# accel_avg_feeder

==> config.mk <==
export PLATFORM = sky130hd
export DESIGN_NAME = accel_avg_feeder
export DESIGN_NICKNAME = d
export VERILOG_FILES = /design/src/rtl/accel_avg_feeder_pkg.sv /design/src/rtl/accel_avg_feeder_axis_accum.sv /design/src/rtl/accel_avg_feeder.sv
export SDC_FILE = /design/constraint.sdc
export NUM_CORES = 1
export LEC_CHECK = 0
export ABC_AREA = 1
export ABC_CLOCK_PERIOD_IN_PS = 4500
export CAP_MARGIN = 15
export CORE_MARGIN = 2
export CORE_UTILIZATION = 40
export DETAILED_ROUTE_END_ITERATION = 7
export SYNTH_ARGS = -nofsm -noshare
export SYNTH_HDL_FRONTEND = slang
export SYNTH_SLANG_ARGS = --single-unit
==> constraint.sdc <==
create_clock -name clk -period 4.5 [get_ports clk]
set_input_delay 0.9 -clock clk [delete_from_list [all_inputs] [get_ports clk]]
set_output_delay 0.9 -clock clk [all_outputs]
set_load 0.02 [all_outputs]
==> src/rtl/accel_avg_feeder_pkg.sv <==
// Shared definitions for the accelerometer averaging feeder: default
// parameter values and the request FSM state encoding.
package accel_avg_feeder_pkg;

    localparam int DEF_DW       = 16;
    localparam int DEF_AVG_LOG2 = 3;

    typedef enum logic {
        IDLE = 1'b0,
        BUSY = 1'b1
    } feeder_state_t;

endpackage

==> src/rtl/accel_avg_feeder_axis_accum.sv <==
// One axis of the box-car averager. The accumulator is wide enough that
// a full window of extreme samples cannot overflow. The average of the
// window is offered combinationally on the closing sample.
module accel_avg_feeder_axis_accum
    import accel_avg_feeder_pkg::*;
#(
    parameter int DW       = DEF_DW,
    parameter int AVG_LOG2 = DEF_AVG_LOG2
) (
    input  logic                 clk,
    input  logic                 rst,
    input  logic                 add,
    input  logic                 close,
    input  logic signed [DW-1:0] sample,
    output logic signed [DW-1:0] avg
);

    localparam int AW = DW + AVG_LOG2;

    logic signed [AW-1:0] acc;
    logic signed [AW-1:0] sum;

    // Running sum including the current sample; dropping the low bits is an
    // arithmetic right shift, i.e. floor division by the window length.
    assign sum = acc + {{AVG_LOG2{sample[DW-1]}}, sample};
    assign avg = sum[AW-1:AVG_LOG2];

    // Accumulate each sample; a closing sample restarts from zero so that
    // consecutive windows never share samples.
    always_ff @(posedge clk) begin
        if (rst) begin
            acc <= '0;
        end else if (add) begin
            if (close) begin
                acc <= '0;
            end else begin
                acc <= sum;
            end
        end
    end

endmodule

==> src/rtl/accel_avg_feeder.sv <==
// Averages raw accelerometer samples over 2^AVG_LOG2 samples and hands each
// average to cordic_angle with a start/done handshake. A finished average
// waits in pending registers while the CORDIC is busy; if another window
// closes first, the pending average is replaced and counted as an overrun.
module accel_avg_feeder
    import accel_avg_feeder_pkg::*;
#(
    parameter int DW       = DEF_DW,
    parameter int AVG_LOG2 = DEF_AVG_LOG2
) (
    input  logic                 clk,
    input  logic                 rst,
    input  logic                 smp_valid,
    input  logic signed [DW-1:0] ax,
    input  logic signed [DW-1:0] ay,
    input  logic signed [DW-1:0] az,
    output logic signed [DW-1:0] x,
    output logic signed [DW-1:0] y,
    output logic signed [DW-1:0] z,
    output logic                 cdra_start,
    input  logic                 cdra_done,
    output logic                 busy,
    output logic [7:0]           ovr_cnt
);

    feeder_state_t state;
    feeder_state_t state_nxt;

    logic [AVG_LOG2-1:0]  smp_cnt;
    logic                 win_close;
    logic                 issue;
    logic                 pend_v;
    logic signed [DW-1:0] avg_x, avg_y, avg_z;
    logic signed [DW-1:0] pend_x, pend_y, pend_z;

    assign win_close = smp_valid && (smp_cnt == '1);
    assign issue     = (state == IDLE) && pend_v;
    assign busy      = (state == BUSY);

    accel_avg_feeder_axis_accum #(.DW(DW), .AVG_LOG2(AVG_LOG2)) u_acc_x (
        .clk(clk), .rst(rst), .add(smp_valid), .close(win_close),
        .sample(ax), .avg(avg_x)
    );

    accel_avg_feeder_axis_accum #(.DW(DW), .AVG_LOG2(AVG_LOG2)) u_acc_y (
        .clk(clk), .rst(rst), .add(smp_valid), .close(win_close),
        .sample(ay), .avg(avg_y)
    );

    accel_avg_feeder_axis_accum #(.DW(DW), .AVG_LOG2(AVG_LOG2)) u_acc_z (
        .clk(clk), .rst(rst), .add(smp_valid), .close(win_close),
        .sample(az), .avg(avg_z)
    );

    // Sample counter shared by all axes; its wrap marks the window close.
    always_ff @(posedge clk) begin
        if (rst) begin
            smp_cnt <= '0;
        end else if (smp_valid) begin
            smp_cnt <= smp_cnt + 1'b1;
        end
    end

    // Pending slot: a closing window always wins over consumption at the
    // same edge, and replacing an unconsumed average counts as an overrun.
    always_ff @(posedge clk) begin
        if (rst) begin
            pend_v  <= 1'b0;
            pend_x  <= '0;
            pend_y  <= '0;
            pend_z  <= '0;
            ovr_cnt <= '0;
        end else begin
            if (win_close) begin
                pend_v <= 1'b1;
                pend_x <= avg_x;
                pend_y <= avg_y;
                pend_z <= avg_z;
                if (pend_v && !issue && (ovr_cnt != 8'hFF)) begin
                    ovr_cnt <= ovr_cnt + 8'd1;
                end
            end else if (issue) begin
                pend_v <= 1'b0;
            end
        end
    end

    // Request FSM state register.
    always_ff @(posedge clk) begin
        if (rst) begin
            state <= IDLE;
        end else begin
            state <= state_nxt;
        end
    end

    // Next state: issue whenever an average is pending, and accept done only
    // after the start cycle so a done from an earlier request cannot end this one.
    always_comb begin
        state_nxt = state;
        case (state)
            IDLE: if (pend_v) state_nxt = BUSY;
            BUSY: if (cdra_done && !cdra_start) state_nxt = IDLE;
        endcase
    end

    // Outputs to the CORDIC: one-cycle start, operands latched at issue and
    // held for the whole request.
    always_ff @(posedge clk) begin
        if (rst) begin
            cdra_start <= 1'b0;
            x          <= '0;
            y          <= '0;
            z          <= '0;
        end else begin
            cdra_start <= issue;
            if (issue) begin
                x <= pend_x;
                y <= pend_y;
                z <= pend_z;
            end
        end
    end

endmodule

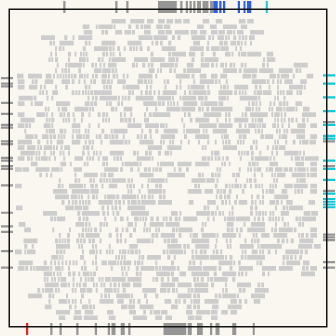
accel_avg_feeder: pin map
Pins as bars across the die edge, other pins in grey.
`az` -> cyan  # pins 16, direction input, edge 15 right, 1 top
`ovr_cnt` -> blue  # pins 8, direction output, edge top
`clk` -> red  # pins 1, direction input, edge bottom
all pins by edge = 34 bottom, 33 top, 24 right, 19 left

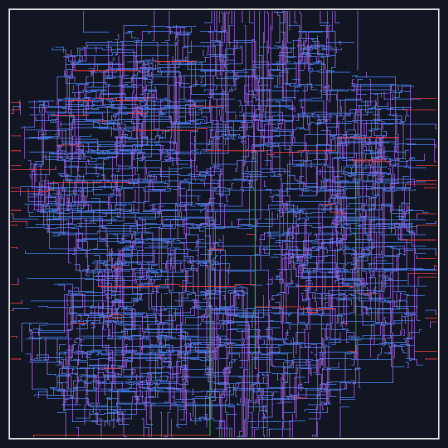
accel_avg_feeder: routed metal, one colour a layer
metal 1 -> blue  # wire length 11900 um
metal 3 -> red  # wire length 699 um
metal 2 -> purple  # wire length 11100 um
metal 4 -> green  # wire length 218 um

==> results.cfg <==
; yosys + openroad results
[power_and_ir_drop]
power.total_w = 0.00402
p_seq_w = 0.00159
pwr-share-clk_pct = 38.3
ir_drop_v = 0.000247
power_frac_seq_pct = 39.5
p_leak_nw = 5.48
power-top-group = registers

[yosys]
synth.logic.top_family = simple AND/OR/NAND/NOR gates
top_area_share_pct = 35.9
yosys.area_share.aoi_pct = 16.1
synthFlopType = dfxtp_1
synth_cells = 1387

[final_layout]
final-clk-cell-share_pct = 5.41
reg_top3 = u_acc_x.acc: 19 flops, u_acc_y.acc: 19 flops, u_acc_z.acc: 19 flops
nets = 1583
regArea_sq_um = 3340
fillCellCount = 2336
num-multi-input-gates = 975
mi_logic_area_sq_um = 5020
fin_util_pct = 49.3
dominant_cells = logic gates
clock_buffer_count = 17

[routing]
dr_total_vias = 8570
drtAntennaViolNets = 0
wl_um = 24000
first_pass_iters = 6
avgRoutedWirePerCell_um = 13.6
drc = 0
wl_met2_um = 11100
drt-initial-drc-count = 465

[setup_path]
crit_cells = 15
path_class = in2reg
critPathBufInv = 3
crit_slowest_cell = fa_1
slowest_delay_ps = 440
cp_data_required_time_ps = 4830
cp_top_family = adder cells
cp-start-kind = input pin

[sta]
postLayoutSetupSlackWorst_ps = 1960
hold_viol_final = 0
drv_slew = 0

[status]
status = completed

[clock_tree]
cts_buffer_depth = 2
cts_root_buf = clkbuf_16
cts_setup_buffers = 0
cts_tree = done
clock.latency.late_pin_ps = 430

[placement]
dp_cells = 1737

[global_routing]
grt_pass1_wl_um = 39600
grt-ovfl-total = 0
grt.met1_usage_pct = 27.0
use_met3_pct = 3.21
groute.usage.overall_pct = 20.1

[floorplan]
tap-cell-count = 285
placementRows = 55
io_pins = 110
dieArea_sq_um = 24500

[worst_hold_path]
hold-path-endpoint = x[8]
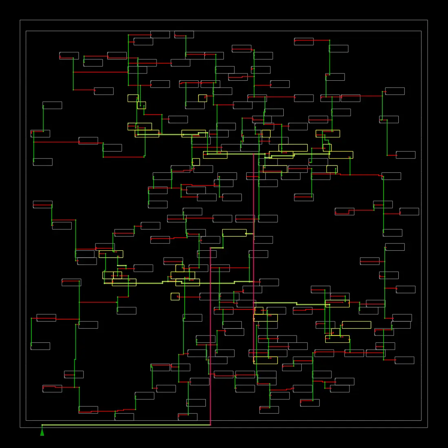
accel_avg_feeder: the clock network
clk pwr: 0.00154 W
Setup Skew: 12.6 ps


# dht11_sensor_emulator

dht11_sensor_emulator, pin map:
Pins as bars across the die edge, other pins in grey.
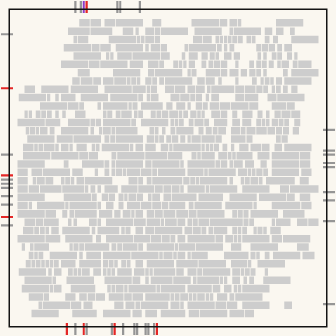
dht11_sensor_emulator, routed metal, one colour a layer:
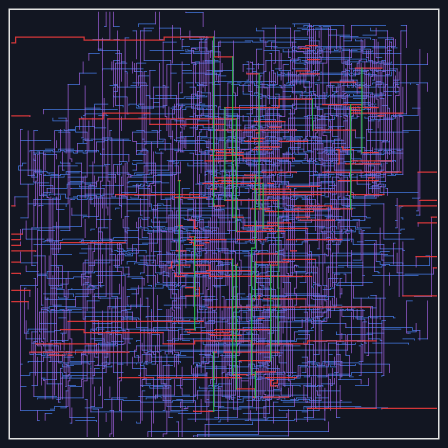
File: config.mk
export PLATFORM = sky130hd
export DESIGN_NAME = dht11_sensor_emulator
export DESIGN_NICKNAME = d
export VERILOG_FILES = /design/src/rtl/dht11_sensor_emulator_pkg.sv /design/src/rtl/dht11_line_sync.sv /design/src/rtl/dht11_sensor_emulator.sv
export SDC_FILE = /design/constraint.sdc
export NUM_CORES = 1
export LEC_CHECK = 0
export CAP_MARGIN = 30
export CORE_MARGIN = 2
export CORE_UTILIZATION = 60
export CTS_CLUSTER_SIZE = 12
export DETAILED_ROUTE_END_ITERATION = 12
export PLACE_DENSITY = 0.82
export SETUP_SLACK_MARGIN = 0.3
export SLEW_MARGIN = 40
export SYNTH_ARGS = -nofsm -noshare
export SYNTH_HDL_FRONTEND = slang
export SYNTH_SLANG_ARGS = --single-unit
File: constraint.sdc
create_clock -name clk -period 3.5 [get_ports clk]
set_input_delay 0.7 -clock clk [delete_from_list [all_inputs] [get_ports clk]]
set_output_delay 0.7 -clock clk [all_outputs]
set_load 0.01 [all_outputs]
File: src/rtl/dht11_sensor_emulator_pkg.sv
// Shared DHT11 definitions: FSM state encoding, default timing table and frame helpers.
// Used by the sensor emulator and intended for the host-side receiver as well,
// so both ends of the link agree on one timing table (1 cycle = 1 us).
package dht11_sensor_emulator_pkg;

    localparam int T_START_MIN_DEF = 18000;
    localparam int T_WAIT_DEF      = 30;
    localparam int T_RESP_LOW_DEF  = 80;
    localparam int T_RESP_HIGH_DEF = 80;
    localparam int T_BIT_LOW_DEF   = 50;
    localparam int T_ZERO_HIGH_DEF = 26;
    localparam int T_ONE_HIGH_DEF  = 70;

    localparam int FRAME_W   = 40;
    localparam int BIT_IDX_W = 6;

    typedef enum logic [2:0] {
        ST_IDLE,
        ST_HOST_LOW,
        ST_WAIT,
        ST_RESP_LOW,
        ST_RESP_HIGH,
        ST_BIT_LOW,
        ST_BIT_HIGH,
        ST_END_LOW
    } dht_state_t;

    // 8-bit truncated sum of the four data bytes.
    function automatic logic [7:0] frame_checksum(input logic [31:0] v);
        return v[31:24] + v[23:16] + v[15:8] + v[7:0];
    endfunction

    // Wire order, MSB first: hum_int, hum_dec, temp_int, temp_dec, checksum.
    function automatic logic [FRAME_W-1:0] build_frame(input logic [31:0] v);
        return {v, frame_checksum(v)};
    endfunction

endpackage

File: src/rtl/dht11_line_sync.sv
// 2-FF synchroniser for the raw single-wire level, plus one-cycle rise/fall pulses.
// Ports: clk, rst (async active-low), din (async line level) -> rise, fall.
// Latency: edge pulse appears 2 cycles after the line change is first sampled; no backpressure.
module dht11_line_sync (
    input  logic clk,
    input  logic rst,
    input  logic din,
    output logic rise,
    output logic fall
);

    logic meta;
    logic sync;
    logic prev;

    // Reset to the idle (pulled-up) level so release from reset never looks like a host falling edge.
    always_ff @(posedge clk or negedge rst) begin
        if (!rst) begin
            meta <= 1'b1;
            sync <= 1'b1;
            prev <= 1'b1;
        end else begin
            meta <= din;
            sync <= meta;
            prev <= sync;
        end
    end

    assign rise = sync & ~prev;
    assign fall = ~sync & prev;

endmodule

File: src/rtl/dht11_sensor_emulator.sv
// DHT11 sensor-side emulator: detects host start pulse, sends response preamble and 40-bit frame.
// Ports: clk/rst, load + four value bytes (shadowed), dht_in line level -> dht_oe (open-drain pull),
// busy, frame_done, start_err. Response begins T_WAIT cycles after accepted release; no backpressure.
module dht11_sensor_emulator
    import dht11_sensor_emulator_pkg::*;
#(
    parameter int T_START_MIN = T_START_MIN_DEF,
    parameter int T_WAIT      = T_WAIT_DEF,
    parameter int T_RESP_LOW  = T_RESP_LOW_DEF,
    parameter int T_RESP_HIGH = T_RESP_HIGH_DEF,
    parameter int T_BIT_LOW   = T_BIT_LOW_DEF,
    parameter int T_ZERO_HIGH = T_ZERO_HIGH_DEF,
    parameter int T_ONE_HIGH  = T_ONE_HIGH_DEF
) (
    input  logic       clk,
    input  logic       rst,
    input  logic       load,
    input  logic [7:0] hum_int,
    input  logic [7:0] hum_dec,
    input  logic [7:0] temp_int,
    input  logic [7:0] temp_dec,
    input  logic       dht_in,
    output logic       dht_oe,
    output logic       busy,
    output logic       frame_done,
    output logic       start_err
);

    localparam int CNT_W = $clog2(T_START_MIN + 1);

    dht_state_t             state, state_nxt;
    logic [CNT_W-1:0]       cnt, cnt_nxt;
    logic [BIT_IDX_W-1:0]   idx, idx_nxt;
    logic [FRAME_W-1:0]     shift, shift_nxt;
    logic [31:0]            shadow, live_vals;
    logic                   busy_nxt, oe_nxt, done_nxt, err_nxt;
    logic                   line_rise, line_fall, host_rise, host_fall;

    dht11_line_sync u_line_sync (
        .clk  (clk),
        .rst  (rst),
        .din  (dht_in),
        .rise (line_rise),
        .fall (line_fall)
    );

    // Our own drive shows up on dht_in; only edges seen while released belong to the host.
    assign host_rise = line_rise & ~dht_oe;
    assign host_fall = line_fall & ~dht_oe;

    always_ff @(posedge clk or negedge rst) begin
        if (!rst) shadow <= '0;
        else if (load) shadow <= {hum_int, hum_dec, temp_int, temp_dec};
    end

    // A load coinciding with start accept must reach the snapshot, so bypass the shadow.
    assign live_vals = load ? {hum_int, hum_dec, temp_int, temp_dec} : shadow;

    always_ff @(posedge clk or negedge rst) begin
        if (!rst) begin
            state      <= ST_IDLE;
            cnt        <= '0;
            idx        <= '0;
            shift      <= '0;
            busy       <= 1'b0;
            dht_oe     <= 1'b0;
            frame_done <= 1'b0;
            start_err  <= 1'b0;
        end else begin
            state      <= state_nxt;
            cnt        <= cnt_nxt;
            idx        <= idx_nxt;
            shift      <= shift_nxt;
            busy       <= busy_nxt;
            dht_oe     <= oe_nxt;
            frame_done <= done_nxt;
            start_err  <= err_nxt;
        end
    end

    always_comb begin
        state_nxt = state;
        cnt_nxt   = cnt;
        idx_nxt   = idx;
        shift_nxt = shift;
        busy_nxt  = busy;
        done_nxt  = 1'b0;
        err_nxt   = 1'b0;
        unique case (state)
            ST_IDLE: begin
                if (host_fall) begin
                    state_nxt = ST_HOST_LOW;
                    cnt_nxt   = '0;
                end
            end
            ST_HOST_LOW: begin
                // The falling-edge cycle itself is not counted, so a host low of exactly
                // T_START_MIN cycles leaves T_START_MIN-1 here when the rising edge arrives.
                if (host_rise) begin
                    if (cnt >= CNT_W'(T_START_MIN - 1)) begin
                        shift_nxt = build_frame(live_vals);
                        busy_nxt  = 1'b1;
                        state_nxt = ST_WAIT;
                        cnt_nxt   = CNT_W'(T_WAIT - 1);
                    end else begin
                        err_nxt   = 1'b1;
                        state_nxt = ST_IDLE;
                    end
                end else if (cnt < CNT_W'(T_START_MIN)) begin
                    cnt_nxt = cnt + 1'b1;
                end
            end
            ST_WAIT: begin
                if (cnt == '0) begin
                    state_nxt = ST_RESP_LOW;
                    cnt_nxt   = CNT_W'(T_RESP_LOW - 1);
                end else cnt_nxt = cnt - 1'b1;
            end
            ST_RESP_LOW: begin
                if (cnt == '0) begin
                    state_nxt = ST_RESP_HIGH;
                    cnt_nxt   = CNT_W'(T_RESP_HIGH - 1);
                end else cnt_nxt = cnt - 1'b1;
            end
            ST_RESP_HIGH: begin
                if (cnt == '0) begin
                    state_nxt = ST_BIT_LOW;
                    cnt_nxt   = CNT_W'(T_BIT_LOW - 1);
                    idx_nxt   = BIT_IDX_W'(FRAME_W - 1);
                end else cnt_nxt = cnt - 1'b1;
            end
            ST_BIT_LOW: begin
                if (cnt == '0) begin
                    state_nxt = ST_BIT_HIGH;
                    cnt_nxt   = shift[FRAME_W-1] ? CNT_W'(T_ONE_HIGH - 1) : CNT_W'(T_ZERO_HIGH - 1);
                end else cnt_nxt = cnt - 1'b1;
            end
            ST_BIT_HIGH: begin
                if (cnt == '0) begin
                    cnt_nxt = CNT_W'(T_BIT_LOW - 1);
                    if (idx != '0) begin
                        idx_nxt   = idx - 1'b1;
                        shift_nxt = shift << 1;
                        state_nxt = ST_BIT_LOW;
                    end else begin
                        state_nxt = ST_END_LOW;
                    end
                end else cnt_nxt = cnt - 1'b1;
            end
            ST_END_LOW: begin
                if (cnt == '0) begin
                    state_nxt = ST_IDLE;
                    done_nxt  = 1'b1;
                    busy_nxt  = 1'b0;
                end else cnt_nxt = cnt - 1'b1;
            end
            default: state_nxt = ST_IDLE;
        endcase
        // Registered from the next state so the pull changes exactly on phase boundaries.
        oe_nxt = (state_nxt == ST_RESP_LOW) || (state_nxt == ST_BIT_LOW) || (state_nxt == ST_END_LOW);
    end

endmodule

==> results.cfg <==
; yosys + openroad results
[status]
status = finished, violations left
violations = setup timing

[yosys]
most_common_cell = dfrtp_1
yosys.area_share.adder_pct = 7.42
mux_share_pct = 7.27
yosys_area_sq_um = 5940

[final_layout]
nonClkBufAreaFrac_pct = 13.5
nets = 777
clock_buffer_count = 12
mostFrequentLayoutCell = dfrtp_1

[sta]
fin_skew_ps = 7.03
postLayoutSetupSlackWorst_ps = -19.5
setup_violations = 1

[routing]
via_per_inst = 6.11

[setup_path]
worst-path-max-fanout = 8
reg2reg_depth = 12

[clock_tree]
cts_buffer_depth = 2
cts_resized = 43

[global_routing]
antenna_found_initial = 0

[placement]
pre_cts_ws_ps = -583
dp_cells = 821
Notes on 'pin map' of dht11_sensor_emulator above:
`temp_int` -> red  # pins 8, direction input, edge 4 bottom, 3 left, 1 top
`load` -> purple  # pins 1, direction input, edge top
all pins by edge = 13 bottom, 11 left, 9 right, 7 top
die height: 103 um
die x size: 103 um
port bufs: 39

Notes on 'routed metal, one colour a layer' of dht11_sensor_emulator above:
metal 1 -> blue  # wire length 6280 um
metal 4 -> green  # wire length 465 um
metal 2 -> purple  # wire length 8090 um
metal 3 -> red  # wire length 1200 um
DR WL/cell: 18.8 um
Via Count: 5215
DRT Wirelength: 16000 um
GR Util All Layers: 31.5%


# ahb_master_ctrl

ahb_master_ctrl, logic cells by family:
Scale bar: 20 um.
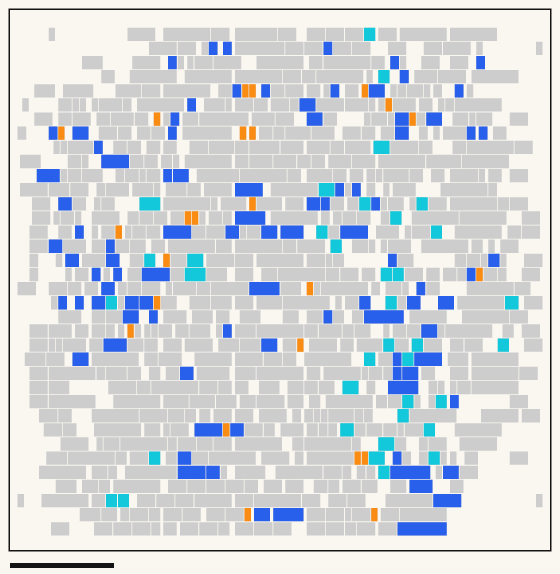
--- src/rtl/ahb_master_ctrl.sv ---
// ---------------------------------------------------------------------------
// ahb_master_ctrl
//   AHB-Lite master transfer sequencer. It takes one transfer command at a
//   time and drives the matching address phases on the bus: SINGLE, INCR4,
//   INCR8 or INCR16, with byte, half-word or word size. It also steps the
//   register-file byte index (rf_idx) so the master register file stores
//   read data, or supplies HWDATA, one beat at a time.
//
//   Commands are rejected at acceptance if any of these hold:
//   - the size or burst encoding is illegal;
//   - the start address is not aligned to the transfer size;
//   - the burst would cross a 1KB boundary.
//
//   A two-cycle ERROR response cancels the rest of the burst.
//
// Ports
//   HCLK, HRESETn            bus clock, asynchronous active-low reset
//   cmd_valid / cmd_ready    command handshake (ready only while idle)
//   cmd_write, cmd_addr,
//   cmd_size, cmd_burst,
//   cmd_rf_idx               command fields
//   HADDR, HTRANS, HWRITE,
//   HSIZE, HBURST, HPROT,
//   HMASTLOCK                AHB-Lite address/control outputs
//   HREADY, HRESP            slave response
//   rf_idx                   register-file byte index (A1)
//   irq_flag                 one-cycle pulse after a bus ERROR
//   done                     one-cycle pulse after successful completion
//   cmd_err                  one-cycle pulse after a rejected command
// ---------------------------------------------------------------------------
module ahb_master_ctrl #(
   parameter int          ADDR_W    = 32,
   parameter int          RF_AW     = 8,
   parameter logic [3:0]  HPROT_VAL = 4'b0011
) (
   input  logic              HCLK,
   input  logic              HRESETn,
   input  logic              cmd_valid,
   output logic              cmd_ready,
   input  logic              cmd_write,
   input  logic [ADDR_W-1:0] cmd_addr,
   input  logic [2:0]        cmd_size,
   input  logic [2:0]        cmd_burst,
   input  logic [RF_AW-1:0]  cmd_rf_idx,
   output logic [ADDR_W-1:0] HADDR,
   output logic [1:0]        HTRANS,
   output logic              HWRITE,
   output logic [2:0]        HSIZE,
   output logic [2:0]        HBURST,
   output logic [3:0]        HPROT,
   output logic              HMASTLOCK,
   input  logic              HREADY,
   input  logic              HRESP,
   output logic [RF_AW-1:0]  rf_idx,
   output logic              irq_flag,
   output logic              done,
   output logic              cmd_err
);

   localparam logic [1:0] TRANS_IDLE   = 2'b00;
   localparam logic [1:0] TRANS_NONSEQ = 2'b10;
   localparam logic [1:0] TRANS_SEQ    = 2'b11;

   typedef enum logic [1:0] {S_IDLE, S_ADDR, S_LAST, S_ERR1} state_t;

   state_t             state_reg, state_next;

   logic               first_reg;    // next address phase on the bus is the NONSEQ one
   logic               dp_reg;       // a data phase is outstanding this cycle
   logic [3:0]         cnt_reg;      // address phases still to issue after the current one
   logic [RF_AW-1:0]   rf_base_reg;
   logic               done_reg, irq_reg, cmd_err_reg;

   // ---------------- command legality check ----------------
   logic               size_ok, burst_ok, aligned, crosses, illegal;
   logic               accept, reject;
   logic [3:0]         beats_m1;
   logic [ADDR_W-1:0]  cmd_inc, last_addr;

   always_comb begin
      size_ok  = (cmd_size == 3'b000) || (cmd_size == 3'b001) || (cmd_size == 3'b010);
      burst_ok = 1'b1;
      beats_m1 = 4'd0;
      case (cmd_burst)
         3'b000:  beats_m1 = 4'd0;
         3'b011:  beats_m1 = 4'd3;
         3'b101:  beats_m1 = 4'd7;
         3'b111:  beats_m1 = 4'd15;
         default: burst_ok = 1'b0;
      endcase
      cmd_inc   = ADDR_W'(1) << cmd_size;
      aligned   = (cmd_addr & (cmd_inc - ADDR_W'(1))) == '0;
      last_addr = cmd_addr + (ADDR_W'(beats_m1) << cmd_size);
      // Any difference above bit 9 means the burst leaves its 1KB page.
      crosses   = last_addr[ADDR_W-1:10] != cmd_addr[ADDR_W-1:10];
      illegal   = !size_ok || !burst_ok || !aligned || crosses;
      accept    = cmd_valid && cmd_ready && !illegal;
      reject    = cmd_valid && cmd_ready && illegal;
   end

   // ---------------- bus events ----------------
   logic               addr_done, data_ok, data_err;
   logic [ADDR_W-1:0]  haddr_inc;
   logic [RF_AW-1:0]   rf_inc;

   always_comb begin
      addr_done = (state_reg == S_ADDR) && HREADY;
      data_ok   = dp_reg && HREADY && !HRESP;
      // The first cycle of a two-cycle ERROR response.
      data_err  = dp_reg && HRESP && !HREADY;
      haddr_inc = ADDR_W'(1) << HSIZE;
      rf_inc    = RF_AW'(1) << HSIZE;
   end

   // ---------------- FSM: state register ----------------
   always_ff @(posedge HCLK or negedge HRESETn) begin
      if (!HRESETn)
         state_reg <= S_IDLE;
      else
         state_reg <= state_next;
   end

   // ---------------- FSM: next state ----------------
   always_comb begin
      state_next = state_reg;
      case (state_reg)
         S_IDLE: if (accept) state_next = S_ADDR;
         S_ADDR: begin
            if (data_err)
               state_next = S_ERR1;
            else if (HREADY && cnt_reg == 4'd0)
               state_next = S_LAST;
         end
         S_LAST: begin
            if (data_err)
               state_next = S_ERR1;
            else if (HREADY)
               state_next = S_IDLE;
         end
         S_ERR1: if (HREADY) state_next = S_IDLE;
         default: state_next = S_IDLE;
      endcase
   end

   // ---------------- FSM: outputs ----------------
   always_comb begin
      HTRANS    = TRANS_IDLE;
      if (state_reg == S_ADDR)
         HTRANS = first_reg ? TRANS_NONSEQ : TRANS_SEQ;
      // Stay busy during the cycle a completion or reject pulse is shown.
      cmd_ready = (state_reg == S_IDLE) && !done_reg && !irq_reg && !cmd_err_reg;
   end

   // ---------------- datapath registers ----------------
   always_ff @(posedge HCLK or negedge HRESETn) begin
      if (!HRESETn) begin
         HADDR       <= '0;
         HWRITE      <= 1'b0;
         HSIZE       <= 3'b010;
         HBURST      <= 3'b000;
         first_reg   <= 1'b0;
         dp_reg      <= 1'b0;
         cnt_reg     <= 4'd0;
         rf_base_reg <= '0;
         rf_idx      <= '0;
         done_reg    <= 1'b0;
         irq_reg     <= 1'b0;
         cmd_err_reg <= 1'b0;
      end else begin
         if (accept) begin
            HADDR       <= cmd_addr;
            HWRITE      <= cmd_write;
            HSIZE       <= cmd_size;
            HBURST      <= cmd_burst;
            cnt_reg     <= beats_m1;
            rf_base_reg <= cmd_rf_idx;
            first_reg   <= 1'b1;
         end else if (addr_done) begin
            first_reg <= 1'b0;
            if (cnt_reg != 4'd0) begin
               HADDR   <= HADDR + haddr_inc;
               cnt_reg <= cnt_reg - 4'd1;
            end
         end

         // A completed address phase opens the data phase of that beat.
         if (addr_done)
            dp_reg <= 1'b1;
         else if (HREADY)
            dp_reg <= 1'b0;

         if (addr_done && first_reg)
            rf_idx <= rf_base_reg;
         else if (data_ok)
            rf_idx <= rf_idx + rf_inc;

         done_reg    <= (state_reg == S_LAST) && HREADY && !HRESP;
         irq_reg     <= (state_reg == S_ERR1) && HREADY;
         cmd_err_reg <= reject;
      end
   end

   assign HPROT     = HPROT_VAL;
   assign HMASTLOCK = 1'b0;
   assign done      = done_reg;
   assign irq_flag  = irq_reg;
   assign cmd_err   = cmd_err_reg;

endmodule

--- config.mk ---
export PLATFORM = sky130hd
export DESIGN_NAME = ahb_master_ctrl
export DESIGN_NICKNAME = d
export VERILOG_FILES = /design/src/rtl/ahb_master_ctrl.sv
export SDC_FILE = /design/constraint.sdc
export NUM_CORES = 1
export LEC_CHECK = 0
export CAP_MARGIN = 20
export CORE_UTILIZATION = 47
export DETAILED_ROUTE_END_ITERATION = 12
export HOLD_SLACK_MARGIN = 0.02
export PLACE_DENSITY = 0.78
export SYNTH_ARGS = -nofsm -noshare
export SYNTH_HDL_FRONTEND = slang
export SYNTH_SLANG_ARGS = --single-unit
--- constraint.sdc ---
create_clock -name HCLK -period 2.7 [get_ports HCLK]
set_clock_uncertainty 0.15 [all_clocks]
set_input_delay 0.405 -clock HCLK [delete_from_list [all_inputs] [get_ports HCLK]]
set_output_delay 0.405 -clock HCLK [all_outputs]
set_load 0.05 [all_outputs]
==> results.cfg <==
; yosys + openroad results
[routing]
wl_met3_um = 1530
wl_um = 18300
m1WireLength_um = 7050

[global_routing]
groute.usage.overall_pct = 32.5
grt.met1_usage_pct = 39.7

[yosys]
yosys.area_share.adder_pct = 8.50
synthFlopType = dfrtp_1
syn_avg_cell_area_sq_um = 8.93
synth_area_sq_um = 4890
async_flop_share_pct = 100
yosys.area_share.aoi_pct = 18.0

[final_layout]
synthToLayoutAreaGrowth_pct = 58.3
nonClkBufAreaFrac_pct = 28.9
largest_reg_flops = 32
layout-drive-gt1-share_pct = 32.5

[setup_path]
cp_common_cell = buf_4
cp_data_required_time_ps = 2790
crit_cells = 11
reg2reg_to = HADDR[12]
critPathBufInv = 4
regToRegStartpoint = HSIZE[0]

[clock_tree]
clk_pin_slew_ps = 80
cts_max_level = 3
numCtsBuffers = 9

[status]
violations = setup timing
status = finished, violations left

[sta]
setup_violations = 54
postLayoutSetupSlackWorst_ps = -456
fin_crit_ps = 3160
worst_pin_slew_ps = 621

[floorplan]
core_util_floorplan_pct = 49.3
placementRows = 36
die_w_um = 104

[placement]
port_buffers = 104
gp_congestion = 0.989

[power_and_ir_drop]
p_leak_nw = 3.54
power.share.switching_pct = 37.0
power-top-group = registers
About 'logic cells by family' of ahb_master_ctrl:
inverters -> orange  # cells 24
inverting AOI/OAI gates -> blue  # cells 93, where spread over the die
AND and OR gates -> cyan  # cells 37
Top cell excl fill/tap: buf_4
Post-Layout Cell Count: 908
Comb area share: 44.1%


# conv_window_fsm_flat

`src/rtl/conv_pkg.sv`:
```
// Shared types and helpers for the convolution window sequencer.
package conv_pkg;

    localparam int unsigned STATE_W = 2;
    localparam int unsigned FLAG_W  = 3;

    typedef enum logic [STATE_W-1:0] {
        ST_IDLE  = 2'd0,
        ST_RUN   = 2'd1,
        ST_DRAIN = 2'd2
    } conv_state_e;

    // Flags travelling alongside the multiply-add tree pipeline.
    typedef struct packed {
        logic valid;
        logic chan;
        logic done;
    } conv_flags_t;

    function automatic int unsigned clog2_min1(input int unsigned value);
        if (value <= 32'd1) begin
            return 32'd1;
        end
        return 32'($clog2(value));
    endfunction

endpackage

```
`src/rtl/conv_window_fsm_if.sv`:
```
// Handshake bundle between the row loader, the sequencer and the datapath.
interface conv_window_fsm_if;

    logic input_start;
    logic row_shift_in_rdy;
    logic sr_enable;
    logic shift_row_up;
    logic window_valid;
    logic chan_done;
    logic conv_done;
    logic busy;

    modport master (
        output input_start,
        output row_shift_in_rdy,
        input  sr_enable,
        input  shift_row_up,
        input  window_valid,
        input  chan_done,
        input  conv_done,
        input  busy
    );

    modport slave (
        input  input_start,
        input  row_shift_in_rdy,
        output sr_enable,
        output shift_row_up,
        output window_valid,
        output chan_done,
        output conv_done,
        output busy
    );

endinterface

```
`src/rtl/conv_delay_line.sv`:
```
// Free-running flag delay matching the multiply-add tree depth; clear flushes in-flight flags.
module conv_delay_line
    import conv_pkg::*;
#(
    parameter int unsigned DEPTH = 4
) (
    input  logic              clock,
    input  logic              reset,
    input  logic              clear,
    input  logic [FLAG_W-1:0] din,
    output logic [FLAG_W-1:0] dout
);

    logic [DEPTH-1:0][FLAG_W-1:0] stage_q;

    always_ff @(posedge clock or posedge reset) begin
        if (reset) begin
            stage_q <= '0;
        end else if (clear) begin
            stage_q <= '0;
        end else begin
            stage_q[0] <= din;
            for (int i = 1; i < int'(DEPTH); i++) begin
                stage_q[i] <= stage_q[i-1];
            end
        end
    end

    assign dout = stage_q[DEPTH-1];

endmodule

```
`src/rtl/conv_window_fsm.sv`:
```
// Sequences row shift registers over a multi-channel input volume and flags
// valid windows, channel ends and convolution end at the MA-tree output.
module conv_window_fsm
    import conv_pkg::*;
#(
    parameter int unsigned SR_WIDTH     = 4,
    parameter int unsigned NUM_SR_ROWS  = 4,
    parameter int unsigned KERNEL_W     = 2,
    parameter int unsigned KERNEL_H     = 2,
    parameter int unsigned STRIDE       = 1,
    parameter int unsigned NUM_CHANNELS = 1,
    parameter int unsigned TREE_LATENCY = 4
) (
    input  logic          clock,
    input  logic          reset,
    conv_window_fsm_if.slave bus
);

    localparam int unsigned ROW_MAX = (NUM_SR_ROWS - KERNEL_H) / STRIDE + 1;
    localparam int unsigned COL_W   = clog2_min1(SR_WIDTH);
    localparam int unsigned ROW_W   = clog2_min1(ROW_MAX);
    localparam int unsigned CHAN_W  = clog2_min1(NUM_CHANNELS);
    localparam int unsigned PH_W    = clog2_min1(STRIDE);
    localparam int unsigned DRN_W   = clog2_min1(TREE_LATENCY);

    localparam logic [COL_W-1:0]  COL_LAST  = COL_W'(SR_WIDTH - 1);
    localparam logic [COL_W-1:0]  COL_KMIN  = COL_W'(KERNEL_W - 1);
    localparam logic [ROW_W-1:0]  ROW_LAST  = ROW_W'(ROW_MAX - 1);
    localparam logic [CHAN_W-1:0] CHAN_LAST = CHAN_W'(NUM_CHANNELS - 1);
    localparam logic [PH_W-1:0]   PH_LAST   = PH_W'(STRIDE - 1);
    localparam logic [DRN_W-1:0]  DRN_LAST  = DRN_W'(TREE_LATENCY - 1);

    conv_state_e       state_q, state_d;
    logic [COL_W-1:0]  col_q, col_d;
    logic [ROW_W-1:0]  row_q, row_d;
    logic [CHAN_W-1:0] chan_q, chan_d;
    logic [PH_W-1:0]   phase_q, phase_d;
    logic [DRN_W-1:0]  drain_q, drain_d;

    logic enable_c, last_col_c, last_row_c, last_chan_c, in_kernel_c;
    logic valid_pre_c, chan_pre_c, done_pre_c;
    conv_flags_t flags_pre_c, flags_q;

    assign enable_c    = bus.row_shift_in_rdy & (state_q == ST_RUN);
    assign last_col_c  = (col_q == COL_LAST);
    assign last_row_c  = (row_q == ROW_LAST);
    assign last_chan_c = (chan_q == CHAN_LAST);
    assign in_kernel_c = (col_q >= COL_KMIN);

    always_ff @(posedge clock or posedge reset) begin
        if (reset) begin
            state_q <= ST_IDLE;
            col_q   <= '0;
            row_q   <= '0;
            chan_q  <= '0;
            phase_q <= '0;
            drain_q <= '0;
        end else begin
            state_q <= state_d;
            col_q   <= col_d;
            row_q   <= row_d;
            chan_q  <= chan_d;
            phase_q <= phase_d;
            drain_q <= drain_d;
        end
    end

    always_comb begin
        state_d = state_q;
        col_d   = col_q;
        row_d   = row_q;
        chan_d  = chan_q;
        phase_d = phase_q;
        drain_d = drain_q;
        case (state_q)
            ST_RUN: begin
                if (enable_c) begin
                    if (last_col_c) begin
                        col_d   = '0;
                        phase_d = '0;
                        if (last_row_c) begin
                            row_d = '0;
                            if (last_chan_c) begin
                                chan_d  = '0;
                                state_d = ST_DRAIN;
                            end else begin
                                chan_d = chan_q + CHAN_W'(1);
                            end
                        end else begin
                            row_d = row_q + ROW_W'(1);
                        end
                    end else begin
                        col_d = col_q + COL_W'(1);
                        // Column stride: only windows on phase 0 are kept.
                        if (in_kernel_c) begin
                            phase_d = (phase_q == PH_LAST) ? '0 : phase_q + PH_W'(1);
                        end
                    end
                end
            end
            ST_DRAIN: begin
                if (drain_q == DRN_LAST) begin
                    drain_d = '0;
                    state_d = ST_IDLE;
                end else begin
                    drain_d = drain_q + DRN_W'(1);
                end
            end
            default: begin
            end
        endcase
        // Start restarts from any state, taking priority over a finishing run.
        if (bus.input_start) begin
            state_d = ST_RUN;
            col_d   = '0;
            row_d   = '0;
            chan_d  = '0;
            phase_d = '0;
            drain_d = '0;
        end
    end

    assign valid_pre_c = enable_c & in_kernel_c & (phase_q == '0);
    assign chan_pre_c  = enable_c & last_col_c & last_row_c;
    assign done_pre_c  = chan_pre_c & last_chan_c;
    assign flags_pre_c = {valid_pre_c, chan_pre_c, done_pre_c};

    conv_delay_line #(
        .DEPTH (TREE_LATENCY)
    ) u_delay (
        .clock (clock),
        .reset (reset),
        .clear (bus.input_start),
        .din   (flags_pre_c),
        .dout  (flags_q)
    );

    assign bus.sr_enable    = enable_c;
    assign bus.shift_row_up = enable_c & last_col_c;
    assign bus.window_valid = flags_q.valid;
    assign bus.chan_done    = flags_q.chan;
    assign bus.conv_done    = flags_q.done;
    assign bus.busy         = (state_q != ST_IDLE);

endmodule

```
`src/flat_wrapper.sv`:
```
// flat-port wrapper written by rule: the top's interface ports become plain ports
module conv_window_fsm_flat import conv_pkg::*;
#(
    parameter int unsigned SR_WIDTH     = 4,
    parameter int unsigned NUM_SR_ROWS  = 4,
    parameter int unsigned KERNEL_W     = 2,
    parameter int unsigned KERNEL_H     = 2,
    parameter int unsigned STRIDE       = 1,
    parameter int unsigned NUM_CHANNELS = 1,
    parameter int unsigned TREE_LATENCY = 4
)
  (clock, reset, bus_input_start, bus_row_shift_in_rdy, bus_sr_enable, bus_shift_row_up, bus_window_valid, bus_chan_done, bus_conv_done, bus_busy);
  conv_window_fsm_if bus_i ();
  input  logic clock;
  input  logic reset;
  input wire logic [$bits(bus_i.input_start)-1:0] bus_input_start;
  input wire logic [$bits(bus_i.row_shift_in_rdy)-1:0] bus_row_shift_in_rdy;
  output wire logic [$bits(bus_i.sr_enable)-1:0] bus_sr_enable;
  output wire logic [$bits(bus_i.shift_row_up)-1:0] bus_shift_row_up;
  output wire logic [$bits(bus_i.window_valid)-1:0] bus_window_valid;
  output wire logic [$bits(bus_i.chan_done)-1:0] bus_chan_done;
  output wire logic [$bits(bus_i.conv_done)-1:0] bus_conv_done;
  output wire logic [$bits(bus_i.busy)-1:0] bus_busy;
  assign bus_i.input_start = bus_input_start;
  assign bus_i.row_shift_in_rdy = bus_row_shift_in_rdy;
  assign bus_sr_enable = bus_i.sr_enable;
  assign bus_shift_row_up = bus_i.shift_row_up;
  assign bus_window_valid = bus_i.window_valid;
  assign bus_chan_done = bus_i.chan_done;
  assign bus_conv_done = bus_i.conv_done;
  assign bus_busy = bus_i.busy;
  conv_window_fsm #(.SR_WIDTH(SR_WIDTH), .NUM_SR_ROWS(NUM_SR_ROWS), .KERNEL_W(KERNEL_W), .KERNEL_H(KERNEL_H), .STRIDE(STRIDE), .NUM_CHANNELS(NUM_CHANNELS), .TREE_LATENCY(TREE_LATENCY)) u_core (.clock(clock), .reset(reset), .bus(bus_i));
endmodule
```
`config.mk`:
```
export PLATFORM = sky130hd
export DESIGN_NAME = conv_window_fsm_flat
export DESIGN_NICKNAME = d
export VERILOG_FILES = /design/src/rtl/conv_pkg.sv /design/src/rtl/conv_window_fsm_if.sv /design/src/rtl/conv_delay_line.sv /design/src/rtl/conv_window_fsm.sv /design/src/flat_wrapper.sv
export SDC_FILE = /design/constraint.sdc
export NUM_CORES = 1
export LEC_CHECK = 0
export ABC_CLOCK_PERIOD_IN_PS = 1600
export CAP_MARGIN = 20
export CELL_PAD_IN_SITES_DETAIL_PLACEMENT = 0
export CELL_PAD_IN_SITES_GLOBAL_PLACEMENT = 1
export CORE_UTILIZATION = 39
export DETAILED_ROUTE_END_ITERATION = 6
export PLACE_DENSITY = 0.85
export SETUP_SLACK_MARGIN = 0.4
export SYNTH_ARGS = -nofsm -noshare
export SYNTH_HDL_FRONTEND = slang
export SYNTH_SLANG_ARGS = --single-unit
```
`constraint.sdc`:
```
create_clock -name clock -period 1.6 [get_ports clock]
set_input_delay 0.32 -clock clock [delete_from_list [all_inputs] [get_ports clock]]
set_output_delay 0.32 -clock clock [all_outputs]
set_load 0.01 [all_outputs]
```
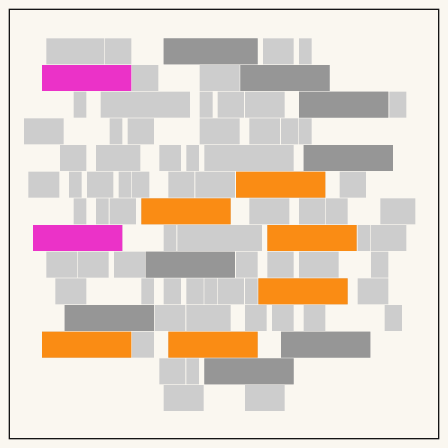
conv_window_fsm_flat: sequential cells coloured by netlist name
Other sequential cells in the stronger grey, the rest of the logic in the fainter grey.
`u_core.col_q` -> magenta  # sequential cells 2
`u_core.u_delay.stage_q` -> orange  # sequential cells 6
not coloured = 8
sequential cell power: 0.000418 W
Flop area: 402 sq um
Seq area share: 41.3%

==> results.cfg <==
; yosys + openroad results
[status]
status = finished, violations left
violations = DRC

[final_layout]
comb_area_share_pct = 30.8
mi_logic_area_sq_um = 300
final_cell_mix = 15 x dfrtp_1, 8 x buf_6, 8 x buf_4
num-multi-input-gates = 36
nets = 94
mostFrequentLayoutCell = dfrtp_1
n_all_inverters = 7
clock_buffer_count = 3

[power_and_ir_drop]
power_density_nw_per_um2 = 723
p_int_w = 0.000543
power_switching_w = 0.000161

[yosys]
ys_ff = 16
yosys_area_sq_um = 677
top_cells_by_area = dfrtp_1 59%, ha_1 5.5%, nor2b_1 5.5%
xor_share_pct = 2.59
yosysCellCount = 61
top_area_share_pct = 59.1
yosys.area_share.aoi_pct = 5.73
yosysSeqAreaShare_pct = 59.1

[global_routing]
top_usage_layer = met2
grt_pass1_wl_um = 2290
use_met3_pct = 3.75

[routing]
drc = 1
dr_total_vias = 522

[flow_run]
openroad.warnings = 30
cap_violations = 0

[sta]
maxSlewHeadroom_pct = 81.1
worst_pin_slew_ps = 281
rsz0062_at_grt = yes
hold_viol_final = 0
fin_skew_ps = 2.60
drv_slew = 0

[worst_hold_path]
hp-class = in2async

[clock_tree]
cts_max_level = 1
cts_setup_buffers = 5
cts_resized = 28

[floorplan]
io_pins = 10

[setup_path]
endpoint = bus_sr_enable
crit_cells = 4
reg2reg_to = u_core.row_q[1]
cp_common_cell = buf_6
cp_top_family = flip-flops
cp_data_required_time_ps = 1280
cp_cell_sequence = buf_6 -> nand3b_1 -> inv_2 -> buf_6

[placement]
placed_area_sq_um = 865
port_buffers = 9
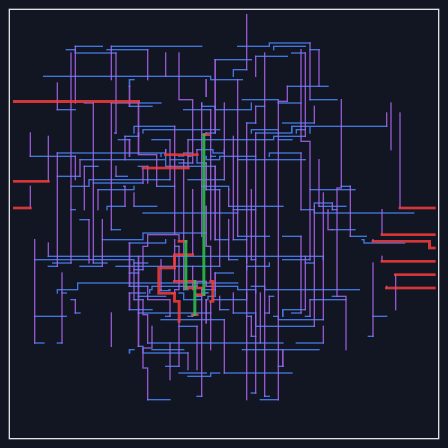
conv_window_fsm_flat: routed metal, one colour a layer
metal 1 -> blue  # wire length 567 um
metal 4 -> green  # wire length 24.5 um
metal 3 -> red  # wire length 75.7 um
metal 2 -> purple  # wire length 735 um


# pc_sequencer_flat

pc_sequencer_flat, sequential cells coloured by netlist name:
Other sequential cells in the stronger grey, the rest of the logic in the fainter grey.
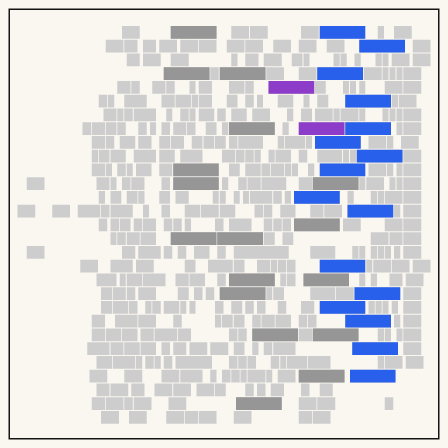
pc_sequencer_flat, pin map:
Pins as bars across the die edge, other pins in grey.
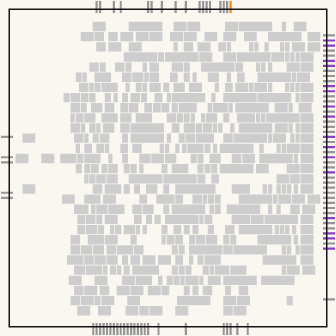
pc_sequencer_flat, logic cells by family:
Scale bar: 20 um.
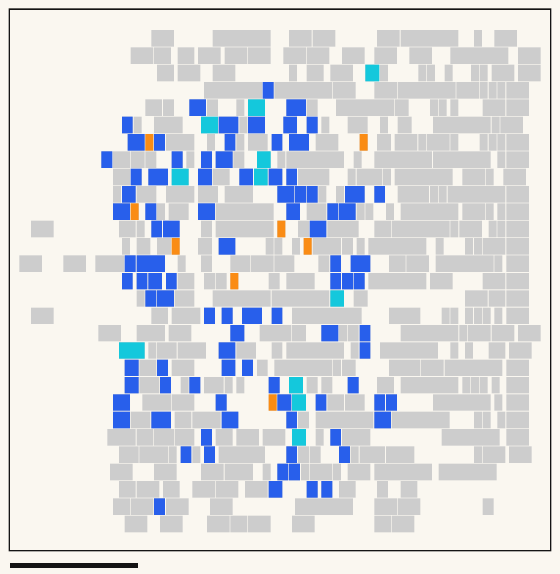
--- config.mk ---
export PLATFORM = sky130hd
export DESIGN_NAME = pc_sequencer_flat
export DESIGN_NICKNAME = d
export VERILOG_FILES = /design/src/rtl/sayeh_pkg.sv /design/src/rtl/pc_sequencer_if.sv /design/src/rtl/pc_sequencer_pc_reg.sv /design/src/rtl/pc_sequencer.sv /design/src/flat_wrapper.sv
export SDC_FILE = /design/constraint.sdc
export NUM_CORES = 1
export LEC_CHECK = 0
export CORE_UTILIZATION = 40
export DETAILED_ROUTE_END_ITERATION = 10
export GPL_TIMING_DRIVEN = 0
export PLACE_DENSITY = 0.82
export SKIP_LAST_GASP = 1
export SYNTH_ARGS = -nofsm -noshare
export SYNTH_HDL_FRONTEND = slang
export SYNTH_SLANG_ARGS = --single-unit
--- constraint.sdc ---
create_clock -name clk -period 7.1 [get_ports clk]
set_input_delay 1.775 -clock clk [delete_from_list [all_inputs] [get_ports clk]]
set_output_delay 1.775 -clock clk [all_outputs]
set_load 0.02 [all_outputs]
--- src/rtl/sayeh_pkg.sv ---
// Shared SAYEH sequencer definitions: sequencer state encoding, datapath word
// width and the default reset/interrupt vectors.
package sayeh_pkg;

    localparam int WORD_W = 16;

    localparam logic [WORD_W-1:0] DEFAULT_RESET_VECTOR = 16'h0000;
    localparam logic [WORD_W-1:0] DEFAULT_IRQ_VECTOR   = 16'h0001;

    typedef enum logic [1:0] {
        ST_FETCH = 2'd0,
        ST_EXEC  = 2'd1,
        ST_HALT  = 2'd2
    } seq_state_e;

endpackage

--- src/rtl/pc_sequencer_if.sv ---
// Fetch/execute bus between the PC sequencer, instruction memory and the execute unit.
// Interrupt signals exist only when PC_SEQUENCER_IRQ_EN is defined.
interface pc_sequencer_if;
    import sayeh_pkg::*;

    logic              mem_rd;
    logic [WORD_W-1:0] mem_addr;
    logic              mem_ready;
    logic [WORD_W-1:0] mem_data;
    logic [WORD_W-1:0] ir;
    logic              ir_valid;
    logic              exec_done;
    logic              jmp_abs;
    logic              jmp_rel;
    logic [WORD_W-1:0] jmp_target;
    logic              halt;
    logic              halted;
    logic [WORD_W-1:0] pc;
`ifdef PC_SEQUENCER_IRQ_EN
    logic              irq;
    logic              irq_ack;
    logic [WORD_W-1:0] epc;
`endif

    modport master (
        output mem_rd, mem_addr, ir, ir_valid, halted, pc,
`ifdef PC_SEQUENCER_IRQ_EN
        output irq_ack, epc,
        input  irq,
`endif
        input  mem_ready, mem_data, exec_done, jmp_abs, jmp_rel, jmp_target, halt
    );

    modport slave (
        input  mem_rd, mem_addr, ir, ir_valid, halted, pc,
`ifdef PC_SEQUENCER_IRQ_EN
        input  irq_ack, epc,
        output irq,
`endif
        output mem_ready, mem_data, exec_done, jmp_abs, jmp_rel, jmp_target, halt
    );

endinterface

--- src/rtl/pc_sequencer_pc_reg.sv ---
// Program-counter register: load-enabled word register with an asynchronous
// active-low reset to a configurable value.
module pc_reg
    import sayeh_pkg::*;
#(
    parameter logic [WORD_W-1:0] RESET_VALUE = DEFAULT_RESET_VECTOR
) (
    input  logic              clk,
    input  logic              rst_n,
    input  logic              en,
    input  logic [WORD_W-1:0] d,
    output logic [WORD_W-1:0] q
);

    always_ff @(posedge clk or negedge rst_n) begin
        if (!rst_n) begin
            q <= RESET_VALUE;
        end else if (en) begin
            q <= d;
        end
    end

endmodule

--- src/rtl/pc_sequencer.sv ---
// Fetch/execute/halt program-counter sequencer for the SAYEH core.
// Define PC_SEQUENCER_IRQ_EN to compile in interrupt entry (irq/irq_ack/epc).
module pc_sequencer
    import sayeh_pkg::*;
#(
    parameter logic [WORD_W-1:0] RESET_VECTOR = DEFAULT_RESET_VECTOR
`ifdef PC_SEQUENCER_IRQ_EN
    ,
    parameter logic [WORD_W-1:0] IRQ_VECTOR = DEFAULT_IRQ_VECTOR
`endif
) (
    input  logic           clk,
    input  logic           rst_n,
    pc_sequencer_if.master bus
);

    seq_state_e        state_q, state_d;
    logic [WORD_W-1:0] pc_q, pc_d;
    logic              pc_en;
    logic [WORD_W-1:0] redirect_pc;
    logic [WORD_W-1:0] ir_q, ir_d;
    logic              ir_valid_q, ir_valid_d;
`ifdef PC_SEQUENCER_IRQ_EN
    logic [WORD_W-1:0] epc_q, epc_d;
    logic              irq_ack_q, irq_ack_d;
`endif

    pc_reg #(
        .RESET_VALUE (RESET_VECTOR)
    ) u_pc_reg (
        .clk   (clk),
        .rst_n (rst_n),
        .en    (pc_en),
        .d     (pc_d),
        .q     (pc_q)
    );

    always_comb begin
        state_d     = state_q;
        pc_d        = pc_q;
        pc_en       = 1'b0;
        ir_d        = ir_q;
        ir_valid_d  = 1'b0;
`ifdef PC_SEQUENCER_IRQ_EN
        epc_d       = epc_q;
        irq_ack_d   = 1'b0;
`endif
        // Relative jumps are taken from the already-incremented pc.
        redirect_pc = pc_q;
        if (bus.jmp_abs) begin
            redirect_pc = bus.jmp_target;
        end else if (bus.jmp_rel) begin
            redirect_pc = pc_q + bus.jmp_target;
        end

        unique case (state_q)
            ST_FETCH: begin
                if (bus.mem_ready) begin
                    ir_d       = bus.mem_data;
                    ir_valid_d = 1'b1;
                    pc_d       = pc_q + 16'd1;
                    pc_en      = 1'b1;
                    state_d    = ST_EXEC;
                end
            end
            ST_EXEC: begin
                if (bus.exec_done) begin
                    if (bus.halt) begin
                        state_d = ST_HALT;
                    end else begin
                        state_d = ST_FETCH;
                        pc_d    = redirect_pc;
                        pc_en   = 1'b1;
`ifdef PC_SEQUENCER_IRQ_EN
                        if (bus.irq) begin
                            epc_d     = redirect_pc;
                            pc_d      = IRQ_VECTOR;
                            irq_ack_d = 1'b1;
                        end
`endif
                    end
                end
            end
            ST_HALT: begin
`ifdef PC_SEQUENCER_IRQ_EN
                if (bus.irq) begin
                    epc_d     = pc_q;
                    pc_d      = IRQ_VECTOR;
                    pc_en     = 1'b1;
                    irq_ack_d = 1'b1;
                    state_d   = ST_FETCH;
                end
`endif
            end
            default: begin
                state_d = ST_FETCH;
            end
        endcase
    end

    always_ff @(posedge clk or negedge rst_n) begin
        if (!rst_n) begin
            state_q    <= ST_FETCH;
            ir_q       <= '0;
            ir_valid_q <= 1'b0;
`ifdef PC_SEQUENCER_IRQ_EN
            epc_q      <= '0;
            irq_ack_q  <= 1'b0;
`endif
        end else begin
            state_q    <= state_d;
            ir_q       <= ir_d;
            ir_valid_q <= ir_valid_d;
`ifdef PC_SEQUENCER_IRQ_EN
            epc_q      <= epc_d;
            irq_ack_q  <= irq_ack_d;
`endif
        end
    end

    // The fetch request is masked while reset is held so memory sees no read.
    assign bus.mem_rd   = (state_q == ST_FETCH) && rst_n;
    assign bus.mem_addr = pc_q;
    assign bus.pc       = pc_q;
    assign bus.ir       = ir_q;
    assign bus.ir_valid = ir_valid_q;
    assign bus.halted   = (state_q == ST_HALT);
`ifdef PC_SEQUENCER_IRQ_EN
    assign bus.irq_ack  = irq_ack_q;
    assign bus.epc      = epc_q;
`endif

endmodule
--- src/flat_wrapper.sv ---
// flat-port wrapper written by rule: the top's interface ports become plain ports
module pc_sequencer_flat import sayeh_pkg::*;
#(
    parameter logic [WORD_W-1:0] RESET_VECTOR = DEFAULT_RESET_VECTOR

)
  (clk, rst_n, bus_mem_rd, bus_mem_addr, bus_ir, bus_ir_valid, bus_halted, bus_pc, bus_mem_ready, bus_mem_data, bus_exec_done, bus_jmp_abs, bus_jmp_rel, bus_jmp_target, bus_halt);
  pc_sequencer_if bus_i ();
  input  logic clk;
  input  logic rst_n;
  output wire logic [$bits(bus_i.mem_rd)-1:0] bus_mem_rd;
  output wire logic [$bits(bus_i.mem_addr)-1:0] bus_mem_addr;
  output wire logic [$bits(bus_i.ir)-1:0] bus_ir;
  output wire logic [$bits(bus_i.ir_valid)-1:0] bus_ir_valid;
  output wire logic [$bits(bus_i.halted)-1:0] bus_halted;
  output wire logic [$bits(bus_i.pc)-1:0] bus_pc;
  input wire logic [$bits(bus_i.mem_ready)-1:0] bus_mem_ready;
  input wire logic [$bits(bus_i.mem_data)-1:0] bus_mem_data;
  input wire logic [$bits(bus_i.exec_done)-1:0] bus_exec_done;
  input wire logic [$bits(bus_i.jmp_abs)-1:0] bus_jmp_abs;
  input wire logic [$bits(bus_i.jmp_rel)-1:0] bus_jmp_rel;
  input wire logic [$bits(bus_i.jmp_target)-1:0] bus_jmp_target;
  input wire logic [$bits(bus_i.halt)-1:0] bus_halt;
  assign bus_mem_rd = bus_i.mem_rd;
  assign bus_mem_addr = bus_i.mem_addr;
  assign bus_ir = bus_i.ir;
  assign bus_ir_valid = bus_i.ir_valid;
  assign bus_halted = bus_i.halted;
  assign bus_pc = bus_i.pc;
  assign bus_i.mem_ready = bus_mem_ready;
  assign bus_i.mem_data = bus_mem_data;
  assign bus_i.exec_done = bus_exec_done;
  assign bus_i.jmp_abs = bus_jmp_abs;
  assign bus_i.jmp_rel = bus_jmp_rel;
  assign bus_i.jmp_target = bus_jmp_target;
  assign bus_i.halt = bus_halt;
  pc_sequencer #(.RESET_VECTOR(RESET_VECTOR)) u_core (.clk(clk), .rst_n(rst_n), .bus(bus_i));
endmodule
==> results.cfg <==
; yosys + openroad results
[status]
status = finished, violations left
violations = DRC

[worst_hold_path]
hold-path-endpoint = u_core.bus.ir[9]

[sta]
hold_viol_final = 0
rsz0062_at_grt = no

[setup_path]
cp-end-kind = primary output
reg2reg_depth = 8
cp_top_family = buffers and inverters

[power_and_ir_drop]
p_leak_nw = 1.66
power_density_nw_per_um2 = 478
pwr-share-comb_pct = 66.7

[clock_tree]
cts_root_buf = clkbuf_8

[yosys]
synth.distinct_cells = 54
synth_area_sq_um = 2730

[routing]
drc = 10

[global_routing]
grt_pass1_wl_um = 13000

[placement]
dp_cells = 506

[final_layout]
clock_buffer_count = 6
nNonClkBuffers = 119
## Picture notes: 'sequential cells coloured by netlist name' of pc_sequencer_flat
`u_core.bus.ir` -> blue  # sequential cells 16
`u_core.state_q` -> purple  # sequential cells 2
sequential cell power: 0.000423 W
final core occ: 59.2%

## Picture notes: 'pin map' of pc_sequencer_flat
`bus_mem_rd` -> orange  # pins 1, direction output, edge top
`bus_ir` -> purple  # pins 16, direction output, edge right

## Picture notes: 'logic cells by family' of pc_sequencer_flat
AND and OR gates -> cyan  # cells 11
inverters -> orange  # cells 8
inverting AOI/OAI gates -> blue  # cells 93


# inst_fetch

inst_fetch, logic cells by family:
Scale bar: 20 um.
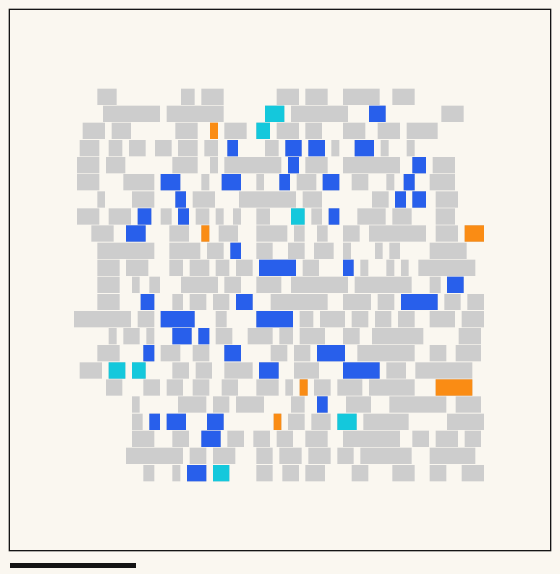
[src/rtl/inst_fetch_pkg.sv]
// Shared definitions for the instruction fetch unit: widths, halt word and fetch state.
package inst_fetch_pkg;
  localparam int PC_W      = 10;
  localparam int INSTR_W   = 9;
  localparam int LUT_IDX_W = 3;
  localparam int CNT_W     = 16;

  localparam logic [INSTR_W-1:0] kHALT = 9'h1FF;

  typedef enum logic [1:0] {
    ST_IDLE = 2'd0,
    ST_RUN  = 2'd1,
    ST_DONE = 2'd2
  } fetch_state_e;
endpackage

[src/rtl/inst_fetch_branch_lut.sv]
// Relative-branch offset table: maps a 3-bit instruction field to a signed PC displacement.
module inst_fetch_branch_lut
  import inst_fetch_pkg::*;
(
  input  logic        [LUT_IDX_W-1:0] idx,
  output logic signed [PC_W-1:0]      offset
);

  always_comb begin
    offset = '0;
    case (idx)
      3'd0:    offset = 10'sd2;
      3'd1:    offset = 10'sd4;
      3'd2:    offset = 10'sd8;
      3'd3:    offset = -10'sd2;
      3'd4:    offset = -10'sd4;
      3'd5:    offset = -10'sd8;
      3'd6:    offset = 10'sd16;
      3'd7:    offset = -10'sd16;
      default: offset = '0;
    endcase
  end

endmodule

[src/rtl/inst_fetch.sv]
// Instruction fetch unit: PC sequencing with relative branches and halt detection.
// Optional cycle counter output CycleCount is built when FETCH_PERF_CNT_EN is defined.
module inst_fetch
  import inst_fetch_pkg::*;
(
  input  logic               Clk,
  input  logic               Reset_n,
  input  logic               Start,
  input  logic [PC_W-1:0]    StartAddr,
  input  logic [INSTR_W-1:0] InstrIn,
  input  logic               BranchRel,
  input  logic               Taken,
  output logic [PC_W-1:0]    PC,
  output logic [INSTR_W-1:0] Instruction,
  output logic               Valid,
  output logic               Done,
  output fetch_state_e       dbg_state
`ifdef FETCH_PERF_CNT_EN
  ,
  output logic [CNT_W-1:0]   CycleCount
`endif
);

  // Handshake: Start is a level request honoured only in IDLE/DONE (no ready back);
  // Valid is a pure qualifier, high for exactly the cycles the fetched word is live.

  fetch_state_e         state_q, state_d;
  logic [PC_W-1:0]      pc_q, pc_d;
  logic [PC_W-1:0]      br_offset;
  logic                 start_acc;
  logic                 halt;

  assign start_acc = Start && (state_q != ST_RUN);
  assign halt      = (InstrIn == kHALT);

  inst_fetch_branch_lut u_lut (
    .idx    (InstrIn[LUT_IDX_W-1:0]),
    .offset (br_offset)
  );

  always_ff @(posedge Clk or negedge Reset_n) begin
    if (!Reset_n) begin
      state_q <= ST_IDLE;
    end else begin
      state_q <= state_d;
    end
  end

  always_comb begin
    state_d = state_q;
    case (state_q)
      ST_IDLE: if (Start) state_d = ST_RUN;
      ST_RUN:  if (halt)  state_d = ST_DONE;
      ST_DONE: if (Start) state_d = ST_RUN;
      default: state_d = ST_IDLE;
    endcase
  end

  always_comb begin
    Valid     = (state_q == ST_RUN);
    Done      = (state_q == ST_DONE);
    dbg_state = state_q;
  end

  // Halt wins over a simultaneous taken branch: the PC freezes on the halt word.
  always_comb begin
    pc_d = pc_q;
    if (state_q == ST_RUN) begin
      if (!halt) begin
        if (BranchRel && Taken) pc_d = pc_q + br_offset;
        else                    pc_d = pc_q + 10'd1;
      end
    end else if (start_acc) begin
      pc_d = StartAddr;
    end
  end

  always_ff @(posedge Clk or negedge Reset_n) begin
    if (!Reset_n) begin
      pc_q <= '0;
    end else begin
      pc_q <= pc_d;
    end
  end

  assign PC          = pc_q;
  assign Instruction = InstrIn;

`ifdef FETCH_PERF_CNT_EN
  logic [CNT_W-1:0] cnt_q;

  always_ff @(posedge Clk or negedge Reset_n) begin
    if (!Reset_n) begin
      cnt_q <= '0;
    end else if (start_acc) begin
      cnt_q <= '0;
    end else if ((state_q == ST_RUN) && (cnt_q != {CNT_W{1'b1}})) begin
      cnt_q <= cnt_q + 16'd1;
    end
  end

  assign CycleCount = cnt_q;
`endif

endmodule

[config.mk]
export PLATFORM = sky130hd
export DESIGN_NAME = inst_fetch
export DESIGN_NICKNAME = d
export VERILOG_FILES = /design/src/rtl/inst_fetch_pkg.sv /design/src/rtl/inst_fetch_branch_lut.sv /design/src/rtl/inst_fetch.sv
export SDC_FILE = /design/constraint.sdc
export NUM_CORES = 1
export LEC_CHECK = 0
export CAP_MARGIN = 30
export CELL_PAD_IN_SITES_DETAIL_PLACEMENT = 1
export CELL_PAD_IN_SITES_GLOBAL_PLACEMENT = 1
export CORE_MARGIN = 10
export CORE_UTILIZATION = 29
export CTS_BUF_LIST = sky130_fd_sc_hd__clkbuf_8
export DETAILED_ROUTE_END_ITERATION = 7
export PLACE_DENSITY_LB_ADDON = 0.1
export SLEW_MARGIN = 25
export SYNTH_ARGS = -nofsm -noshare
export SYNTH_HDL_FRONTEND = slang
export SYNTH_SLANG_ARGS = --single-unit
[constraint.sdc]
create_clock -name Clk -period 2.2 [get_ports Clk]
set_clock_uncertainty 0.1 [all_clocks]
set_input_delay 0.66 -clock Clk [delete_from_list [all_inputs] [get_ports Clk]]
set_output_delay 0.66 -clock Clk [all_outputs]
set_load 0.005 [all_outputs]
==> results.cfg <==
; yosys + openroad results
[yosys]
yosysCellCount = 157
yosys.area_share.aoi_pct = 23.8
synth.distinct_cells = 40
xor_share_pct = 7.65
synth_cells = 157
top_area_cell = dfrtp_1
syn_avg_cell_area_sq_um = 8.02
ys_ff = 12

[sta]
tns_ps = -1860
postLayoutSetupSlackWorst_ps = -721
setup_violations = 6
timing.fmax_mhz = 342

[worst_hold_path]
hold-path-endpoint = dbg_state[0]

[setup_path]
endpoint = PC[9]
rrSetupSlack_ps = -360
crit_slowest_cell = a2111o_1
cp-end-kind = flip-flop

[clock_tree]
clock-sinks = 12
cts_root_buf = clkbuf_8
cts_buffer_depth = 2
clk_pin_slew_ps = 70

[status]
status = finished, violations left
violations = setup timing

[final_layout]
antenna_cells = 0
mi_logic_area_sq_um = 1090
final_cell_mix = 49 x buf_4, 35 x clkdlybuf4s50_1, 12 x dfrtp_1
synthToLayoutAreaGrowth_pct = 96.9

[power_and_ir_drop]
p_int_w = 0.00166
power_frac_seq_pct = 15.2
power_density_nw_per_um2 = 1210
power_switching_w = 0.00134

[floorplan]
io_pins = 47
die_w_um = 85.9
placementRows = 23
dieArea_sq_um = 7380

[routing]
m1WireLength_um = 2440
dr_total_vias = 1721
first_pass_iters = 4

[placement]
dp_cells = 289
pre_cts_ws_ps = -1380
port_buffers = 46

[global_routing]
use_met3_pct = 4.73
About 'logic cells by family' of inst_fetch:
AND and OR gates -> cyan  # cells 7
inverters -> orange  # cells 6
inverting AOI/OAI gates -> blue  # cells 41
Top cell excl fill/tap: buf_4
Post-Layout Cell Count: 302
Comb area share: 44.1%


# conv_job_scheduler_flat

conv_job_scheduler_flat, routed metal, one colour a layer:
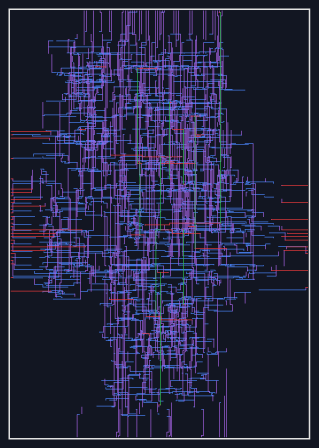
conv_job_scheduler_flat, pin map:
Pins as bars across the die edge, other pins in grey.
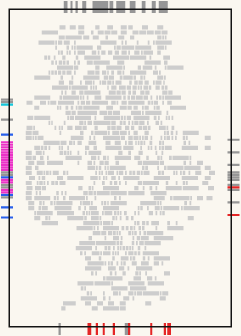
[src/rtl/conv_job_scheduler_if.sv]
// Scheduler-side bundle: run/busy handshake, input-SRAM read port and the
// convolution-engine job port. Signal names match the legacy flat ports.
interface conv_job_scheduler_if;
  logic        dut_run;
  logic        dut_busy;
  logic [11:0] dut_sram_read_address;
  logic [15:0] sram_dut_read_data;
  logic [11:0] eng_read_address;
  logic        eng_start;
  logic [4:0]  eng_nrows;
  logic [4:0]  eng_ncols;
  logic [11:0] eng_raddr_base;
  logic [11:0] eng_waddr_base;
  logic        eng_done;
  logic        err_dims;
  logic [7:0]  job_count;

  modport master (
    input  dut_run, sram_dut_read_data, eng_read_address, eng_done,
    output dut_busy, dut_sram_read_address, eng_start, eng_nrows, eng_ncols,
           eng_raddr_base, eng_waddr_base, err_dims, job_count
  );

  modport slave (
    output dut_run, sram_dut_read_data, eng_read_address, eng_done,
    input  dut_busy, dut_sram_read_address, eng_start, eng_nrows, eng_ncols,
           eng_raddr_base, eng_waddr_base, err_dims, job_count
  );
endinterface

[src/rtl/conv_job_scheduler.sv]
// Walks a packed list of images in input SRAM (nrows, ncols, row words) and
// launches one engine job per image until the end-marker word is read.
module conv_job_scheduler #(
  parameter logic [15:0] END_MARKER = 16'h00FF,
  parameter int unsigned MIN_DIM    = 3,
  parameter int unsigned MAX_DIM    = 16
) (
  input logic                  clk,
  input logic                  reset_b,
  conv_job_scheduler_if.master bus
);

  localparam logic [2:0] S_IDLE   = 3'd0;
  localparam logic [2:0] S_REQ_R  = 3'd1;
  localparam logic [2:0] S_REQ_C  = 3'd2;
  localparam logic [2:0] S_CHK    = 3'd3;
  localparam logic [2:0] S_LAUNCH = 3'd4;
  localparam logic [2:0] S_WAIT   = 3'd5;
  localparam logic [2:0] S_ADV    = 3'd6;
  localparam logic [2:0] S_DONE   = 3'd7;

  localparam logic [4:0] MIN_D = 5'(MIN_DIM);
  localparam logic [4:0] MAX_D = 5'(MAX_DIM);

  logic [2:0]  state_q, state_d;
  logic        busy_q, busy_d;
  logic [11:0] img_base_q, img_base_d;
  logic [11:0] out_base_q, out_base_d;
  logic [11:0] addr_q, addr_d;
  logic [11:0] raddr_base_q, raddr_base_d;
  logic [11:0] waddr_base_q, waddr_base_d;
  logic [4:0]  nrows_q, nrows_d;
  logic [4:0]  ncols_q, ncols_d;
  logic        nrows_hi_q, nrows_hi_d;
  logic        err_q, err_d;
  logic [7:0]  job_count_q, job_count_d;
  logic [15:0] rdata;
  logic        dims_bad;

  assign rdata = bus.sram_dut_read_data;

  // nrows upper bits were seen a cycle earlier, so they are carried in a flag.
  assign dims_bad = nrows_hi_q | (|rdata[15:5])
                  | (nrows_q < MIN_D) | (nrows_q > MAX_D)
                  | (rdata[4:0] < MIN_D) | (rdata[4:0] > MAX_D);

  always_comb begin
    state_d      = state_q;
    img_base_d   = img_base_q;
    out_base_d   = out_base_q;
    raddr_base_d = raddr_base_q;
    waddr_base_d = waddr_base_q;
    nrows_d      = nrows_q;
    ncols_d      = ncols_q;
    nrows_hi_d   = nrows_hi_q;
    err_d        = err_q;
    job_count_d  = job_count_q;
    addr_d       = addr_q;

    case (state_q)
      S_IDLE: begin
        // busy_q still high for one cycle after DONE: blocks an instant re-run
        if (bus.dut_run && !busy_q) begin
          img_base_d  = '0;
          out_base_d  = '0;
          job_count_d = '0;
          err_d       = 1'b0;
          state_d     = S_REQ_R;
        end
      end
      S_REQ_R: begin
        addr_d  = img_base_q;
        state_d = S_REQ_C;
      end
      S_REQ_C: begin
        addr_d = img_base_q + 12'd1;
        if (rdata == END_MARKER) begin
          state_d = S_DONE;
        end else begin
          nrows_d    = rdata[4:0];
          nrows_hi_d = |rdata[15:5];
          state_d    = S_CHK;
        end
      end
      S_CHK: begin
        ncols_d = rdata[4:0];
        if (dims_bad) begin
          err_d   = 1'b1;
          state_d = S_DONE;
        end else begin
          raddr_base_d = img_base_q + 12'd2;
          waddr_base_d = out_base_q;
          state_d      = S_LAUNCH;
        end
      end
      S_LAUNCH: state_d = S_WAIT;
      S_WAIT: begin
        addr_d = bus.eng_read_address;
        if (bus.eng_done) state_d = S_ADV;
      end
      S_ADV: begin
        img_base_d = img_base_q + 12'd2 + {7'd0, nrows_q};
        out_base_d = out_base_q + {7'd0, nrows_q} - 12'd2;
        if (job_count_q != '1) job_count_d = job_count_q + 8'd1;
        state_d = S_REQ_R;
      end
      S_DONE:  state_d = S_IDLE;
      default: state_d = S_IDLE;
    endcase

    busy_d = (state_d != S_IDLE) || (state_q != S_IDLE);
  end

  always_ff @(posedge clk or negedge reset_b) begin
    if (!reset_b) begin
      state_q      <= S_IDLE;
      busy_q       <= 1'b0;
      img_base_q   <= '0;
      out_base_q   <= '0;
      addr_q       <= '0;
      raddr_base_q <= '0;
      waddr_base_q <= '0;
      nrows_q      <= '0;
      ncols_q      <= '0;
      nrows_hi_q   <= 1'b0;
      err_q        <= 1'b0;
      job_count_q  <= '0;
    end else begin
      state_q      <= state_d;
      busy_q       <= busy_d;
      img_base_q   <= img_base_d;
      out_base_q   <= out_base_d;
      addr_q       <= addr_d;
      raddr_base_q <= raddr_base_d;
      waddr_base_q <= waddr_base_d;
      nrows_q      <= nrows_d;
      ncols_q      <= ncols_d;
      nrows_hi_q   <= nrows_hi_d;
      err_q        <= err_d;
      job_count_q  <= job_count_d;
    end
  end

  assign bus.dut_busy              = busy_q;
  assign bus.dut_sram_read_address = addr_d;
  assign bus.eng_start             = (state_q == S_LAUNCH);
  assign bus.eng_nrows             = nrows_q;
  assign bus.eng_ncols             = ncols_q;
  assign bus.eng_raddr_base        = raddr_base_q;
  assign bus.eng_waddr_base        = waddr_base_q;
  assign bus.err_dims              = err_q;
  assign bus.job_count             = job_count_q;

endmodule
[src/flat_wrapper.sv]
// flat-port wrapper written by rule: the top's interface ports become plain ports
module conv_job_scheduler_flat 
#(
  parameter logic [15:0] END_MARKER = 16'h00FF,
  parameter int unsigned MIN_DIM    = 3,
  parameter int unsigned MAX_DIM    = 16
)
  (clk, reset_b, bus_dut_run, bus_sram_dut_read_data, bus_eng_read_address, bus_eng_done, bus_dut_busy, bus_dut_sram_read_address, bus_eng_start, bus_eng_nrows, bus_eng_ncols, bus_eng_raddr_base, bus_eng_waddr_base, bus_err_dims, bus_job_count);
  conv_job_scheduler_if bus_i ();
  input logic clk;
  input logic reset_b;
  input wire logic [$bits(bus_i.dut_run)-1:0] bus_dut_run;
  input wire logic [$bits(bus_i.sram_dut_read_data)-1:0] bus_sram_dut_read_data;
  input wire logic [$bits(bus_i.eng_read_address)-1:0] bus_eng_read_address;
  input wire logic [$bits(bus_i.eng_done)-1:0] bus_eng_done;
  output wire logic [$bits(bus_i.dut_busy)-1:0] bus_dut_busy;
  output wire logic [$bits(bus_i.dut_sram_read_address)-1:0] bus_dut_sram_read_address;
  output wire logic [$bits(bus_i.eng_start)-1:0] bus_eng_start;
  output wire logic [$bits(bus_i.eng_nrows)-1:0] bus_eng_nrows;
  output wire logic [$bits(bus_i.eng_ncols)-1:0] bus_eng_ncols;
  output wire logic [$bits(bus_i.eng_raddr_base)-1:0] bus_eng_raddr_base;
  output wire logic [$bits(bus_i.eng_waddr_base)-1:0] bus_eng_waddr_base;
  output wire logic [$bits(bus_i.err_dims)-1:0] bus_err_dims;
  output wire logic [$bits(bus_i.job_count)-1:0] bus_job_count;
  assign bus_i.dut_run = bus_dut_run;
  assign bus_i.sram_dut_read_data = bus_sram_dut_read_data;
  assign bus_i.eng_read_address = bus_eng_read_address;
  assign bus_i.eng_done = bus_eng_done;
  assign bus_dut_busy = bus_i.dut_busy;
  assign bus_dut_sram_read_address = bus_i.dut_sram_read_address;
  assign bus_eng_start = bus_i.eng_start;
  assign bus_eng_nrows = bus_i.eng_nrows;
  assign bus_eng_ncols = bus_i.eng_ncols;
  assign bus_eng_raddr_base = bus_i.eng_raddr_base;
  assign bus_eng_waddr_base = bus_i.eng_waddr_base;
  assign bus_err_dims = bus_i.err_dims;
  assign bus_job_count = bus_i.job_count;
  conv_job_scheduler #(.END_MARKER(END_MARKER), .MIN_DIM(MIN_DIM), .MAX_DIM(MAX_DIM)) u_core (.clk(clk), .reset_b(reset_b), .bus(bus_i));
endmodule
[config.mk]
export PLATFORM = sky130hd
export DESIGN_NAME = conv_job_scheduler_flat
export DESIGN_NICKNAME = d
export VERILOG_FILES = /design/src/rtl/conv_job_scheduler_if.sv /design/src/rtl/conv_job_scheduler.sv /design/src/flat_wrapper.sv
export SDC_FILE = /design/constraint.sdc
export NUM_CORES = 1
export LEC_CHECK = 0
export ABC_AREA = 1
export CAP_MARGIN = 20
export CORE_ASPECT_RATIO = 1.5
export CORE_MARGIN = 8
export CORE_UTILIZATION = 30
export CTS_BUF_LIST = sky130_fd_sc_hd__clkbuf_4 sky130_fd_sc_hd__clkbuf_8 sky130_fd_sc_hd__clkbuf_16
export DETAILED_ROUTE_END_ITERATION = 12
export PLACE_DENSITY = 0.6
export SYNTH_ARGS = -nofsm -noshare
export SYNTH_HDL_FRONTEND = slang
export SYNTH_SLANG_ARGS = --single-unit
[constraint.sdc]
create_clock -name clk -period 2.5 [get_ports clk]
set_clock_uncertainty 0.15 [all_clocks]
set_input_delay 0.5 -clock clk [delete_from_list [all_inputs] [get_ports clk]]
set_output_delay 0.5 -clock clk [all_outputs]
set_load 0.02 [all_outputs]
==> results.cfg <==
; yosys + openroad results
[status]
status = completed

[setup_path]
rrSetupSlack_ps = 130
cp_top_family = flip-flops
cp_cell_sequence = ha_4 -> nand2_4 -> nor3_4 -> nand2_1 -> o211ai_1 -> o2111ai_2 -> buf_6
cp_data_required_time_ps = 1850

[sta]
tns_ps = 0
timing.fmax_mhz = 405
maxSlewHeadroom_pct = 68.2

[yosys]
yosys.area_share.adder_pct = 6.79
xor_share_pct = 1.45
fp_nets = 666
yosysCellCount = 609
top_area_share_pct = 43.6
edf_count = 0
synth.logic.top_family = simple AND/OR/NAND/NOR gates

[routing]
m1WireLength_um = 5580
wl_um = 13800
drtAntennaViolNets = 0
avgRoutedWirePerCell_um = 14.2
wl_met3_um = 504

[final_layout]
nets = 820
layout-drive-gt1-share_pct = 21.1
antenna_cells = 0
synthToLayoutAreaGrowth_pct = 45.2
num-multi-input-gates = 415
clock_buffer_count = 10
n_all_inverters = 96

[floorplan]
placementRows = 57
dieArea_sq_um = 20500
die_w_um = 120

[placement]
placed_area_sq_um = 6350

[clock_tree]
clock.latency.late_pin_ps = 340
clock-sinks = 84

[power_and_ir_drop]
power_density_nw_per_um2 = 1330
p_int_w = 0.00520

[global_routing]
met2_usage_pct = 25.1
grt.met1_usage_pct = 14.8
groute.usage.overall_pct = 13.7

[worst_hold_path]
hp-class = in2async
Notes on 'routed metal, one colour a layer' of conv_job_scheduler_flat above:
metal 2 -> purple  # wire length 7350 um
metal 1 -> blue  # wire length 5580 um
metal 3 -> red  # wire length 504 um
metal 4 -> green  # wire length 406 um

Notes on 'pin map' of conv_job_scheduler_flat above:
`bus_eng_waddr_base` -> red  # pins 12, direction output, edge 10 bottom, 2 right
`bus_eng_start` -> cyan  # pins 1, direction output, edge left
`bus_sram_dut_read_data` -> magenta  # pins 16, direction input, edge left
`bus_eng_ncols` -> blue  # pins 5, direction output, edge left


# nibble_serial_adder_ctrl_flat

==> src/rtl/nibble_serial_adder_ctrl_if.sv <==
// Bundle of the operand/result handshakes and the 4-bit adder-stage
// connections of the nibble-serial adder sequencer.
// The controller uses the slave view; the environment (producer,
// consumer and the external adder stage) uses the master view.
interface nibble_serial_adder_ctrl_if #(
  parameter int WIDTH = 16
);
  logic             in_valid;
  logic             in_ready;
  logic [WIDTH-1:0] op_a;
  logic [WIDTH-1:0] op_b;
  logic             op_cin;
  logic [3:0]       add_a;
  logic [3:0]       add_b;
  logic             add_cin;
  logic [3:0]       add_sum;
  logic             add_cout;
  logic             out_valid;
  logic             out_ready;
  logic [WIDTH-1:0] result;
  logic             result_cout;
  logic             busy;

  modport slave (
    input  in_valid, op_a, op_b, op_cin, add_sum, add_cout, out_ready,
    output in_ready, add_a, add_b, add_cin, out_valid, result, result_cout, busy
  );

  modport master (
    output in_valid, op_a, op_b, op_cin, add_sum, add_cout, out_ready,
    input  in_ready, add_a, add_b, add_cin, out_valid, result, result_cout, busy
  );
endinterface

==> src/rtl/nibble_serial_adder_ctrl.sv <==
// Nibble-serial adder sequencer: feeds one nibble pair plus the running
// carry per cycle into an external 4-bit ripple-carry stage and collects
// the sum nibbles into a WIDTH-bit result with a final carry-out.
module nibble_serial_adder_ctrl #(
  parameter int WIDTH = 16
) (
  input  logic                        clk,
  input  logic                        rst,
  nibble_serial_adder_ctrl_if.slave   bus
);
  localparam int NIBBLES = WIDTH / 4;
  // idx needs at least one bit even when there is a single nibble
  localparam int IDX_W = (NIBBLES > 1) ? $clog2(NIBBLES) : 1;
  localparam logic [IDX_W-1:0] LAST_IDX = IDX_W'(NIBBLES - 1);

  typedef enum logic [1:0] {
    IDLE = 2'd0,
    RUN  = 2'd1,
    DONE = 2'd2
  } state_t;

  state_t                 state_q, state_d;
  logic [IDX_W-1:0]       idx_q, idx_d;
  logic                   carry_q, carry_d;
  logic [NIBBLES-1:0][3:0] a_q, a_d;
  logic [NIBBLES-1:0][3:0] b_q, b_d;
  logic [NIBBLES-1:0][3:0] result_q, result_d;
  logic                   result_cout_q, result_cout_d;

  // State and datapath registers; reset discards any operation in flight
  always_ff @(posedge clk) begin
    if (rst) begin
      state_q       <= IDLE;
      idx_q         <= '0;
      carry_q       <= 1'b0;
      a_q           <= '0;
      b_q           <= '0;
      result_q      <= '0;
      result_cout_q <= 1'b0;
    end else begin
      state_q       <= state_d;
      idx_q         <= idx_d;
      carry_q       <= carry_d;
      a_q           <= a_d;
      b_q           <= b_d;
      result_q      <= result_d;
      result_cout_q <= result_cout_d;
    end
  end

  // Next-state, datapath updates and handshake/adder-stage outputs
  always_comb begin
    state_d       = state_q;
    idx_d         = idx_q;
    carry_d       = carry_q;
    a_d           = a_q;
    b_d           = b_q;
    result_d      = result_q;
    result_cout_d = result_cout_q;
    bus.in_ready  = 1'b0;
    bus.out_valid = 1'b0;
    bus.busy      = 1'b0;
    bus.add_a     = 4'd0;
    bus.add_b     = 4'd0;
    bus.add_cin   = 1'b0;

    case (state_q)
      IDLE: begin
        bus.in_ready = 1'b1;
        if (bus.in_valid) begin
          a_d      = bus.op_a;
          b_d      = bus.op_b;
          carry_d  = bus.op_cin;
          idx_d    = '0;
          result_d = '0;
          state_d  = RUN;
        end
      end
      RUN: begin
        bus.busy         = 1'b1;
        bus.add_a        = a_q[idx_q];
        bus.add_b        = b_q[idx_q];
        bus.add_cin      = carry_q;
        result_d[idx_q]  = bus.add_sum;
        carry_d          = bus.add_cout;
        if (idx_q == LAST_IDX) begin
          result_cout_d = bus.add_cout;
          idx_d         = '0;
          state_d       = DONE;
        end else begin
          idx_d = idx_q + 1'b1;
        end
      end
      DONE: begin
        bus.busy      = 1'b1;
        bus.out_valid = 1'b1;
        if (bus.out_ready) begin
          state_d = IDLE;
        end
      end
      default: begin
        state_d = IDLE;
      end
    endcase
  end

  assign bus.result      = result_q;
  assign bus.result_cout = result_cout_q;
endmodule

==> src/flat_wrapper.sv <==
// flat-port wrapper written by rule: the top's interface ports become plain ports
module nibble_serial_adder_ctrl_flat 
#(
  parameter int WIDTH = 16
)
  (clk, rst, bus_in_valid, bus_op_a, bus_op_b, bus_op_cin, bus_add_sum, bus_add_cout, bus_out_ready, bus_in_ready, bus_add_a, bus_add_b, bus_add_cin, bus_out_valid, bus_result, bus_result_cout, bus_busy);
  nibble_serial_adder_ctrl_if #(.WIDTH(WIDTH)) bus_i ();
  input  logic clk;
  input  logic rst;
  input wire logic [$bits(bus_i.in_valid)-1:0] bus_in_valid;
  input wire logic [$bits(bus_i.op_a)-1:0] bus_op_a;
  input wire logic [$bits(bus_i.op_b)-1:0] bus_op_b;
  input wire logic [$bits(bus_i.op_cin)-1:0] bus_op_cin;
  input wire logic [$bits(bus_i.add_sum)-1:0] bus_add_sum;
  input wire logic [$bits(bus_i.add_cout)-1:0] bus_add_cout;
  input wire logic [$bits(bus_i.out_ready)-1:0] bus_out_ready;
  output wire logic [$bits(bus_i.in_ready)-1:0] bus_in_ready;
  output wire logic [$bits(bus_i.add_a)-1:0] bus_add_a;
  output wire logic [$bits(bus_i.add_b)-1:0] bus_add_b;
  output wire logic [$bits(bus_i.add_cin)-1:0] bus_add_cin;
  output wire logic [$bits(bus_i.out_valid)-1:0] bus_out_valid;
  output wire logic [$bits(bus_i.result)-1:0] bus_result;
  output wire logic [$bits(bus_i.result_cout)-1:0] bus_result_cout;
  output wire logic [$bits(bus_i.busy)-1:0] bus_busy;
  assign bus_i.in_valid = bus_in_valid;
  assign bus_i.op_a = bus_op_a;
  assign bus_i.op_b = bus_op_b;
  assign bus_i.op_cin = bus_op_cin;
  assign bus_i.add_sum = bus_add_sum;
  assign bus_i.add_cout = bus_add_cout;
  assign bus_i.out_ready = bus_out_ready;
  assign bus_in_ready = bus_i.in_ready;
  assign bus_add_a = bus_i.add_a;
  assign bus_add_b = bus_i.add_b;
  assign bus_add_cin = bus_i.add_cin;
  assign bus_out_valid = bus_i.out_valid;
  assign bus_result = bus_i.result;
  assign bus_result_cout = bus_i.result_cout;
  assign bus_busy = bus_i.busy;
  nibble_serial_adder_ctrl #(.WIDTH(WIDTH)) u_core (.clk(clk), .rst(rst), .bus(bus_i));
endmodule
==> config.mk <==
export PLATFORM = sky130hd
export DESIGN_NAME = nibble_serial_adder_ctrl_flat
export DESIGN_NICKNAME = d
export VERILOG_FILES = /design/src/rtl/nibble_serial_adder_ctrl_if.sv /design/src/rtl/nibble_serial_adder_ctrl.sv /design/src/flat_wrapper.sv
export SDC_FILE = /design/constraint.sdc
export NUM_CORES = 1
export LEC_CHECK = 0
export ABC_AREA = 0
export CAP_MARGIN = 20
export CORE_MARGIN = 2
export CORE_UTILIZATION = 45
export CTS_CLUSTER_DIAMETER = 40
export CTS_CLUSTER_SIZE = 20
export DETAILED_ROUTE_END_ITERATION = 8
export HOLD_SLACK_MARGIN = 0.12
export PLACE_DENSITY = 0.76
export SLEW_MARGIN = 20
export SYNTH_ARGS = -nofsm -noshare
export SYNTH_HDL_FRONTEND = slang
export SYNTH_SLANG_ARGS = --single-unit
export TNS_END_PERCENT = 100
==> constraint.sdc <==
create_clock -name clk -period 3.3 [get_ports clk]
set_input_delay 0.66 -clock clk [delete_from_list [all_inputs] [get_ports clk]]
set_output_delay 0.66 -clock clk [all_outputs]
set_load 0.01 [all_outputs]
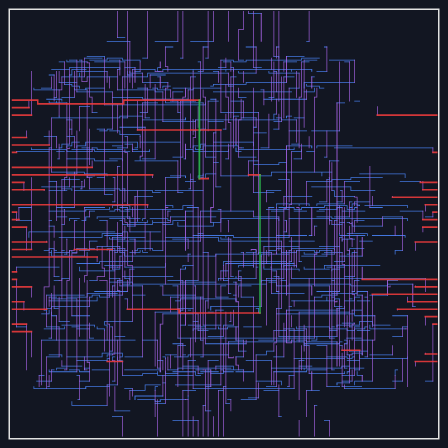
nibble_serial_adder_ctrl_flat: routed metal, one colour a layer
metal 4 -> green  # wire length 39.4 um
metal 3 -> red  # wire length 316 um
metal 1 -> blue  # wire length 2490 um
metal 2 -> purple  # wire length 2770 um
GR Util All Layers: 19.2%
DRT Wirelength: 5620 um
Via Count: 2160
DR WL/cell: 13.6 um

==> results.cfg <==
; yosys + openroad results
[global_routing]
grt_pass1_wl_um = 9340
top_usage_layer = met2

[floorplan]
die_y_um = 78.0
tap-cell-count = 70
dieArea_sq_um = 6080
io_pins = 71

[sta]
fin_crit_ps = 2950
fin_skew_ps = 7.28
postLayoutSetupSlackWorst_ps = 348
drv_slew = 0

[routing]
drt-initial-drc-count = 114
drc = 0
wl_met3_um = 316

[worst_hold_path]
hold-path-endpoint = u_core.b_q[15]
holdCritStartpoint = u_core.b_q[15]

[clock_tree]
cts_root_buf = clkbuf_8
clock.latency.late_pin_ps = 310
cts_tree = done
clk_pin_slew_ps = 100

[final_layout]
fin_util_pct = 62.5
mostFrequentLayoutCell = clkdlybuf4s50_1
comb_area_share_pct = 38.2
antenna_cells = 0
nNonClkBuffers = 73
n_all_inverters = 7
regArea_sq_um = 1080
seq_area_share_pct = 33.2

[yosys]
synthFlopType = dfxtp_1
synth.distinct_cells = 27
yosysCellCount = 283
fp_nets = 335
most_common_cell = nand2_1
top_area_cell = dfxtp_1
edf_count = 0

[placement]
placed_area_sq_um = 3150
gp_congestion = 0.825
dpl.hpwl_um = 3850

[power_and_ir_drop]
pwr-share-clk_pct = 20.8
p_leak_nw = 1.16
ir_drop_v = 0.000283
power_density_nw_per_um2 = 584
p_clk_w = 0.000396
p_comb_w = 0.000689

[status]
status = completed

[setup_path]
reg2reg_depth = 5
crit_cells = 3
path_class = reg2out
cp-start-kind = flip-flop

# bus_arbiter_flat

$ cat src/rtl/bus_arbiter_pkg.sv
// Shared definitions for the bus arbiter slice: FSM state encoding,
// default requester count, grant ID width, requester index constants and
// the round-robin pointer advance helper.
package bus_arb_pkg;

  typedef enum logic [1:0] {
    IDLE  = 2'd0,
    OFFER = 2'd1,
    BUSY  = 2'd2
  } arb_state_t;

  localparam int unsigned NREQ_DEFAULT = 6;
  localparam int unsigned ID_W         = 3;
  localparam int unsigned HOLD_W       = 7;

  // Requester indices: data masters D0..D3, then the two test buses.
  localparam logic [ID_W-1:0] ID_D0  = 3'd0;
  localparam logic [ID_W-1:0] ID_D1  = 3'd1;
  localparam logic [ID_W-1:0] ID_D2  = 3'd2;
  localparam logic [ID_W-1:0] ID_D3  = 3'd3;
  localparam logic [ID_W-1:0] ID_TB0 = 3'd4;
  localparam logic [ID_W-1:0] ID_TB1 = 3'd5;

  // Round-robin pointer for the requester after 'id', wrapping at nreq.
  function automatic logic [ID_W-1:0] next_ptr(input logic [ID_W-1:0] id,
                                                input int unsigned     nreq);
    return ((32'(id) + 32'd1) >= nreq) ? '0 : id + 1'b1;
  endfunction

endpackage

$ cat src/rtl/bus_arbiter_if.sv
// Arbiter <-> bus switch signal bundle.
//   req          : per-requester level request (NREQ bits)
//   sw_idle      : switch is in its IDLE state
//   grant_ack    : switch accepted the grant (1-cycle pulse)
//   txn_done     : switch finished the transaction (1-cycle pulse)
//   grant_valid  : a grant is offered or held
//   grant_id     : index of granted requester (0 when no grant)
//   grant_onehot : one-hot form of grant_id (0 when no grant)
//   timeout      : held grant aborted (1-cycle pulse)
// Modport master is the arbiter side, slave the switch/requester side.
interface bus_arbiter_if
  import bus_arb_pkg::*;
#(
  parameter int unsigned NREQ = NREQ_DEFAULT
);

  logic [NREQ-1:0] req;
  logic            sw_idle;
  logic            grant_ack;
  logic            txn_done;
  logic            grant_valid;
  logic [ID_W-1:0] grant_id;
  logic [NREQ-1:0] grant_onehot;
  logic            timeout;

  modport master (
    input  req, sw_idle, grant_ack, txn_done,
    output grant_valid, grant_id, grant_onehot, timeout
  );

  modport slave (
    output req, sw_idle, grant_ack, txn_done,
    input  grant_valid, grant_id, grant_onehot, timeout
  );

endinterface

$ cat src/rtl/bus_arbiter_rr_pick.sv
// Combinational round-robin search.
//   req       : request vector
//   rr_ptr    : index where the search starts
//   any       : at least one request is set
//   winner_id : first set request at or after rr_ptr, wrapping upward
module rr_pick
  import bus_arb_pkg::*;
#(
  parameter int unsigned NREQ = NREQ_DEFAULT
) (
  input  logic [NREQ-1:0] req,
  input  logic [ID_W-1:0] rr_ptr,
  output logic            any,
  output logic [ID_W-1:0] winner_id
);

  int unsigned w_idx;

  always_comb begin
    any       = 1'b0;
    winner_id = '0;
    w_idx     = 0;
    for (int unsigned k = 0; k < NREQ; k++) begin
      w_idx = (32'(rr_ptr) + k) % NREQ;
      if (!any && req[w_idx]) begin
        any       = 1'b1;
        winner_id = ID_W'(w_idx);
      end
    end
  end

endmodule

$ cat src/rtl/bus_arbiter.sv
// Round-robin bus arbiter with an IDLE/OFFER/BUSY grant FSM and a
// hold-time watchdog that aborts a grant after TIMEOUT BUSY cycles.
//   clk   : clock, rising edge
//   reset : asynchronous active-high reset
//   bus   : bus_arbiter_if master modport (requests, switch handshake,
//           registered grant outputs and timeout pulse)
module bus_arbiter
  import bus_arb_pkg::*;
#(
  parameter int unsigned NREQ    = NREQ_DEFAULT,
  parameter int unsigned TIMEOUT = 64
) (
  input  logic          clk,
  input  logic          reset,
  bus_arbiter_if.master bus
);

  arb_state_t      r_state, w_state_nxt;
  logic [ID_W-1:0] r_rr_ptr, w_rr_ptr_nxt;
  logic [HOLD_W-1:0] r_hold, w_hold_nxt;
  logic            r_grant_valid, w_grant_valid_nxt;
  logic [ID_W-1:0] r_grant_id, w_grant_id_nxt;
  logic [NREQ-1:0] r_grant_onehot, w_grant_onehot_nxt;
  logic            r_timeout, w_timeout_nxt;

  logic            w_any;
  logic [ID_W-1:0] w_winner_id;
  logic            w_start;
  logic            w_req_held;
  logic            w_hold_limit;

  rr_pick #(.NREQ(NREQ)) u_rr_pick (
    .req       (bus.req),
    .rr_ptr    (r_rr_ptr),
    .any       (w_any),
    .winner_id (w_winner_id)
  );

  assign w_start      = w_any && bus.sw_idle;
  assign w_req_held   = bus.req[r_grant_id];
  assign w_hold_limit = (r_hold == HOLD_W'(TIMEOUT - 1));

  always_ff @(posedge clk or posedge reset) begin
    if (reset) begin
      r_state        <= IDLE;
      r_rr_ptr       <= '0;
      r_hold         <= '0;
      r_grant_valid  <= 1'b0;
      r_grant_id     <= '0;
      r_grant_onehot <= '0;
      r_timeout      <= 1'b0;
    end else begin
      r_state        <= w_state_nxt;
      r_rr_ptr       <= w_rr_ptr_nxt;
      r_hold         <= w_hold_nxt;
      r_grant_valid  <= w_grant_valid_nxt;
      r_grant_id     <= w_grant_id_nxt;
      r_grant_onehot <= w_grant_onehot_nxt;
      r_timeout      <= w_timeout_nxt;
    end
  end

  always_comb begin
    w_state_nxt = r_state;
    unique case (r_state)
      IDLE:  if (w_start) w_state_nxt = OFFER;
      // grant_ack wins over a simultaneous request drop
      OFFER: if (bus.grant_ack) w_state_nxt = BUSY;
             else if (!w_req_held) w_state_nxt = IDLE;
      BUSY:  if (bus.txn_done || w_hold_limit) w_state_nxt = IDLE;
      default: w_state_nxt = IDLE;
    endcase
  end

  // Next values for the registered outputs and datapath; every output is
  // computed here one cycle ahead so the ports come straight from flops.
  always_comb begin
    w_grant_valid_nxt = r_grant_valid;
    w_grant_id_nxt    = r_grant_id;
    w_rr_ptr_nxt      = r_rr_ptr;
    w_hold_nxt        = r_hold;
    w_timeout_nxt     = 1'b0;
    unique case (r_state)
      IDLE: begin
        w_grant_valid_nxt = w_start;
        w_grant_id_nxt    = w_start ? w_winner_id : '0;
      end
      OFFER: begin
        if (bus.grant_ack) begin
          w_hold_nxt = '0;
        end else if (!w_req_held) begin
          w_grant_valid_nxt = 1'b0;
          w_grant_id_nxt    = '0;
        end
      end
      BUSY: begin
        if (bus.txn_done || w_hold_limit) begin
          w_grant_valid_nxt = 1'b0;
          w_grant_id_nxt    = '0;
          w_rr_ptr_nxt      = next_ptr(r_grant_id, NREQ);
          w_timeout_nxt     = !bus.txn_done;
        end else begin
          w_hold_nxt = r_hold + 1'b1;
        end
      end
      default: begin
        w_grant_valid_nxt = 1'b0;
        w_grant_id_nxt    = '0;
      end
    endcase
    w_grant_onehot_nxt = '0;
    for (int unsigned i = 0; i < NREQ; i++) begin
      w_grant_onehot_nxt[i] = w_grant_valid_nxt && (w_grant_id_nxt == ID_W'(i));
    end
  end

  assign bus.grant_valid  = r_grant_valid;
  assign bus.grant_id     = r_grant_id;
  assign bus.grant_onehot = r_grant_onehot;
  assign bus.timeout      = r_timeout;

endmodule

$ cat src/flat_wrapper.sv
// flat-port wrapper written by rule: the top's interface ports become plain ports
module bus_arbiter_flat import bus_arb_pkg::*;
#(
  parameter int unsigned NREQ    = NREQ_DEFAULT,
  parameter int unsigned TIMEOUT = 64
)
  (clk, reset, bus_req, bus_sw_idle, bus_grant_ack, bus_txn_done, bus_grant_valid, bus_grant_id, bus_grant_onehot, bus_timeout);
  bus_arbiter_if #(.NREQ(NREQ)) bus_i ();
  input  logic clk;
  input  logic reset;
  input wire logic [$bits(bus_i.req)-1:0] bus_req;
  input wire logic [$bits(bus_i.sw_idle)-1:0] bus_sw_idle;
  input wire logic [$bits(bus_i.grant_ack)-1:0] bus_grant_ack;
  input wire logic [$bits(bus_i.txn_done)-1:0] bus_txn_done;
  output wire logic [$bits(bus_i.grant_valid)-1:0] bus_grant_valid;
  output wire logic [$bits(bus_i.grant_id)-1:0] bus_grant_id;
  output wire logic [$bits(bus_i.grant_onehot)-1:0] bus_grant_onehot;
  output wire logic [$bits(bus_i.timeout)-1:0] bus_timeout;
  assign bus_i.req = bus_req;
  assign bus_i.sw_idle = bus_sw_idle;
  assign bus_i.grant_ack = bus_grant_ack;
  assign bus_i.txn_done = bus_txn_done;
  assign bus_grant_valid = bus_i.grant_valid;
  assign bus_grant_id = bus_i.grant_id;
  assign bus_grant_onehot = bus_i.grant_onehot;
  assign bus_timeout = bus_i.timeout;
  bus_arbiter #(.NREQ(NREQ), .TIMEOUT(TIMEOUT)) u_core (.clk(clk), .reset(reset), .bus(bus_i));
endmodule
$ cat config.mk
export PLATFORM = sky130hd
export DESIGN_NAME = bus_arbiter_flat
export DESIGN_NICKNAME = d
export VERILOG_FILES = /design/src/rtl/bus_arbiter_pkg.sv /design/src/rtl/bus_arbiter_if.sv /design/src/rtl/bus_arbiter_rr_pick.sv /design/src/rtl/bus_arbiter.sv /design/src/flat_wrapper.sv
export SDC_FILE = /design/constraint.sdc
export NUM_CORES = 1
export LEC_CHECK = 0
export CORE_ASPECT_RATIO = 1.4
export CORE_MARGIN = 5
export CORE_UTILIZATION = 45
export CTS_BUF_LIST = sky130_fd_sc_hd__clkbuf_8
export CTS_CLUSTER_DIAMETER = 80
export CTS_CLUSTER_SIZE = 30
export DETAILED_ROUTE_END_ITERATION = 8
export PLACE_DENSITY = 0.63
export SLEW_MARGIN = 20
export SYNTH_ARGS = -nofsm -noshare
export SYNTH_HDL_FRONTEND = slang
export SYNTH_SLANG_ARGS = --single-unit
export TNS_END_PERCENT = 20
$ cat constraint.sdc
create_clock -name clk -period 4.31 [get_ports clk]
set_input_delay 0.431 -clock clk [delete_from_list [all_inputs] [get_ports clk]]
set_output_delay 0.431 -clock clk [all_outputs]
set_load 0.03 [all_outputs]
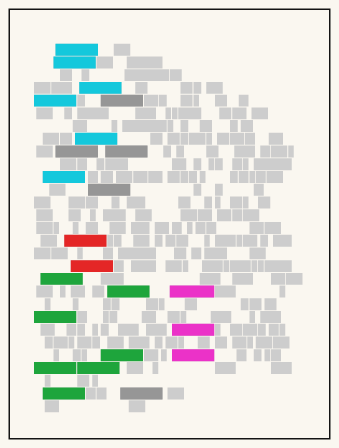
bus_arbiter_flat: sequential cells coloured by netlist name
Other sequential cells in the stronger grey, the rest of the logic in the fainter grey.
`u_core.r_state` -> red  # sequential cells 2
`u_core.r_rr_ptr` -> magenta  # sequential cells 3
`u_core.r_hold` -> green  # sequential cells 7, where lower left
`u_core.bus.grant_onehot` -> cyan  # sequential cells 6, where upper left

==> results.cfg <==
; yosys + openroad results
[floorplan]
core_area_sq_um = 4570
core_util_floorplan_pct = 46.6

[power_and_ir_drop]
power_switching_w = 0.000992
power_density_nw_per_um2 = 815
power-top-group = combinational cells

[placement]
dp_cells = 313
dpl.hpwl_um = 3800

[routing]
wl_um = 4800
avgRoutedWirePerCell_um = 15.1
drc = 0
wl_met3_um = 119

[status]
status = completed

[final_layout]
final_cell_mix = 22 x dfrtp_1, 21 x clkdlybuf4s50_1, 16 x inv_1
fin_util_pct = 53.8
seq_area_share_pct = 23.5
antenna_cells = 0
fin_cells = 317
nNonClkBuffers = 26
nonClkBufAreaFrac_pct = 10.1

[global_routing]
groute.usage.overall_pct = 16.8
use_met3_pct = 1.73

[yosys]
mux_share_pct = 8.74
synth_area_sq_um = 2130
synthFlopType = dfrtp_1
synth.distinct_cells = 72
xor_share_pct = 4.05
ys_ff = 23

[sta]
worst_pin_slew_ps = 867
postLayoutSetupSlackWorst_ps = 399
maxSlewHeadroom_pct = 42.1

[flow_run]
openroad.warnings = 33

[setup_path]
cp_top_family = AND-OR/OR-AND gates
critPathArrivalTime_ps = 4060
regToRegStartpoint = u_core.r_rr_ptr[1]

[clock_tree]
cts_root_buf = clkbuf_8
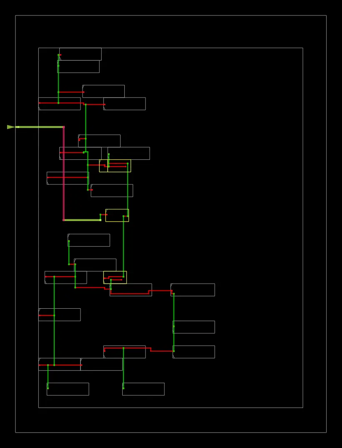
bus_arbiter_flat: the clock network
cts bufs inserted: 3
Setup Skew: 7.45 ps
FF+latch count: 23
# clk buffers: 3


# wb_arbiter

## src/rtl/wb_arbiter_pkg.sv

```systemverilog
// rtl/wb_arbiter_pkg.sv - shared constants and requester encoding for the write-back arbiter
package wb_arbiter_pkg;

  localparam int REG_NUM   = 32;
  localparam int REG_IDX_W = 5;

  typedef enum logic {
    REQ_ALU = 1'b0,
    REQ_MEM = 1'b1
  } req_e;

endpackage

```

## src/rtl/wb_scoreboard.sv

```systemverilog
// rtl/wb_scoreboard.sv - busy bits for in-flight destination registers, with set/clear and hazard lookups
module wb_scoreboard
  import wb_arbiter_pkg::*;
(
  input  logic                 clk,
  input  logic                 rst,
  input  logic                 rdy_in,
  input  logic                 issue_valid,
  input  logic [REG_IDX_W-1:0] issue_rd,
  input  logic                 clr_en,
  input  logic [REG_IDX_W-1:0] clr_rd,
  input  logic [REG_IDX_W-1:0] rs1,
  input  logic [REG_IDX_W-1:0] rs2,
  output logic                 issue_ready,
  output logic                 rs1_busy,
  output logic                 rs2_busy
);

  logic [REG_NUM-1:0] busy_q;
  logic [REG_NUM-1:0] busy_d;

  // Set is applied after clear so it wins should both ever target one index.
  always_comb begin
    busy_d = busy_q;
    if (rdy_in) begin
      if (clr_en) begin
        busy_d[clr_rd] = 1'b0;
      end
      if (issue_valid && issue_ready && (issue_rd != '0)) begin
        busy_d[issue_rd] = 1'b1;
      end
    end
    busy_d[0] = 1'b0;
  end

  always_ff @(posedge clk or posedge rst) begin
    if (rst) begin
      busy_q <= '0;
    end else begin
      busy_q <= busy_d;
    end
  end

  assign issue_ready = !busy_q[issue_rd];
  assign rs1_busy    = busy_q[rs1];
  assign rs2_busy    = busy_q[rs2];

endmodule

```

## src/rtl/wb_arbiter.sv

```systemverilog
// rtl/wb_arbiter.sv - shares the register-file write port between ALU and load unit; WB_RR_EN selects round-robin
module wb_arbiter
  import wb_arbiter_pkg::*;
#(
  parameter int LEN = 32
) (
  input  logic                 clk,
  input  logic                 rst,
  input  logic                 rdy_in,
  input  logic                 issue_valid,
  input  logic [REG_IDX_W-1:0] issue_rd,
  output logic                 issue_ready,
  input  logic [REG_IDX_W-1:0] rs1,
  input  logic [REG_IDX_W-1:0] rs2,
  output logic                 rs1_busy,
  output logic                 rs2_busy,
  input  logic                 alu_valid,
  input  logic [REG_IDX_W-1:0] alu_rd,
  input  logic [LEN-1:0]       alu_data,
  output logic                 alu_ready,
  input  logic                 mem_valid,
  input  logic [REG_IDX_W-1:0] mem_rd,
  input  logic [LEN-1:0]       mem_data,
  output logic                 mem_ready,
  output logic                 wb_flag,
  output logic [REG_IDX_W-1:0] wb_rd,
  output logic [LEN-1:0]       wb_data
);

  logic grant_mem;

`ifdef WB_RR_EN
  // prio_q names the requester favoured on the next contested cycle; after
  // a contest it moves to the loser, so reset value mem wins the first one.
  req_e prio_q;
  req_e prio_d;

  always_comb begin
    grant_mem = mem_valid && (!alu_valid || (prio_q == REQ_MEM));
    prio_d    = prio_q;
    if (rdy_in && alu_valid && mem_valid) begin
      prio_d = grant_mem ? REQ_ALU : REQ_MEM;
    end
  end

  always_ff @(posedge clk or posedge rst) begin
    if (rst) begin
      prio_q <= REQ_MEM;
    end else begin
      prio_q <= prio_d;
    end
  end
`else
  assign grant_mem = mem_valid;
`endif

  assign mem_ready = rdy_in && grant_mem;
  assign alu_ready = rdy_in && alu_valid && !grant_mem;

  logic                 wb_flag_q, wb_flag_d;
  logic [REG_IDX_W-1:0] wb_rd_q, wb_rd_d;
  logic [LEN-1:0]       wb_data_q, wb_data_d;

  // A write to x0 completes the handshake but never raises the write enable.
  always_comb begin
    wb_flag_d = 1'b0;
    wb_rd_d   = wb_rd_q;
    wb_data_d = wb_data_q;
    if (mem_ready) begin
      wb_flag_d = (mem_rd != '0);
      wb_rd_d   = mem_rd;
      wb_data_d = mem_data;
    end else if (alu_ready) begin
      wb_flag_d = (alu_rd != '0);
      wb_rd_d   = alu_rd;
      wb_data_d = alu_data;
    end
  end

  always_ff @(posedge clk or posedge rst) begin
    if (rst) begin
      wb_flag_q <= 1'b0;
      wb_rd_q   <= '0;
      wb_data_q <= '0;
    end else begin
      wb_flag_q <= wb_flag_d;
      wb_rd_q   <= wb_rd_d;
      wb_data_q <= wb_data_d;
    end
  end

  assign wb_flag = wb_flag_q;
  assign wb_rd   = wb_rd_q;
  assign wb_data = wb_data_q;

  wb_scoreboard u_scoreboard (
    .clk        (clk),
    .rst        (rst),
    .rdy_in     (rdy_in),
    .issue_valid(issue_valid),
    .issue_rd   (issue_rd),
    .clr_en     (wb_flag_q),
    .clr_rd     (wb_rd_q),
    .rs1        (rs1),
    .rs2        (rs2),
    .issue_ready(issue_ready),
    .rs1_busy   (rs1_busy),
    .rs2_busy   (rs2_busy)
  );

endmodule

```

## config.mk

```make
export PLATFORM = sky130hd
export DESIGN_NAME = wb_arbiter
export DESIGN_NICKNAME = d
export VERILOG_FILES = /design/src/rtl/wb_arbiter_pkg.sv /design/src/rtl/wb_scoreboard.sv /design/src/rtl/wb_arbiter.sv
export SDC_FILE = /design/constraint.sdc
export NUM_CORES = 1
export LEC_CHECK = 0
export CAP_MARGIN = 15
export CORE_MARGIN = 2
export CORE_UTILIZATION = 43
export CTS_BUF_LIST = sky130_fd_sc_hd__clkbuf_4 sky130_fd_sc_hd__clkbuf_8
export DETAILED_ROUTE_END_ITERATION = 10
export MAX_ROUTING_LAYER = met4
export PLACE_DENSITY = 0.81
export SLEW_MARGIN = 10
export SYNTH_ARGS = -nofsm -noshare
export SYNTH_HDL_FRONTEND = slang
export SYNTH_SLANG_ARGS = --single-unit
export TNS_END_PERCENT = 20
```

## constraint.sdc

```tcl
create_clock -name clk -period 2.1 [get_ports clk]
set_clock_uncertainty 0.1 [all_clocks]
set_input_delay 0.21 -clock clk [delete_from_list [all_inputs] [get_ports clk]]
set_output_delay 0.21 -clock clk [all_outputs]
set_load 0.01 [all_outputs]
```

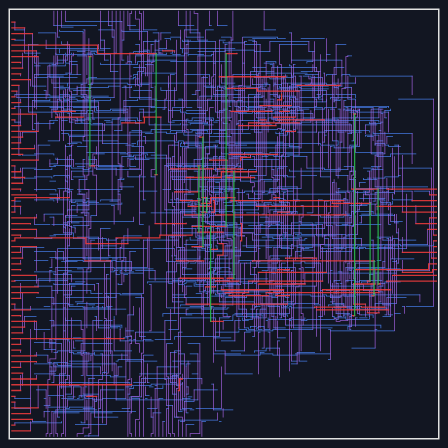
wb_arbiter: routed metal, one colour a layer
metal 1 -> blue  # wire length 5030 um
metal 2 -> purple  # wire length 6390 um
metal 4 -> green  # wire length 284 um
metal 3 -> red  # wire length 1110 um

==> results.cfg <==
; yosys + openroad results
[status]
status = finished, violations left
violations = setup timing

[clock_tree]
clk_pin_slew_ps = 70
cts_resized = 19
cts_setup_buffers = 4
clock.latency.late_pin_ps = 350
cts_root_buf = clkbuf_8

[setup_path]
rrSetupSlack_ps = 100
cp_data_required_time_ps = 1790
reg2reg_to = u_scoreboard.busy_q[24]
slowest_delay_ps = 460
cp_top_family = multiplexers
worst-path-max-fanout = 3
cp-end-kind = primary output
reg2reg_depth = 4

[global_routing]
use_met3_pct = 5.55
grt_pass1_wl_um = 20400
antenna_found_initial = 0

[routing]
wl_met2_um = 6390
top_layer = met4
wl_um = 12800
first_pass_iters = 5
drc = 0
via_per_inst = 5.78

[yosys]
syn_avg_cell_area_sq_um = 10.0
synth_cells = 405
yosysCellCount = 405
xor_share_pct = 0
most_common_cell = o21ai_0
top_area_share_pct = 42.6
common_cells = 80 x o21ai_0, 69 x dfrtp_1, 54 x nand2_1

[power_and_ir_drop]
p_leak_nw = 2.74
p_seq_w = 0.00176
pwr-share-clk_pct = 26.6
p_int_w = 0.00314

[final_layout]
dominant_cells = logic gates
seq_area_share_pct = 27.9
fin_util_pct = 67.3
final-clk-cell-share_pct = 3.54
fillCellCount = 709

[sta]
postLayoutSetupSlackWorst_ps = -236
setup_violations = 3
fin_crit_sh_pct = 111

[placement]
port_buffers = 137
placed_area_sq_um = 5930
pre_cts_ws_ps = -802
dpl.hpwl_um = 9990

[floorplan]
die_w_um = 101
die_y_um = 101

# alu_cmd_sequencer

[src/rtl/alu_seq_pkg.sv]
// alu_seq_pkg
//   Shared types for the ALU command sequencer: ALU op encoding, sequencer
//   FSM states and response flag bit positions.
package alu_seq_pkg;

   typedef enum logic [2:0] {
      OP_ADD = 3'b000,
      OP_SUB = 3'b001,
      OP_AND = 3'b010,
      OP_OR  = 3'b011,
      OP_XOR = 3'b100,
      OP_NOT = 3'b101,
      OP_SHL = 3'b110,
      OP_SHR = 3'b111
   } op_e;

   typedef enum logic [1:0] {
      ST_IDLE,
      ST_LOAD,
      ST_EXEC,
      ST_RESP
   } state_e;

   // Bit positions inside rsp_flags = {overflow, carry, zero}
   localparam int FLAG_ZERO  = 0;
   localparam int FLAG_CARRY = 1;
   localparam int FLAG_OVF   = 2;

endpackage

[src/rtl/alu_seq_fifo.sv]
// alu_seq_fifo
//   Synchronous command FIFO. Head entry is presented combinationally on
//   o_rdata; a pop advances the read pointer. Pointers wrap modulo DEPTH.
// Ports:
//   clk, reset       rising-edge clock, asynchronous active-high reset
//   i_push, i_wdata  write request and entry (ignored while full)
//   i_pop            read request (ignored while empty)
//   o_rdata          current head entry
//   o_count          number of stored entries (0..DEPTH)
//   o_full, o_empty  occupancy status
module alu_seq_fifo #(
   parameter int DEPTH   = 4,
   parameter int ENTRY_W = 11
) (
   input  logic                         clk,
   input  logic                         reset,
   input  logic                         i_push,
   input  logic [ENTRY_W-1:0]           i_wdata,
   input  logic                         i_pop,
   output logic [ENTRY_W-1:0]           o_rdata,
   output logic [$clog2(DEPTH):0]       o_count,
   output logic                         o_full,
   output logic                         o_empty
);

   localparam int PTR_W = $clog2(DEPTH);
   localparam int CNT_W = PTR_W + 1;

   logic [ENTRY_W-1:0] r_mem [DEPTH];
   logic [PTR_W-1:0]   r_wptr;
   logic [PTR_W-1:0]   r_rptr;
   logic [CNT_W-1:0]   r_count;
   logic               w_do_push;
   logic               w_do_pop;

   assign o_full    = (r_count == CNT_W'(DEPTH));
   assign o_empty   = (r_count == '0);
   assign o_count   = r_count;
   assign o_rdata   = r_mem[r_rptr];
   assign w_do_push = i_push && !o_full;
   assign w_do_pop  = i_pop && !o_empty;

   always_ff @(posedge clk or posedge reset) begin
      if (reset) begin
         r_wptr  <= '0;
         r_rptr  <= '0;
         r_count <= '0;
      end else begin
         if (w_do_push) r_wptr <= r_wptr + 1'b1;
         if (w_do_pop)  r_rptr <= r_rptr + 1'b1;
         if (w_do_push && !w_do_pop)
            r_count <= r_count + 1'b1;
         else if (!w_do_push && w_do_pop)
            r_count <= r_count - 1'b1;
      end
   end

   // Storage needs no reset: an entry is only read after it was written.
   always_ff @(posedge clk) begin
      if (w_do_push) r_mem[r_wptr] <= i_wdata;
   end

endmodule

[src/rtl/alu_cmd_sequencer.sv]
// alu_cmd_sequencer
//   Command-side initiator for a combinational ALU. Commands are queued in
//   a FIFO, then issued one at a time: IDLE -> LOAD (registers ALU inputs,
//   pops FIFO) -> EXEC (captures ALU outputs) -> RESP (holds response until
//   accepted). Responses return in command order, one per command.
// Optional feature macro: ALU_SEQ_CHAIN_EN
//   When defined, cmd_chain is stored per entry and a chained entry takes
//   operand A from the last captured rsp_result.
// Ports:
//   clk, reset                       clock, asynchronous active-high reset
//   cmd_valid/cmd_ready              command handshake
//   cmd_op, cmd_a, cmd_b, cmd_chain  command payload
//   alu_a, alu_b, alu_sel            registered ALU stimulus
//   alu_result, alu_zero, alu_carry, alu_overflow  ALU outputs
//   rsp_valid/rsp_ready              response handshake
//   rsp_result, rsp_flags, rsp_op    response payload, flags {ovf,carry,zero}
//   busy                             FSM not idle or FIFO non-empty
module alu_cmd_sequencer
   import alu_seq_pkg::*;
#(
   parameter int WIDTH = 4,
   parameter int DEPTH = 4
) (
   input  logic             clk,
   input  logic             reset,
   input  logic             cmd_valid,
   output logic             cmd_ready,
   input  logic [2:0]       cmd_op,
   input  logic [WIDTH-1:0] cmd_a,
   input  logic [WIDTH-1:0] cmd_b,
   input  logic             cmd_chain,
   output logic [WIDTH-1:0] alu_a,
   output logic [WIDTH-1:0] alu_b,
   output logic [2:0]       alu_sel,
   input  logic [WIDTH-1:0] alu_result,
   input  logic             alu_zero,
   input  logic             alu_carry,
   input  logic             alu_overflow,
   output logic             rsp_valid,
   input  logic             rsp_ready,
   output logic [WIDTH-1:0] rsp_result,
   output logic [2:0]       rsp_flags,
   output logic [2:0]       rsp_op,
   output logic             busy
);

   localparam int CNT_W = $clog2(DEPTH) + 1;
`ifdef ALU_SEQ_CHAIN_EN
   localparam int ENTRY_W = 4 + 2 * WIDTH;
`else
   localparam int ENTRY_W = 3 + 2 * WIDTH;
`endif

   state_e             r_state;
   logic [WIDTH-1:0]   r_alu_a;
   logic [WIDTH-1:0]   r_alu_b;
   logic [2:0]         r_alu_sel;
   logic               r_rsp_valid;
   logic [WIDTH-1:0]   r_rsp_result;
   logic [2:0]         r_rsp_flags;
   logic [2:0]         r_rsp_op;

   logic               w_push;
   logic               w_pop;
   logic [ENTRY_W-1:0] w_wdata;
   logic [ENTRY_W-1:0] w_rdata;
   logic [CNT_W-1:0]   w_count;
   logic               w_full;
   logic               w_empty;
   logic [2:0]         w_head_op;
   logic [WIDTH-1:0]   w_head_a;
   logic [WIDTH-1:0]   w_head_b;

`ifdef ALU_SEQ_CHAIN_EN
   logic               w_head_chain;
   assign w_wdata      = {cmd_chain, cmd_op, cmd_a, cmd_b};
   assign w_head_chain = w_rdata[ENTRY_W-1];
`else
   logic               w_unused_chain;
   assign w_wdata        = {cmd_op, cmd_a, cmd_b};
   assign w_unused_chain = cmd_chain;
`endif

   assign w_head_op = w_rdata[2*WIDTH +: 3];
   assign w_head_a  = w_rdata[WIDTH +: WIDTH];
   assign w_head_b  = w_rdata[0 +: WIDTH];

   // cmd_ready depends only on the registered count: no push-when-full
   // bypass, and no path from rsp_ready.
   assign cmd_ready = (w_count < CNT_W'(DEPTH));
   assign w_push    = cmd_valid && !w_full;
   assign w_pop     = (r_state == ST_LOAD);

   alu_seq_fifo #(
      .DEPTH   (DEPTH),
      .ENTRY_W (ENTRY_W)
   ) u_fifo (
      .clk     (clk),
      .reset   (reset),
      .i_push  (w_push),
      .i_wdata (w_wdata),
      .i_pop   (w_pop),
      .o_rdata (w_rdata),
      .o_count (w_count),
      .o_full  (w_full),
      .o_empty (w_empty)
   );

   always_ff @(posedge clk or posedge reset) begin
      if (reset) begin
         r_state      <= ST_IDLE;
         r_alu_a      <= '0;
         r_alu_b      <= '0;
         r_alu_sel    <= '0;
         r_rsp_valid  <= 1'b0;
         r_rsp_result <= '0;
         r_rsp_flags  <= '0;
         r_rsp_op     <= '0;
      end else begin
         case (r_state)
            ST_IDLE: begin
               if (!w_empty) r_state <= ST_LOAD;
            end
            ST_LOAD: begin
`ifdef ALU_SEQ_CHAIN_EN
               r_alu_a <= w_head_chain ? r_rsp_result : w_head_a;
`else
               r_alu_a <= w_head_a;
`endif
               r_alu_b   <= w_head_b;
               r_alu_sel <= w_head_op;
               r_state   <= ST_EXEC;
            end
            ST_EXEC: begin
               r_rsp_result            <= alu_result;
               r_rsp_flags[FLAG_ZERO]  <= alu_zero;
               r_rsp_flags[FLAG_CARRY] <= alu_carry;
               r_rsp_flags[FLAG_OVF]   <= alu_overflow;
               r_rsp_op                <= r_alu_sel;
               r_rsp_valid             <= 1'b1;
               r_state                 <= ST_RESP;
            end
            ST_RESP: begin
               if (rsp_ready) begin
                  r_rsp_valid <= 1'b0;
                  r_state     <= w_empty ? ST_IDLE : ST_LOAD;
               end
            end
            default: r_state <= ST_IDLE;
         endcase
      end
   end

   assign alu_a      = r_alu_a;
   assign alu_b      = r_alu_b;
   assign alu_sel    = r_alu_sel;
   assign rsp_valid  = r_rsp_valid;
   assign rsp_result = r_rsp_result;
   assign rsp_flags  = r_rsp_flags;
   assign rsp_op     = r_rsp_op;
   assign busy       = (r_state != ST_IDLE) || !w_empty;

endmodule

[config.mk]
export PLATFORM = sky130hd
export DESIGN_NAME = alu_cmd_sequencer
export DESIGN_NICKNAME = d
export VERILOG_FILES = /design/src/rtl/alu_seq_pkg.sv /design/src/rtl/alu_seq_fifo.sv /design/src/rtl/alu_cmd_sequencer.sv
export SDC_FILE = /design/constraint.sdc
export NUM_CORES = 1
export LEC_CHECK = 0
export CAP_MARGIN = 20
export CORE_UTILIZATION = 23
export CTS_BUF_LIST = sky130_fd_sc_hd__clkbuf_4 sky130_fd_sc_hd__clkbuf_8
export CTS_CLUSTER_DIAMETER = 150
export DETAILED_ROUTE_END_ITERATION = 12
export HOLD_SLACK_MARGIN = 0.08
export SYNTH_ARGS = -nofsm -noshare
export SYNTH_HDL_FRONTEND = slang
export SYNTH_SLANG_ARGS = --single-unit
[constraint.sdc]
create_clock -name clk -period 2.1 [get_ports clk]
set_clock_uncertainty 0.1 [all_clocks]
set_input_delay 0.63 -clock clk [delete_from_list [all_inputs] [get_ports clk]]
set_output_delay 0.63 -clock clk [all_outputs]
set_load 0.005 [all_outputs]
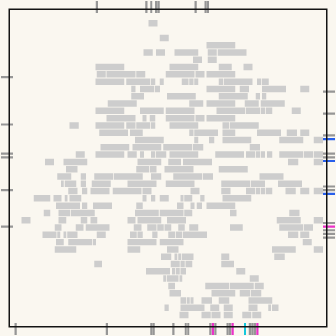
alu_cmd_sequencer: pin map
Pins as bars across the die edge, other pins in grey.
`reset` -> cyan  # pins 1, direction input, edge bottom
`rsp_result` -> magenta  # pins 4, direction output, edge 3 bottom, 1 right
`alu_sel` -> blue  # pins 3, direction output, edge right

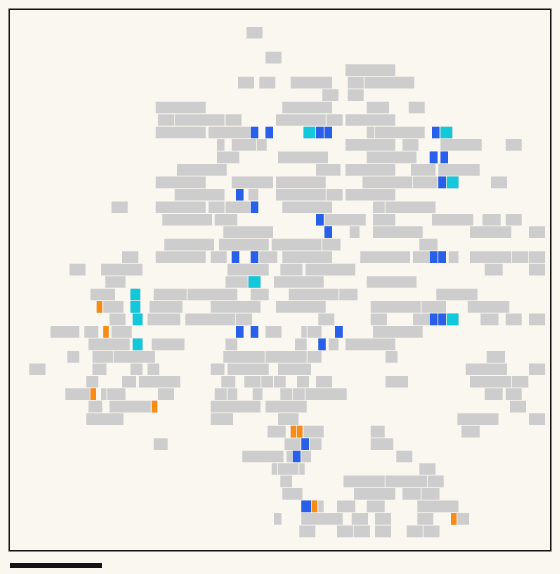
alu_cmd_sequencer: logic cells by family
Scale bar: 20 um.
AND and OR gates -> cyan  # cells 9
inverters -> orange  # cells 8
inverting AOI/OAI gates -> blue  # cells 25
Comb area share: 22.4%
Top cell excl fill/tap: edfxtp_1
Post-Layout Cell Count: 438

==> results.cfg <==
; yosys + openroad results
[setup_path]
regToRegStartpoint = u_fifo.o_count[0]
cp_cell_sequence = clkdlybuf4s50_1 -> o31a_4 -> ha_2 -> inv_2 -> fa_2 -> xor2_1 -> nor2_1 -> xnor2_1
reg2reg_depth = 6
critPathArrivalTime_ps = 2220

[floorplan]
tap-cell-count = 172

[sta]
fin_hold_ws_ps = 413
hold_viol_final = 0

[status]
status = completed

[routing]
via_per_inst = 3.88

[global_routing]
groute.usage.overall_pct = 9.29
grt_pass1_vias = 1827

[yosys]
synth.distinct_cells = 29
top_area_share_pct = 42.8
synth.logic.top_family = multiplexers
syn_avg_cell_area_sq_um = 15.9

[power_and_ir_drop]
p_comb_w = 0.00232
power.share.switching_pct = 31.0
power_frac_seq_pct = 40.8

[final_layout]
clock_buffer_count = 9

[worst_hold_path]
hp-class = reg2reg
hold-path-endpoint = rsp_op[0]

[clock_tree]
cts_max_level = 3
clk_pin_slew_ps = 80

[placement]
placed_area_sq_um = 3860

# tap_ctrl

[src/rtl/tap_ctrl.sv]
// IEEE 1149.1 TAP controller: 16-state FSM, 4-bit IR, BYPASS and IDCODE data
// registers, with TDO and IR_OUT updated on the falling edge of TCK.
module tap_ctrl (
  input  logic       TCK,
  input  logic       TRST,
  input  logic       TMS,
  input  logic       TDI,
  input  logic       BSR_TDO,
  output logic       TDO,
  output logic       TDO_EN,
  output logic       CAPTURE_DR,
  output logic       SHIFT_DR,
  output logic       UPDATE_DR,
  output logic [3:0] IR_OUT,
  output logic       SEL_BSR,
  output logic       MODE,
  output logic [3:0] TAP_STATE
);

  typedef enum logic [3:0] {
    TLR, RTI, SEL_DR, CAP_DR, SH_DR, EX1_DR, PAUSE_DR, EX2_DR, UPD_DR,
    SEL_IR, CAP_IR, SH_IR, EX1_IR, PAUSE_IR, EX2_IR, UPD_IR
  } tap_state_e;

  localparam logic [3:0]  INSTR_EXTEST = 4'b0000;
  localparam logic [3:0]  INSTR_SAMPLE = 4'b0001;
  localparam logic [3:0]  INSTR_IDCODE = 4'b0010;
  localparam logic [31:0] IDCODE_VAL   = 32'h1876_5001;

  tap_state_e  state_q, state_d;
  logic [3:0]  ir_sr_q, ir_sr_d;
  logic        bypass_q, bypass_d;
  logic [31:0] idcode_q, idcode_d;
  logic [3:0]  ir_q, ir_d;
  logic        tdo_q, tdo_d;
  logic        tdo_en_q, tdo_en_d;
  logic        dr_tdo;

  // NOTE: every always_comb output gets a default first so no path can infer a latch.
  always_comb begin
    state_d = state_q;
    unique case (state_q)
      TLR:      state_d = TMS ? TLR    : RTI;
      RTI:      state_d = TMS ? SEL_DR : RTI;
      SEL_DR:   state_d = TMS ? SEL_IR : CAP_DR;
      CAP_DR:   state_d = TMS ? EX1_DR : SH_DR;
      SH_DR:    state_d = TMS ? EX1_DR : SH_DR;
      EX1_DR:   state_d = TMS ? UPD_DR : PAUSE_DR;
      PAUSE_DR: state_d = TMS ? EX2_DR : PAUSE_DR;
      EX2_DR:   state_d = TMS ? UPD_DR : SH_DR;
      UPD_DR:   state_d = TMS ? SEL_DR : RTI;
      SEL_IR:   state_d = TMS ? TLR    : CAP_IR;
      CAP_IR:   state_d = TMS ? EX1_IR : SH_IR;
      SH_IR:    state_d = TMS ? EX1_IR : SH_IR;
      EX1_IR:   state_d = TMS ? UPD_IR : PAUSE_IR;
      PAUSE_IR: state_d = TMS ? EX2_IR : PAUSE_IR;
      EX2_IR:   state_d = TMS ? UPD_IR : SH_IR;
      UPD_IR:   state_d = TMS ? SEL_DR : RTI;
      default:  state_d = TLR;
    endcase
  end

  // Shift registers only move in Capture/Shift; Pause and Exit states hold them.
  always_comb begin
    ir_sr_d  = ir_sr_q;
    bypass_d = bypass_q;
    idcode_d = idcode_q;
    case (state_q)
      CAP_IR: ir_sr_d = 4'b0001;
      SH_IR:  ir_sr_d = {TDI, ir_sr_q[3:1]};
      CAP_DR: begin
        bypass_d = 1'b0;
        idcode_d = IDCODE_VAL;
      end
      SH_DR: begin
        bypass_d = TDI;
        idcode_d = {TDI, idcode_q[31:1]};
      end
      default: ;
    endcase
  end

  // NOTE: sequential state uses non-blocking assignments so all flops sample pre-edge values.
  always_ff @(posedge TCK or posedge TRST) begin
    if (TRST) begin
      state_q  <= TLR;
      ir_sr_q  <= 4'b0001;
      bypass_q <= 1'b0;
      idcode_q <= IDCODE_VAL;
    end else begin
      state_q  <= state_d;
      ir_sr_q  <= ir_sr_d;
      bypass_q <= bypass_d;
      idcode_q <= idcode_d;
    end
  end

  assign SEL_BSR = (ir_q == INSTR_EXTEST) || (ir_q == INSTR_SAMPLE);
  assign MODE    = (ir_q == INSTR_EXTEST);
  // Unlisted codes fall through to the bypass bit, matching BYPASS behaviour.
  assign dr_tdo  = SEL_BSR ? BSR_TDO :
                   (ir_q == INSTR_IDCODE) ? idcode_q[0] : bypass_q;

  always_comb begin
    tdo_d    = 1'b0;
    tdo_en_d = 1'b0;
    ir_d     = ir_q;
    case (state_q)
      SH_DR: begin
        tdo_d    = dr_tdo;
        tdo_en_d = 1'b1;
      end
      SH_IR: begin
        tdo_d    = ir_sr_q[0];
        tdo_en_d = 1'b1;
      end
      UPD_IR:  ir_d = ir_sr_q;
      TLR:     ir_d = INSTR_IDCODE;
      default: ;
    endcase
  end

  // NOTE: TDO and IR_OUT change on the falling edge so downstream logic sees them stable at the rise.
  always_ff @(negedge TCK or posedge TRST) begin
    if (TRST) begin
      tdo_q    <= 1'b0;
      tdo_en_q <= 1'b0;
      ir_q     <= INSTR_IDCODE;
    end else begin
      tdo_q    <= tdo_d;
      tdo_en_q <= tdo_en_d;
      ir_q     <= ir_d;
    end
  end

  assign TDO        = tdo_q;
  assign TDO_EN     = tdo_en_q;
  assign IR_OUT     = ir_q;
  assign TAP_STATE  = state_q;
  assign CAPTURE_DR = (state_q == CAP_DR);
  assign SHIFT_DR   = (state_q == SH_DR);
  assign UPDATE_DR  = (state_q == UPD_DR);

endmodule

[config.mk]
export PLATFORM = sky130hd
export DESIGN_NAME = tap_ctrl
export DESIGN_NICKNAME = d
export VERILOG_FILES = /design/src/rtl/tap_ctrl.sv
export SDC_FILE = /design/constraint.sdc
export NUM_CORES = 1
export LEC_CHECK = 0
export CORE_ASPECT_RATIO = 0.9
export CORE_MARGIN = 4
export CORE_UTILIZATION = 50
export DETAILED_ROUTE_END_ITERATION = 8
export PLACE_DENSITY = 0.77
export SKIP_CTS_REPAIR_TIMING = 1
export SLEW_MARGIN = 30
export SYNTH_ARGS = -nofsm -noshare
export SYNTH_HDL_FRONTEND = slang
export SYNTH_SLANG_ARGS = --single-unit
[constraint.sdc]
create_clock -name TCK -period 2 [get_ports TCK]
set_input_delay 0.5 -clock TCK [delete_from_list [all_inputs] [get_ports TCK]]
set_output_delay 0.5 -clock TCK [all_outputs]
set_load 0.005 [all_outputs]
==> results.cfg <==
; yosys + openroad results
[global_routing]
groute.usage.overall_pct = 18.7
grt_pass1_wl_um = 7160
top_usage_layer = met2
grt_pass1_vias = 1520
grt_max_degree = 33

[setup_path]
cp_data_required_time_ps = 1500
worst-path-max-fanout = 2
reg2reg_to = IR_OUT[3]
critPathBufInv = 2

[status]
violations = setup timing
status = finished, violations left

[routing]
via_per_inst = 6.06
wl_um = 4990
top_layer = met4
dr_total_vias = 1612
avgRoutedWirePerCell_um = 18.7

[yosys]
simple_gate_share_pct = 11.9
synthFlopType = dfrtp_1
mux_share_pct = 0
yosys.area_share.aoi_pct = 23.1
synth_area_sq_um = 1990
yosysCellCount = 171
ys_warn_count = 0
top_area_cell = dfrtp_1
common_cells = 29 x dfrtp_1, 22 x a22o_1, 14 x nand2_1
most_common_cell = dfrtp_1
fp_nets = 176

[final_layout]
final-clk-cell-share_pct = 3.78
largest_reg_flops = 31
fillCellCount = 271
layout-drive-gt1-share_pct = 40.0
dominant_cells = flip-flops and latches
nonClkBufAreaFrac_pct = 18.8
largest-register = idcode_q
seq_area_share_pct = 44.7
synthToLayoutAreaGrowth_pct = 31.1
nNonClkBuffers = 56

[power_and_ir_drop]
pwr-share-clk_pct = 12.9
p_comb_w = 0.00225
power.share.switching_pct = 37.2
power_density_nw_per_um2 = 1720
p_leak_nw = 1.22

[placement]
pre_cts_ws_ps = -725
port_buffers = 19

[sta]
maxSlewHeadroom_pct = 65.0
hold_viol_final = 0
tns_ps = -5500
setup_violations = 14
postLayoutSetupSlackWorst_ps = -705

[worst_hold_path]
holdPathStages = 2

[clock_tree]
cts_root_buf = clkbuf_8
cts_tree = done
cts_buffer_depth = 2

[flow_run]
cap_violations = 0
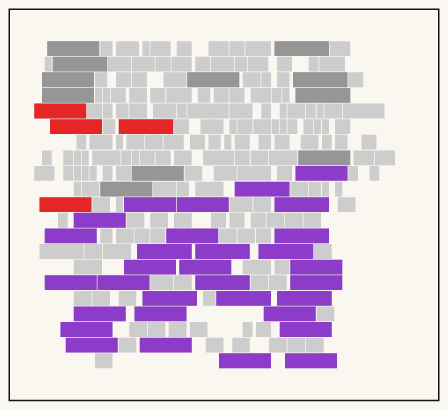
tap_ctrl: sequential cells coloured by netlist name
Other sequential cells in the stronger grey, the rest of the logic in the fainter grey.
`ir_sr_q` -> red  # sequential cells 4
`idcode_q` -> purple  # sequential cells 31
sequential cell power: 0.00167 W
Flop area: 1170 sq um
final core occ: 69.1%

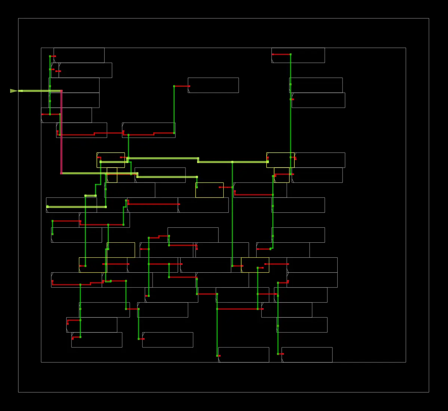
tap_ctrl: the clock network
Worst-Skew Late Latency: 340 ps
FF+latch count: 46
Sink Count: 46
cts bufs inserted: 5
# clk buffers: 6


# fir_job_sequencer

fir_job_sequencer, the clock network:
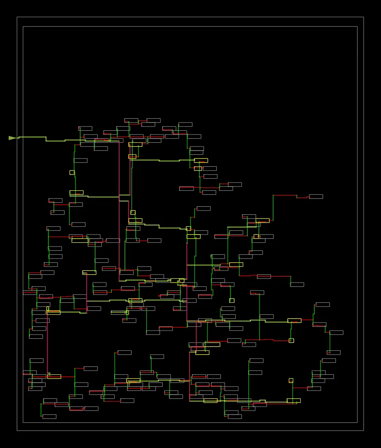
[config.mk]
export PLATFORM = sky130hd
export DESIGN_NAME = fir_job_sequencer
export DESIGN_NICKNAME = d
export VERILOG_FILES = /design/src/rtl/fir_job_sequencer.sv
export SDC_FILE = /design/constraint.sdc
export NUM_CORES = 2
export LEC_CHECK = 0
export CELL_PAD_IN_SITES_DETAIL_PLACEMENT = 1
export CELL_PAD_IN_SITES_GLOBAL_PLACEMENT = 2
export CORE_ASPECT_RATIO = 1.2
export CORE_MARGIN = 4
export CORE_UTILIZATION = 42
export DETAILED_ROUTE_END_ITERATION = 7
export MAX_ROUTING_LAYER = met4
export PLACE_DENSITY = 0.88
export REMOVE_ABC_BUFFERS = 1
export SLEW_MARGIN = 25
export SYNTH_ARGS = -nofsm -noshare
export SYNTH_HDL_FRONTEND = slang
export SYNTH_SLANG_ARGS = --single-unit
[constraint.sdc]
create_clock -name clk_clk -period 11.3 [get_ports clk_clk]
set_input_delay 2.26 -clock clk_clk [delete_from_list [all_inputs] [get_ports clk_clk]]
set_output_delay 2.26 -clock clk_clk [all_outputs]
set_load 0.03 [all_outputs]
[src/rtl/fir_job_sequencer.sv]
// FIR job sequencer: streams coefficients and samples from the memory s2 port, MACs them
// and writes saturated 32-bit results back into the same memory. One job runs per start pulse.
module fir_job_sequencer #(
    parameter int ADDR_W = 15,
    parameter int ACC_W  = 48
) (
    input  logic              clk_clk,
    input  logic              reset_reset_n,
    input  logic              start,
    input  logic              abort,
    input  logic [ADDR_W-1:0] coef_base,
    input  logic [ADDR_W-1:0] samp_base,
    input  logic [ADDR_W-1:0] res_base,
    input  logic [8:0]        num_taps,
    input  logic [ADDR_W-1:0] num_out,
    input  logic [4:0]        shift,
    output logic              busy,
    output logic              done,
    output logic              err,
    output logic [ADDR_W-1:0] mem_address,
    output logic              mem_chipselect,
    output logic              mem_clken,
    output logic              mem_write,
    output logic [3:0]        mem_byteenable,
    output logic [31:0]       mem_writedata,
    input  logic [31:0]       mem_readdata
);

    typedef enum logic [2:0] {IDLE, RD_C, RD_X, FLUSH, WR, DONE, ERR} state_t;

    localparam logic [ADDR_W-1:0] ONE_A = 1;
    localparam logic [ADDR_W-1:0] ZERO_A = '0;

    state_t state, state_nxt;

    logic [ADDR_W-1:0] coef_base_r, samp_base_r, res_base_r, nout_r;
    logic [8:0]        taps_r;
    logic [4:0]        shift_r;
    logic [8:0]        i_r;
    logic [ADDR_W-1:0] k_r;
    logic signed [ACC_W-1:0] acc;
    logic signed [15:0] coef_r;
    logic               err_r;

    logic               last_tap, last_out;
    logic signed [15:0] samp;
    logic signed [31:0] prod;
    logic signed [ACC_W-1:0] prod_ext, acc_sh;
    logic [31:0]        sat;
    logic               fits;

    assign last_tap = (i_r == taps_r - 9'd1);
    assign last_out = (k_r == nout_r - ONE_A);
    assign samp     = mem_readdata[15:0];
    assign prod     = coef_r * samp;
    assign prod_ext = {{(ACC_W-32){prod[31]}}, prod};

    // Saturate: the shifted value fits in 32 bits only if bits [ACC_W-1:31] are all equal.
    assign acc_sh = acc >>> shift_r;
    assign fits   = (&acc_sh[ACC_W-1:31]) | ~(|acc_sh[ACC_W-1:31]);
    always_comb begin
        sat = acc_sh[31:0];
        if (!fits) sat = acc_sh[ACC_W-1] ? 32'h8000_0000 : 32'h7FFF_FFFF;
    end

    always_comb begin
        state_nxt = state;
        case (state)
            IDLE: begin
                if (start) begin
                    if (num_taps == 9'd0 || num_out == ZERO_A) state_nxt = ERR;
                    else                                       state_nxt = RD_C;
                end
            end
            RD_C:    state_nxt = RD_X;
            RD_X:    state_nxt = last_tap ? FLUSH : RD_C;
            FLUSH:   state_nxt = WR;
            WR:      state_nxt = last_out ? DONE : RD_C;
            DONE:    state_nxt = IDLE;
            ERR:     state_nxt = DONE;
            default: state_nxt = IDLE;
        endcase
        if (abort) state_nxt = IDLE;
    end

    // Memory-side outputs decode straight from state so an async reset clears them at once.
    always_comb begin
        mem_address    = '0;
        mem_chipselect = 1'b0;
        mem_write      = 1'b0;
        mem_writedata  = '0;
        case (state)
            RD_C: begin
                mem_chipselect = 1'b1;
                mem_address    = coef_base_r + ADDR_W'(i_r);
            end
            RD_X: begin
                mem_chipselect = 1'b1;
                mem_address    = samp_base_r + k_r + ADDR_W'(i_r);
            end
            WR: begin
                mem_chipselect = 1'b1;
                mem_write      = 1'b1;
                mem_address    = res_base_r + k_r;
                mem_writedata  = sat;
            end
            default: ;
        endcase
    end

    assign mem_byteenable = {4{mem_chipselect}};
    assign busy           = (state != IDLE) && (state != DONE);
    assign mem_clken      = busy;
    assign done           = (state == DONE);
    assign err            = err_r;

    always_ff @(posedge clk_clk or negedge reset_reset_n) begin
        if (!reset_reset_n) begin
            state       <= IDLE;
            coef_base_r <= '0;
            samp_base_r <= '0;
            res_base_r  <= '0;
            nout_r      <= '0;
            taps_r      <= '0;
            shift_r     <= '0;
            i_r         <= '0;
            k_r         <= '0;
            acc         <= '0;
            coef_r      <= '0;
            err_r       <= 1'b0;
        end else begin
            state <= state_nxt;
            if (!abort) begin
                case (state)
                    IDLE: begin
                        if (start) begin
                            coef_base_r <= coef_base;
                            samp_base_r <= samp_base;
                            res_base_r  <= res_base;
                            nout_r      <= num_out;
                            taps_r      <= num_taps;
                            shift_r     <= shift;
                            err_r       <= 1'b0;
                            acc         <= '0;
                            i_r         <= '0;
                            k_r         <= '0;
                        end
                    end
                    // x[k+i-1] arrives while c[i] is being addressed; pair it with the held c[i-1].
                    RD_C: if (i_r != 9'd0) acc <= acc + prod_ext;
                    RD_X: begin
                        coef_r <= samp;
                        if (!last_tap) i_r <= i_r + 9'd1;
                    end
                    FLUSH: acc <= acc + prod_ext;
                    WR: begin
                        if (!last_out) begin
                            k_r <= k_r + ONE_A;
                            i_r <= '0;
                            acc <= '0;
                        end
                    end
                    ERR: err_r <= 1'b1;
                    default: ;
                endcase
            end
        end
    end

endmodule

==> results.cfg <==
; yosys + openroad results
[global_routing]
met2_usage_pct = 43.6

[final_layout]
final_cell_mix = 471 x nand2_1, 467 x inv_1, 374 x fa_1
fin_cells = 3819

[yosys]
ys_warn_count = 0
yosysSeqAreaShare_pct = 15.9
xor_share_pct = 4.02
most_common_cell = nand2_1
simple_gate_share_pct = 16.0

[sta]
worst_pin_slew_ps = 875
tns_ps = 0

[clock_tree]
clk_pin_slew_ps = 70

[floorplan]
dieArea_sq_um = 66300

[status]
status = completed

[worst_hold_path]
holdCritStartpoint = coef_base_r[3]

[routing]
drt-initial-drc-count = 984

[setup_path]
endpoint = acc[44]
Notes on 'the clock network' of fir_job_sequencer above:
cts bufs inserted: 17
Worst-Skew Late Latency: 500 ps


# axi_rd_burst_master_flat

axi_rd_burst_master_flat, the clock network:
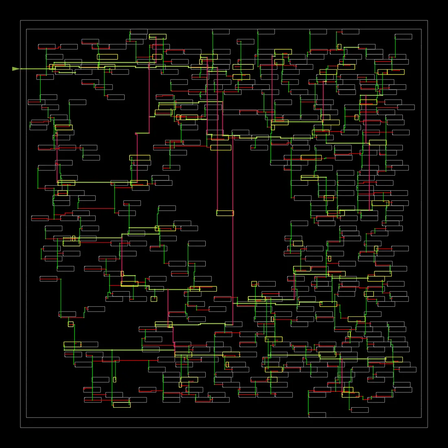
axi_rd_burst_master_flat, routed metal, one colour a layer:
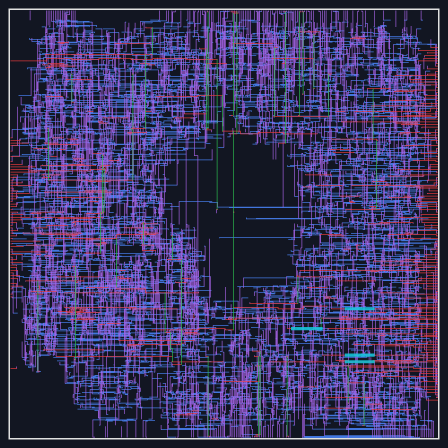
<file path="src/rtl/axi_rd_burst_master_if.sv">
// Signal bundle for axi_rd_burst_master: descriptor input, beat stream output and
// the AXI4 AR/R channels towards memory.
interface axi_rd_burst_master_if #(
  parameter int unsigned BEATS_W = 16
) ();
  logic               desc_valid;
  logic               desc_ready;
  logic [47:0]        desc_addr;
  logic [BEATS_W-1:0] desc_beats;

  logic               rd_valid;
  logic               rd_ready;
  logic [127:0]       rd_data;
  logic               rd_last;
  logic               done;
  logic               done_err;

  logic [47:0]        m_axi_araddr;
  logic [7:0]         m_axi_arlen;
  logic [2:0]         m_axi_arsize;
  logic [1:0]         m_axi_arburst;
  logic               m_axi_arvalid;
  logic               m_axi_arready;
  logic [127:0]       m_axi_rdata;
  logic               m_axi_rlast;
  logic               m_axi_rvalid;
  logic               m_axi_rready;

  modport master (
    input  desc_valid, desc_addr, desc_beats, rd_ready,
    input  m_axi_arready, m_axi_rdata, m_axi_rlast, m_axi_rvalid,
    output desc_ready, rd_valid, rd_data, rd_last, done, done_err,
    output m_axi_araddr, m_axi_arlen, m_axi_arsize, m_axi_arburst, m_axi_arvalid,
    output m_axi_rready
  );

  modport slave (
    output desc_valid, desc_addr, desc_beats, rd_ready,
    output m_axi_arready, m_axi_rdata, m_axi_rlast, m_axi_rvalid,
    input  desc_ready, rd_valid, rd_data, rd_last, done, done_err,
    input  m_axi_araddr, m_axi_arlen, m_axi_arsize, m_axi_arburst, m_axi_arvalid,
    input  m_axi_rready
  );
endinterface

</file>
<file path="src/rtl/axi_rd_burst_master.sv">
// AXI4 read-burst initiator: splits (addr, beats) descriptors into 4KB-safe INCR bursts
// and streams the returned beats through a 2-entry output buffer.
module axi_rd_burst_master #(
  parameter int unsigned MAX_BURST = 16,
  parameter int unsigned BEATS_W   = 16
) (
  input logic                   clk,
  input logic                   rst_b,
  axi_rd_burst_master_if.master bus
);

  localparam int unsigned CW = (BEATS_W > 9) ? BEATS_W : 9;

  typedef enum logic [1:0] {StIdle, StAr, StR, StDrain} state_e;

  state_e             r_state;
  logic [47:0]        r_addr;
  logic [BEATS_W-1:0] r_remaining;
  logic [8:0]         r_burst;
  logic [8:0]         r_beat_cnt;
  logic               r_err;
  logic               r_done;
  logic               r_done_err;
  logic               r_desc_ready;
  logic               r_arvalid;
  logic [47:0]        r_araddr;
  logic [7:0]         r_arlen;

  logic [127:0]       r_buf_data [2];
  logic [1:0]         r_buf_last;
  logic               r_wptr;
  logic               r_rptr;
  logic [1:0]         r_count;

  logic [47:0]        w_desc_addr;
  logic [8:0]         w_burst_idle;
  logic [8:0]         w_burst_next;
  logic               w_ar_hs;
  logic               w_r_hs;
  logic               w_pop;
  logic               w_last_in;
  logic               w_rready;

  // Beats for the next burst: limited by what is left, MAX_BURST and the 4KB page end.
  function automatic logic [8:0] burst_of(input logic [7:0] line,
                                          input logic [BEATS_W-1:0] rem);
    logic [CW-1:0] lim;
    logic [CW-1:0] room;
    logic [CW-1:0] left;
    room = CW'(9'd256 - {1'b0, line});
    lim  = CW'(MAX_BURST);
    left = CW'(rem);
    if (room < lim) lim = room;
    if (left < lim) lim = left;
    return 9'(lim);
  endfunction

  assign w_desc_addr  = bus.desc_addr & ~48'hF;
  assign w_burst_idle = burst_of(w_desc_addr[11:4], bus.desc_beats);
  assign w_burst_next = burst_of(r_addr[11:4], r_remaining);
  assign w_ar_hs      = r_arvalid & bus.m_axi_arready;
  assign w_rready     = (r_state == StR) && (r_count != 2'd2);
  assign w_r_hs       = bus.m_axi_rvalid & w_rready;
  assign w_pop        = (r_count != 2'd0) & bus.rd_ready;
  assign w_last_in    = (r_beat_cnt == 9'd1) && (r_remaining == '0);

  always_ff @(posedge clk or negedge rst_b) begin
    if (!rst_b) begin
      r_state      <= StIdle;
      r_addr       <= '0;
      r_remaining  <= '0;
      r_burst      <= '0;
      r_beat_cnt   <= '0;
      r_err        <= 1'b0;
      r_done       <= 1'b0;
      r_done_err   <= 1'b0;
      r_desc_ready <= 1'b0;
      r_arvalid    <= 1'b0;
      r_araddr     <= '0;
      r_arlen      <= '0;
    end else begin
      r_done     <= 1'b0;
      r_done_err <= 1'b0;
      unique case (r_state)
        StIdle: begin
          if (bus.desc_valid && r_desc_ready) begin
            r_err <= 1'b0;
            if (bus.desc_beats == '0) begin
              r_done <= 1'b1;
            end else begin
              r_addr       <= w_desc_addr;
              r_remaining  <= bus.desc_beats;
              r_burst      <= w_burst_idle;
              r_araddr     <= w_desc_addr;
              r_arlen      <= 8'(w_burst_idle - 9'd1);
              r_arvalid    <= 1'b1;
              r_desc_ready <= 1'b0;
              r_state      <= StAr;
            end
          end else begin
            r_desc_ready <= 1'b1;
          end
        end
        StAr: begin
          if (w_ar_hs) begin
            r_arvalid   <= 1'b0;
            r_beat_cnt  <= r_burst;
            r_addr      <= r_addr + {35'd0, r_burst, 4'h0};
            r_remaining <= r_remaining - BEATS_W'(r_burst);
            r_state     <= StR;
          end
        end
        StR: begin
          if (w_r_hs) begin
            // rlast is only audited; the local beat count decides where a burst ends.
            if (bus.m_axi_rlast != (r_beat_cnt == 9'd1)) r_err <= 1'b1;
            r_beat_cnt <= r_beat_cnt - 9'd1;
            if (r_beat_cnt == 9'd1) begin
              if (r_remaining != '0) begin
                r_burst   <= w_burst_next;
                r_araddr  <= r_addr;
                r_arlen   <= 8'(w_burst_next - 9'd1);
                r_arvalid <= 1'b1;
                r_state   <= StAr;
              end else begin
                r_state <= StDrain;
              end
            end
          end
        end
        StDrain: begin
          if (w_pop && r_buf_last[r_rptr]) begin
            r_done       <= 1'b1;
            r_done_err   <= r_err;
            r_desc_ready <= 1'b1;
            r_state      <= StIdle;
          end
        end
        default: r_state <= StIdle;
      endcase
    end
  end

  always_ff @(posedge clk or negedge rst_b) begin
    if (!rst_b) begin
      r_buf_data[0] <= '0;
      r_buf_data[1] <= '0;
      r_buf_last    <= '0;
      r_wptr        <= 1'b0;
      r_rptr        <= 1'b0;
      r_count       <= '0;
    end else begin
      if (w_r_hs) begin
        r_buf_data[r_wptr] <= bus.m_axi_rdata;
        r_buf_last[r_wptr] <= w_last_in;
        r_wptr             <= ~r_wptr;
      end
      if (w_pop) r_rptr <= ~r_rptr;
      if (w_r_hs && !w_pop) begin
        r_count <= r_count + 2'd1;
      end else if (!w_r_hs && w_pop) begin
        r_count <= r_count - 2'd1;
      end
    end
  end

  assign bus.desc_ready    = r_desc_ready;
  assign bus.rd_valid      = (r_count != 2'd0);
  assign bus.rd_data       = r_buf_data[r_rptr];
  assign bus.rd_last       = r_buf_last[r_rptr];
  assign bus.done          = r_done;
  assign bus.done_err      = r_done_err;
  assign bus.m_axi_araddr  = r_araddr;
  assign bus.m_axi_arlen   = r_arlen;
  assign bus.m_axi_arsize  = 3'd4;
  assign bus.m_axi_arburst = 2'b01;
  assign bus.m_axi_arvalid = r_arvalid;
  assign bus.m_axi_rready  = w_rready;

endmodule

</file>
<file path="src/flat_wrapper.sv">
// flat-port wrapper written by rule: the top's interface ports become plain ports
module axi_rd_burst_master_flat 
#(
  parameter int unsigned MAX_BURST = 16,
  parameter int unsigned BEATS_W   = 16
)
  (clk, rst_b, bus_desc_valid, bus_desc_addr, bus_desc_beats, bus_rd_ready, bus_m_axi_arready, bus_m_axi_rdata, bus_m_axi_rlast, bus_m_axi_rvalid, bus_desc_ready, bus_rd_valid, bus_rd_data, bus_rd_last, bus_done, bus_done_err, bus_m_axi_araddr, bus_m_axi_arlen, bus_m_axi_arsize, bus_m_axi_arburst, bus_m_axi_arvalid, bus_m_axi_rready);
  axi_rd_burst_master_if #(.BEATS_W(BEATS_W)) bus_i ();
  input logic clk;
  input logic rst_b;
  input wire logic [$bits(bus_i.desc_valid)-1:0] bus_desc_valid;
  input wire logic [$bits(bus_i.desc_addr)-1:0] bus_desc_addr;
  input wire logic [$bits(bus_i.desc_beats)-1:0] bus_desc_beats;
  input wire logic [$bits(bus_i.rd_ready)-1:0] bus_rd_ready;
  input wire logic [$bits(bus_i.m_axi_arready)-1:0] bus_m_axi_arready;
  input wire logic [$bits(bus_i.m_axi_rdata)-1:0] bus_m_axi_rdata;
  input wire logic [$bits(bus_i.m_axi_rlast)-1:0] bus_m_axi_rlast;
  input wire logic [$bits(bus_i.m_axi_rvalid)-1:0] bus_m_axi_rvalid;
  output wire logic [$bits(bus_i.desc_ready)-1:0] bus_desc_ready;
  output wire logic [$bits(bus_i.rd_valid)-1:0] bus_rd_valid;
  output wire logic [$bits(bus_i.rd_data)-1:0] bus_rd_data;
  output wire logic [$bits(bus_i.rd_last)-1:0] bus_rd_last;
  output wire logic [$bits(bus_i.done)-1:0] bus_done;
  output wire logic [$bits(bus_i.done_err)-1:0] bus_done_err;
  output wire logic [$bits(bus_i.m_axi_araddr)-1:0] bus_m_axi_araddr;
  output wire logic [$bits(bus_i.m_axi_arlen)-1:0] bus_m_axi_arlen;
  output wire logic [$bits(bus_i.m_axi_arsize)-1:0] bus_m_axi_arsize;
  output wire logic [$bits(bus_i.m_axi_arburst)-1:0] bus_m_axi_arburst;
  output wire logic [$bits(bus_i.m_axi_arvalid)-1:0] bus_m_axi_arvalid;
  output wire logic [$bits(bus_i.m_axi_rready)-1:0] bus_m_axi_rready;
  assign bus_i.desc_valid = bus_desc_valid;
  assign bus_i.desc_addr = bus_desc_addr;
  assign bus_i.desc_beats = bus_desc_beats;
  assign bus_i.rd_ready = bus_rd_ready;
  assign bus_i.m_axi_arready = bus_m_axi_arready;
  assign bus_i.m_axi_rdata = bus_m_axi_rdata;
  assign bus_i.m_axi_rlast = bus_m_axi_rlast;
  assign bus_i.m_axi_rvalid = bus_m_axi_rvalid;
  assign bus_desc_ready = bus_i.desc_ready;
  assign bus_rd_valid = bus_i.rd_valid;
  assign bus_rd_data = bus_i.rd_data;
  assign bus_rd_last = bus_i.rd_last;
  assign bus_done = bus_i.done;
  assign bus_done_err = bus_i.done_err;
  assign bus_m_axi_araddr = bus_i.m_axi_araddr;
  assign bus_m_axi_arlen = bus_i.m_axi_arlen;
  assign bus_m_axi_arsize = bus_i.m_axi_arsize;
  assign bus_m_axi_arburst = bus_i.m_axi_arburst;
  assign bus_m_axi_arvalid = bus_i.m_axi_arvalid;
  assign bus_m_axi_rready = bus_i.m_axi_rready;
  axi_rd_burst_master #(.MAX_BURST(MAX_BURST), .BEATS_W(BEATS_W)) u_core (.clk(clk), .rst_b(rst_b), .bus(bus_i));
endmodule
</file>
<file path="config.mk">
export PLATFORM = sky130hd
export DESIGN_NAME = axi_rd_burst_master_flat
export DESIGN_NICKNAME = d
export VERILOG_FILES = /design/src/rtl/axi_rd_burst_master_if.sv /design/src/rtl/axi_rd_burst_master.sv /design/src/flat_wrapper.sv
export SDC_FILE = /design/constraint.sdc
export NUM_CORES = 1
export LEC_CHECK = 0
export ABC_AREA = 1
export CAP_MARGIN = 30
export CORE_MARGIN = 3
export CORE_UTILIZATION = 45
export CTS_CLUSTER_DIAMETER = 100
export DETAILED_ROUTE_END_ITERATION = 8
export PLACE_DENSITY = 0.72
export SLEW_MARGIN = 20
export SYNTH_ARGS = -nofsm -noshare
export SYNTH_HDL_FRONTEND = slang
export SYNTH_SLANG_ARGS = --single-unit
</file>
<file path="constraint.sdc">
create_clock -name clk -period 5.26 [get_ports clk]
set_input_delay 1.052 -clock clk [delete_from_list [all_inputs] [get_ports clk]]
set_output_delay 1.052 -clock clk [all_outputs]
set_load 0.05 [all_outputs]
</file>
==> results.cfg <==
; yosys + openroad results
[power_and_ir_drop]
power_density_nw_per_um2 = 272
p_comb_w = 0.000735

[yosys]
top_area_cell = dfrtp_1
ys_ff = 399
yosysCellCount = 2710
synth.logic.top_family = simple AND/OR/NAND/NOR gates

[routing]
drc = 0
drtAntennaViolNets = 0
m1WireLength_um = 26900

[final_layout]
nets = 3275
nNonClkBuffers = 405
fin_util_pct = 59.3
largest_reg_flops = 256

[setup_path]
crit_cells = 5
worst-path-max-fanout = 61
critPathBufInv = 3
cp-start-kind = flip-flop
critPathArrivalTime_ps = 3250

[placement]
gp_congestion = 0.962

[clock_tree]
cts_buffer_depth = 3
cts_tree = done
clk_pin_slew_ps = 50

[global_routing]
grt_pass1_wl_um = 97600
antenna_found_initial = 6

[sta]
setup_violations = 0

[status]
status = completed
Notes on 'the clock network' of axi_rd_burst_master_flat above:
Worst-Skew Late Latency: 570 ps
# clk buffers: 67

Notes on 'routed metal, one colour a layer' of axi_rd_burst_master_flat above:
metal 4 -> green  # wire length 1400 um
metal 1 -> blue  # wire length 26.9 mm
metal 5 -> cyan  # wire length 56.1 um
metal 3 -> red  # wire length 4550 um
metal 2 -> purple  # wire length 29.2 mm
DRT Wirelength: 62100 um
DR WL/cell: 16.9 um
Via Count: 19200
GR Util All Layers: 25.0%


# instr_fetch_unit

instr_fetch_unit, logic cells by family:
Scale bar: 20 um.
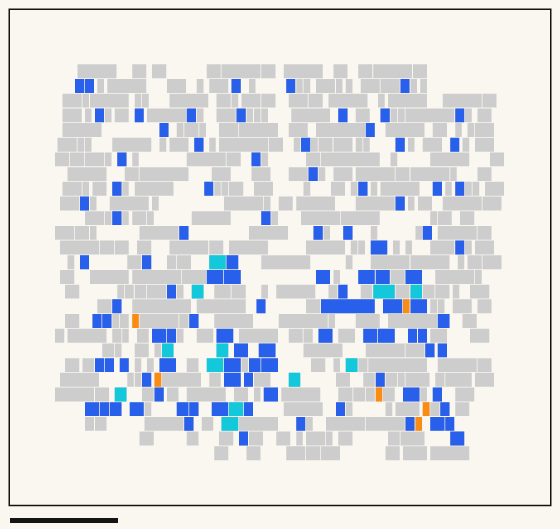
instr_fetch_unit, the clock network:
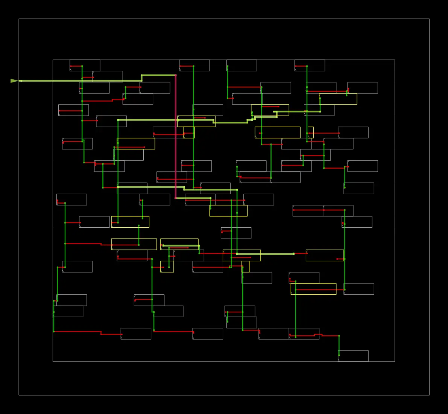
instr_fetch_unit, pin map:
Pins as bars across the die edge, other pins in grey.
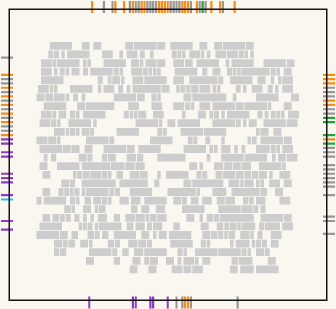
### config.mk
export PLATFORM = sky130hd
export DESIGN_NAME = instr_fetch_unit
export DESIGN_NICKNAME = d
export VERILOG_FILES = /design/src/rtl/instr_fetch_unit.sv
export SDC_FILE = /design/constraint.sdc
export NUM_CORES = 1
export LEC_CHECK = 0
export CAP_MARGIN = 15
export CORE_ASPECT_RATIO = 0.9
export CORE_MARGIN = 8
export CORE_UTILIZATION = 44
export CTS_BUF_LIST = sky130_fd_sc_hd__clkbuf_16
export DETAILED_ROUTE_END_ITERATION = 12
export HOLD_SLACK_MARGIN = 0.03
export PLACE_DENSITY_LB_ADDON = 0.12
export SLEW_MARGIN = 20
export SYNTH_ARGS = -nofsm -noshare
export SYNTH_HDL_FRONTEND = slang
export SYNTH_SLANG_ARGS = --single-unit
### constraint.sdc
create_clock -name clock -period 2.8 [get_ports clock]
set_input_delay 0.42 -clock clock [delete_from_list [all_inputs] [get_ports clock]]
set_output_delay 0.42 -clock clock [all_outputs]
set_load 0.1 [all_outputs]
### src/rtl/instr_fetch_unit.sv
// Fetch stage: owns the PC, drives the falling-edge instruction ROM and hands
// captured words to the decoder over a valid/ready handshake.
module instr_fetch_unit #(
  parameter int START_ADDR = 0,
  parameter int LAST_ADDR  = 31,
  parameter int CNT_W      = 16
) (
  input  logic             clock,
  input  logic             reset,
  input  logic             start,
  input  logic             redirect_valid,
  input  logic [4:0]       redirect_pc,
  output logic [4:0]       rom_addr,
  input  logic [31:0]      rom_data,
  output logic [31:0]      instr,
  output logic [4:0]       instr_pc,
  output logic             instr_valid,
  input  logic             instr_ready,
  output logic             done,
  output logic [CNT_W-1:0] fetch_count
);

  localparam logic [1:0] ST_IDLE = 2'd0;
  localparam logic [1:0] ST_RUN  = 2'd1;
  localparam logic [1:0] ST_DONE = 2'd2;

  localparam logic [4:0]       START_PC = 5'(START_ADDR);
  localparam logic [4:0]       LAST_PC  = 5'(LAST_ADDR);
  localparam logic [CNT_W-1:0] CNT_MAX  = {CNT_W{1'b1}};

  logic [1:0]       state_q, state_d;
  logic [4:0]       pc_q, pc_d;
  logic [31:0]      instr_q, instr_d;
  logic [4:0]       instr_pc_q, instr_pc_d;
  logic             instr_valid_q, instr_valid_d;
  logic [CNT_W-1:0] fetch_count_q, fetch_count_d;
  logic             accept;

  assign accept = !instr_valid_q || instr_ready;

  always_comb begin
    // NOTE: every next-state signal gets its hold value first so no path
    // through the case below can leave one unassigned and infer a latch.
    state_d       = state_q;
    pc_d          = pc_q;
    instr_d       = instr_q;
    instr_pc_d    = instr_pc_q;
    instr_valid_d = instr_valid_q;
    fetch_count_d = fetch_count_q;

    case (state_q)
      ST_IDLE: begin
        if (start) state_d = ST_RUN;
      end
      ST_RUN: begin
        if (redirect_valid) begin
          pc_d          = redirect_pc;
          instr_valid_d = 1'b0;
        end else if (accept) begin
          // rom_data now holds the word latched from pc_q on the last falling edge.
          instr_d       = rom_data;
          instr_pc_d    = pc_q;
          instr_valid_d = 1'b1;
          if (fetch_count_q != CNT_MAX) fetch_count_d = fetch_count_q + 1'b1;
          if (pc_q >= LAST_PC) state_d = ST_DONE;
          else                 pc_d    = pc_q + 5'd1;
        end
      end
      ST_DONE: begin
        if (redirect_valid) begin
          pc_d          = redirect_pc;
          instr_valid_d = 1'b0;
          state_d       = ST_RUN;
        end else if (start) begin
          pc_d          = START_PC;
          fetch_count_d = '0;
          instr_valid_d = 1'b0;
          state_d       = ST_RUN;
        end else if (instr_valid_q && instr_ready) begin
          instr_valid_d = 1'b0;
        end
      end
      default: state_d = ST_IDLE;
    endcase
  end

  // NOTE: state registers use non-blocking assignments so every flop samples
  // the values from before this edge, independent of statement order.
  always_ff @(posedge clock) begin
    if (reset) begin
      state_q       <= ST_IDLE;
      pc_q          <= START_PC;
      instr_q       <= '0;
      instr_pc_q    <= '0;
      instr_valid_q <= 1'b0;
      fetch_count_q <= '0;
    end else begin
      state_q       <= state_d;
      pc_q          <= pc_d;
      instr_q       <= instr_d;
      instr_pc_q    <= instr_pc_d;
      instr_valid_q <= instr_valid_d;
      fetch_count_q <= fetch_count_d;
    end
  end

  assign rom_addr    = pc_q;
  assign instr       = instr_q;
  assign instr_pc    = instr_pc_q;
  assign instr_valid = instr_valid_q;
  assign done        = (state_q == ST_DONE);
  assign fetch_count = fetch_count_q;

endmodule

==> results.cfg <==
; yosys + openroad results
[status]
status = completed

[placement]
gp_congestion = 0.878
dpl.hpwl_um = 5900

[final_layout]
regArea_sq_um = 1220
largest_reg_flops = 32
fillCellCount = 529
layout-drive-gt1-share_pct = 20.5
nets = 497
seq_area_share_pct = 30.1
nonClkBufAreaFrac_pct = 22.6
synthToLayoutAreaGrowth_pct = 45.1
fin_util_pct = 66.3
dominant_cells = logic gates
num-multi-input-gates = 261

[routing]
wl_um = 8470
drt-initial-drc-count = 153
wl_met3_um = 862
top_layer = met4
drtAntennaViolNets = 0
dr_total_vias = 2876
first_pass_iters = 4

[yosys]
yosys_area_sq_um = 2790
yosysCellCount = 352
synthFlopType = dfxtp_1
top_area_share_pct = 43.7
fp_nets = 401
simple_gate_share_pct = 23.6
ys_ff = 61
edf_count = 0
mux_share_pct = 0.358
ys_warn_count = 0
synth.distinct_cells = 44

[power_and_ir_drop]
power-top-group = the clock network
ir_drop_v = 0.000348
p_leak_nw = 1.57
power_frac_seq_pct = 34.9
power.share.switching_pct = 28.8
pwr-share-clk_pct = 46.9

[setup_path]
cp-start-kind = flip-flop
slowest_delay_ps = 800
cp-end-kind = flip-flop
cp_top_family = AND-OR/OR-AND gates
cp_common_cell = a2111oi_0
rrSetupSlack_ps = 360

[sta]
fin_crit_sh_pct = 87.0
hold_viol_final = 0
fin_hold_ws_ps = 452
timing.fmax_mhz = 411

[flow_run]
openroad.warnings = 29

[global_routing]
use_met3_pct = 7.48
grt_max_degree = 36
grt_pass1_wl_um = 13600
grt-ovfl-total = 0
antenna_found_initial = 0
grt.met1_usage_pct = 23.4

[floorplan]
placementRows = 27
core_area_sq_um = 6110

[clock_tree]
cts_resized = 0
cts_tree = done
clk_pin_slew_ps = 50

[worst_hold_path]
hp-class = reg2reg
holdPathStages = 2
Notes on 'logic cells by family' of instr_fetch_unit above:
inverting AOI/OAI gates -> blue  # cells 100
AND and OR gates -> cyan  # cells 12
inverters -> orange  # cells 6
Comb area share: 35.6%
Top cell excl fill/tap: nand2_1
Post-Layout Cell Count: 540

Notes on 'the clock network' of instr_fetch_unit above:
Worst-Skew Late Latency: 320 ps
FF+latch count: 61
cts bufs inserted: 9
Setup Skew: 4.77 ps

Notes on 'pin map' of instr_fetch_unit above:
`fetch_count` -> purple  # pins 16, direction output, edge 10 left, 6 bottom
`instr` -> orange  # pins 32, direction output, edge 17 top, 7 left, 6 right, 2 bottom
`instr_pc` -> green  # pins 5, direction output, edge 4 right, 1 top
`reset` -> cyan  # pins 1, direction input, edge left
die height: 91.6 um
port bufs: 101
die x size: 100 um


# inv_mix_column_iter

File: src/rtl/aes_pkg.sv
// Shared AES definitions: reduction polynomial, xtime, datapath widths, FSM states.
package aes_pkg;

  localparam logic [7:0] AES_POLY = 8'h1B;
  localparam int         STATE_W  = 128;
  localparam int         COL_W    = 32;

  typedef enum logic [1:0] {
    ST_IDLE = 2'd0,
    ST_BUSY = 2'd1,
    ST_DONE = 2'd2
  } fsm_state_e;

  // Multiply by x in GF(2^8) mod 0x11B
  function automatic logic [7:0] xtime(input logic [7:0] b);
    return {b[6:0], 1'b0} ^ (b[7] ? AES_POLY : 8'h00);
  endfunction

endpackage

File: src/rtl/inv_cal_word.sv
// Combinational InvMixColumns on one 32-bit column; byte 0 is the MSB.
module inv_cal_word
  import aes_pkg::*;
(
  input  logic [COL_W-1:0] col_i,
  output logic [COL_W-1:0] col_o
);

  logic [7:0] s [4];
  logic [7:0] m9 [4];
  logic [7:0] mb [4];
  logic [7:0] md [4];
  logic [7:0] me [4];

  // Each constant is a sum of x8, x4, x2 and x terms built from chained xtime
  always_comb begin
    for (int i = 0; i < 4; i++) begin
      logic [7:0] x2, x4, x8;
      s[i]  = col_i[COL_W-1-8*i -: 8];
      x2    = xtime(s[i]);
      x4    = xtime(x2);
      x8    = xtime(x4);
      m9[i] = x8 ^ s[i];
      mb[i] = x8 ^ x2 ^ s[i];
      md[i] = x8 ^ x4 ^ s[i];
      me[i] = x8 ^ x4 ^ x2;
    end
  end

  assign col_o[31:24] = me[0] ^ mb[1] ^ md[2] ^ m9[3];
  assign col_o[23:16] = m9[0] ^ me[1] ^ mb[2] ^ md[3];
  assign col_o[15:8]  = md[0] ^ m9[1] ^ me[2] ^ mb[3];
  assign col_o[7:0]   = mb[0] ^ md[1] ^ m9[2] ^ me[3];

endmodule

File: src/rtl/inv_mix_column_iter.sv
// Iterative InvMixColumns: accepts a 128-bit state, transforms one column per
// cycle through a shared inv_cal_word, and holds the result under valid/ready.
module inv_mix_column_iter
  import aes_pkg::*;
(
  input  logic               clk,
  input  logic               rst,
  input  logic               in_valid,
  output logic               in_ready,
  input  logic [STATE_W-1:0] in_data,
  output logic               out_valid,
  input  logic               out_ready,
  output logic [STATE_W-1:0] out_data
);

  fsm_state_e         state_q;
  logic [1:0]         col_idx_q;
  logic [STATE_W-1:0] work_q;
  logic [STATE_W-1:0] work_d;
  logic               out_valid_q;
  logic [COL_W-1:0]   col_in;
  logic [COL_W-1:0]   col_out;

  always_comb begin
    col_in = work_q[127:96];
    case (col_idx_q)
      2'd1:    col_in = work_q[95:64];
      2'd2:    col_in = work_q[63:32];
      2'd3:    col_in = work_q[31:0];
      default: col_in = work_q[127:96];
    endcase
  end

  inv_cal_word u_inv_cal_word (
    .col_i (col_in),
    .col_o (col_out)
  );

  always_comb begin
    work_d = work_q;
    case (col_idx_q)
      2'd0:    work_d[127:96] = col_out;
      2'd1:    work_d[95:64]  = col_out;
      2'd2:    work_d[63:32]  = col_out;
      default: work_d[31:0]   = col_out;
    endcase
  end

  // DONE with out_ready doubles as an accept slot for back-to-back states
  assign in_ready  = (state_q == ST_IDLE) || ((state_q == ST_DONE) && out_ready);
  assign out_valid = out_valid_q;
  assign out_data  = work_q;

  always_ff @(posedge clk or posedge rst) begin
    if (rst) begin
      state_q     <= ST_IDLE;
      col_idx_q   <= 2'd0;
      work_q      <= '0;
      out_valid_q <= 1'b0;
    end else begin
      case (state_q)
        ST_IDLE: begin
          if (in_valid) begin
            work_q    <= in_data;
            col_idx_q <= 2'd0;
            state_q   <= ST_BUSY;
          end
        end
        ST_BUSY: begin
          work_q    <= work_d;
          col_idx_q <= col_idx_q + 2'd1;
          if (col_idx_q == 2'd3) begin
            state_q     <= ST_DONE;
            out_valid_q <= 1'b1;
          end
        end
        ST_DONE: begin
          if (out_ready) begin
            out_valid_q <= 1'b0;
            if (in_valid) begin
              work_q    <= in_data;
              col_idx_q <= 2'd0;
              state_q   <= ST_BUSY;
            end else begin
              state_q <= ST_IDLE;
            end
          end
        end
        default: begin
          state_q     <= ST_IDLE;
          out_valid_q <= 1'b0;
        end
      endcase
    end
  end

endmodule

File: config.mk
export PLATFORM = sky130hd
export DESIGN_NAME = inv_mix_column_iter
export DESIGN_NICKNAME = d
export VERILOG_FILES = /design/src/rtl/aes_pkg.sv /design/src/rtl/inv_cal_word.sv /design/src/rtl/inv_mix_column_iter.sv
export SDC_FILE = /design/constraint.sdc
export NUM_CORES = 1
export LEC_CHECK = 0
export ABC_AREA = 1
export CORE_UTILIZATION = 55
export CTS_CLUSTER_DIAMETER = 50
export DETAILED_ROUTE_END_ITERATION = 6
export HOLD_SLACK_MARGIN = 0.05
export PLACE_DENSITY = 0.87
export SLEW_MARGIN = 20
export SYNTH_ARGS = -nofsm -noshare
export SYNTH_HDL_FRONTEND = slang
export SYNTH_HIERARCHICAL = 1
export SYNTH_SLANG_ARGS = --single-unit
File: constraint.sdc
create_clock -name clk -period 12.9 [get_ports clk]
set_input_delay 3.225 -clock clk [delete_from_list [all_inputs] [get_ports clk]]
set_output_delay 3.225 -clock clk [all_outputs]
set_load 0.005 [all_outputs]
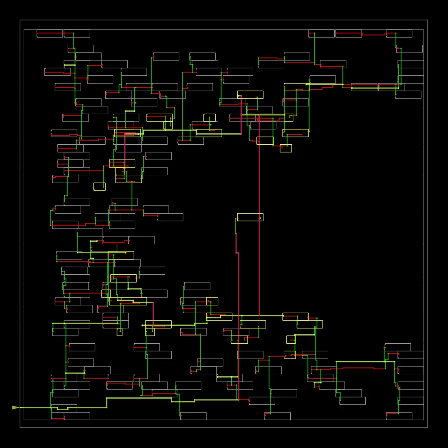
inv_mix_column_iter: the clock network
FF+latch count: 133

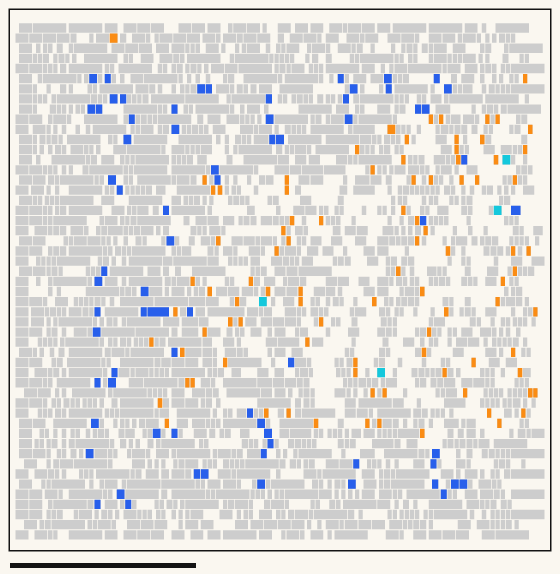
inv_mix_column_iter: logic cells by family
Scale bar: 50 um.
inverters -> orange  # cells 91
AND and OR gates -> cyan  # cells 4, where middle right
inverting AOI/OAI gates -> blue  # cells 71, where spread over the die

==> results.cfg <==
; yosys + openroad results
[status]
status = completed

[final_layout]
num-multi-input-gates = 1519
clock_buffer_count = 17
antenna_cells = 0
final-clk-cell-share_pct = 4.04
final_cell_mix = 972 x nand2_1, 261 x clkdlybuf4s50_1, 256 x nand3_1
fin_area_sq_um = 14400
fillCellCount = 1590
n_all_inverters = 91
mostFrequentLayoutCell = nand2_1
regArea_sq_um = 3330
layout-drive-gt1-share_pct = 5.05
synthToLayoutAreaGrowth_pct = 28.5

[clock_tree]
clk_pin_slew_ps = 70
hold_buffers = 0
cts_buffer_depth = 2
cts_setup_buffers = 0
cts_resized = 0
cts_max_level = 4

[sta]
tns_ps = 0
fin_crit_ps = 7740
hold_viol_final = 0
fin_crit_sh_pct = 60.0
worst_pin_slew_ps = 1210

[yosys]
yosysSeqAreaShare_pct = 29.6
common_cells = 972 x nand2_1, 256 x nand3_1, 133 x dfrtp_1
synth_cells = 1838
most_common_cell = nand2_1
synthFlopType = dfrtp_1
yosys.area_share.aoi_pct = 3.58
top_area_share_pct = 32.5
xor_share_pct = 10.3
mux_share_pct = 0
syn_avg_cell_area_sq_um = 6.11

[worst_hold_path]
holdCritStartpoint = out_data[105]

[setup_path]
cp-start-kind = input pin
rrSetupSlack_ps = 8240
cp_top_family = buffers and inverters
startpoint = out_ready
crit_slowest_cell = clkdlybuf4s50_1
path_class = in2out
regToRegStartpoint = col_idx_q[0]
worst-path-max-fanout = 3
reg2reg_depth = 21
cp_data_required_time_ps = 9680
crit_cells = 4

[global_routing]
grt.met1_usage_pct = 59.1
groute.usage.overall_pct = 43.9
grt_pass1_vias = 12900
antenna_found_initial = 2
grt_pass1_wl_um = 71300

[placement]
dp_cells = 2292
gp_congestion = 1.04
placed_area_sq_um = 13900
port_buffers = 261

[floorplan]
die_y_um = 145
tap-cell-count = 265

[flow_run]
cap_violations = 0

[routing]
drc = 0
drt-initial-drc-count = 1484
drtAntennaViolNets = 0
m1WireLength_um = 18000
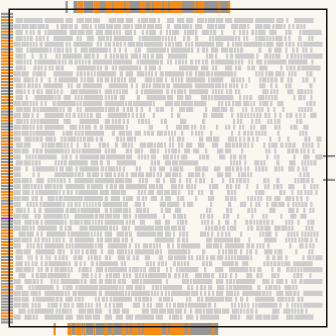
inv_mix_column_iter: pin map
Pins as bars across the die edge, other pins in grey.
`in_data` -> orange  # pins 128, direction input, edge 53 left, 38 top, 37 bottom
`in_ready` -> purple  # pins 1, direction output, edge left


# approx_max_stream

**src/rtl/approx_max_pkg.sv**
```systemverilog
// Shared constants, index types and width helpers for approx_max_stream.
// Optional truncation build: define APPROX_MAX_TRUNC_EN.
package approx_max_pkg;

  localparam int DEF_WIDTH       = 8;
  localparam int DEF_LANES       = 4;
  localparam int DEF_BEAT_W      = 8;
  localparam int DEF_APPROX_LSBS = 2;

  function automatic int clog2(input int n);
    int r;
    r = 0;
    for (int i = 0; i < 32; i++) begin
      if ((1 << i) < n) r = i + 1;
    end
    return r;
  endfunction

  function automatic int idx_w(input int n);
    return (n < 2) ? 1 : clog2(n);
  endfunction

  typedef logic [idx_w(DEF_LANES)-1:0] lane_idx_t;
  typedef logic [DEF_BEAT_W-1:0]       beat_idx_t;

endpackage

```
**src/rtl/approx_max_tree.sv**
```systemverilog
// Combinational unsigned max over LANES operands.
// Ties go to the lowest lane index.
module approx_max_tree
  import approx_max_pkg::*;
#(
  parameter  int WIDTH = DEF_WIDTH,
  parameter  int LANES = DEF_LANES,
  localparam int LW    = idx_w(LANES)
) (
  input  logic [LANES*WIDTH-1:0] i_ops,
  output logic [WIDTH-1:0]       o_max,
  output logic [LW-1:0]          o_lane
);

  // Strict compare keeps the earlier lane on equality.
  always_comb begin
    o_max  = i_ops[WIDTH-1:0];
    o_lane = '0;
    for (int i = 1; i < LANES; i++) begin
      if (i_ops[i*WIDTH +: WIDTH] > o_max) begin
        o_max  = i_ops[i*WIDTH +: WIDTH];
        o_lane = LW'(i);
      end
    end
  end

endmodule

```
**src/rtl/approx_max_stream.sv**
```systemverilog
// Streaming packet max: beat max (stage 1), running max (stage 2).
// Define APPROX_MAX_TRUNC_EN to zero APPROX_LSBS low bits before compare.
module approx_max_stream
  import approx_max_pkg::*;
#(
  parameter  int WIDTH       = DEF_WIDTH,
  parameter  int LANES       = DEF_LANES,
  parameter  int BEAT_W      = DEF_BEAT_W,
  parameter  int APPROX_LSBS = DEF_APPROX_LSBS,
  localparam int LW          = idx_w(LANES)
) (
  input  logic                   clk,
  input  logic                   rst_n,
  input  logic                   in_valid,
  output logic                   in_ready,
  input  logic [LANES*WIDTH-1:0] in_data,
  input  logic                   in_last,
  output logic                   out_valid,
  input  logic                   out_ready,
  output logic [WIDTH-1:0]       out_max,
  output logic [LW-1:0]          out_lane,
  output logic [BEAT_W-1:0]      out_beat
);

`ifdef APPROX_MAX_TRUNC_EN
  localparam int LSBS = APPROX_LSBS;
`else
  localparam int LSBS = APPROX_LSBS * 0;
`endif

  localparam logic [WIDTH-1:0] LMASK = {WIDTH{1'b1}} << LSBS;

  logic                   w_en;
  logic [LANES*WIDTH-1:0] w_ops;
  logic [WIDTH-1:0]       w_tmax;
  logic [LW-1:0]          w_tlane;

  logic                   r_s1_valid;
  logic                   r_s1_last;
  logic [WIDTH-1:0]       r_s1_max;
  logic [LW-1:0]          r_s1_lane;

  logic [WIDTH-1:0]       r_max;
  logic [LW-1:0]          r_lane;
  logic [BEAT_W-1:0]      r_beat;
  logic [BEAT_W-1:0]      r_cnt;
  logic                   r_out_valid;

  assign w_en     = !r_out_valid | out_ready;
  assign in_ready = w_en;
  assign w_ops    = in_data & {LANES{LMASK}};

  approx_max_tree #(
    .WIDTH (WIDTH),
    .LANES (LANES)
  ) u_tree (
    .i_ops  (w_ops),
    .o_max  (w_tmax),
    .o_lane (w_tlane)
  );

  always_ff @(posedge clk or negedge rst_n) begin
    if (!rst_n) begin
      r_s1_valid <= 1'b0;
      r_s1_last  <= 1'b0;
      r_s1_max   <= '0;
      r_s1_lane  <= '0;
    end else if (w_en) begin
      r_s1_valid <= in_valid;
      if (in_valid) begin
        r_s1_last <= in_last;
        r_s1_max  <= w_tmax;
        r_s1_lane <= w_tlane;
      end
    end
  end

  // r_cnt is the packet index of the beat in stage 1; zero marks a packet start.
  always_ff @(posedge clk or negedge rst_n) begin
    if (!rst_n) begin
      r_max  <= '0;
      r_lane <= '0;
      r_beat <= '0;
      r_cnt  <= '0;
    end else if (w_en && r_s1_valid) begin
      if (r_cnt == '0 || r_s1_max > r_max) begin
        r_max  <= r_s1_max;
        r_lane <= r_s1_lane;
        r_beat <= r_cnt;
      end
      if (r_s1_last)
        r_cnt <= '0;
      else if (r_cnt != {BEAT_W{1'b1}})
        r_cnt <= r_cnt + 1'b1;
    end
  end

  always_ff @(posedge clk or negedge rst_n) begin
    if (!rst_n)
      r_out_valid <= 1'b0;
    else if (w_en)
      r_out_valid <= r_s1_valid & r_s1_last;
  end

  assign out_valid = r_out_valid;
  assign out_max   = r_max;
  assign out_lane  = r_lane;
  assign out_beat  = r_beat;

endmodule

```
**config.mk**
```make
export PLATFORM = sky130hd
export DESIGN_NAME = approx_max_stream
export DESIGN_NICKNAME = d
export VERILOG_FILES = /design/src/rtl/approx_max_pkg.sv /design/src/rtl/approx_max_tree.sv /design/src/rtl/approx_max_stream.sv
export SDC_FILE = /design/constraint.sdc
export NUM_CORES = 1
export LEC_CHECK = 0
export CAP_MARGIN = 10
export CORE_MARGIN = 10
export CORE_UTILIZATION = 53
export CTS_BUF_LIST = sky130_fd_sc_hd__clkbuf_8 sky130_fd_sc_hd__clkbuf_16
export DETAILED_ROUTE_END_ITERATION = 10
export PLACE_DENSITY = 0.83
export SETUP_SLACK_MARGIN = 0.02
export SLEW_MARGIN = 20
export SYNTH_ARGS = -nofsm -noshare
export SYNTH_HDL_FRONTEND = slang
export SYNTH_SLANG_ARGS = --single-unit
```
**constraint.sdc**
```tcl
create_clock -name clk -period 3.5 [get_ports clk]
set_clock_uncertainty 0.05 [all_clocks]
set_input_delay 0.525 -clock clk [delete_from_list [all_inputs] [get_ports clk]]
set_output_delay 0.525 -clock clk [all_outputs]
set_load 0.005 [all_outputs]
```
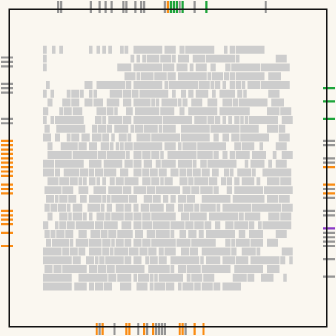
approx_max_stream: pin map
Pins as bars across the die edge, other pins in grey.
`out_beat` -> green  # pins 8, direction output, edge 5 top, 3 right
`in_ready` -> purple  # pins 1, direction output, edge right
`in_data` -> orange  # pins 32, direction input, edge 18 left, 10 bottom, 3 right, 1 top
die x size: 98.0 um
port bufs: 56
die height: 98.0 um

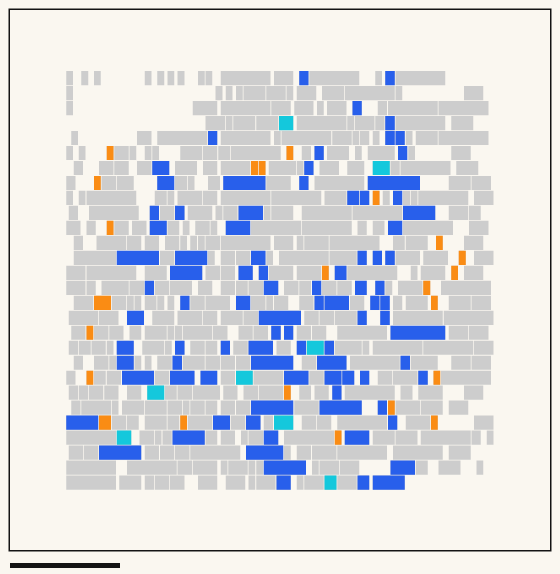
approx_max_stream: logic cells by family
Scale bar: 20 um.
AND and OR gates -> cyan  # cells 8
inverting AOI/OAI gates -> blue  # cells 90
inverters -> orange  # cells 23
Comb area share: 48.5%
Post-Layout Cell Count: 574
Top cell excl fill/tap: buf_4

==> results.cfg <==
; yosys + openroad results
[final_layout]
num-multi-input-gates = 276
clock_buffer_count = 5
fillCellCount = 330
fin_area_sq_um = 4880

[yosys]
yosysCellCount = 353
synth_area_sq_um = 3230
most_common_cell = dfrtp_1
simple_gate_share_pct = 14.1

[routing]
drt-initial-drc-count = 209
wl_um = 11200

[floorplan]
core_area_sq_um = 5920
dieArea_sq_um = 9610
tap-cell-count = 75

[status]
violations = setup timing
status = finished, violations left

[setup_path]
reg2reg_to = out_max[6]
worst-path-max-fanout = 5
critPathArrivalTime_ps = 4620

[clock_tree]
cts_setup_buffers = 21

[sta]
postLayoutSetupSlackWorst_ps = -1010
setup_violations = 10

# result_wb_packer

result_wb_packer, routed metal, one colour a layer:
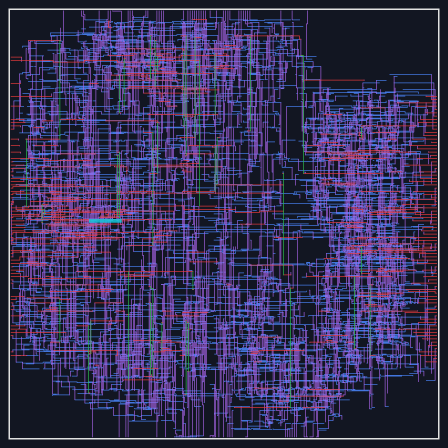
result_wb_packer, logic cells by family:
Scale bar: 50 um.
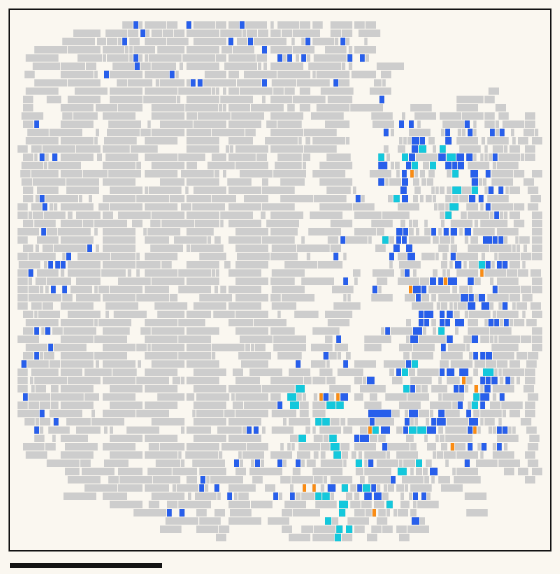
result_wb_packer, the clock network:
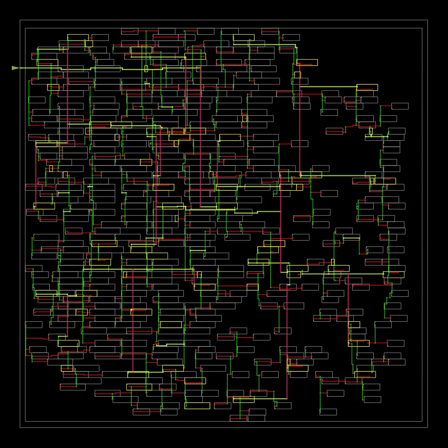
**src/rtl/result_wb_packer.sv**
```systemverilog
// result_wb_packer: masks adder result words, buffers them in a small FIFO and
// writes one frame of sequentially addressed words to the HASH BRAM port.
module result_wb_packer #(
  parameter int DATA_WIDTH  = 16,
  parameter int LANES       = 4,
  parameter int LOGQ        = 15,
  parameter int FIFO_DEPTH  = 4,
  parameter int FRAME_WORDS = 2688,
  parameter int ADDR_STEP   = 1
) (
  input  logic                        clk,
  input  logic                        rst,
  input  logic                        start,
  input  logic [31:0]                 base_addr,
  input  logic                        mask_en,
  input  logic                        in_valid,
  output logic                        in_ready,
  input  logic [DATA_WIDTH*LANES-1:0] in_data,
  input  logic                        hash_ready,
  output logic [31:0]                 addr_HASH,
  output logic                        wen_HASH,
  output logic [DATA_WIDTH*LANES-1:0] bram_wdata_HASH,
  output logic                        busy,
  output logic                        done,
  output logic [15:0]                 word_cnt,
  output logic                        overflow_err
);
  localparam int W = DATA_WIDTH * LANES;
  localparam int AW = $clog2(FIFO_DEPTH);
  localparam logic [DATA_WIDTH-1:0] LANE_MASK = DATA_WIDTH'((64'd1 << LOGQ) - 64'd1);
  localparam logic [W-1:0] WORD_MASK = {LANES{LANE_MASK}};
  localparam logic [15:0] FRAME_N = 16'(FRAME_WORDS);
  localparam logic [AW:0] PTR_ONE = (AW+1)'(1);
  typedef enum logic [1:0] {IDLE, RUN, DONE} state_t;
  state_t state, state_d;
  logic [W-1:0] mem [FIFO_DEPTH];
  logic [AW:0] wp, rp;
  logic [31:0] wr_addr;
  logic [15:0] acc_cnt;
  logic mask_q, full, empty, push, pop, go;
  // Extra pointer MSB distinguishes full from empty when the indices match.
  assign empty = wp == rp;
  assign full = (wp[AW] != rp[AW]) && (wp[AW-1:0] == rp[AW-1:0]);
  assign go = (state == IDLE) && start;
  assign in_ready = (state == RUN) && !full && (acc_cnt < FRAME_N);
  assign push = in_valid && in_ready;
  assign pop = (state == RUN) && !empty && hash_ready;
  assign busy = state != IDLE;
  assign done = state == DONE;
  always_comb begin
    state_d = go ? RUN :
              (pop && word_cnt == FRAME_N - 16'd1) ? DONE :
              (state == DONE) ? IDLE : state;
  end
  always_ff @(posedge clk) state <= rst ? IDLE : state_d;
  always_ff @(posedge clk) if (push) mem[wp[AW-1:0]] <= mask_q ? (in_data & WORD_MASK) : in_data;
  always_ff @(posedge clk) begin
    if (rst) begin
      wp <= '0;
      rp <= '0;
      wr_addr <= '0;
      mask_q <= 1'b0;
      acc_cnt <= '0;
      word_cnt <= '0;
      overflow_err <= 1'b0;
      addr_HASH <= '0;
      wen_HASH <= 1'b0;
      bram_wdata_HASH <= '0;
    end else begin
      wen_HASH <= pop;
      if (go) begin
        wr_addr <= base_addr;
        mask_q <= mask_en;
        acc_cnt <= '0;
        word_cnt <= '0;
        overflow_err <= 1'b0;
        wp <= '0;
        rp <= '0;
      end
      if (push) begin
        wp <= wp + PTR_ONE;
        acc_cnt <= acc_cnt + 16'd1;
      end
      if (pop) begin
        rp <= rp + PTR_ONE;
        addr_HASH <= wr_addr;
        bram_wdata_HASH <= mem[rp[AW-1:0]];
        wr_addr <= wr_addr + 32'(ADDR_STEP);
        word_cnt <= word_cnt + 16'd1;
      end
      if (state == RUN && in_valid && acc_cnt == FRAME_N) overflow_err <= 1'b1;
    end
  end
endmodule

```
**config.mk**
```make
export PLATFORM = sky130hd
export DESIGN_NAME = result_wb_packer
export DESIGN_NICKNAME = d
export VERILOG_FILES = /design/src/rtl/result_wb_packer.sv
export SDC_FILE = /design/constraint.sdc
export NUM_CORES = 1
export LEC_CHECK = 0
export CAP_MARGIN = 40
export CORE_MARGIN = 2
export CORE_UTILIZATION = 55
export DETAILED_ROUTE_END_ITERATION = 12
export PLACE_DENSITY = 0.87
export SETUP_SLACK_MARGIN = 0.1
export SLEW_MARGIN = 20
export SYNTH_ARGS = -nofsm -noshare
export SYNTH_HDL_FRONTEND = slang
export SYNTH_SLANG_ARGS = --single-unit
```
**constraint.sdc**
```tcl
create_clock -name clk -period 4.59 [get_ports clk]
set_input_delay 1.1475 -clock clk [delete_from_list [all_inputs] [get_ports clk]]
set_output_delay 1.1475 -clock clk [all_outputs]
set_load 0.01 [all_outputs]
```
==> results.cfg <==
; yosys + openroad results
[clock_tree]
clk_pin_slew_ps = 60
cts_setup_buffers = 0
cts_buffer_depth = 3
hold_buffers = 0

[floorplan]
die_y_um = 178
dieArea_sq_um = 31600
placementRows = 63
core_area_sq_um = 29600

[power_and_ir_drop]
pwr-share-clk_pct = 43.5
power_density_nw_per_um2 = 388
ir_drop_v = 0.000389
power_switching_w = 0.00167
p_int_w = 0.00633
p_comb_w = 0.000356

[routing]
top_layer = met5
first_pass_iters = 8
drt-initial-drc-count = 1344
m1WireLength_um = 15900
via_per_inst = 6.08
wl_met2_um = 21000
drtAntennaViolNets = 0

[yosys]
top_area_cell = edfxtp_1
most_common_cell = edfxtp_1
top_area_share_pct = 46.4
synth.distinct_cells = 59
ys_warn_count = 0
top_cells_by_area = edfxtp_1 46%, dfxtp_1 21%, mux4_2 8.7%
synth.logic.top_family = simple AND/OR/NAND/NOR gates
edf_count = 256
yosysSeqAreaShare_pct = 67.0
async_flop_share_pct = 0
synthFlopType = edfxtp_1
simple_gate_share_pct = 12.5

[global_routing]
grt_max_degree = 77
grt.met1_usage_pct = 34.0
grt_pass1_vias = 11300
grt-ovfl-total = 0
met2_usage_pct = 45.7
use_met3_pct = 5.48

[final_layout]
fillCellCount = 1986
largest_reg_flops = 256
regArea_sq_um = 11100
clock_buffer_count = 57
fin_area_sq_um = 20600
final_cell_mix = 256 x edfxtp_1, 247 x nand2_1, 217 x clkdlybuf4s50_1
flops = 427
antenna_cells = 1
num-multi-input-gates = 749
seq_area_share_pct = 53.9
fin_util_pct = 69.6

[sta]
fin_crit_ps = 3510
maxSlewHeadroom_pct = 47.4
fin_crit_sh_pct = 76.5
setup_violations = 0
postLayoutSetupSlackWorst_ps = 1080

[placement]
port_buffers = 218
pre_cts_ws_ps = 1010

[setup_path]
critPathBufInv = 1
regToRegStartpoint = rp[2]
cp_cell_sequence = xnor2_1 -> nand3b_1 -> and4_1 -> clkdlybuf4s50_1
cp_top_family = simple AND/OR/NAND/NOR gates
critPathArrivalTime_ps = 2360
startpoint = wp[1]
slowest_delay_ps = 480

[status]
status = completed

[flow_run]
cap_violations = 0

[worst_hold_path]
hp-class = reg2reg
Notes on 'routed metal, one colour a layer' of result_wb_packer above:
metal 1 -> blue  # wire length 15900 um
metal 5 -> cyan  # wire length 12.0 um
metal 2 -> purple  # wire length 21.0 mm
metal 3 -> red  # wire length 3980 um
metal 4 -> green  # wire length 1020 um
DRT Wirelength: 41900 um
Via Count: 11500
GR Util All Layers: 26.5%
DR WL/cell: 22.1 um

Notes on 'logic cells by family' of result_wb_packer above:
inverters -> orange  # cells 14
inverting AOI/OAI gates -> blue  # cells 216, where spread over the die
AND and OR gates -> cyan  # cells 50
Comb area share: 24.8%
Post-Layout Cell Count: 1896
Top cell excl fill/tap: edfxtp_1

Notes on 'the clock network' of result_wb_packer above:
Sink Count: 427
cts bufs inserted: 41
Worst-Skew Late Latency: 550 ps
clk pwr: 0.00348 W


# regfile_write_buffer

regfile_write_buffer, logic cells by family:
Scale bar: 50 um.
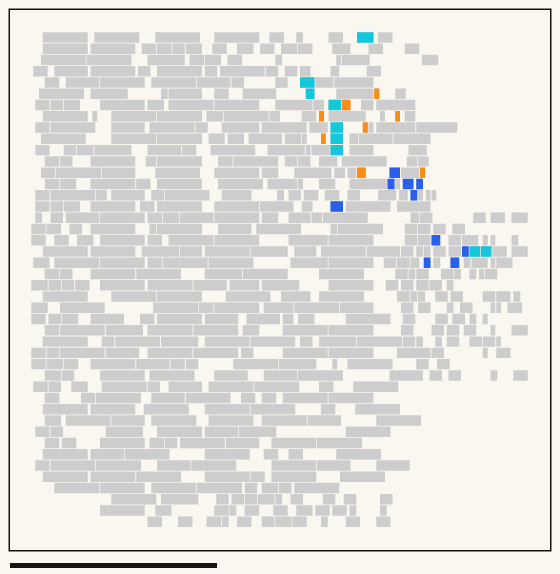
===== config.mk =====
export PLATFORM = sky130hd
export DESIGN_NAME = regfile_write_buffer
export DESIGN_NICKNAME = d
export VERILOG_FILES = /design/src/rtl/regfile_write_buffer_pkg.sv /design/src/rtl/regfile_write_buffer_wb_fifo.sv /design/src/rtl/regfile_write_buffer.sv
export SDC_FILE = /design/constraint.sdc
export NUM_CORES = 1
export LEC_CHECK = 0
export ABC_CLOCK_PERIOD_IN_PS = 2600
export CORE_MARGIN = 5
export CORE_UTILIZATION = 47
export CTS_CLUSTER_SIZE = 25
export DETAILED_ROUTE_END_ITERATION = 10
export GPL_TIMING_DRIVEN = 0
export PLACE_DENSITY = 0.84
export SYNTH_ARGS = -nofsm -noshare
export SYNTH_HDL_FRONTEND = slang
export SYNTH_SLANG_ARGS = --single-unit
export TNS_END_PERCENT = 5

===== constraint.sdc =====
create_clock -name CLK -period 2.6 [get_ports CLK]
set_clock_uncertainty 0.15 [all_clocks]
set_input_delay 0.52 -clock CLK [delete_from_list [all_inputs] [get_ports CLK]]
set_output_delay 0.52 -clock CLK [all_outputs]
set_load 0.03 [all_outputs]

===== src/rtl/regfile_write_buffer_pkg.sv =====
// Shared core parameters for the deferred register-file write buffer.
// XLEN and REG_ADDR_W match the core datapath; WB_DEPTH is the default buffer size.
package regfile_write_buffer_pkg;
  localparam int XLEN       = 32;
  localparam int REG_ADDR_W = 5;
  localparam int WB_DEPTH   = 4;
endpackage


===== src/rtl/regfile_write_buffer_wb_fifo.sv =====
// FIFO of deferred register writes: storage, pointers and occupancy count.
// Every entry's address and valid flag are exposed so the parent can run hazard compares.
module wb_fifo
  import regfile_write_buffer_pkg::*;
#(
  parameter  int DEPTH = WB_DEPTH,
  localparam int PTR_W = $clog2(DEPTH),
  localparam int CNT_W = PTR_W + 1
) (
  input  logic                              CLK,
  input  logic                              rst,
  input  logic                              push,
  input  logic                              pop,
  input  logic                              flush,
  input  logic [REG_ADDR_W-1:0]             push_rd,
  input  logic [XLEN-1:0]                   push_data,
  output logic [REG_ADDR_W-1:0]             head_rd,
  output logic [XLEN-1:0]                   head_data,
  output logic [CNT_W-1:0]                  count,
  output logic [DEPTH-1:0][REG_ADDR_W-1:0]  entry_rd,
  output logic [DEPTH-1:0]                  entry_valid
);

  logic [REG_ADDR_W-1:0] rd_mem   [DEPTH];
  logic [XLEN-1:0]       data_mem [DEPTH];
  logic [PTR_W-1:0]      wr_ptr_reg;
  logic [PTR_W-1:0]      rd_ptr_reg;
  logic [CNT_W-1:0]      count_reg;

  // Entry contents are qualified by the valid window, so they need no reset.
  always_ff @(posedge CLK) begin
    if (push) begin
      rd_mem[wr_ptr_reg]   <= push_rd;
      data_mem[wr_ptr_reg] <= push_data;
    end
  end

  always_ff @(posedge CLK or negedge rst) begin
    if (!rst) begin
      wr_ptr_reg <= '0;
      rd_ptr_reg <= '0;
      count_reg  <= '0;
    end else if (flush) begin
      wr_ptr_reg <= '0;
      rd_ptr_reg <= '0;
      count_reg  <= '0;
    end else begin
      if (push) wr_ptr_reg <= wr_ptr_reg + PTR_W'(1);
      if (pop)  rd_ptr_reg <= rd_ptr_reg + PTR_W'(1);
      count_reg <= count_reg + CNT_W'(push) - CNT_W'(pop);
    end
  end

  assign count     = count_reg;
  assign head_rd   = rd_mem[rd_ptr_reg];
  assign head_data = data_mem[rd_ptr_reg];

  // An entry is live when its distance from the head (mod DEPTH) is below the count.
  generate
    for (genvar gi = 0; gi < DEPTH; gi++) begin : g_entry
      logic [PTR_W-1:0] offset;
      assign offset          = PTR_W'(gi) - rd_ptr_reg;
      assign entry_rd[gi]    = rd_mem[gi];
      assign entry_valid[gi] = ({1'b0, offset} < count_reg);
    end
  endgenerate

endmodule


===== src/rtl/regfile_write_buffer.sv =====
// Buffers late register-file writes and drains them into idle write-port cycles.
// Core writeback always owns the port; decode reads are flagged when a buffered write is pending.
module regfile_write_buffer
  import regfile_write_buffer_pkg::*;
#(
  parameter  int DEPTH = WB_DEPTH,
  localparam int CNT_W = $clog2(DEPTH) + 1
) (
  input  logic                  CLK,
  input  logic                  rst,
  input  logic                  in_valid,
  output logic                  in_ready,
  input  logic [REG_ADDR_W-1:0] in_rd,
  input  logic [XLEN-1:0]       in_data,
  input  logic                  core_we,
  input  logic [REG_ADDR_W-1:0] core_rd,
  input  logic [XLEN-1:0]       core_wd,
  input  logic                  flush,
  input  logic [REG_ADDR_W-1:0] rs1,
  input  logic [REG_ADDR_W-1:0] rs2,
  output logic                  hit1,
  output logic                  hit2,
  output logic [REG_ADDR_W-1:0] A3,
  output logic [XLEN-1:0]       WD3,
  output logic                  WE3,
  output logic [CNT_W-1:0]      count
);

  logic                             push;
  logic                             pop;
  logic                             nonempty;
  logic [REG_ADDR_W-1:0]            head_rd;
  logic [XLEN-1:0]                  head_data;
  logic [DEPTH-1:0][REG_ADDR_W-1:0] entry_rd;
  logic [DEPTH-1:0]                 entry_valid;
  logic [DEPTH-1:0]                 match1;
  logic [DEPTH-1:0]                 match2;

  assign nonempty = (count != '0);
  assign in_ready = rst && (count < CNT_W'(DEPTH)) && !flush;
  // Writes to x0 are accepted but never stored.
  assign push     = in_valid && in_ready && (in_rd != '0);
  assign pop      = rst && !core_we && nonempty;

  wb_fifo #(.DEPTH(DEPTH)) u_fifo (
    .CLK         (CLK),
    .rst         (rst),
    .push        (push),
    .pop         (pop),
    .flush       (flush),
    .push_rd     (in_rd),
    .push_data   (in_data),
    .head_rd     (head_rd),
    .head_data   (head_data),
    .count       (count),
    .entry_rd    (entry_rd),
    .entry_valid (entry_valid)
  );

  always_comb begin
    WE3 = 1'b0;
    A3  = '0;
    WD3 = '0;
    if (rst) begin
      if (core_we) begin
        WE3 = 1'b1;
        A3  = core_rd;
        WD3 = core_wd;
      end else if (nonempty) begin
        WE3 = 1'b1;
        A3  = head_rd;
        WD3 = head_data;
      end
    end
  end

  generate
    for (genvar gi = 0; gi < DEPTH; gi++) begin : g_hit
      assign match1[gi] = entry_valid[gi] && (entry_rd[gi] == rs1);
      assign match2[gi] = entry_valid[gi] && (entry_rd[gi] == rs2);
    end
  endgenerate

  assign hit1 = rst && (rs1 != '0) && (|match1);
  assign hit2 = rst && (rs2 != '0) && (|match2);

endmodule


==> results.cfg <==
; yosys + openroad results
[global_routing]
grt_pass1_wl_um = 24400
grt.met1_usage_pct = 22.7
antenna_found_initial = 0
grt-ovfl-total = 0

[yosys]
yosys.area_share.adder_pct = 2.13
most_common_cell = edfxtp_1
yosysCellCount = 379
edf_count = 148
fp_nets = 479
async_flop_share_pct = 4.52
synthFlopType = edfxtp_1
common_cells = 148 x edfxtp_1, 37 x a22o_1, 37 x mux4_2

[routing]
wl_um = 16200
via_per_inst = 5.68
drc = 0

[sta]
fin_crit_ps = 2880
rsz0062_at_grt = yes
postLayoutSetupSlackWorst_ps = -281
hold_viol_final = 0
drv_slew = 0
setup_violations = 40

[status]
status = finished, violations left
violations = setup timing

[setup_path]
endpoint = hit2
cp_data_required_time_ps = 1930
startpoint = u_fifo.rd_ptr_reg[1]
crit_cells = 9
reg2reg_depth = 11
path_class = reg2out
reg2reg_to = u_fifo.count[2]
cp_cell_sequence = buf_8 -> xnor2_4 -> inv_1 -> ha_1 -> a21oi_1 -> nor2_1 -> o22ai_1 -> o221a_2 -> buf_6

[power_and_ir_drop]
pwr-share-clk_pct = 34.7
power_frac_seq_pct = 41.2
p_int_w = 0.00498
p_clk_w = 0.00240
p_leak_nw = 3.12

[clock_tree]
cts_max_level = 4
cts_setup_buffers = 10

[floorplan]
tap-cell-count = 184
core_util_floorplan_pct = 47.4
placementRows = 44

[final_layout]
seq_area_share_pct = 50.6
fin_util_pct = 63.5
final_cell_mix = 148 x edfxtp_1, 79 x clkdlybuf4s50_1, 37 x mux4_2, 37 x a22o_1, 33 x buf_6
nets = 628
nNonClkBuffers = 159

[flow_run]
cap_violations = 0

[placement]
placed_area_sq_um = 8320
Notes on 'logic cells by family' of regfile_write_buffer above:
AND and OR gates -> cyan  # cells 9
inverting AOI/OAI gates -> blue  # cells 10
inverters -> orange  # cells 8


# receiver

### src/rtl/receiver.sv
// UART receive stage: 2-flop line synchroniser, 16x oversampled frame FSM,
// first-word-fall-through frame FIFO and 1 ms low-line configuration detector.
module receiver #(
  parameter int RX_FIFO_DEPTH = 8,
  parameter int COUNT_1MS     = 100000
) (
  input  logic       clk_i,
  input  logic       rst_i,
  input  logic       enable,
  input  logic       ov_baud_rt_i,
  input  logic       rx_i,
  input  logic [1:0] data_width_i,
  input  logic [1:0] stop_bits_number_i,
  input  logic [1:0] parity_mode_i,
  input  logic       rx_fifo_read_i,
  input  logic       clear_overrun_i,
  output logic [7:0] rx_data_o,
  output logic       parity_err_o,
  output logic       frame_err_o,
  output logic       rx_fifo_empty_o,
  output logic       rx_fifo_full_o,
  output logic       rx_done_o,
  output logic       overrun_o,
  output logic       config_req_slv_o,
  output logic       rx_idle_o
);

  localparam int AW = $clog2(RX_FIFO_DEPTH);
  localparam int LW = $clog2(COUNT_1MS + 1);
  localparam logic [LW-1:0] LOW_MAX = LW'(COUNT_1MS);
  localparam logic [LW-1:0] LOW_HIT = LW'(COUNT_1MS - 1);
  localparam logic [AW:0]   DEPTH_C = (AW + 1)'(RX_FIFO_DEPTH);

  typedef enum logic [2:0] {
    RX_IDLE, RX_START, RX_DATA, RX_PARITY, RX_STOP, RX_CFG_WAIT
  } rx_state_t;

  rx_state_t state, next_state;

  logic s1, rxs;
  always_ff @(posedge clk_i) begin
    if (rst_i) begin
      s1  <= 1'b1;
      rxs <= 1'b1;
    end else begin
      s1  <= rx_i;
      rxs <= s1;
    end
  end

  // Saturating low-line counter: exactly one request pulse per low period.
  logic [LW-1:0] low_cnt;
  logic          cfg_hit;
  assign cfg_hit = !rxs && (low_cnt == LOW_HIT);

  always_ff @(posedge clk_i) begin
    if (rst_i) begin
      low_cnt          <= '0;
      config_req_slv_o <= 1'b0;
    end else begin
      config_req_slv_o <= cfg_hit;
      if (rxs) low_cnt <= '0;
      else if (low_cnt != LOW_MAX) low_cnt <= low_cnt + 1'b1;
    end
  end

  logic [3:0] bit_cnt;
  logic [2:0] bit_idx;
  logic       stop_idx;
  logic [7:0] shreg;
  logic [1:0] wcode;
  logic       par_en, par_odd, two_stop;
  logic       parity_err_r, frame_err_r;
  logic       sample, push;
  logic [7:0] data_out;
  logic [9:0] push_entry;

  // Start is checked at half a bit; every later sample lands mid-bit.
  assign sample     = ov_baud_rt_i && (bit_cnt == ((state == RX_START) ? 4'd7 : 4'd15));
  assign data_out   = shreg >> (2'd3 - wcode);
  assign push_entry = {frame_err_r | !rxs, parity_err_r, data_out};

  always_ff @(posedge clk_i) begin
    if (rst_i) state <= RX_IDLE;
    else       state <= next_state;
  end

  always_comb begin
    next_state = state;
    push       = 1'b0;
    unique case (state)
      RX_IDLE:     if (enable && !rxs) next_state = RX_START;
      RX_START:    if (sample) next_state = rxs ? RX_IDLE : RX_DATA;
      RX_DATA:     if (sample && (bit_idx == (3'd4 + {1'b0, wcode})))
                     next_state = par_en ? RX_PARITY : RX_STOP;
      RX_PARITY:   if (sample) next_state = RX_STOP;
      RX_STOP:     if (sample && (!two_stop || stop_idx)) begin
                     next_state = RX_IDLE;
                     push       = 1'b1;
                   end
      RX_CFG_WAIT: if (rxs) next_state = RX_IDLE;
      default:     next_state = RX_IDLE;
    endcase
    if (cfg_hit) begin
      next_state = RX_CFG_WAIT;
      push       = 1'b0;
    end
  end

  always_ff @(posedge clk_i) begin
    if (rst_i) begin
      bit_cnt      <= '0;
      bit_idx      <= '0;
      stop_idx     <= 1'b0;
      shreg        <= '0;
      wcode        <= '0;
      par_en       <= 1'b0;
      par_odd      <= 1'b0;
      two_stop     <= 1'b0;
      parity_err_r <= 1'b0;
      frame_err_r  <= 1'b0;
    end else begin
      if (state == RX_IDLE) bit_cnt <= '0;
      else if (sample && state == RX_START) bit_cnt <= '0;
      else if (ov_baud_rt_i) bit_cnt <= bit_cnt + 1'b1;

      unique case (state)
        RX_START: if (sample && !rxs) begin
          wcode        <= data_width_i;
          par_en       <= !parity_mode_i[1];
          par_odd      <= parity_mode_i[0];
          two_stop     <= (stop_bits_number_i == 2'b01);
          shreg        <= '0;
          bit_idx      <= '0;
          stop_idx     <= 1'b0;
          parity_err_r <= 1'b0;
          frame_err_r  <= 1'b0;
        end
        RX_DATA: if (sample) begin
          shreg   <= {rxs, shreg[7:1]};
          bit_idx <= bit_idx + 1'b1;
        end
        RX_PARITY: if (sample) parity_err_r <= (^shreg) ^ rxs ^ par_odd;
        RX_STOP: if (sample) begin
          if (!rxs) frame_err_r <= 1'b1;
          stop_idx <= 1'b1;
        end
        default: ;
      endcase
    end
  end

  logic [9:0]    mem [RX_FIFO_DEPTH];
  logic [AW-1:0] wr_ptr, rd_ptr;
  logic [AW:0]   count;
  logic          do_pop, do_write, ov_new;
  logic [9:0]    head;

  assign rx_fifo_empty_o = (count == '0);
  assign rx_fifo_full_o  = (count == DEPTH_C);
  assign do_pop          = rx_fifo_read_i && !rx_fifo_empty_o;
  // A pop in the same cycle frees the slot, so a full FIFO still accepts.
  assign do_write        = push && (!rx_fifo_full_o || do_pop);
  assign ov_new          = push && rx_fifo_full_o && !do_pop;

  always_ff @(posedge clk_i) begin
    if (do_write) mem[wr_ptr] <= push_entry;
  end

  always_ff @(posedge clk_i) begin
    if (rst_i) begin
      wr_ptr    <= '0;
      rd_ptr    <= '0;
      count     <= '0;
      overrun_o <= 1'b0;
      rx_done_o <= 1'b0;
    end else begin
      if (do_write) wr_ptr <= wr_ptr + 1'b1;
      if (do_pop)   rd_ptr <= rd_ptr + 1'b1;
      unique case ({do_write, do_pop})
        2'b10:   count <= count + 1'b1;
        2'b01:   count <= count - 1'b1;
        default: ;
      endcase
      overrun_o <= (overrun_o && !clear_overrun_i) || ov_new;
      rx_done_o <= do_write;
    end
  end

  assign head         = mem[rd_ptr];
  assign rx_data_o    = rx_fifo_empty_o ? 8'h00 : head[7:0];
  assign parity_err_o = rx_fifo_empty_o ? 1'b0  : head[8];
  assign frame_err_o  = rx_fifo_empty_o ? 1'b0  : head[9];
  assign rx_idle_o    = (state == RX_IDLE);

endmodule
### config.mk
export PLATFORM = sky130hd
export DESIGN_NAME = receiver
export DESIGN_NICKNAME = d
export VERILOG_FILES = /design/src/rtl/receiver.sv
export SDC_FILE = /design/constraint.sdc
export NUM_CORES = 1
export LEC_CHECK = 0
export CAP_MARGIN = 20
export CELL_PAD_IN_SITES_DETAIL_PLACEMENT = 2
export CELL_PAD_IN_SITES_GLOBAL_PLACEMENT = 2
export CORE_UTILIZATION = 45
export DETAILED_ROUTE_END_ITERATION = 7
export PLACE_DENSITY = 0.82
export SLEW_MARGIN = 0
export SYNTH_ARGS = -nofsm -noshare
export SYNTH_HDL_FRONTEND = slang
export SYNTH_SLANG_ARGS = --single-unit
export TNS_END_PERCENT = 50
### constraint.sdc
create_clock -name clk_i -period 6.1 [get_ports clk_i]
set_input_delay 1.22 -clock clk_i [delete_from_list [all_inputs] [get_ports clk_i]]
set_output_delay 1.22 -clock clk_i [all_outputs]
set_load 0.03 [all_outputs]
==> results.cfg <==
; yosys + openroad results
[yosys]
yosys.area_share.adder_pct = 1.40
yosys_area_sq_um = 6240
yosysCellCount = 509
simple_gate_share_pct = 15.8
xor_share_pct = 4.71
yosysSeqAreaShare_pct = 58.1
fp_nets = 529

[final_layout]
fin_area_sq_um = 7290
antenna_cells = 0
num-multi-input-gates = 337
largest_reg_flops = 80
mostFrequentLayoutCell = edfxtp_1

[setup_path]
reg2reg_depth = 12
crit_cells = 7
critPathBufInv = 2
slowest_delay_ps = 760
path_class = in2reg
cp_cell_sequence = clkdlybuf4s50_1 -> nand4_2 -> or3_4 -> a21oi_2 -> nand2_1 -> nor3_1 -> buf_4
cp-start-kind = input pin
critPathArrivalTime_ps = 4370
endpoint = mem[2][5]

[sta]
rsz0062_at_grt = no
fin_hold_ws_ps = 412
setup_violations = 0
fin_skew_ps = 9.85
hold_viol_final = 0

[clock_tree]
clk_pin_slew_ps = 60
cts_setup_buffers = 0
numCtsBuffers = 17

[global_routing]
groute.usage.overall_pct = 26.0
grt.met1_usage_pct = 30.3
use_met3_pct = 5.99
top_usage_layer = met2
grt_pass1_vias = 4855

[floorplan]
die_y_um = 120
tap-cell-count = 176
die_w_um = 120
io_pins = 29
core_area_sq_um = 13400
core_util_floorplan_pct = 46.5
dieArea_sq_um = 14300

[power_and_ir_drop]
power_density_nw_per_um2 = 285
p_seq_w = 0.00100

[routing]
wl_met2_um = 9100
drt-initial-drc-count = 221
first_pass_iters = 4

[worst_hold_path]
holdCritStartpoint = s1

[placement]
placed_area_sq_um = 6680
port_buffers = 28
gp_congestion = 0.827

[flow_run]
openroad.warnings = 27

[status]
status = completed
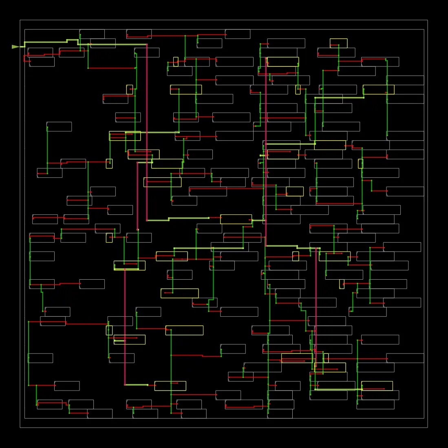
receiver: the clock network
Worst-Skew Late Latency: 430 ps
clk pwr: 0.00105 W
# clk buffers: 24

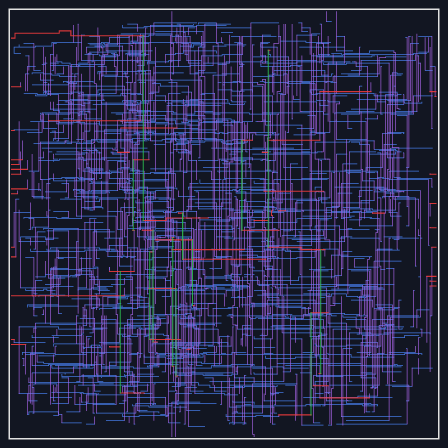
receiver: routed metal, one colour a layer
metal 2 -> purple  # wire length 9100 um
metal 3 -> red  # wire length 395 um
metal 4 -> green  # wire length 396 um
metal 1 -> blue  # wire length 7130 um


# mms_mem_arb

mms_mem_arb, routed metal, one colour a layer:
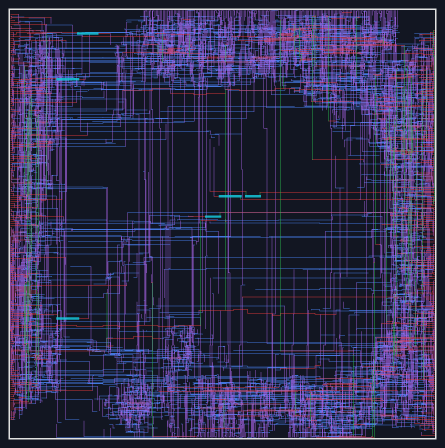
## src/rtl/mms_mem_arb.sv

```systemverilog
// Memory-port arbiter: round-robin grant of whole-line requests from NREQ
// cache-side requesters, sequenced as LINE_WORDS word beats on one memory port.
module mms_mem_arb #(
    parameter int NREQ       = 3,
    parameter int LINE_WORDS = 4
) (
    input  logic                                   clk,
    input  logic                                   rst_n,
    input  logic [NREQ-1:0]                        req_valid,
    output logic [NREQ-1:0]                        req_ready,
    input  logic [NREQ-1:0]                        req_we,
    input  logic [NREQ-1:0][31:0]                  req_addr,
    input  logic [NREQ-1:0][32*LINE_WORDS-1:0]     req_wdata,
    output logic [NREQ-1:0]                        rsp_valid,
    output logic [32*LINE_WORDS-1:0]               rsp_data,
    output logic                                   mem_req_valid,
    input  logic                                   mem_req_ready,
    output logic [31:0]                            mem_addr,
    output logic                                   mem_we,
    output logic [31:0]                            mem_wdata,
    input  logic                                   mem_rsp_valid,
    input  logic [31:0]                            mem_rsp_data
);
    localparam int IW = (NREQ > 1) ? $clog2(NREQ) : 1;
    localparam int WW = $clog2(LINE_WORDS);
    localparam int CW = WW + 1;
    localparam int AW = 32 - WW - 2;

    typedef enum logic [1:0] {IDLE, XFER, DONE} state_t;

    state_t                       state, state_nxt;
    logic [IW-1:0]                rr_ptr, rr_nxt, gnt_idx, cur;
    logic                         gnt_found, grant;
    logic [AW-1:0]                addr_hi;
    logic                         we_q;
    logic [LINE_WORDS-1:0][31:0]  line_buf;
    logic [CW-1:0]                beat_cnt, rsp_cnt;
    logic                         beat_fire, rsp_fire, xfer_last;
    int                           idx;
    logic                         addr_lo_unused;

    // Round-robin search starting at rr_ptr, wrapping mod NREQ.
    always_comb begin
        gnt_idx   = '0;
        gnt_found = 1'b0;
        idx       = 0;
        for (int i = 0; i < NREQ; i++) begin
            idx = int'(rr_ptr) + i;
            if (idx >= NREQ) idx = idx - NREQ;
            if (!gnt_found && req_valid[IW'(idx)]) begin
                gnt_found = 1'b1;
                gnt_idx   = IW'(idx);
            end
        end
    end

    always_comb begin
        addr_lo_unused = 1'b0;
        for (int i = 0; i < NREQ; i++) addr_lo_unused = addr_lo_unused ^ (^req_addr[i][3:0]);
    end

    assign grant     = (state == IDLE) && gnt_found;
    assign rr_nxt    = (gnt_idx == IW'(NREQ - 1)) ? '0 : gnt_idx + 1'b1;
    assign beat_fire = mem_req_valid && mem_req_ready;
    assign rsp_fire  = (state == XFER) && !we_q && mem_rsp_valid && (rsp_cnt < CW'(LINE_WORDS));

    // Exit on the edge that completes the last beat/return so DONE lands at
    // T5 (write) / T6 (read) with zero-wait memory.
    assign xfer_last = we_q ? (beat_fire && beat_cnt == CW'(LINE_WORDS - 1))
                            : (rsp_fire  && rsp_cnt  == CW'(LINE_WORDS - 1));

    always_ff @(posedge clk or negedge rst_n) begin
        if (!rst_n) state <= IDLE;
        else        state <= state_nxt;
    end

    always_comb begin
        state_nxt = state;
        case (state)
            IDLE:    if (gnt_found) state_nxt = XFER;
            XFER:    if (xfer_last) state_nxt = DONE;
            DONE:    state_nxt = IDLE;
            default: state_nxt = IDLE;
        endcase
    end

    // req_ready is gated by rst_n so every output reads 0 while held in reset.
    always_comb begin
        req_ready     = '0;
        rsp_valid     = '0;
        mem_req_valid = 1'b0;
        if (grant && rst_n)  req_ready[gnt_idx] = 1'b1;
        if (state == DONE)   rsp_valid[cur]     = 1'b1;
        if (state == XFER && beat_cnt < CW'(LINE_WORDS)) mem_req_valid = 1'b1;
    end

    assign mem_addr  = {addr_hi, beat_cnt[WW-1:0], 2'b00};
    assign mem_we    = we_q;
    assign mem_wdata = line_buf[beat_cnt[WW-1:0]];
    assign rsp_data  = line_buf;

    always_ff @(posedge clk or negedge rst_n) begin
        if (!rst_n) begin
            rr_ptr   <= '0;
            cur      <= '0;
            addr_hi  <= '0;
            we_q     <= 1'b0;
            line_buf <= '0;
            beat_cnt <= '0;
            rsp_cnt  <= '0;
        end else if (grant) begin
            rr_ptr   <= rr_nxt;
            cur      <= gnt_idx;
            addr_hi  <= req_addr[gnt_idx][31:32-AW];
            we_q     <= req_we[gnt_idx];
            line_buf <= req_wdata[gnt_idx];
            beat_cnt <= '0;
            rsp_cnt  <= '0;
        end else begin
            if (beat_fire) beat_cnt <= beat_cnt + 1'b1;
            if (rsp_fire) begin
                line_buf[rsp_cnt[WW-1:0]] <= mem_rsp_data;
                rsp_cnt                   <= rsp_cnt + 1'b1;
            end
        end
    end
endmodule

```

## config.mk

```make
export PLATFORM = sky130hd
export DESIGN_NAME = mms_mem_arb
export DESIGN_NICKNAME = d
export VERILOG_FILES = /design/src/rtl/mms_mem_arb.sv
export SDC_FILE = /design/constraint.sdc
export NUM_CORES = 1
export LEC_CHECK = 0
export CORE_AREA = 2 2 282 284
export DETAILED_ROUTE_END_ITERATION = 12
export DIE_AREA = 0 0 284 286
export SLEW_MARGIN = 20
export SYNTH_ARGS = -nofsm -noshare
export SYNTH_HDL_FRONTEND = slang
export SYNTH_SLANG_ARGS = --single-unit
```

## constraint.sdc

```tcl
create_clock -name clk -period 2.4 [get_ports clk]
set_input_delay 0.48 -clock clk [delete_from_list [all_inputs] [get_ports clk]]
set_output_delay 0.48 -clock clk [all_outputs]
set_load 0.01 [all_outputs]
```

==> results.cfg <==
; yosys + openroad results
[setup_path]
cp-end-kind = primary output
critPathBufInv = 1
regToRegStartpoint = rr_ptr[1]
endpoint = req_ready[1]
slowest_delay_ps = 430
worst-path-max-fanout = 3
crit_slowest_cell = dfrtp_1
cp-start-kind = flip-flop
crit_cells = 7

[yosys]
simple_gate_share_pct = 9.79
top_area_cell = dfrtp_1
yosysSeqAreaShare_pct = 36.6
common_cells = 280 x mux2i_1, 169 x dfrtp_1, 146 x nand3_1
async_flop_share_pct = 100
synth_cells = 1068
top_cells_by_area = dfrtp_1 37%, mux2i_1 24%, o221ai_1 8.6%
synthFlopType = dfrtp_1
yosys.area_share.aoi_pct = 15.1

[global_routing]
groute.usage.overall_pct = 19.7
grt_pass1_vias = 14900
grt-ovfl-total = 0
top_usage_layer = met2
use_met3_pct = 6.14
grt_pass1_wl_um = 114000

[clock_tree]
cts_setup_buffers = 72
cts_tree = done
clock.latency.late_pin_ps = 480
cts_resized = 465
clock-sinks = 169

[routing]
m1WireLength_um = 32300
drt-initial-drc-count = 913
wl_met3_um = 6940
drtAntennaViolNets = 0
first_pass_iters = 5
dr_total_vias = 14000
via_per_inst = 4.67
wl_met2_um = 42300
drc = 0

[power_and_ir_drop]
power-top-group = combinational cells
power.share.switching_pct = 41.8
p_leak_nw = 10.7
p_seq_w = 0.00572
power.total_w = 0.0350
pwr-share-comb_pct = 74.8

[placement]
pre_cts_ws_ps = -787
port_buffers = 707
gp_congestion = 0.930
placed_area_sq_um = 20600

[final_layout]
fin_area_sq_um = 26000
dominant_cells = non-clock buffers
largest_reg_flops = 128
flops = 169
fin_util_pct = 33.2
nNonClkBuffers = 971
synthToLayoutAreaGrowth_pct = 125
num-multi-input-gates = 770

[floorplan]
die_w_um = 284
die_y_um = 286
io_pins = 722
core_area_sq_um = 78400
core_util_floorplan_pct = 14.8

[status]
violations = setup timing
status = finished, violations left

[sta]
fin_crit_ps = 2850
hold_viol_final = 0
maxSlewHeadroom_pct = 43.6
postLayoutSetupSlackWorst_ps = -450
drv_slew = 0
setup_violations = 186

[flow_run]
openroad.warnings = 46
About 'routed metal, one colour a layer' of mms_mem_arb:
metal 4 -> green  # wire length 3960 um
metal 2 -> purple  # wire length 42.3 mm
metal 3 -> red  # wire length 6940 um
metal 1 -> blue  # wire length 32.3 mm
metal 5 -> cyan  # wire length 72.7 um


# irq_controller_flat

irq_controller_flat, pin map:
Pins as bars across the die edge, other pins in grey.
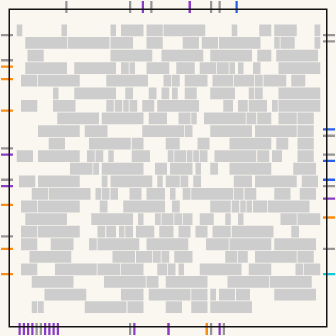
irq_controller_flat, sequential cells coloured by netlist name:
Other sequential cells in the stronger grey, the rest of the logic in the fainter grey.
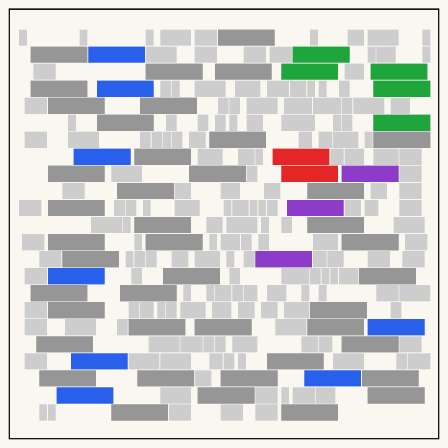
==> src/rtl/irq_controller_pkg.sv <==
// irq_controller shared package
// FSM states, id width and default sizing.
package irq_controller_pkg;

    localparam int IRQ_ID_W    = 4;
    localparam int N_SRC_DEF   = 8;
    localparam int HOLDOFF_DEF = 16;

    typedef enum logic [1:0] {
        ST_IDLE = 2'd0,
        ST_FIRE = 2'd1,
        ST_HOLD = 2'd2
    } irq_state_t;

endpackage

==> src/rtl/irq_controller_if.sv <==
// irq_controller bus interface
// Request lines, software writes and processor-facing outputs.
interface irq_controller_if #(
    parameter int N_SRC = 8
) ();
    import irq_controller_pkg::*;

    logic [N_SRC-1:0]    irq_req;
    logic                mask_wr_en;
    logic                clr_wr_en;
    logic [15:0]         wr_data;
    logic                interrupt;
    logic [IRQ_ID_W-1:0] irq_id;
    logic [15:0]         cause;
    logic                busy;

    modport master (
        output irq_req, mask_wr_en, clr_wr_en, wr_data,
        input  interrupt, irq_id, cause, busy
    );

    modport slave (
        input  irq_req, mask_wr_en, clr_wr_en, wr_data,
        output interrupt, irq_id, cause, busy
    );
endinterface

==> src/rtl/irq_controller_sync_edge.sv <==
// irq_sync_edge: one request line
// 2-FF synchroniser followed by a rising-edge detector.
module irq_sync_edge (
    input  logic clk,
    input  logic reset,
    input  logic d,
    output logic rise
);
    logic s1, s2, s2_d;

    // Two metastability stages plus the previous-sample register.
    always_ff @(posedge clk or negedge reset) begin
        if (!reset) begin
            s1   <= 1'b0;
            s2   <= 1'b0;
            s2_d <= 1'b0;
        end else begin
            s1   <= d;
            s2   <= s1;
            s2_d <= s2;
        end
    end

    assign rise = s2 & ~s2_d;
endmodule

==> src/rtl/irq_controller.sv <==
// irq_controller: prioritised interrupt pulser
// Pending/mask registers, priority encoder and FIRE/HOLD sequencer.
module irq_controller
    import irq_controller_pkg::*;
#(
    parameter int N_SRC   = N_SRC_DEF,
    parameter int HOLDOFF = HOLDOFF_DEF
) (
    input  logic             clk,
    input  logic             reset,
    irq_controller_if.slave  bus
);
    localparam int CNT_W = $clog2(HOLDOFF) + 1;

    irq_state_t          state;
    logic [CNT_W-1:0]    cnt;
    logic [N_SRC-1:0]    rise;
    logic [N_SRC-1:0]    pending, mask;
    logic [N_SRC-1:0]    pend_nxt, mask_nxt;
    logic [N_SRC-1:0]    req, fire_clr;
    logic [IRQ_ID_W-1:0] win;
    logic [15:0]         cause_nxt;
    logic                unused_wr;

    assign unused_wr = ^(bus.wr_data >> N_SRC);

    for (genvar g = 0; g < N_SRC; g++) begin : g_sync
        irq_sync_edge u_sync (
            .clk   (clk),
            .reset (reset),
            .d     (bus.irq_req[g]),
            .rise  (rise[g])
        );
    end

    assign req = pending & mask;

    // Lowest enabled index wins; scan downward so the last hit is lowest.
    always_comb begin
        win = '0;
        for (int i = N_SRC - 1; i >= 0; i--) begin
            if (req[i]) win = IRQ_ID_W'(i);
        end
    end

    // Next-state pending/mask; a new edge beats any clear of that bit.
    always_comb begin
        fire_clr = '0;
        if (state == ST_IDLE && |req) fire_clr[win] = 1'b1;
        mask_nxt = bus.mask_wr_en ? bus.wr_data[N_SRC-1:0] : mask;
        pend_nxt = pending & ~fire_clr;
        if (bus.clr_wr_en) pend_nxt = pend_nxt & ~bus.wr_data[N_SRC-1:0];
        pend_nxt = pend_nxt | rise;
        cause_nxt = '0;
        cause_nxt[N_SRC-1:0] = pend_nxt & mask_nxt;
    end

    // Pending, mask and the registered cause view.
    always_ff @(posedge clk or negedge reset) begin
        if (!reset) begin
            pending   <= '0;
            mask      <= '0;
            bus.cause <= '0;
        end else begin
            pending   <= pend_nxt;
            mask      <= mask_nxt;
            bus.cause <= cause_nxt;
        end
    end

    // Sequencer: IDLE picks a winner, FIRE pulses, HOLD spaces pulses.
    always_ff @(posedge clk or negedge reset) begin
        if (!reset) begin
            state         <= ST_IDLE;
            cnt           <= '0;
            bus.interrupt <= 1'b0;
            bus.busy      <= 1'b0;
            bus.irq_id    <= '0;
        end else begin
            unique case (state)
                ST_IDLE: begin
                    if (|req) begin
                        bus.irq_id    <= win;
                        bus.interrupt <= 1'b1;
                        bus.busy      <= 1'b1;
                        state         <= ST_FIRE;
                    end
                end
                ST_FIRE: begin
                    bus.interrupt <= 1'b0;
                    cnt           <= CNT_W'(HOLDOFF - 1);
                    state         <= ST_HOLD;
                end
                ST_HOLD: begin
                    if (cnt == '0) begin
                        bus.busy <= 1'b0;
                        state    <= ST_IDLE;
                    end else begin
                        cnt <= cnt - 1'b1;
                    end
                end
                default: state <= ST_IDLE;
            endcase
        end
    end
endmodule

==> src/flat_wrapper.sv <==
// flat-port wrapper written by rule: the top's interface ports become plain ports
module irq_controller_flat import irq_controller_pkg::*;
#(
    parameter int N_SRC   = N_SRC_DEF,
    parameter int HOLDOFF = HOLDOFF_DEF
)
  (clk, reset, bus_irq_req, bus_mask_wr_en, bus_clr_wr_en, bus_wr_data, bus_interrupt, bus_irq_id, bus_cause, bus_busy);
  irq_controller_if #(.N_SRC(N_SRC)) bus_i ();
  input  logic clk;
  input  logic reset;
  input wire logic [$bits(bus_i.irq_req)-1:0] bus_irq_req;
  input wire logic [$bits(bus_i.mask_wr_en)-1:0] bus_mask_wr_en;
  input wire logic [$bits(bus_i.clr_wr_en)-1:0] bus_clr_wr_en;
  input wire logic [$bits(bus_i.wr_data)-1:0] bus_wr_data;
  output wire logic [$bits(bus_i.interrupt)-1:0] bus_interrupt;
  output wire logic [$bits(bus_i.irq_id)-1:0] bus_irq_id;
  output wire logic [$bits(bus_i.cause)-1:0] bus_cause;
  output wire logic [$bits(bus_i.busy)-1:0] bus_busy;
  assign bus_i.irq_req = bus_irq_req;
  assign bus_i.mask_wr_en = bus_mask_wr_en;
  assign bus_i.clr_wr_en = bus_clr_wr_en;
  assign bus_i.wr_data = bus_wr_data;
  assign bus_interrupt = bus_i.interrupt;
  assign bus_irq_id = bus_i.irq_id;
  assign bus_cause = bus_i.cause;
  assign bus_busy = bus_i.busy;
  irq_controller #(.N_SRC(N_SRC), .HOLDOFF(HOLDOFF)) u_core (.clk(clk), .reset(reset), .bus(bus_i));
endmodule
==> config.mk <==
export PLATFORM = sky130hd
export DESIGN_NAME = irq_controller_flat
export DESIGN_NICKNAME = d
export VERILOG_FILES = /design/src/rtl/irq_controller_pkg.sv /design/src/rtl/irq_controller_if.sv /design/src/rtl/irq_controller_sync_edge.sv /design/src/rtl/irq_controller.sv /design/src/flat_wrapper.sv
export SDC_FILE = /design/constraint.sdc
export NUM_CORES = 1
export LEC_CHECK = 0
export CORE_UTILIZATION = 54
export DETAILED_ROUTE_END_ITERATION = 12
export HOLD_SLACK_MARGIN = 0.02
export PLACE_DENSITY = 0.83
export SLEW_MARGIN = 30
export SYNTH_ARGS = -nofsm -noshare
export SYNTH_HDL_FRONTEND = slang
export SYNTH_HIERARCHICAL = 1
export SYNTH_SLANG_ARGS = --single-unit
==> constraint.sdc <==
create_clock -name clk -period 3.1 [get_ports clk]
set_input_delay 0.31 -clock clk [delete_from_list [all_inputs] [get_ports clk]]
set_output_delay 0.31 -clock clk [all_outputs]
set_load 0.01 [all_outputs]
==> results.cfg <==
; yosys + openroad results
[status]
status = completed

[floorplan]
core_util_floorplan_pct = 57.7
io_pins = 50
die_w_um = 68.3

[global_routing]
met2_usage_pct = 31.4
grt-ovfl-total = 0
groute.usage.overall_pct = 20.2
grt_pass1_vias = 1423

[final_layout]
layout-drive-gt1-share_pct = 17.2
nonClkBufAreaFrac_pct = 11.5
synthToLayoutAreaGrowth_pct = 22.0
mostFrequentLayoutCell = dfrtp_1
dominant_cells = flip-flops and latches
nNonClkBuffers = 34

[clock_tree]
cts_max_level = 3
cts_resized = 0

[yosys]
synthFlopType = dfrtp_1
async_flop_share_pct = 100
synth_cells = 185
top_area_cell = dfrtp_1

[sta]
maxSlewHeadroom_pct = 55.5
drv_slew = 0
fin_skew_ps = 9.41

[power_and_ir_drop]
power_density_nw_per_um2 = 732
power_frac_seq_pct = 47.0

[routing]
m1WireLength_um = 1760
first_pass_iters = 4

[worst_hold_path]
holdCritStartpoint = u_core/g_sync[6].u_sync/s1
hp-class = reg2reg

[placement]
dpl.hpwl_um = 2770

[setup_path]
reg2reg_depth = 6
## Picture notes: 'pin map' of irq_controller_flat
`bus_wr_data` -> purple  # pins 16, direction input, edge 11 bottom, 2 left, 2 top, 1 right
`bus_irq_req` -> orange  # pins 8, direction input, edge 6 left, 1 bottom, 1 right
`reset` -> cyan  # pins 1, direction input, edge right
`bus_irq_id` -> blue  # pins 4, direction output, edge 3 right, 1 top
port bufs: 32
die height: 68.3 um

## Picture notes: 'sequential cells coloured by netlist name' of irq_controller_flat
`u_core/bus.irq_id` -> purple  # sequential cells 3
`u_core/state` -> red  # sequential cells 2
`u_core/g_sync.u_sync/s2` -> blue  # sequential cells 8, where spread over the die
`u_core/cnt` -> green  # sequential cells 5, where upper right
final core occ: 70.4%
Seq area share: 51.8%
Flop area: 1500 sq um
sequential cell power: 0.000997 W


# dlx_bus_master

dlx_bus_master, sequential cells coloured by netlist name:
Other sequential cells in the stronger grey, the rest of the logic in the fainter grey.
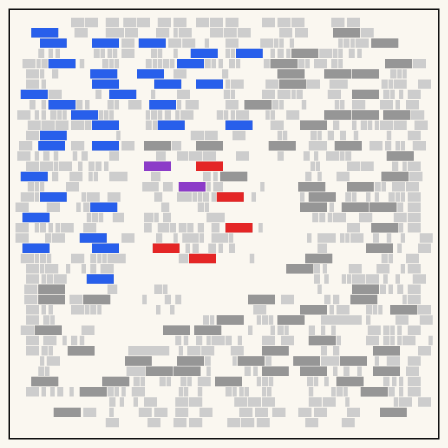
dlx_bus_master, pin map:
Pins as bars across the die edge, other pins in grey.
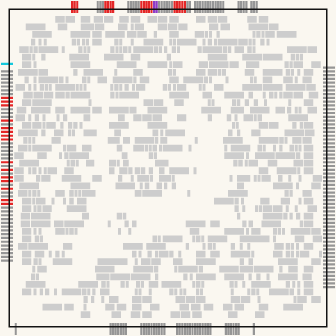
dlx_bus_master, routed metal, one colour a layer:
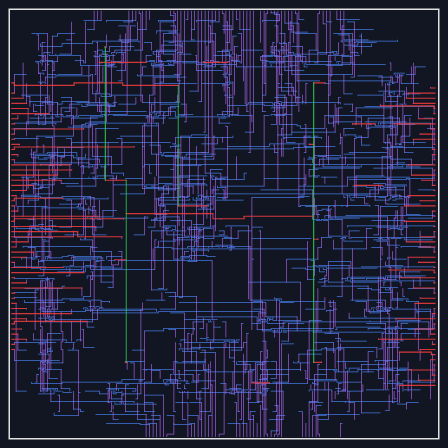
**config.mk**
```make
export PLATFORM = sky130hd
export DESIGN_NAME = dlx_bus_master
export DESIGN_NICKNAME = d
export VERILOG_FILES = /design/src/rtl/dlx_bus_master.sv
export SDC_FILE = /design/constraint.sdc
export NUM_CORES = 1
export LEC_CHECK = 0
export CORE_UTILIZATION = 30
export CTS_BUF_LIST = sky130_fd_sc_hd__clkbuf_2 sky130_fd_sc_hd__clkbuf_4 sky130_fd_sc_hd__clkbuf_8
export CTS_CLUSTER_DIAMETER = 150
export DETAILED_ROUTE_END_ITERATION = 10
export GPL_TIMING_DRIVEN = 0
export SETUP_SLACK_MARGIN = 0.05
export SKIP_LAST_GASP = 1
export SYNTH_ARGS = -nofsm -noshare
export SYNTH_HDL_FRONTEND = slang
export SYNTH_SLANG_ARGS = --single-unit
```
**constraint.sdc**
```tcl
create_clock -name CLK -period 2.47 [get_ports CLK]
set_input_delay 0.6175 -clock CLK [delete_from_list [all_inputs] [get_ports CLK]]
set_output_delay 0.6175 -clock CLK [all_outputs]
set_load 0.02 [all_outputs]
```
**src/rtl/dlx_bus_master.sv**
```systemverilog
// DLX memory-bus master: turns the controller's REQ/MR/MW strobes into one
// address-strobe / acknowledge bus cycle per request, returns busy to the
// controller, holds read data, and flags slaves that never acknowledge.
module dlx_bus_master #(
  parameter int AW      = 32,
  parameter int DW      = 32,
  parameter int TIMEOUT = 16,
  parameter int TW      = 5
) (
  input  logic          CLK,
  input  logic          RESET,
  // controller side
  input  logic          REQ,
  input  logic          MR,
  input  logic          MW,
  input  logic [AW-1:0] ADDR_IN,
  input  logic [DW-1:0] WDATA_IN,
  output logic          busy,
  output logic [DW-1:0] RDATA_o,
  output logic          ERR_o,
  // bus side
  output logic [AW-1:0] AO,
  output logic [DW-1:0] DO,
  input  logic [DW-1:0] DI,
  output logic          AS_N,
  output logic          WR_N,
  input  logic          ACK_N,
  output logic [1:0]    STATE_o
);

  typedef enum logic [1:0] {
    ST_IDLE = 2'd0,
    ST_WAIT = 2'd1,
    ST_DONE = 2'd2
  } state_e;

  state_e        state_q, state_d;
  logic [AW-1:0] ao_q, ao_d;
  logic [DW-1:0] do_q, do_d;
  logic [DW-1:0] rdata_q, rdata_d;
  logic          as_n_q, as_n_d;
  logic          wr_n_q, wr_n_d;
  logic          err_q, err_d;
  logic [TW-1:0] cnt_q, cnt_d;

  // MR carries no information beyond MW: anything that is not a write is a read.
  logic unused_mr;
  assign unused_mr = MR;

  localparam logic [TW-1:0] CNT_LAST = TW'(TIMEOUT - 1);

  // Next-state and bus-register updates; defaults hold every register.
  always_comb begin
    state_d = state_q;
    ao_d    = ao_q;
    do_d    = do_q;
    rdata_d = rdata_q;
    as_n_d  = as_n_q;
    wr_n_d  = wr_n_q;
    err_d   = err_q;
    cnt_d   = cnt_q;
    case (state_q)
      ST_IDLE: begin
        // A still-asserted acknowledge from the previous cycle blocks the start.
        if (REQ && ACK_N) begin
          ao_d    = ADDR_IN;
          do_d    = WDATA_IN;
          as_n_d  = 1'b0;
          wr_n_d  = ~MW;
          cnt_d   = '0;
          state_d = ST_WAIT;
        end
      end
      ST_WAIT: begin
        if (!ACK_N) begin
          if (wr_n_q) rdata_d = DI;
          as_n_d  = 1'b1;
          wr_n_d  = 1'b1;
          state_d = ST_DONE;
        end else if (cnt_q == CNT_LAST) begin
          // Forced completion: read data is left untouched.
          err_d   = 1'b1;
          as_n_d  = 1'b1;
          wr_n_d  = 1'b1;
          state_d = ST_DONE;
        end else begin
          cnt_d = cnt_q + 1'b1;
        end
      end
      ST_DONE: state_d = ST_IDLE;
      default: begin
        state_d = ST_IDLE;
        as_n_d  = 1'b1;
        wr_n_d  = 1'b1;
      end
    endcase
  end

  // State and bus registers with synchronous reset.
  always_ff @(posedge CLK) begin
    if (RESET) begin
      state_q <= ST_IDLE;
      ao_q    <= '0;
      do_q    <= '0;
      rdata_q <= '0;
      as_n_q  <= 1'b1;
      wr_n_q  <= 1'b1;
      err_q   <= 1'b0;
      cnt_q   <= '0;
    end else begin
      state_q <= state_d;
      ao_q    <= ao_d;
      do_q    <= do_d;
      rdata_q <= rdata_d;
      as_n_q  <= as_n_d;
      wr_n_q  <= wr_n_d;
      err_q   <= err_d;
      cnt_q   <= cnt_d;
    end
  end

  // busy drops only in the completion cycle, so the controller captures then.
  assign busy    = REQ && (state_q != ST_DONE);
  assign RDATA_o = rdata_q;
  assign ERR_o   = err_q;
  assign AO      = ao_q;
  assign DO      = do_q;
  assign AS_N    = as_n_q;
  assign WR_N    = wr_n_q;
  assign STATE_o = state_q;

endmodule

```
==> results.cfg <==
; yosys + openroad results
[floorplan]
core_util_floorplan_pct = 30.9

[yosys]
synth.distinct_cells = 29
common_cells = 195 x nand2_1, 106 x dfxtp_1, 101 x a21oi_1
synth_area_sq_um = 3730
top_cells_by_area = dfxtp_1 57%, nand2_1 20%, a21oi_1 14%
mux_share_pct = 0
async_flop_share_pct = 0
ys_warn_count = 0

[power_and_ir_drop]
power_switching_w = 0.000882
p_leak_nw = 2.15

[placement]
gp_congestion = 0.722
pre_cts_ws_ps = -68.9

[status]
status = completed

[sta]
drv_slew = 0
rsz0062_at_grt = no
setup_violations = 0
tns_ps = 0

[setup_path]
reg2reg_to = cnt_q[2]
worst-path-max-fanout = 2
endpoint = busy
cp-start-kind = input pin
regToRegStartpoint = cnt_q[0]
startpoint = REQ

[final_layout]
fillCellCount = 1196
dominant_cells = non-clock buffers
mostFrequentLayoutCell = clkdlybuf4s50_1
nNonClkBuffers = 233
synthToLayoutAreaGrowth_pct = 65.2
comb_area_share_pct = 23.8
fin_area_sq_um = 6160
clock_buffer_count = 10

[global_routing]
antenna_found_initial = 0

[flow_run]
cap_violations = 0
openroad.warnings = 27

[routing]
wl_um = 11000
wl_met3_um = 822
m1WireLength_um = 5000
## Picture notes: 'sequential cells coloured by netlist name' of dlx_bus_master
`cnt_q` -> red  # sequential cells 5, where centre
`RDATA_o` -> blue  # sequential cells 32
`STATE_o` -> purple  # sequential cells 2
not coloured = 67
final core occ: 51.1%
sequential cell power: 0.00181 W
Seq area share: 34.4%
Flop area: 2120 sq um

## Picture notes: 'pin map' of dlx_bus_master
`RDATA_o` -> red  # pins 32, direction output, edge 17 top, 15 left
`CLK` -> cyan  # pins 1, direction input, edge left
`STATE_o` -> purple  # pins 2, direction output, edge top
all pins by edge = 59 right, 54 top, 52 left, 39 bottom
die x size: 114 um
port bufs: 201

## Picture notes: 'routed metal, one colour a layer' of dlx_bus_master
metal 2 -> purple  # wire length 5040 um
metal 3 -> red  # wire length 822 um
metal 4 -> green  # wire length 190 um
metal 1 -> blue  # wire length 5000 um


# player_ctrl

player_ctrl, pin map:
Pins as bars across the die edge, other pins in grey.
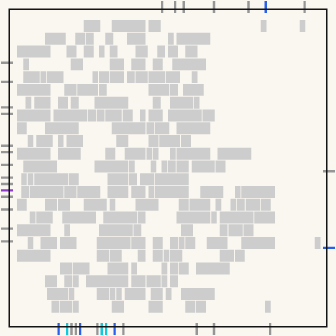
==> config.mk <==
export PLATFORM = sky130hd
export DESIGN_NAME = player_ctrl
export DESIGN_NICKNAME = d
export VERILOG_FILES = /design/src/rtl/player_ctrl.sv
export SDC_FILE = /design/constraint.sdc
export NUM_CORES = 1
export LEC_CHECK = 0
export CORE_MARGIN = 1
export CORE_UTILIZATION = 40
export CTS_CLUSTER_SIZE = 10
export DETAILED_ROUTE_END_ITERATION = 10
export DONT_BUFFER_PORTS = 1
export PLACE_DENSITY = 0.65
export SLEW_MARGIN = 20
export SYNTH_ARGS = -nofsm -noshare
export SYNTH_HDL_FRONTEND = slang
export SYNTH_SLANG_ARGS = --single-unit
export TNS_END_PERCENT = 100
==> constraint.sdc <==
create_clock -name clk -period 2.1 [get_ports clk]
set_input_delay 0.42 -clock clk [delete_from_list [all_inputs] [get_ports clk]]
set_output_delay 0.42 -clock clk [all_outputs]
set_load 0.02 [all_outputs]
==> src/rtl/player_ctrl.sv <==
// Player cannon position/aim controller: synchronised buttons, hold auto-repeat, aim vector and fire handshake.
// Optional build macro WRAP_X_EN makes x_pos wrap between X_MIN and X_MAX instead of saturating.
module player_ctrl #(
  parameter int X_W         = 5,
  parameter int X_MIN       = 0,
  parameter int X_MAX       = 31,
  parameter int X_INIT      = 15,
  parameter int AIM_W       = 3,
  parameter int VEC_W       = 5,
  parameter int REPEAT_DLY  = 8,
  parameter int REPEAT_RATE = 4
) (
  input  logic             clk,
  input  logic             reset,
  input  logic             left_x,
  input  logic             right_x,
  input  logic             left_aim,
  input  logic             right_aim,
  input  logic             fire,
  input  logic             shot_ready,
  output logic [X_W-1:0]   x_pos,
  output logic [AIM_W-1:0] aim_pos,
  output logic [VEC_W-1:0] run,
  output logic [VEC_W-1:0] rise,
  output logic             dir,
  output logic             shot_valid,
  output logic [X_W-1:0]   shot_x,
  output logic [AIM_W-1:0] shot_aim
);
  localparam int HALF  = 1 << (AIM_W - 1);
  localparam int SH    = VEC_W - AIM_W;
  localparam int RMAX  = (REPEAT_DLY > REPEAT_RATE) ? REPEAT_DLY : REPEAT_RATE;
  localparam int CNT_W = $clog2(RMAX + 1);
  localparam logic [X_W-1:0]   X_LO    = X_W'(X_MIN);
  localparam logic [X_W-1:0]   X_HI    = X_W'(X_MAX);
  localparam logic [AIM_W-1:0] AIM_TOP = '1;

  logic s_lx, s_rx, s_la, s_ra, s_f, p_f;
  logic [CNT_W-1:0] x_cnt, a_cnt;
  logic x_first, a_first;
  logic x_one, a_one, x_step, a_step, fire_press;
  logic [X_W-1:0]   x_next;
  logic [AIM_W-1:0] aim_next, m;

  // An axis steps when exactly one of its buttons is held and the counter
  // is at 0 (start of a hold), at REPEAT_DLY, then every REPEAT_RATE cycles.
  assign x_one  = s_lx ^ s_rx;
  assign a_one  = s_la ^ s_ra;
  assign x_step = x_one & (x_first ? (x_cnt == '0 || x_cnt == CNT_W'(REPEAT_DLY))
                                   : (x_cnt == CNT_W'(REPEAT_RATE)));
  assign a_step = a_one & (a_first ? (a_cnt == '0 || a_cnt == CNT_W'(REPEAT_DLY))
                                   : (a_cnt == CNT_W'(REPEAT_RATE)));
  assign fire_press = s_f & ~p_f;

  always_comb begin
    x_next = x_pos;
    if (x_step) begin
      if (s_lx) begin
`ifdef WRAP_X_EN
        x_next = (x_pos == X_LO) ? X_HI : x_pos - X_W'(1);
`else
        x_next = (x_pos == X_LO) ? X_LO : x_pos - X_W'(1);
`endif
      end else begin
`ifdef WRAP_X_EN
        x_next = (x_pos == X_HI) ? X_LO : x_pos + X_W'(1);
`else
        x_next = (x_pos == X_HI) ? X_HI : x_pos + X_W'(1);
`endif
      end
    end
  end

  always_comb begin
    aim_next = aim_pos;
    if (a_step) begin
      if (s_la) aim_next = (aim_pos == '0) ? '0 : aim_pos - AIM_W'(1);
      else      aim_next = (aim_pos == AIM_TOP) ? AIM_TOP : aim_pos + AIM_W'(1);
    end
  end

  // Aim vector: m is the distance from the vertical centre line.
  always_comb begin
    dir  = (aim_pos >= AIM_W'(HALF));
    m    = dir ? aim_pos - AIM_W'(HALF) : AIM_W'(HALF - 1) - aim_pos;
    run  = (VEC_W'(m) + VEC_W'(1)) << SH;
    rise = (VEC_W'(HALF) - VEC_W'(m)) << SH;
  end

  // Shot handshake: shot_valid stays high with a stable snapshot until a cycle
  // with shot_ready high; it then drops, and a fire press in that cycle is lost.
  always_ff @(posedge clk) begin
    if (reset) begin
      s_lx <= 1'b0; s_rx <= 1'b0; s_la <= 1'b0; s_ra <= 1'b0;
      s_f  <= 1'b0; p_f  <= 1'b0;
      x_cnt <= '0; a_cnt <= '0; x_first <= 1'b1; a_first <= 1'b1;
      x_pos <= X_W'(X_INIT);
      aim_pos <= AIM_W'(HALF);
      shot_valid <= 1'b0;
      shot_x <= '0;
      shot_aim <= '0;
    end else begin
      s_lx <= left_x;   s_rx <= right_x;
      s_la <= left_aim; s_ra <= right_aim;
      s_f  <= fire;     p_f  <= s_f;

      if (!x_one) begin
        x_cnt <= '0; x_first <= 1'b1;
      end else if (x_step) begin
        x_cnt <= CNT_W'(1);
        if (x_cnt != '0) x_first <= 1'b0;
      end else begin
        x_cnt <= x_cnt + CNT_W'(1);
      end

      if (!a_one) begin
        a_cnt <= '0; a_first <= 1'b1;
      end else if (a_step) begin
        a_cnt <= CNT_W'(1);
        if (a_cnt != '0) a_first <= 1'b0;
      end else begin
        a_cnt <= a_cnt + CNT_W'(1);
      end

      x_pos   <= x_next;
      aim_pos <= aim_next;

      if (shot_valid && shot_ready) begin
        shot_valid <= 1'b0;
      end else if (!shot_valid && fire_press) begin
        shot_valid <= 1'b1;
        shot_x     <= x_pos;
        shot_aim   <= aim_pos;
      end
    end
  end
endmodule

==> results.cfg <==
; yosys + openroad results
[floorplan]
io_pins = 36
core_area_sq_um = 4060
dieArea_sq_um = 4540

[routing]
wl_met2_um = 1470
dr_total_vias = 1294
top_layer = met4
first_pass_iters = 4
drt-initial-drc-count = 25

[setup_path]
reg2reg_to = x_pos[1]
crit_cells = 5
cp_top_family = flip-flops
worst-path-max-fanout = 7
endpoint = rise[4]
cp-start-kind = flip-flop
reg2reg_depth = 4
cp_data_required_time_ps = 1680

[final_layout]
fin_cells = 248
fillCellCount = 388
nets = 215
reg_top3 = shot_x: 5 flops, x_pos: 5 flops
final-clk-cell-share_pct = 5.36
clock_buffer_count = 7
seq_area_share_pct = 34.9
fin_area_sq_um = 1890
antenna_cells = 0

[yosys]
synth_area_sq_um = 1710
yosys_area_sq_um = 1710
async_flop_share_pct = 0
yosysCellCount = 190
mux_share_pct = 5.27
yosys.area_share.adder_pct = 7.33
synth.distinct_cells = 49
edf_count = 0
top_area_share_pct = 38.7
yosys.area_share.aoi_pct = 16.0
synth.logic.top_family = simple AND/OR/NAND/NOR gates

[sta]
maxSlewHeadroom_pct = 64.8
fin_crit_sh_pct = 91.2
drv_slew = 0
timing.fmax_mhz = 522
postLayoutSetupSlackWorst_ps = 185
worst_pin_slew_ps = 528
hold_viol_final = 0
setup_violations = 0

[power_and_ir_drop]
power_switching_w = 0.000475
p_seq_w = 0.000726
power_density_nw_per_um2 = 836

[clock_tree]
cts_tree = done
cts_resized = 0
clk_pin_slew_ps = 70
cts_root_buf = clkbuf_8

[status]
status = completed

[global_routing]
met2_usage_pct = 22.0
use_met3_pct = 5.57
antenna_found_initial = 0
grt_pass1_vias = 1134

[placement]
pre_cts_ws_ps = 326
dp_cells = 240

[worst_hold_path]
holdCritStartpoint = reset
hold-path-endpoint = s_la
## Picture notes: 'pin map' of player_ctrl
`reset` -> purple  # pins 1, direction input, edge left
`aim_pos` -> cyan  # pins 3, direction output, edge bottom
`rise` -> blue  # pins 5, direction output, edge 3 bottom, 1 top, 1 right
port bufs: 0
die x size: 67.3 um
die height: 67.3 um


# irq_dispatch

irq_dispatch, pin map:
Pins as bars across the die edge, other pins in grey.
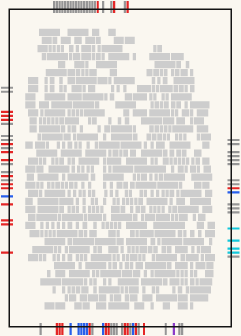
irq_dispatch, routed metal, one colour a layer:
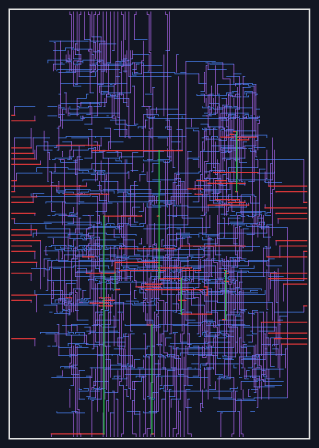
irq_dispatch, the clock network:
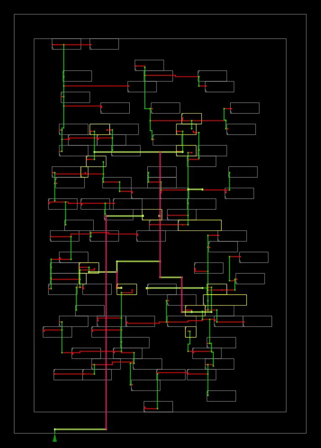
File: config.mk
export PLATFORM = sky130hd
export DESIGN_NAME = irq_dispatch
export DESIGN_NICKNAME = d
export VERILOG_FILES = /design/src/rtl/irq_dispatch.sv
export SDC_FILE = /design/constraint.sdc
export NUM_CORES = 1
export LEC_CHECK = 0
export ABC_AREA = 1
export CAP_MARGIN = 20
export CORE_ASPECT_RATIO = 1.5
export CORE_MARGIN = 5
export CORE_UTILIZATION = 54
export CTS_BUF_LIST = sky130_fd_sc_hd__clkbuf_2 sky130_fd_sc_hd__clkbuf_4 sky130_fd_sc_hd__clkbuf_8
export CTS_CLUSTER_DIAMETER = 80
export DETAILED_ROUTE_END_ITERATION = 7
export PLACE_DENSITY = 0.9
export SYNTH_ARGS = -nofsm -noshare
export SYNTH_HDL_FRONTEND = slang
export SYNTH_SLANG_ARGS = --single-unit
export TNS_END_PERCENT = 100
File: constraint.sdc
create_clock -name clk -period 3.4 [get_ports clk]
set_input_delay 1.02 -clock clk [delete_from_list [all_inputs] [get_ports clk]]
set_output_delay 1.02 -clock clk [all_outputs]
set_load 0.1 [all_outputs]
File: src/rtl/irq_dispatch.sv
// Sequential wrapper around the 27-channel priority encoder: captures source events, runs the CPU
// irq/ack/eoi handshake. Define IRQ_LEVEL_EN for level-sensitive sources (default: rising-edge capture).
module irq_dispatch #(
    parameter int NCH     = 9,
    parameter int VEC_W   = 5,
    parameter int TIMEOUT = 15
) (
    input  logic                 clk,
    input  logic                 rst,
    input  logic [3*NCH-1:0]     irq_src,
    input  logic                 mask_wr,
    input  logic [NCH-1:0]       mask_data,
    output logic [NCH-1:0]       req_a,
    output logic [NCH-1:0]       req_b,
    output logic [NCH-1:0]       req_c,
    output logic [NCH-1:0]       req_en,
    input  logic                 grant_a,
    input  logic                 grant_b,
    input  logic                 grant_c,
    input  logic [3:0]           grant_chan,
    output logic                 cpu_irq,
    output logic [VEC_W-1:0]     cpu_vec,
    input  logic                 cpu_ack,
    input  logic                 cpu_eoi,
    output logic                 busy,
    output logic                 err
);

    localparam int NSRC  = 3 * NCH;
    localparam int TMR_W = 8;

    typedef enum logic [1:0] {
        ST_IDLE,
        ST_SETTLE,
        ST_ASSERT,
        ST_SERVICE
    } state_t;

    state_t              state_q, state_d;
    logic [NSRC-1:0]     src_q, src_d;
    logic [NSRC-1:0]     pending_q, pending_d;
    logic [NCH-1:0]      en_q, en_d;
    logic [VEC_W-1:0]    vec_q, vec_d;
    logic [TMR_W-1:0]    timer_q, timer_d;
    logic                err_q, err_d;
    logic                clr_fire;

    // Grant decode: exactly one bus and an in-range channel is a valid grant.
    logic [1:0]          grant_cnt;
    logic [1:0]          grant_bus;
    logic                grant_none;
    logic                grant_valid;
    logic                grant_bad;
    logic [VEC_W-1:0]    grant_vec;

    assign grant_cnt   = {1'b0, grant_a} + {1'b0, grant_b} + {1'b0, grant_c};
    assign grant_none  = (grant_cnt == 2'd0);
    assign grant_valid = (grant_cnt == 2'd1) && (grant_chan <= 4'(NCH - 1));
    assign grant_bad   = !grant_none && !grant_valid;

    always_comb begin
        grant_bus = 2'd0;
        if (grant_b) begin
            grant_bus = 2'd1;
        end else if (grant_c) begin
            grant_bus = 2'd2;
        end
    end

    assign grant_vec = VEC_W'(grant_bus) * VEC_W'(NCH) + VEC_W'(grant_chan);

    assign src_d = irq_src;
    assign en_d  = mask_wr ? mask_data : en_q;

    // The vector equals the flat source index, so vec_q also names the bit to clear on ack.
    generate
        for (genvar gi = 0; gi < NSRC; gi++) begin : g_pend
`ifdef IRQ_LEVEL_EN
            assign pending_d[gi] = irq_src[gi];
`else
            logic set_bit;
            logic clr_bit;
            assign set_bit       = irq_src[gi] & ~src_q[gi];
            assign clr_bit       = clr_fire && (vec_q == VEC_W'(gi));
            assign pending_d[gi] = set_bit | (pending_q[gi] & ~clr_bit);
`endif
        end
    endgenerate

    always_comb begin
        state_d  = state_q;
        vec_d    = vec_q;
        timer_d  = timer_q;
        err_d    = err_q;
        clr_fire = 1'b0;
        case (state_q)
            ST_IDLE: begin
                if (pending_q != '0) begin
                    state_d = ST_SETTLE;
                end
            end
            ST_SETTLE: begin
                if (grant_valid) begin
                    vec_d   = grant_vec;
                    timer_d = '0;
                    state_d = ST_ASSERT;
                end else begin
                    if (grant_bad) begin
                        err_d = 1'b1;
                    end
                    state_d = ST_IDLE;
                end
            end
            ST_ASSERT: begin
                // Ack takes priority over an expiring timer.
                if (cpu_ack) begin
                    clr_fire = 1'b1;
                    state_d  = ST_SERVICE;
                end else if (timer_q == TMR_W'(TIMEOUT - 1)) begin
                    state_d = ST_IDLE;
                end else begin
                    timer_d = timer_q + 1'b1;
                end
            end
            ST_SERVICE: begin
                if (cpu_eoi) begin
                    state_d = ST_IDLE;
                end
            end
            default: begin
                state_d = ST_IDLE;
            end
        endcase
    end

    always_ff @(posedge clk) begin
        if (rst) begin
            state_q   <= ST_IDLE;
            src_q     <= '0;
            pending_q <= '0;
            en_q      <= '1;
            vec_q     <= '0;
            timer_q   <= '0;
            err_q     <= 1'b0;
        end else begin
            state_q   <= state_d;
            src_q     <= src_d;
            pending_q <= pending_d;
            en_q      <= en_d;
            vec_q     <= vec_d;
            timer_q   <= timer_d;
            err_q     <= err_d;
        end
    end

    assign req_a   = pending_q[NCH-1:0];
    assign req_b   = pending_q[2*NCH-1:NCH];
    assign req_c   = pending_q[3*NCH-1:2*NCH];
    assign req_en  = en_q;
    assign cpu_irq = (state_q == ST_ASSERT);
    assign cpu_vec = vec_q;
    assign busy    = (state_q != ST_IDLE);
    assign err     = err_q;

endmodule

==> results.cfg <==
; yosys + openroad results
[yosys]
yosys.area_share.aoi_pct = 9.59
synthFlopType = dfxtp_1
top_area_share_pct = 46.8
yosysSeqAreaShare_pct = 46.8
common_cells = 101 x nor2_1, 90 x nand2_1, 79 x dfxtp_1
mux_share_pct = 0
async_flop_share_pct = 0

[floorplan]
core_util_floorplan_pct = 55.1
die_w_um = 74.6

[power_and_ir_drop]
power-top-group = registers
pwr-share-clk_pct = 31.6

[setup_path]
critPathArrivalTime_ps = 2950
critPathBufInv = 2
cp-end-kind = flip-flop

[routing]
drtAntennaViolNets = 0

[worst_hold_path]
hold-path-endpoint = pending_q[3]

[sta]
maxSlewHeadroom_pct = 45.0
postLayoutSetupSlackWorst_ps = 671

[clock_tree]
cts_buffer_depth = 2
cts_setup_buffers = 0

[final_layout]
n_all_inverters = 79
synthToLayoutAreaGrowth_pct = 31.6

[placement]
dpl.hpwl_um = 6380

[global_routing]
groute.usage.overall_pct = 22.2
grt_pass1_vias = 3134
met2_usage_pct = 39.4

[status]
status = completed
## Picture notes: 'pin map' of irq_dispatch
`req_c` -> blue  # pins 9, direction output, edge 7 bottom, 1 right, 1 left
`irq_src` -> red  # pins 27, direction input, edge 13 left, 10 bottom, 3 top, 1 right
`grant_chan` -> cyan  # pins 4, direction input, edge right
`grant_b` -> purple  # pins 1, direction input, edge bottom
all pins by edge = 29 bottom, 23 left, 22 top, 18 right

## Picture notes: 'routed metal, one colour a layer' of irq_dispatch
metal 1 -> blue  # wire length 3140 um
metal 3 -> red  # wire length 523 um
metal 4 -> green  # wire length 154 um
metal 2 -> purple  # wire length 4550 um

## Picture notes: 'the clock network' of irq_dispatch
clk pwr: 0.000750 W
cts bufs inserted: 9
# clk buffers: 11



## Gallery

Logic cells by family.
panel A
Scale bar: 50 um.
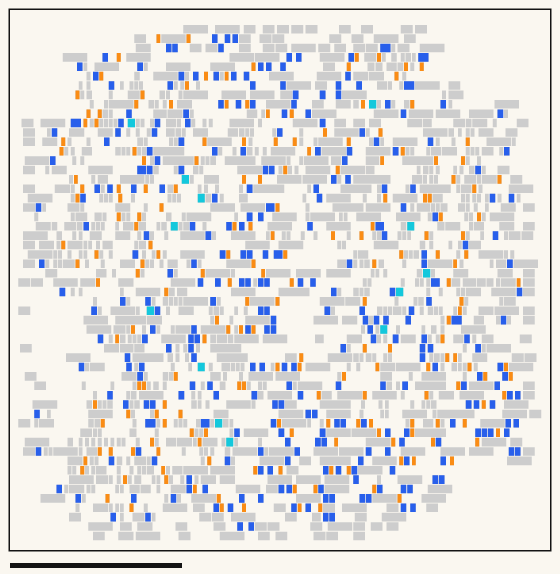
panel B
Scale bar: 20 um.
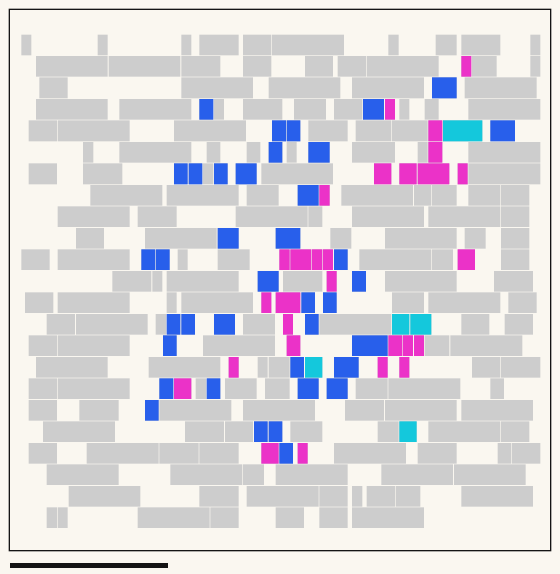
panel C
Scale bar: 20 um.
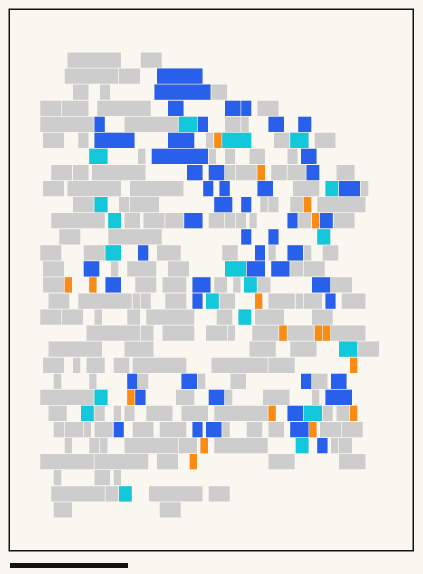
panel D
Scale bar: 20 um.
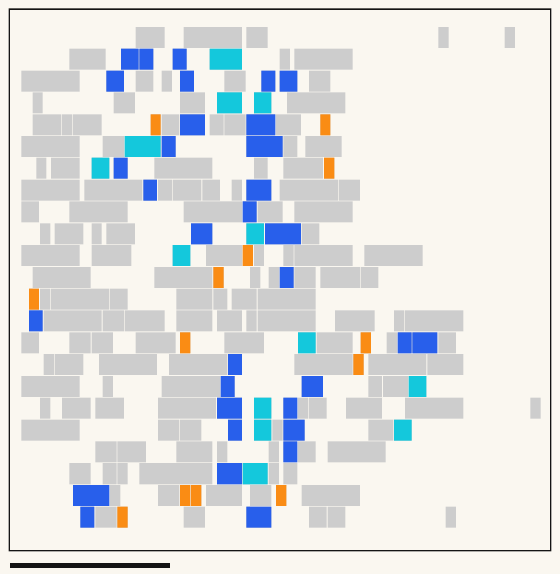
panel E
Scale bar: 20 um.
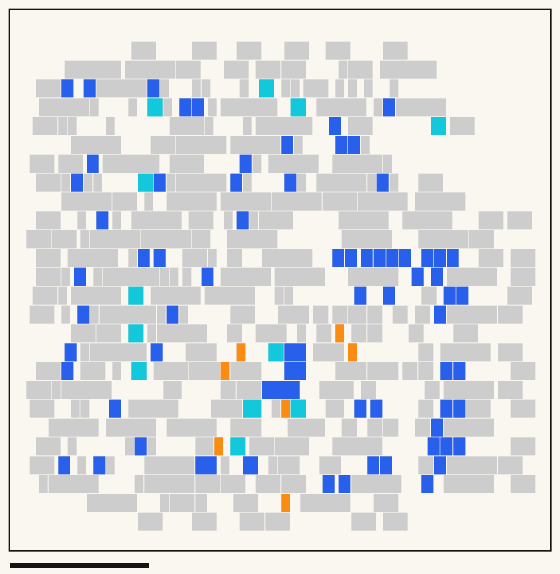
panel F
Scale bar: 10 um.
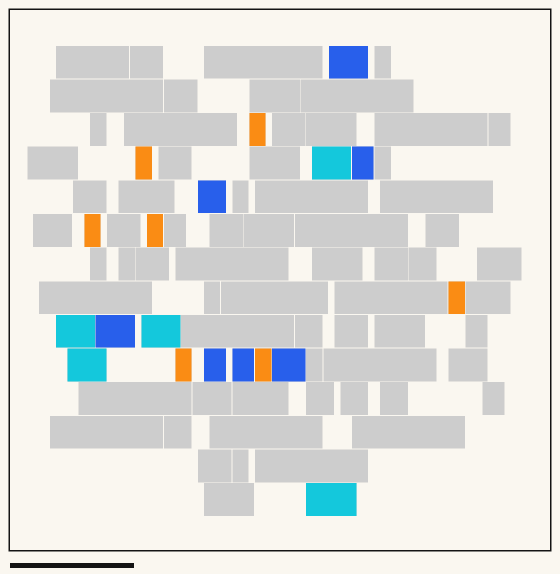
- panel E = nibble_serial_adder_ctrl_flat
- panel A = accel_avg_feeder
- panel C = bus_arbiter_flat
- panel F = conv_window_fsm_flat
- panel B = irq_controller_flat
- panel D = player_ctrl


==> notes/layouts.md <==
Pictures saved along the way, in no particular order.

Pin map.
Pins as bars across the die edge, other pins in grey.
image #1
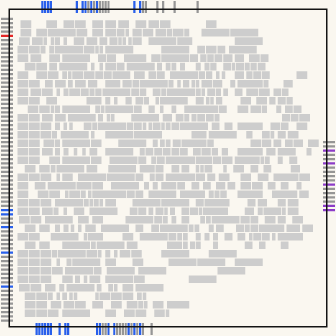
image #2
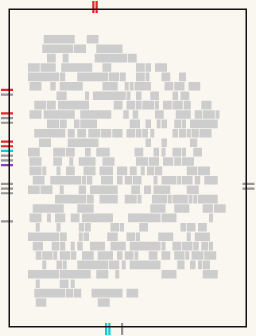
image #3
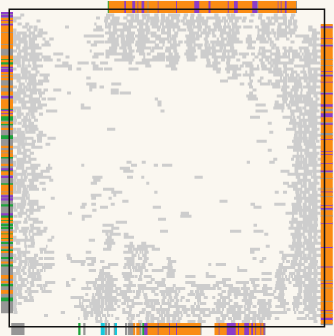
image #4
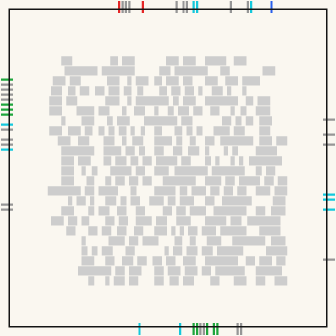
image #5
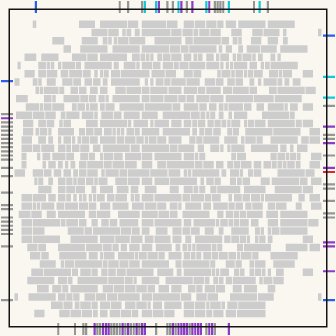
image #6
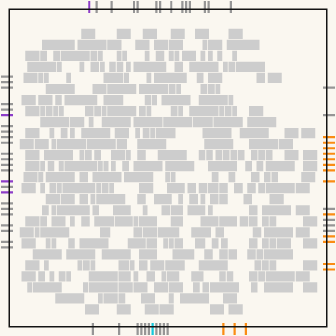
For wb_arbiter, see image #1.
For nibble_serial_adder_ctrl_flat, see image #6.
For ahb_master_ctrl, see image #5.
For inst_fetch, see image #4.
For mms_mem_arb, see image #3.
For bus_arbiter_flat, see image #2.
- fewest pins: image #2
- most pins: image #3

Power figures rest on the tool's default switching activity, not on a simulated workload.
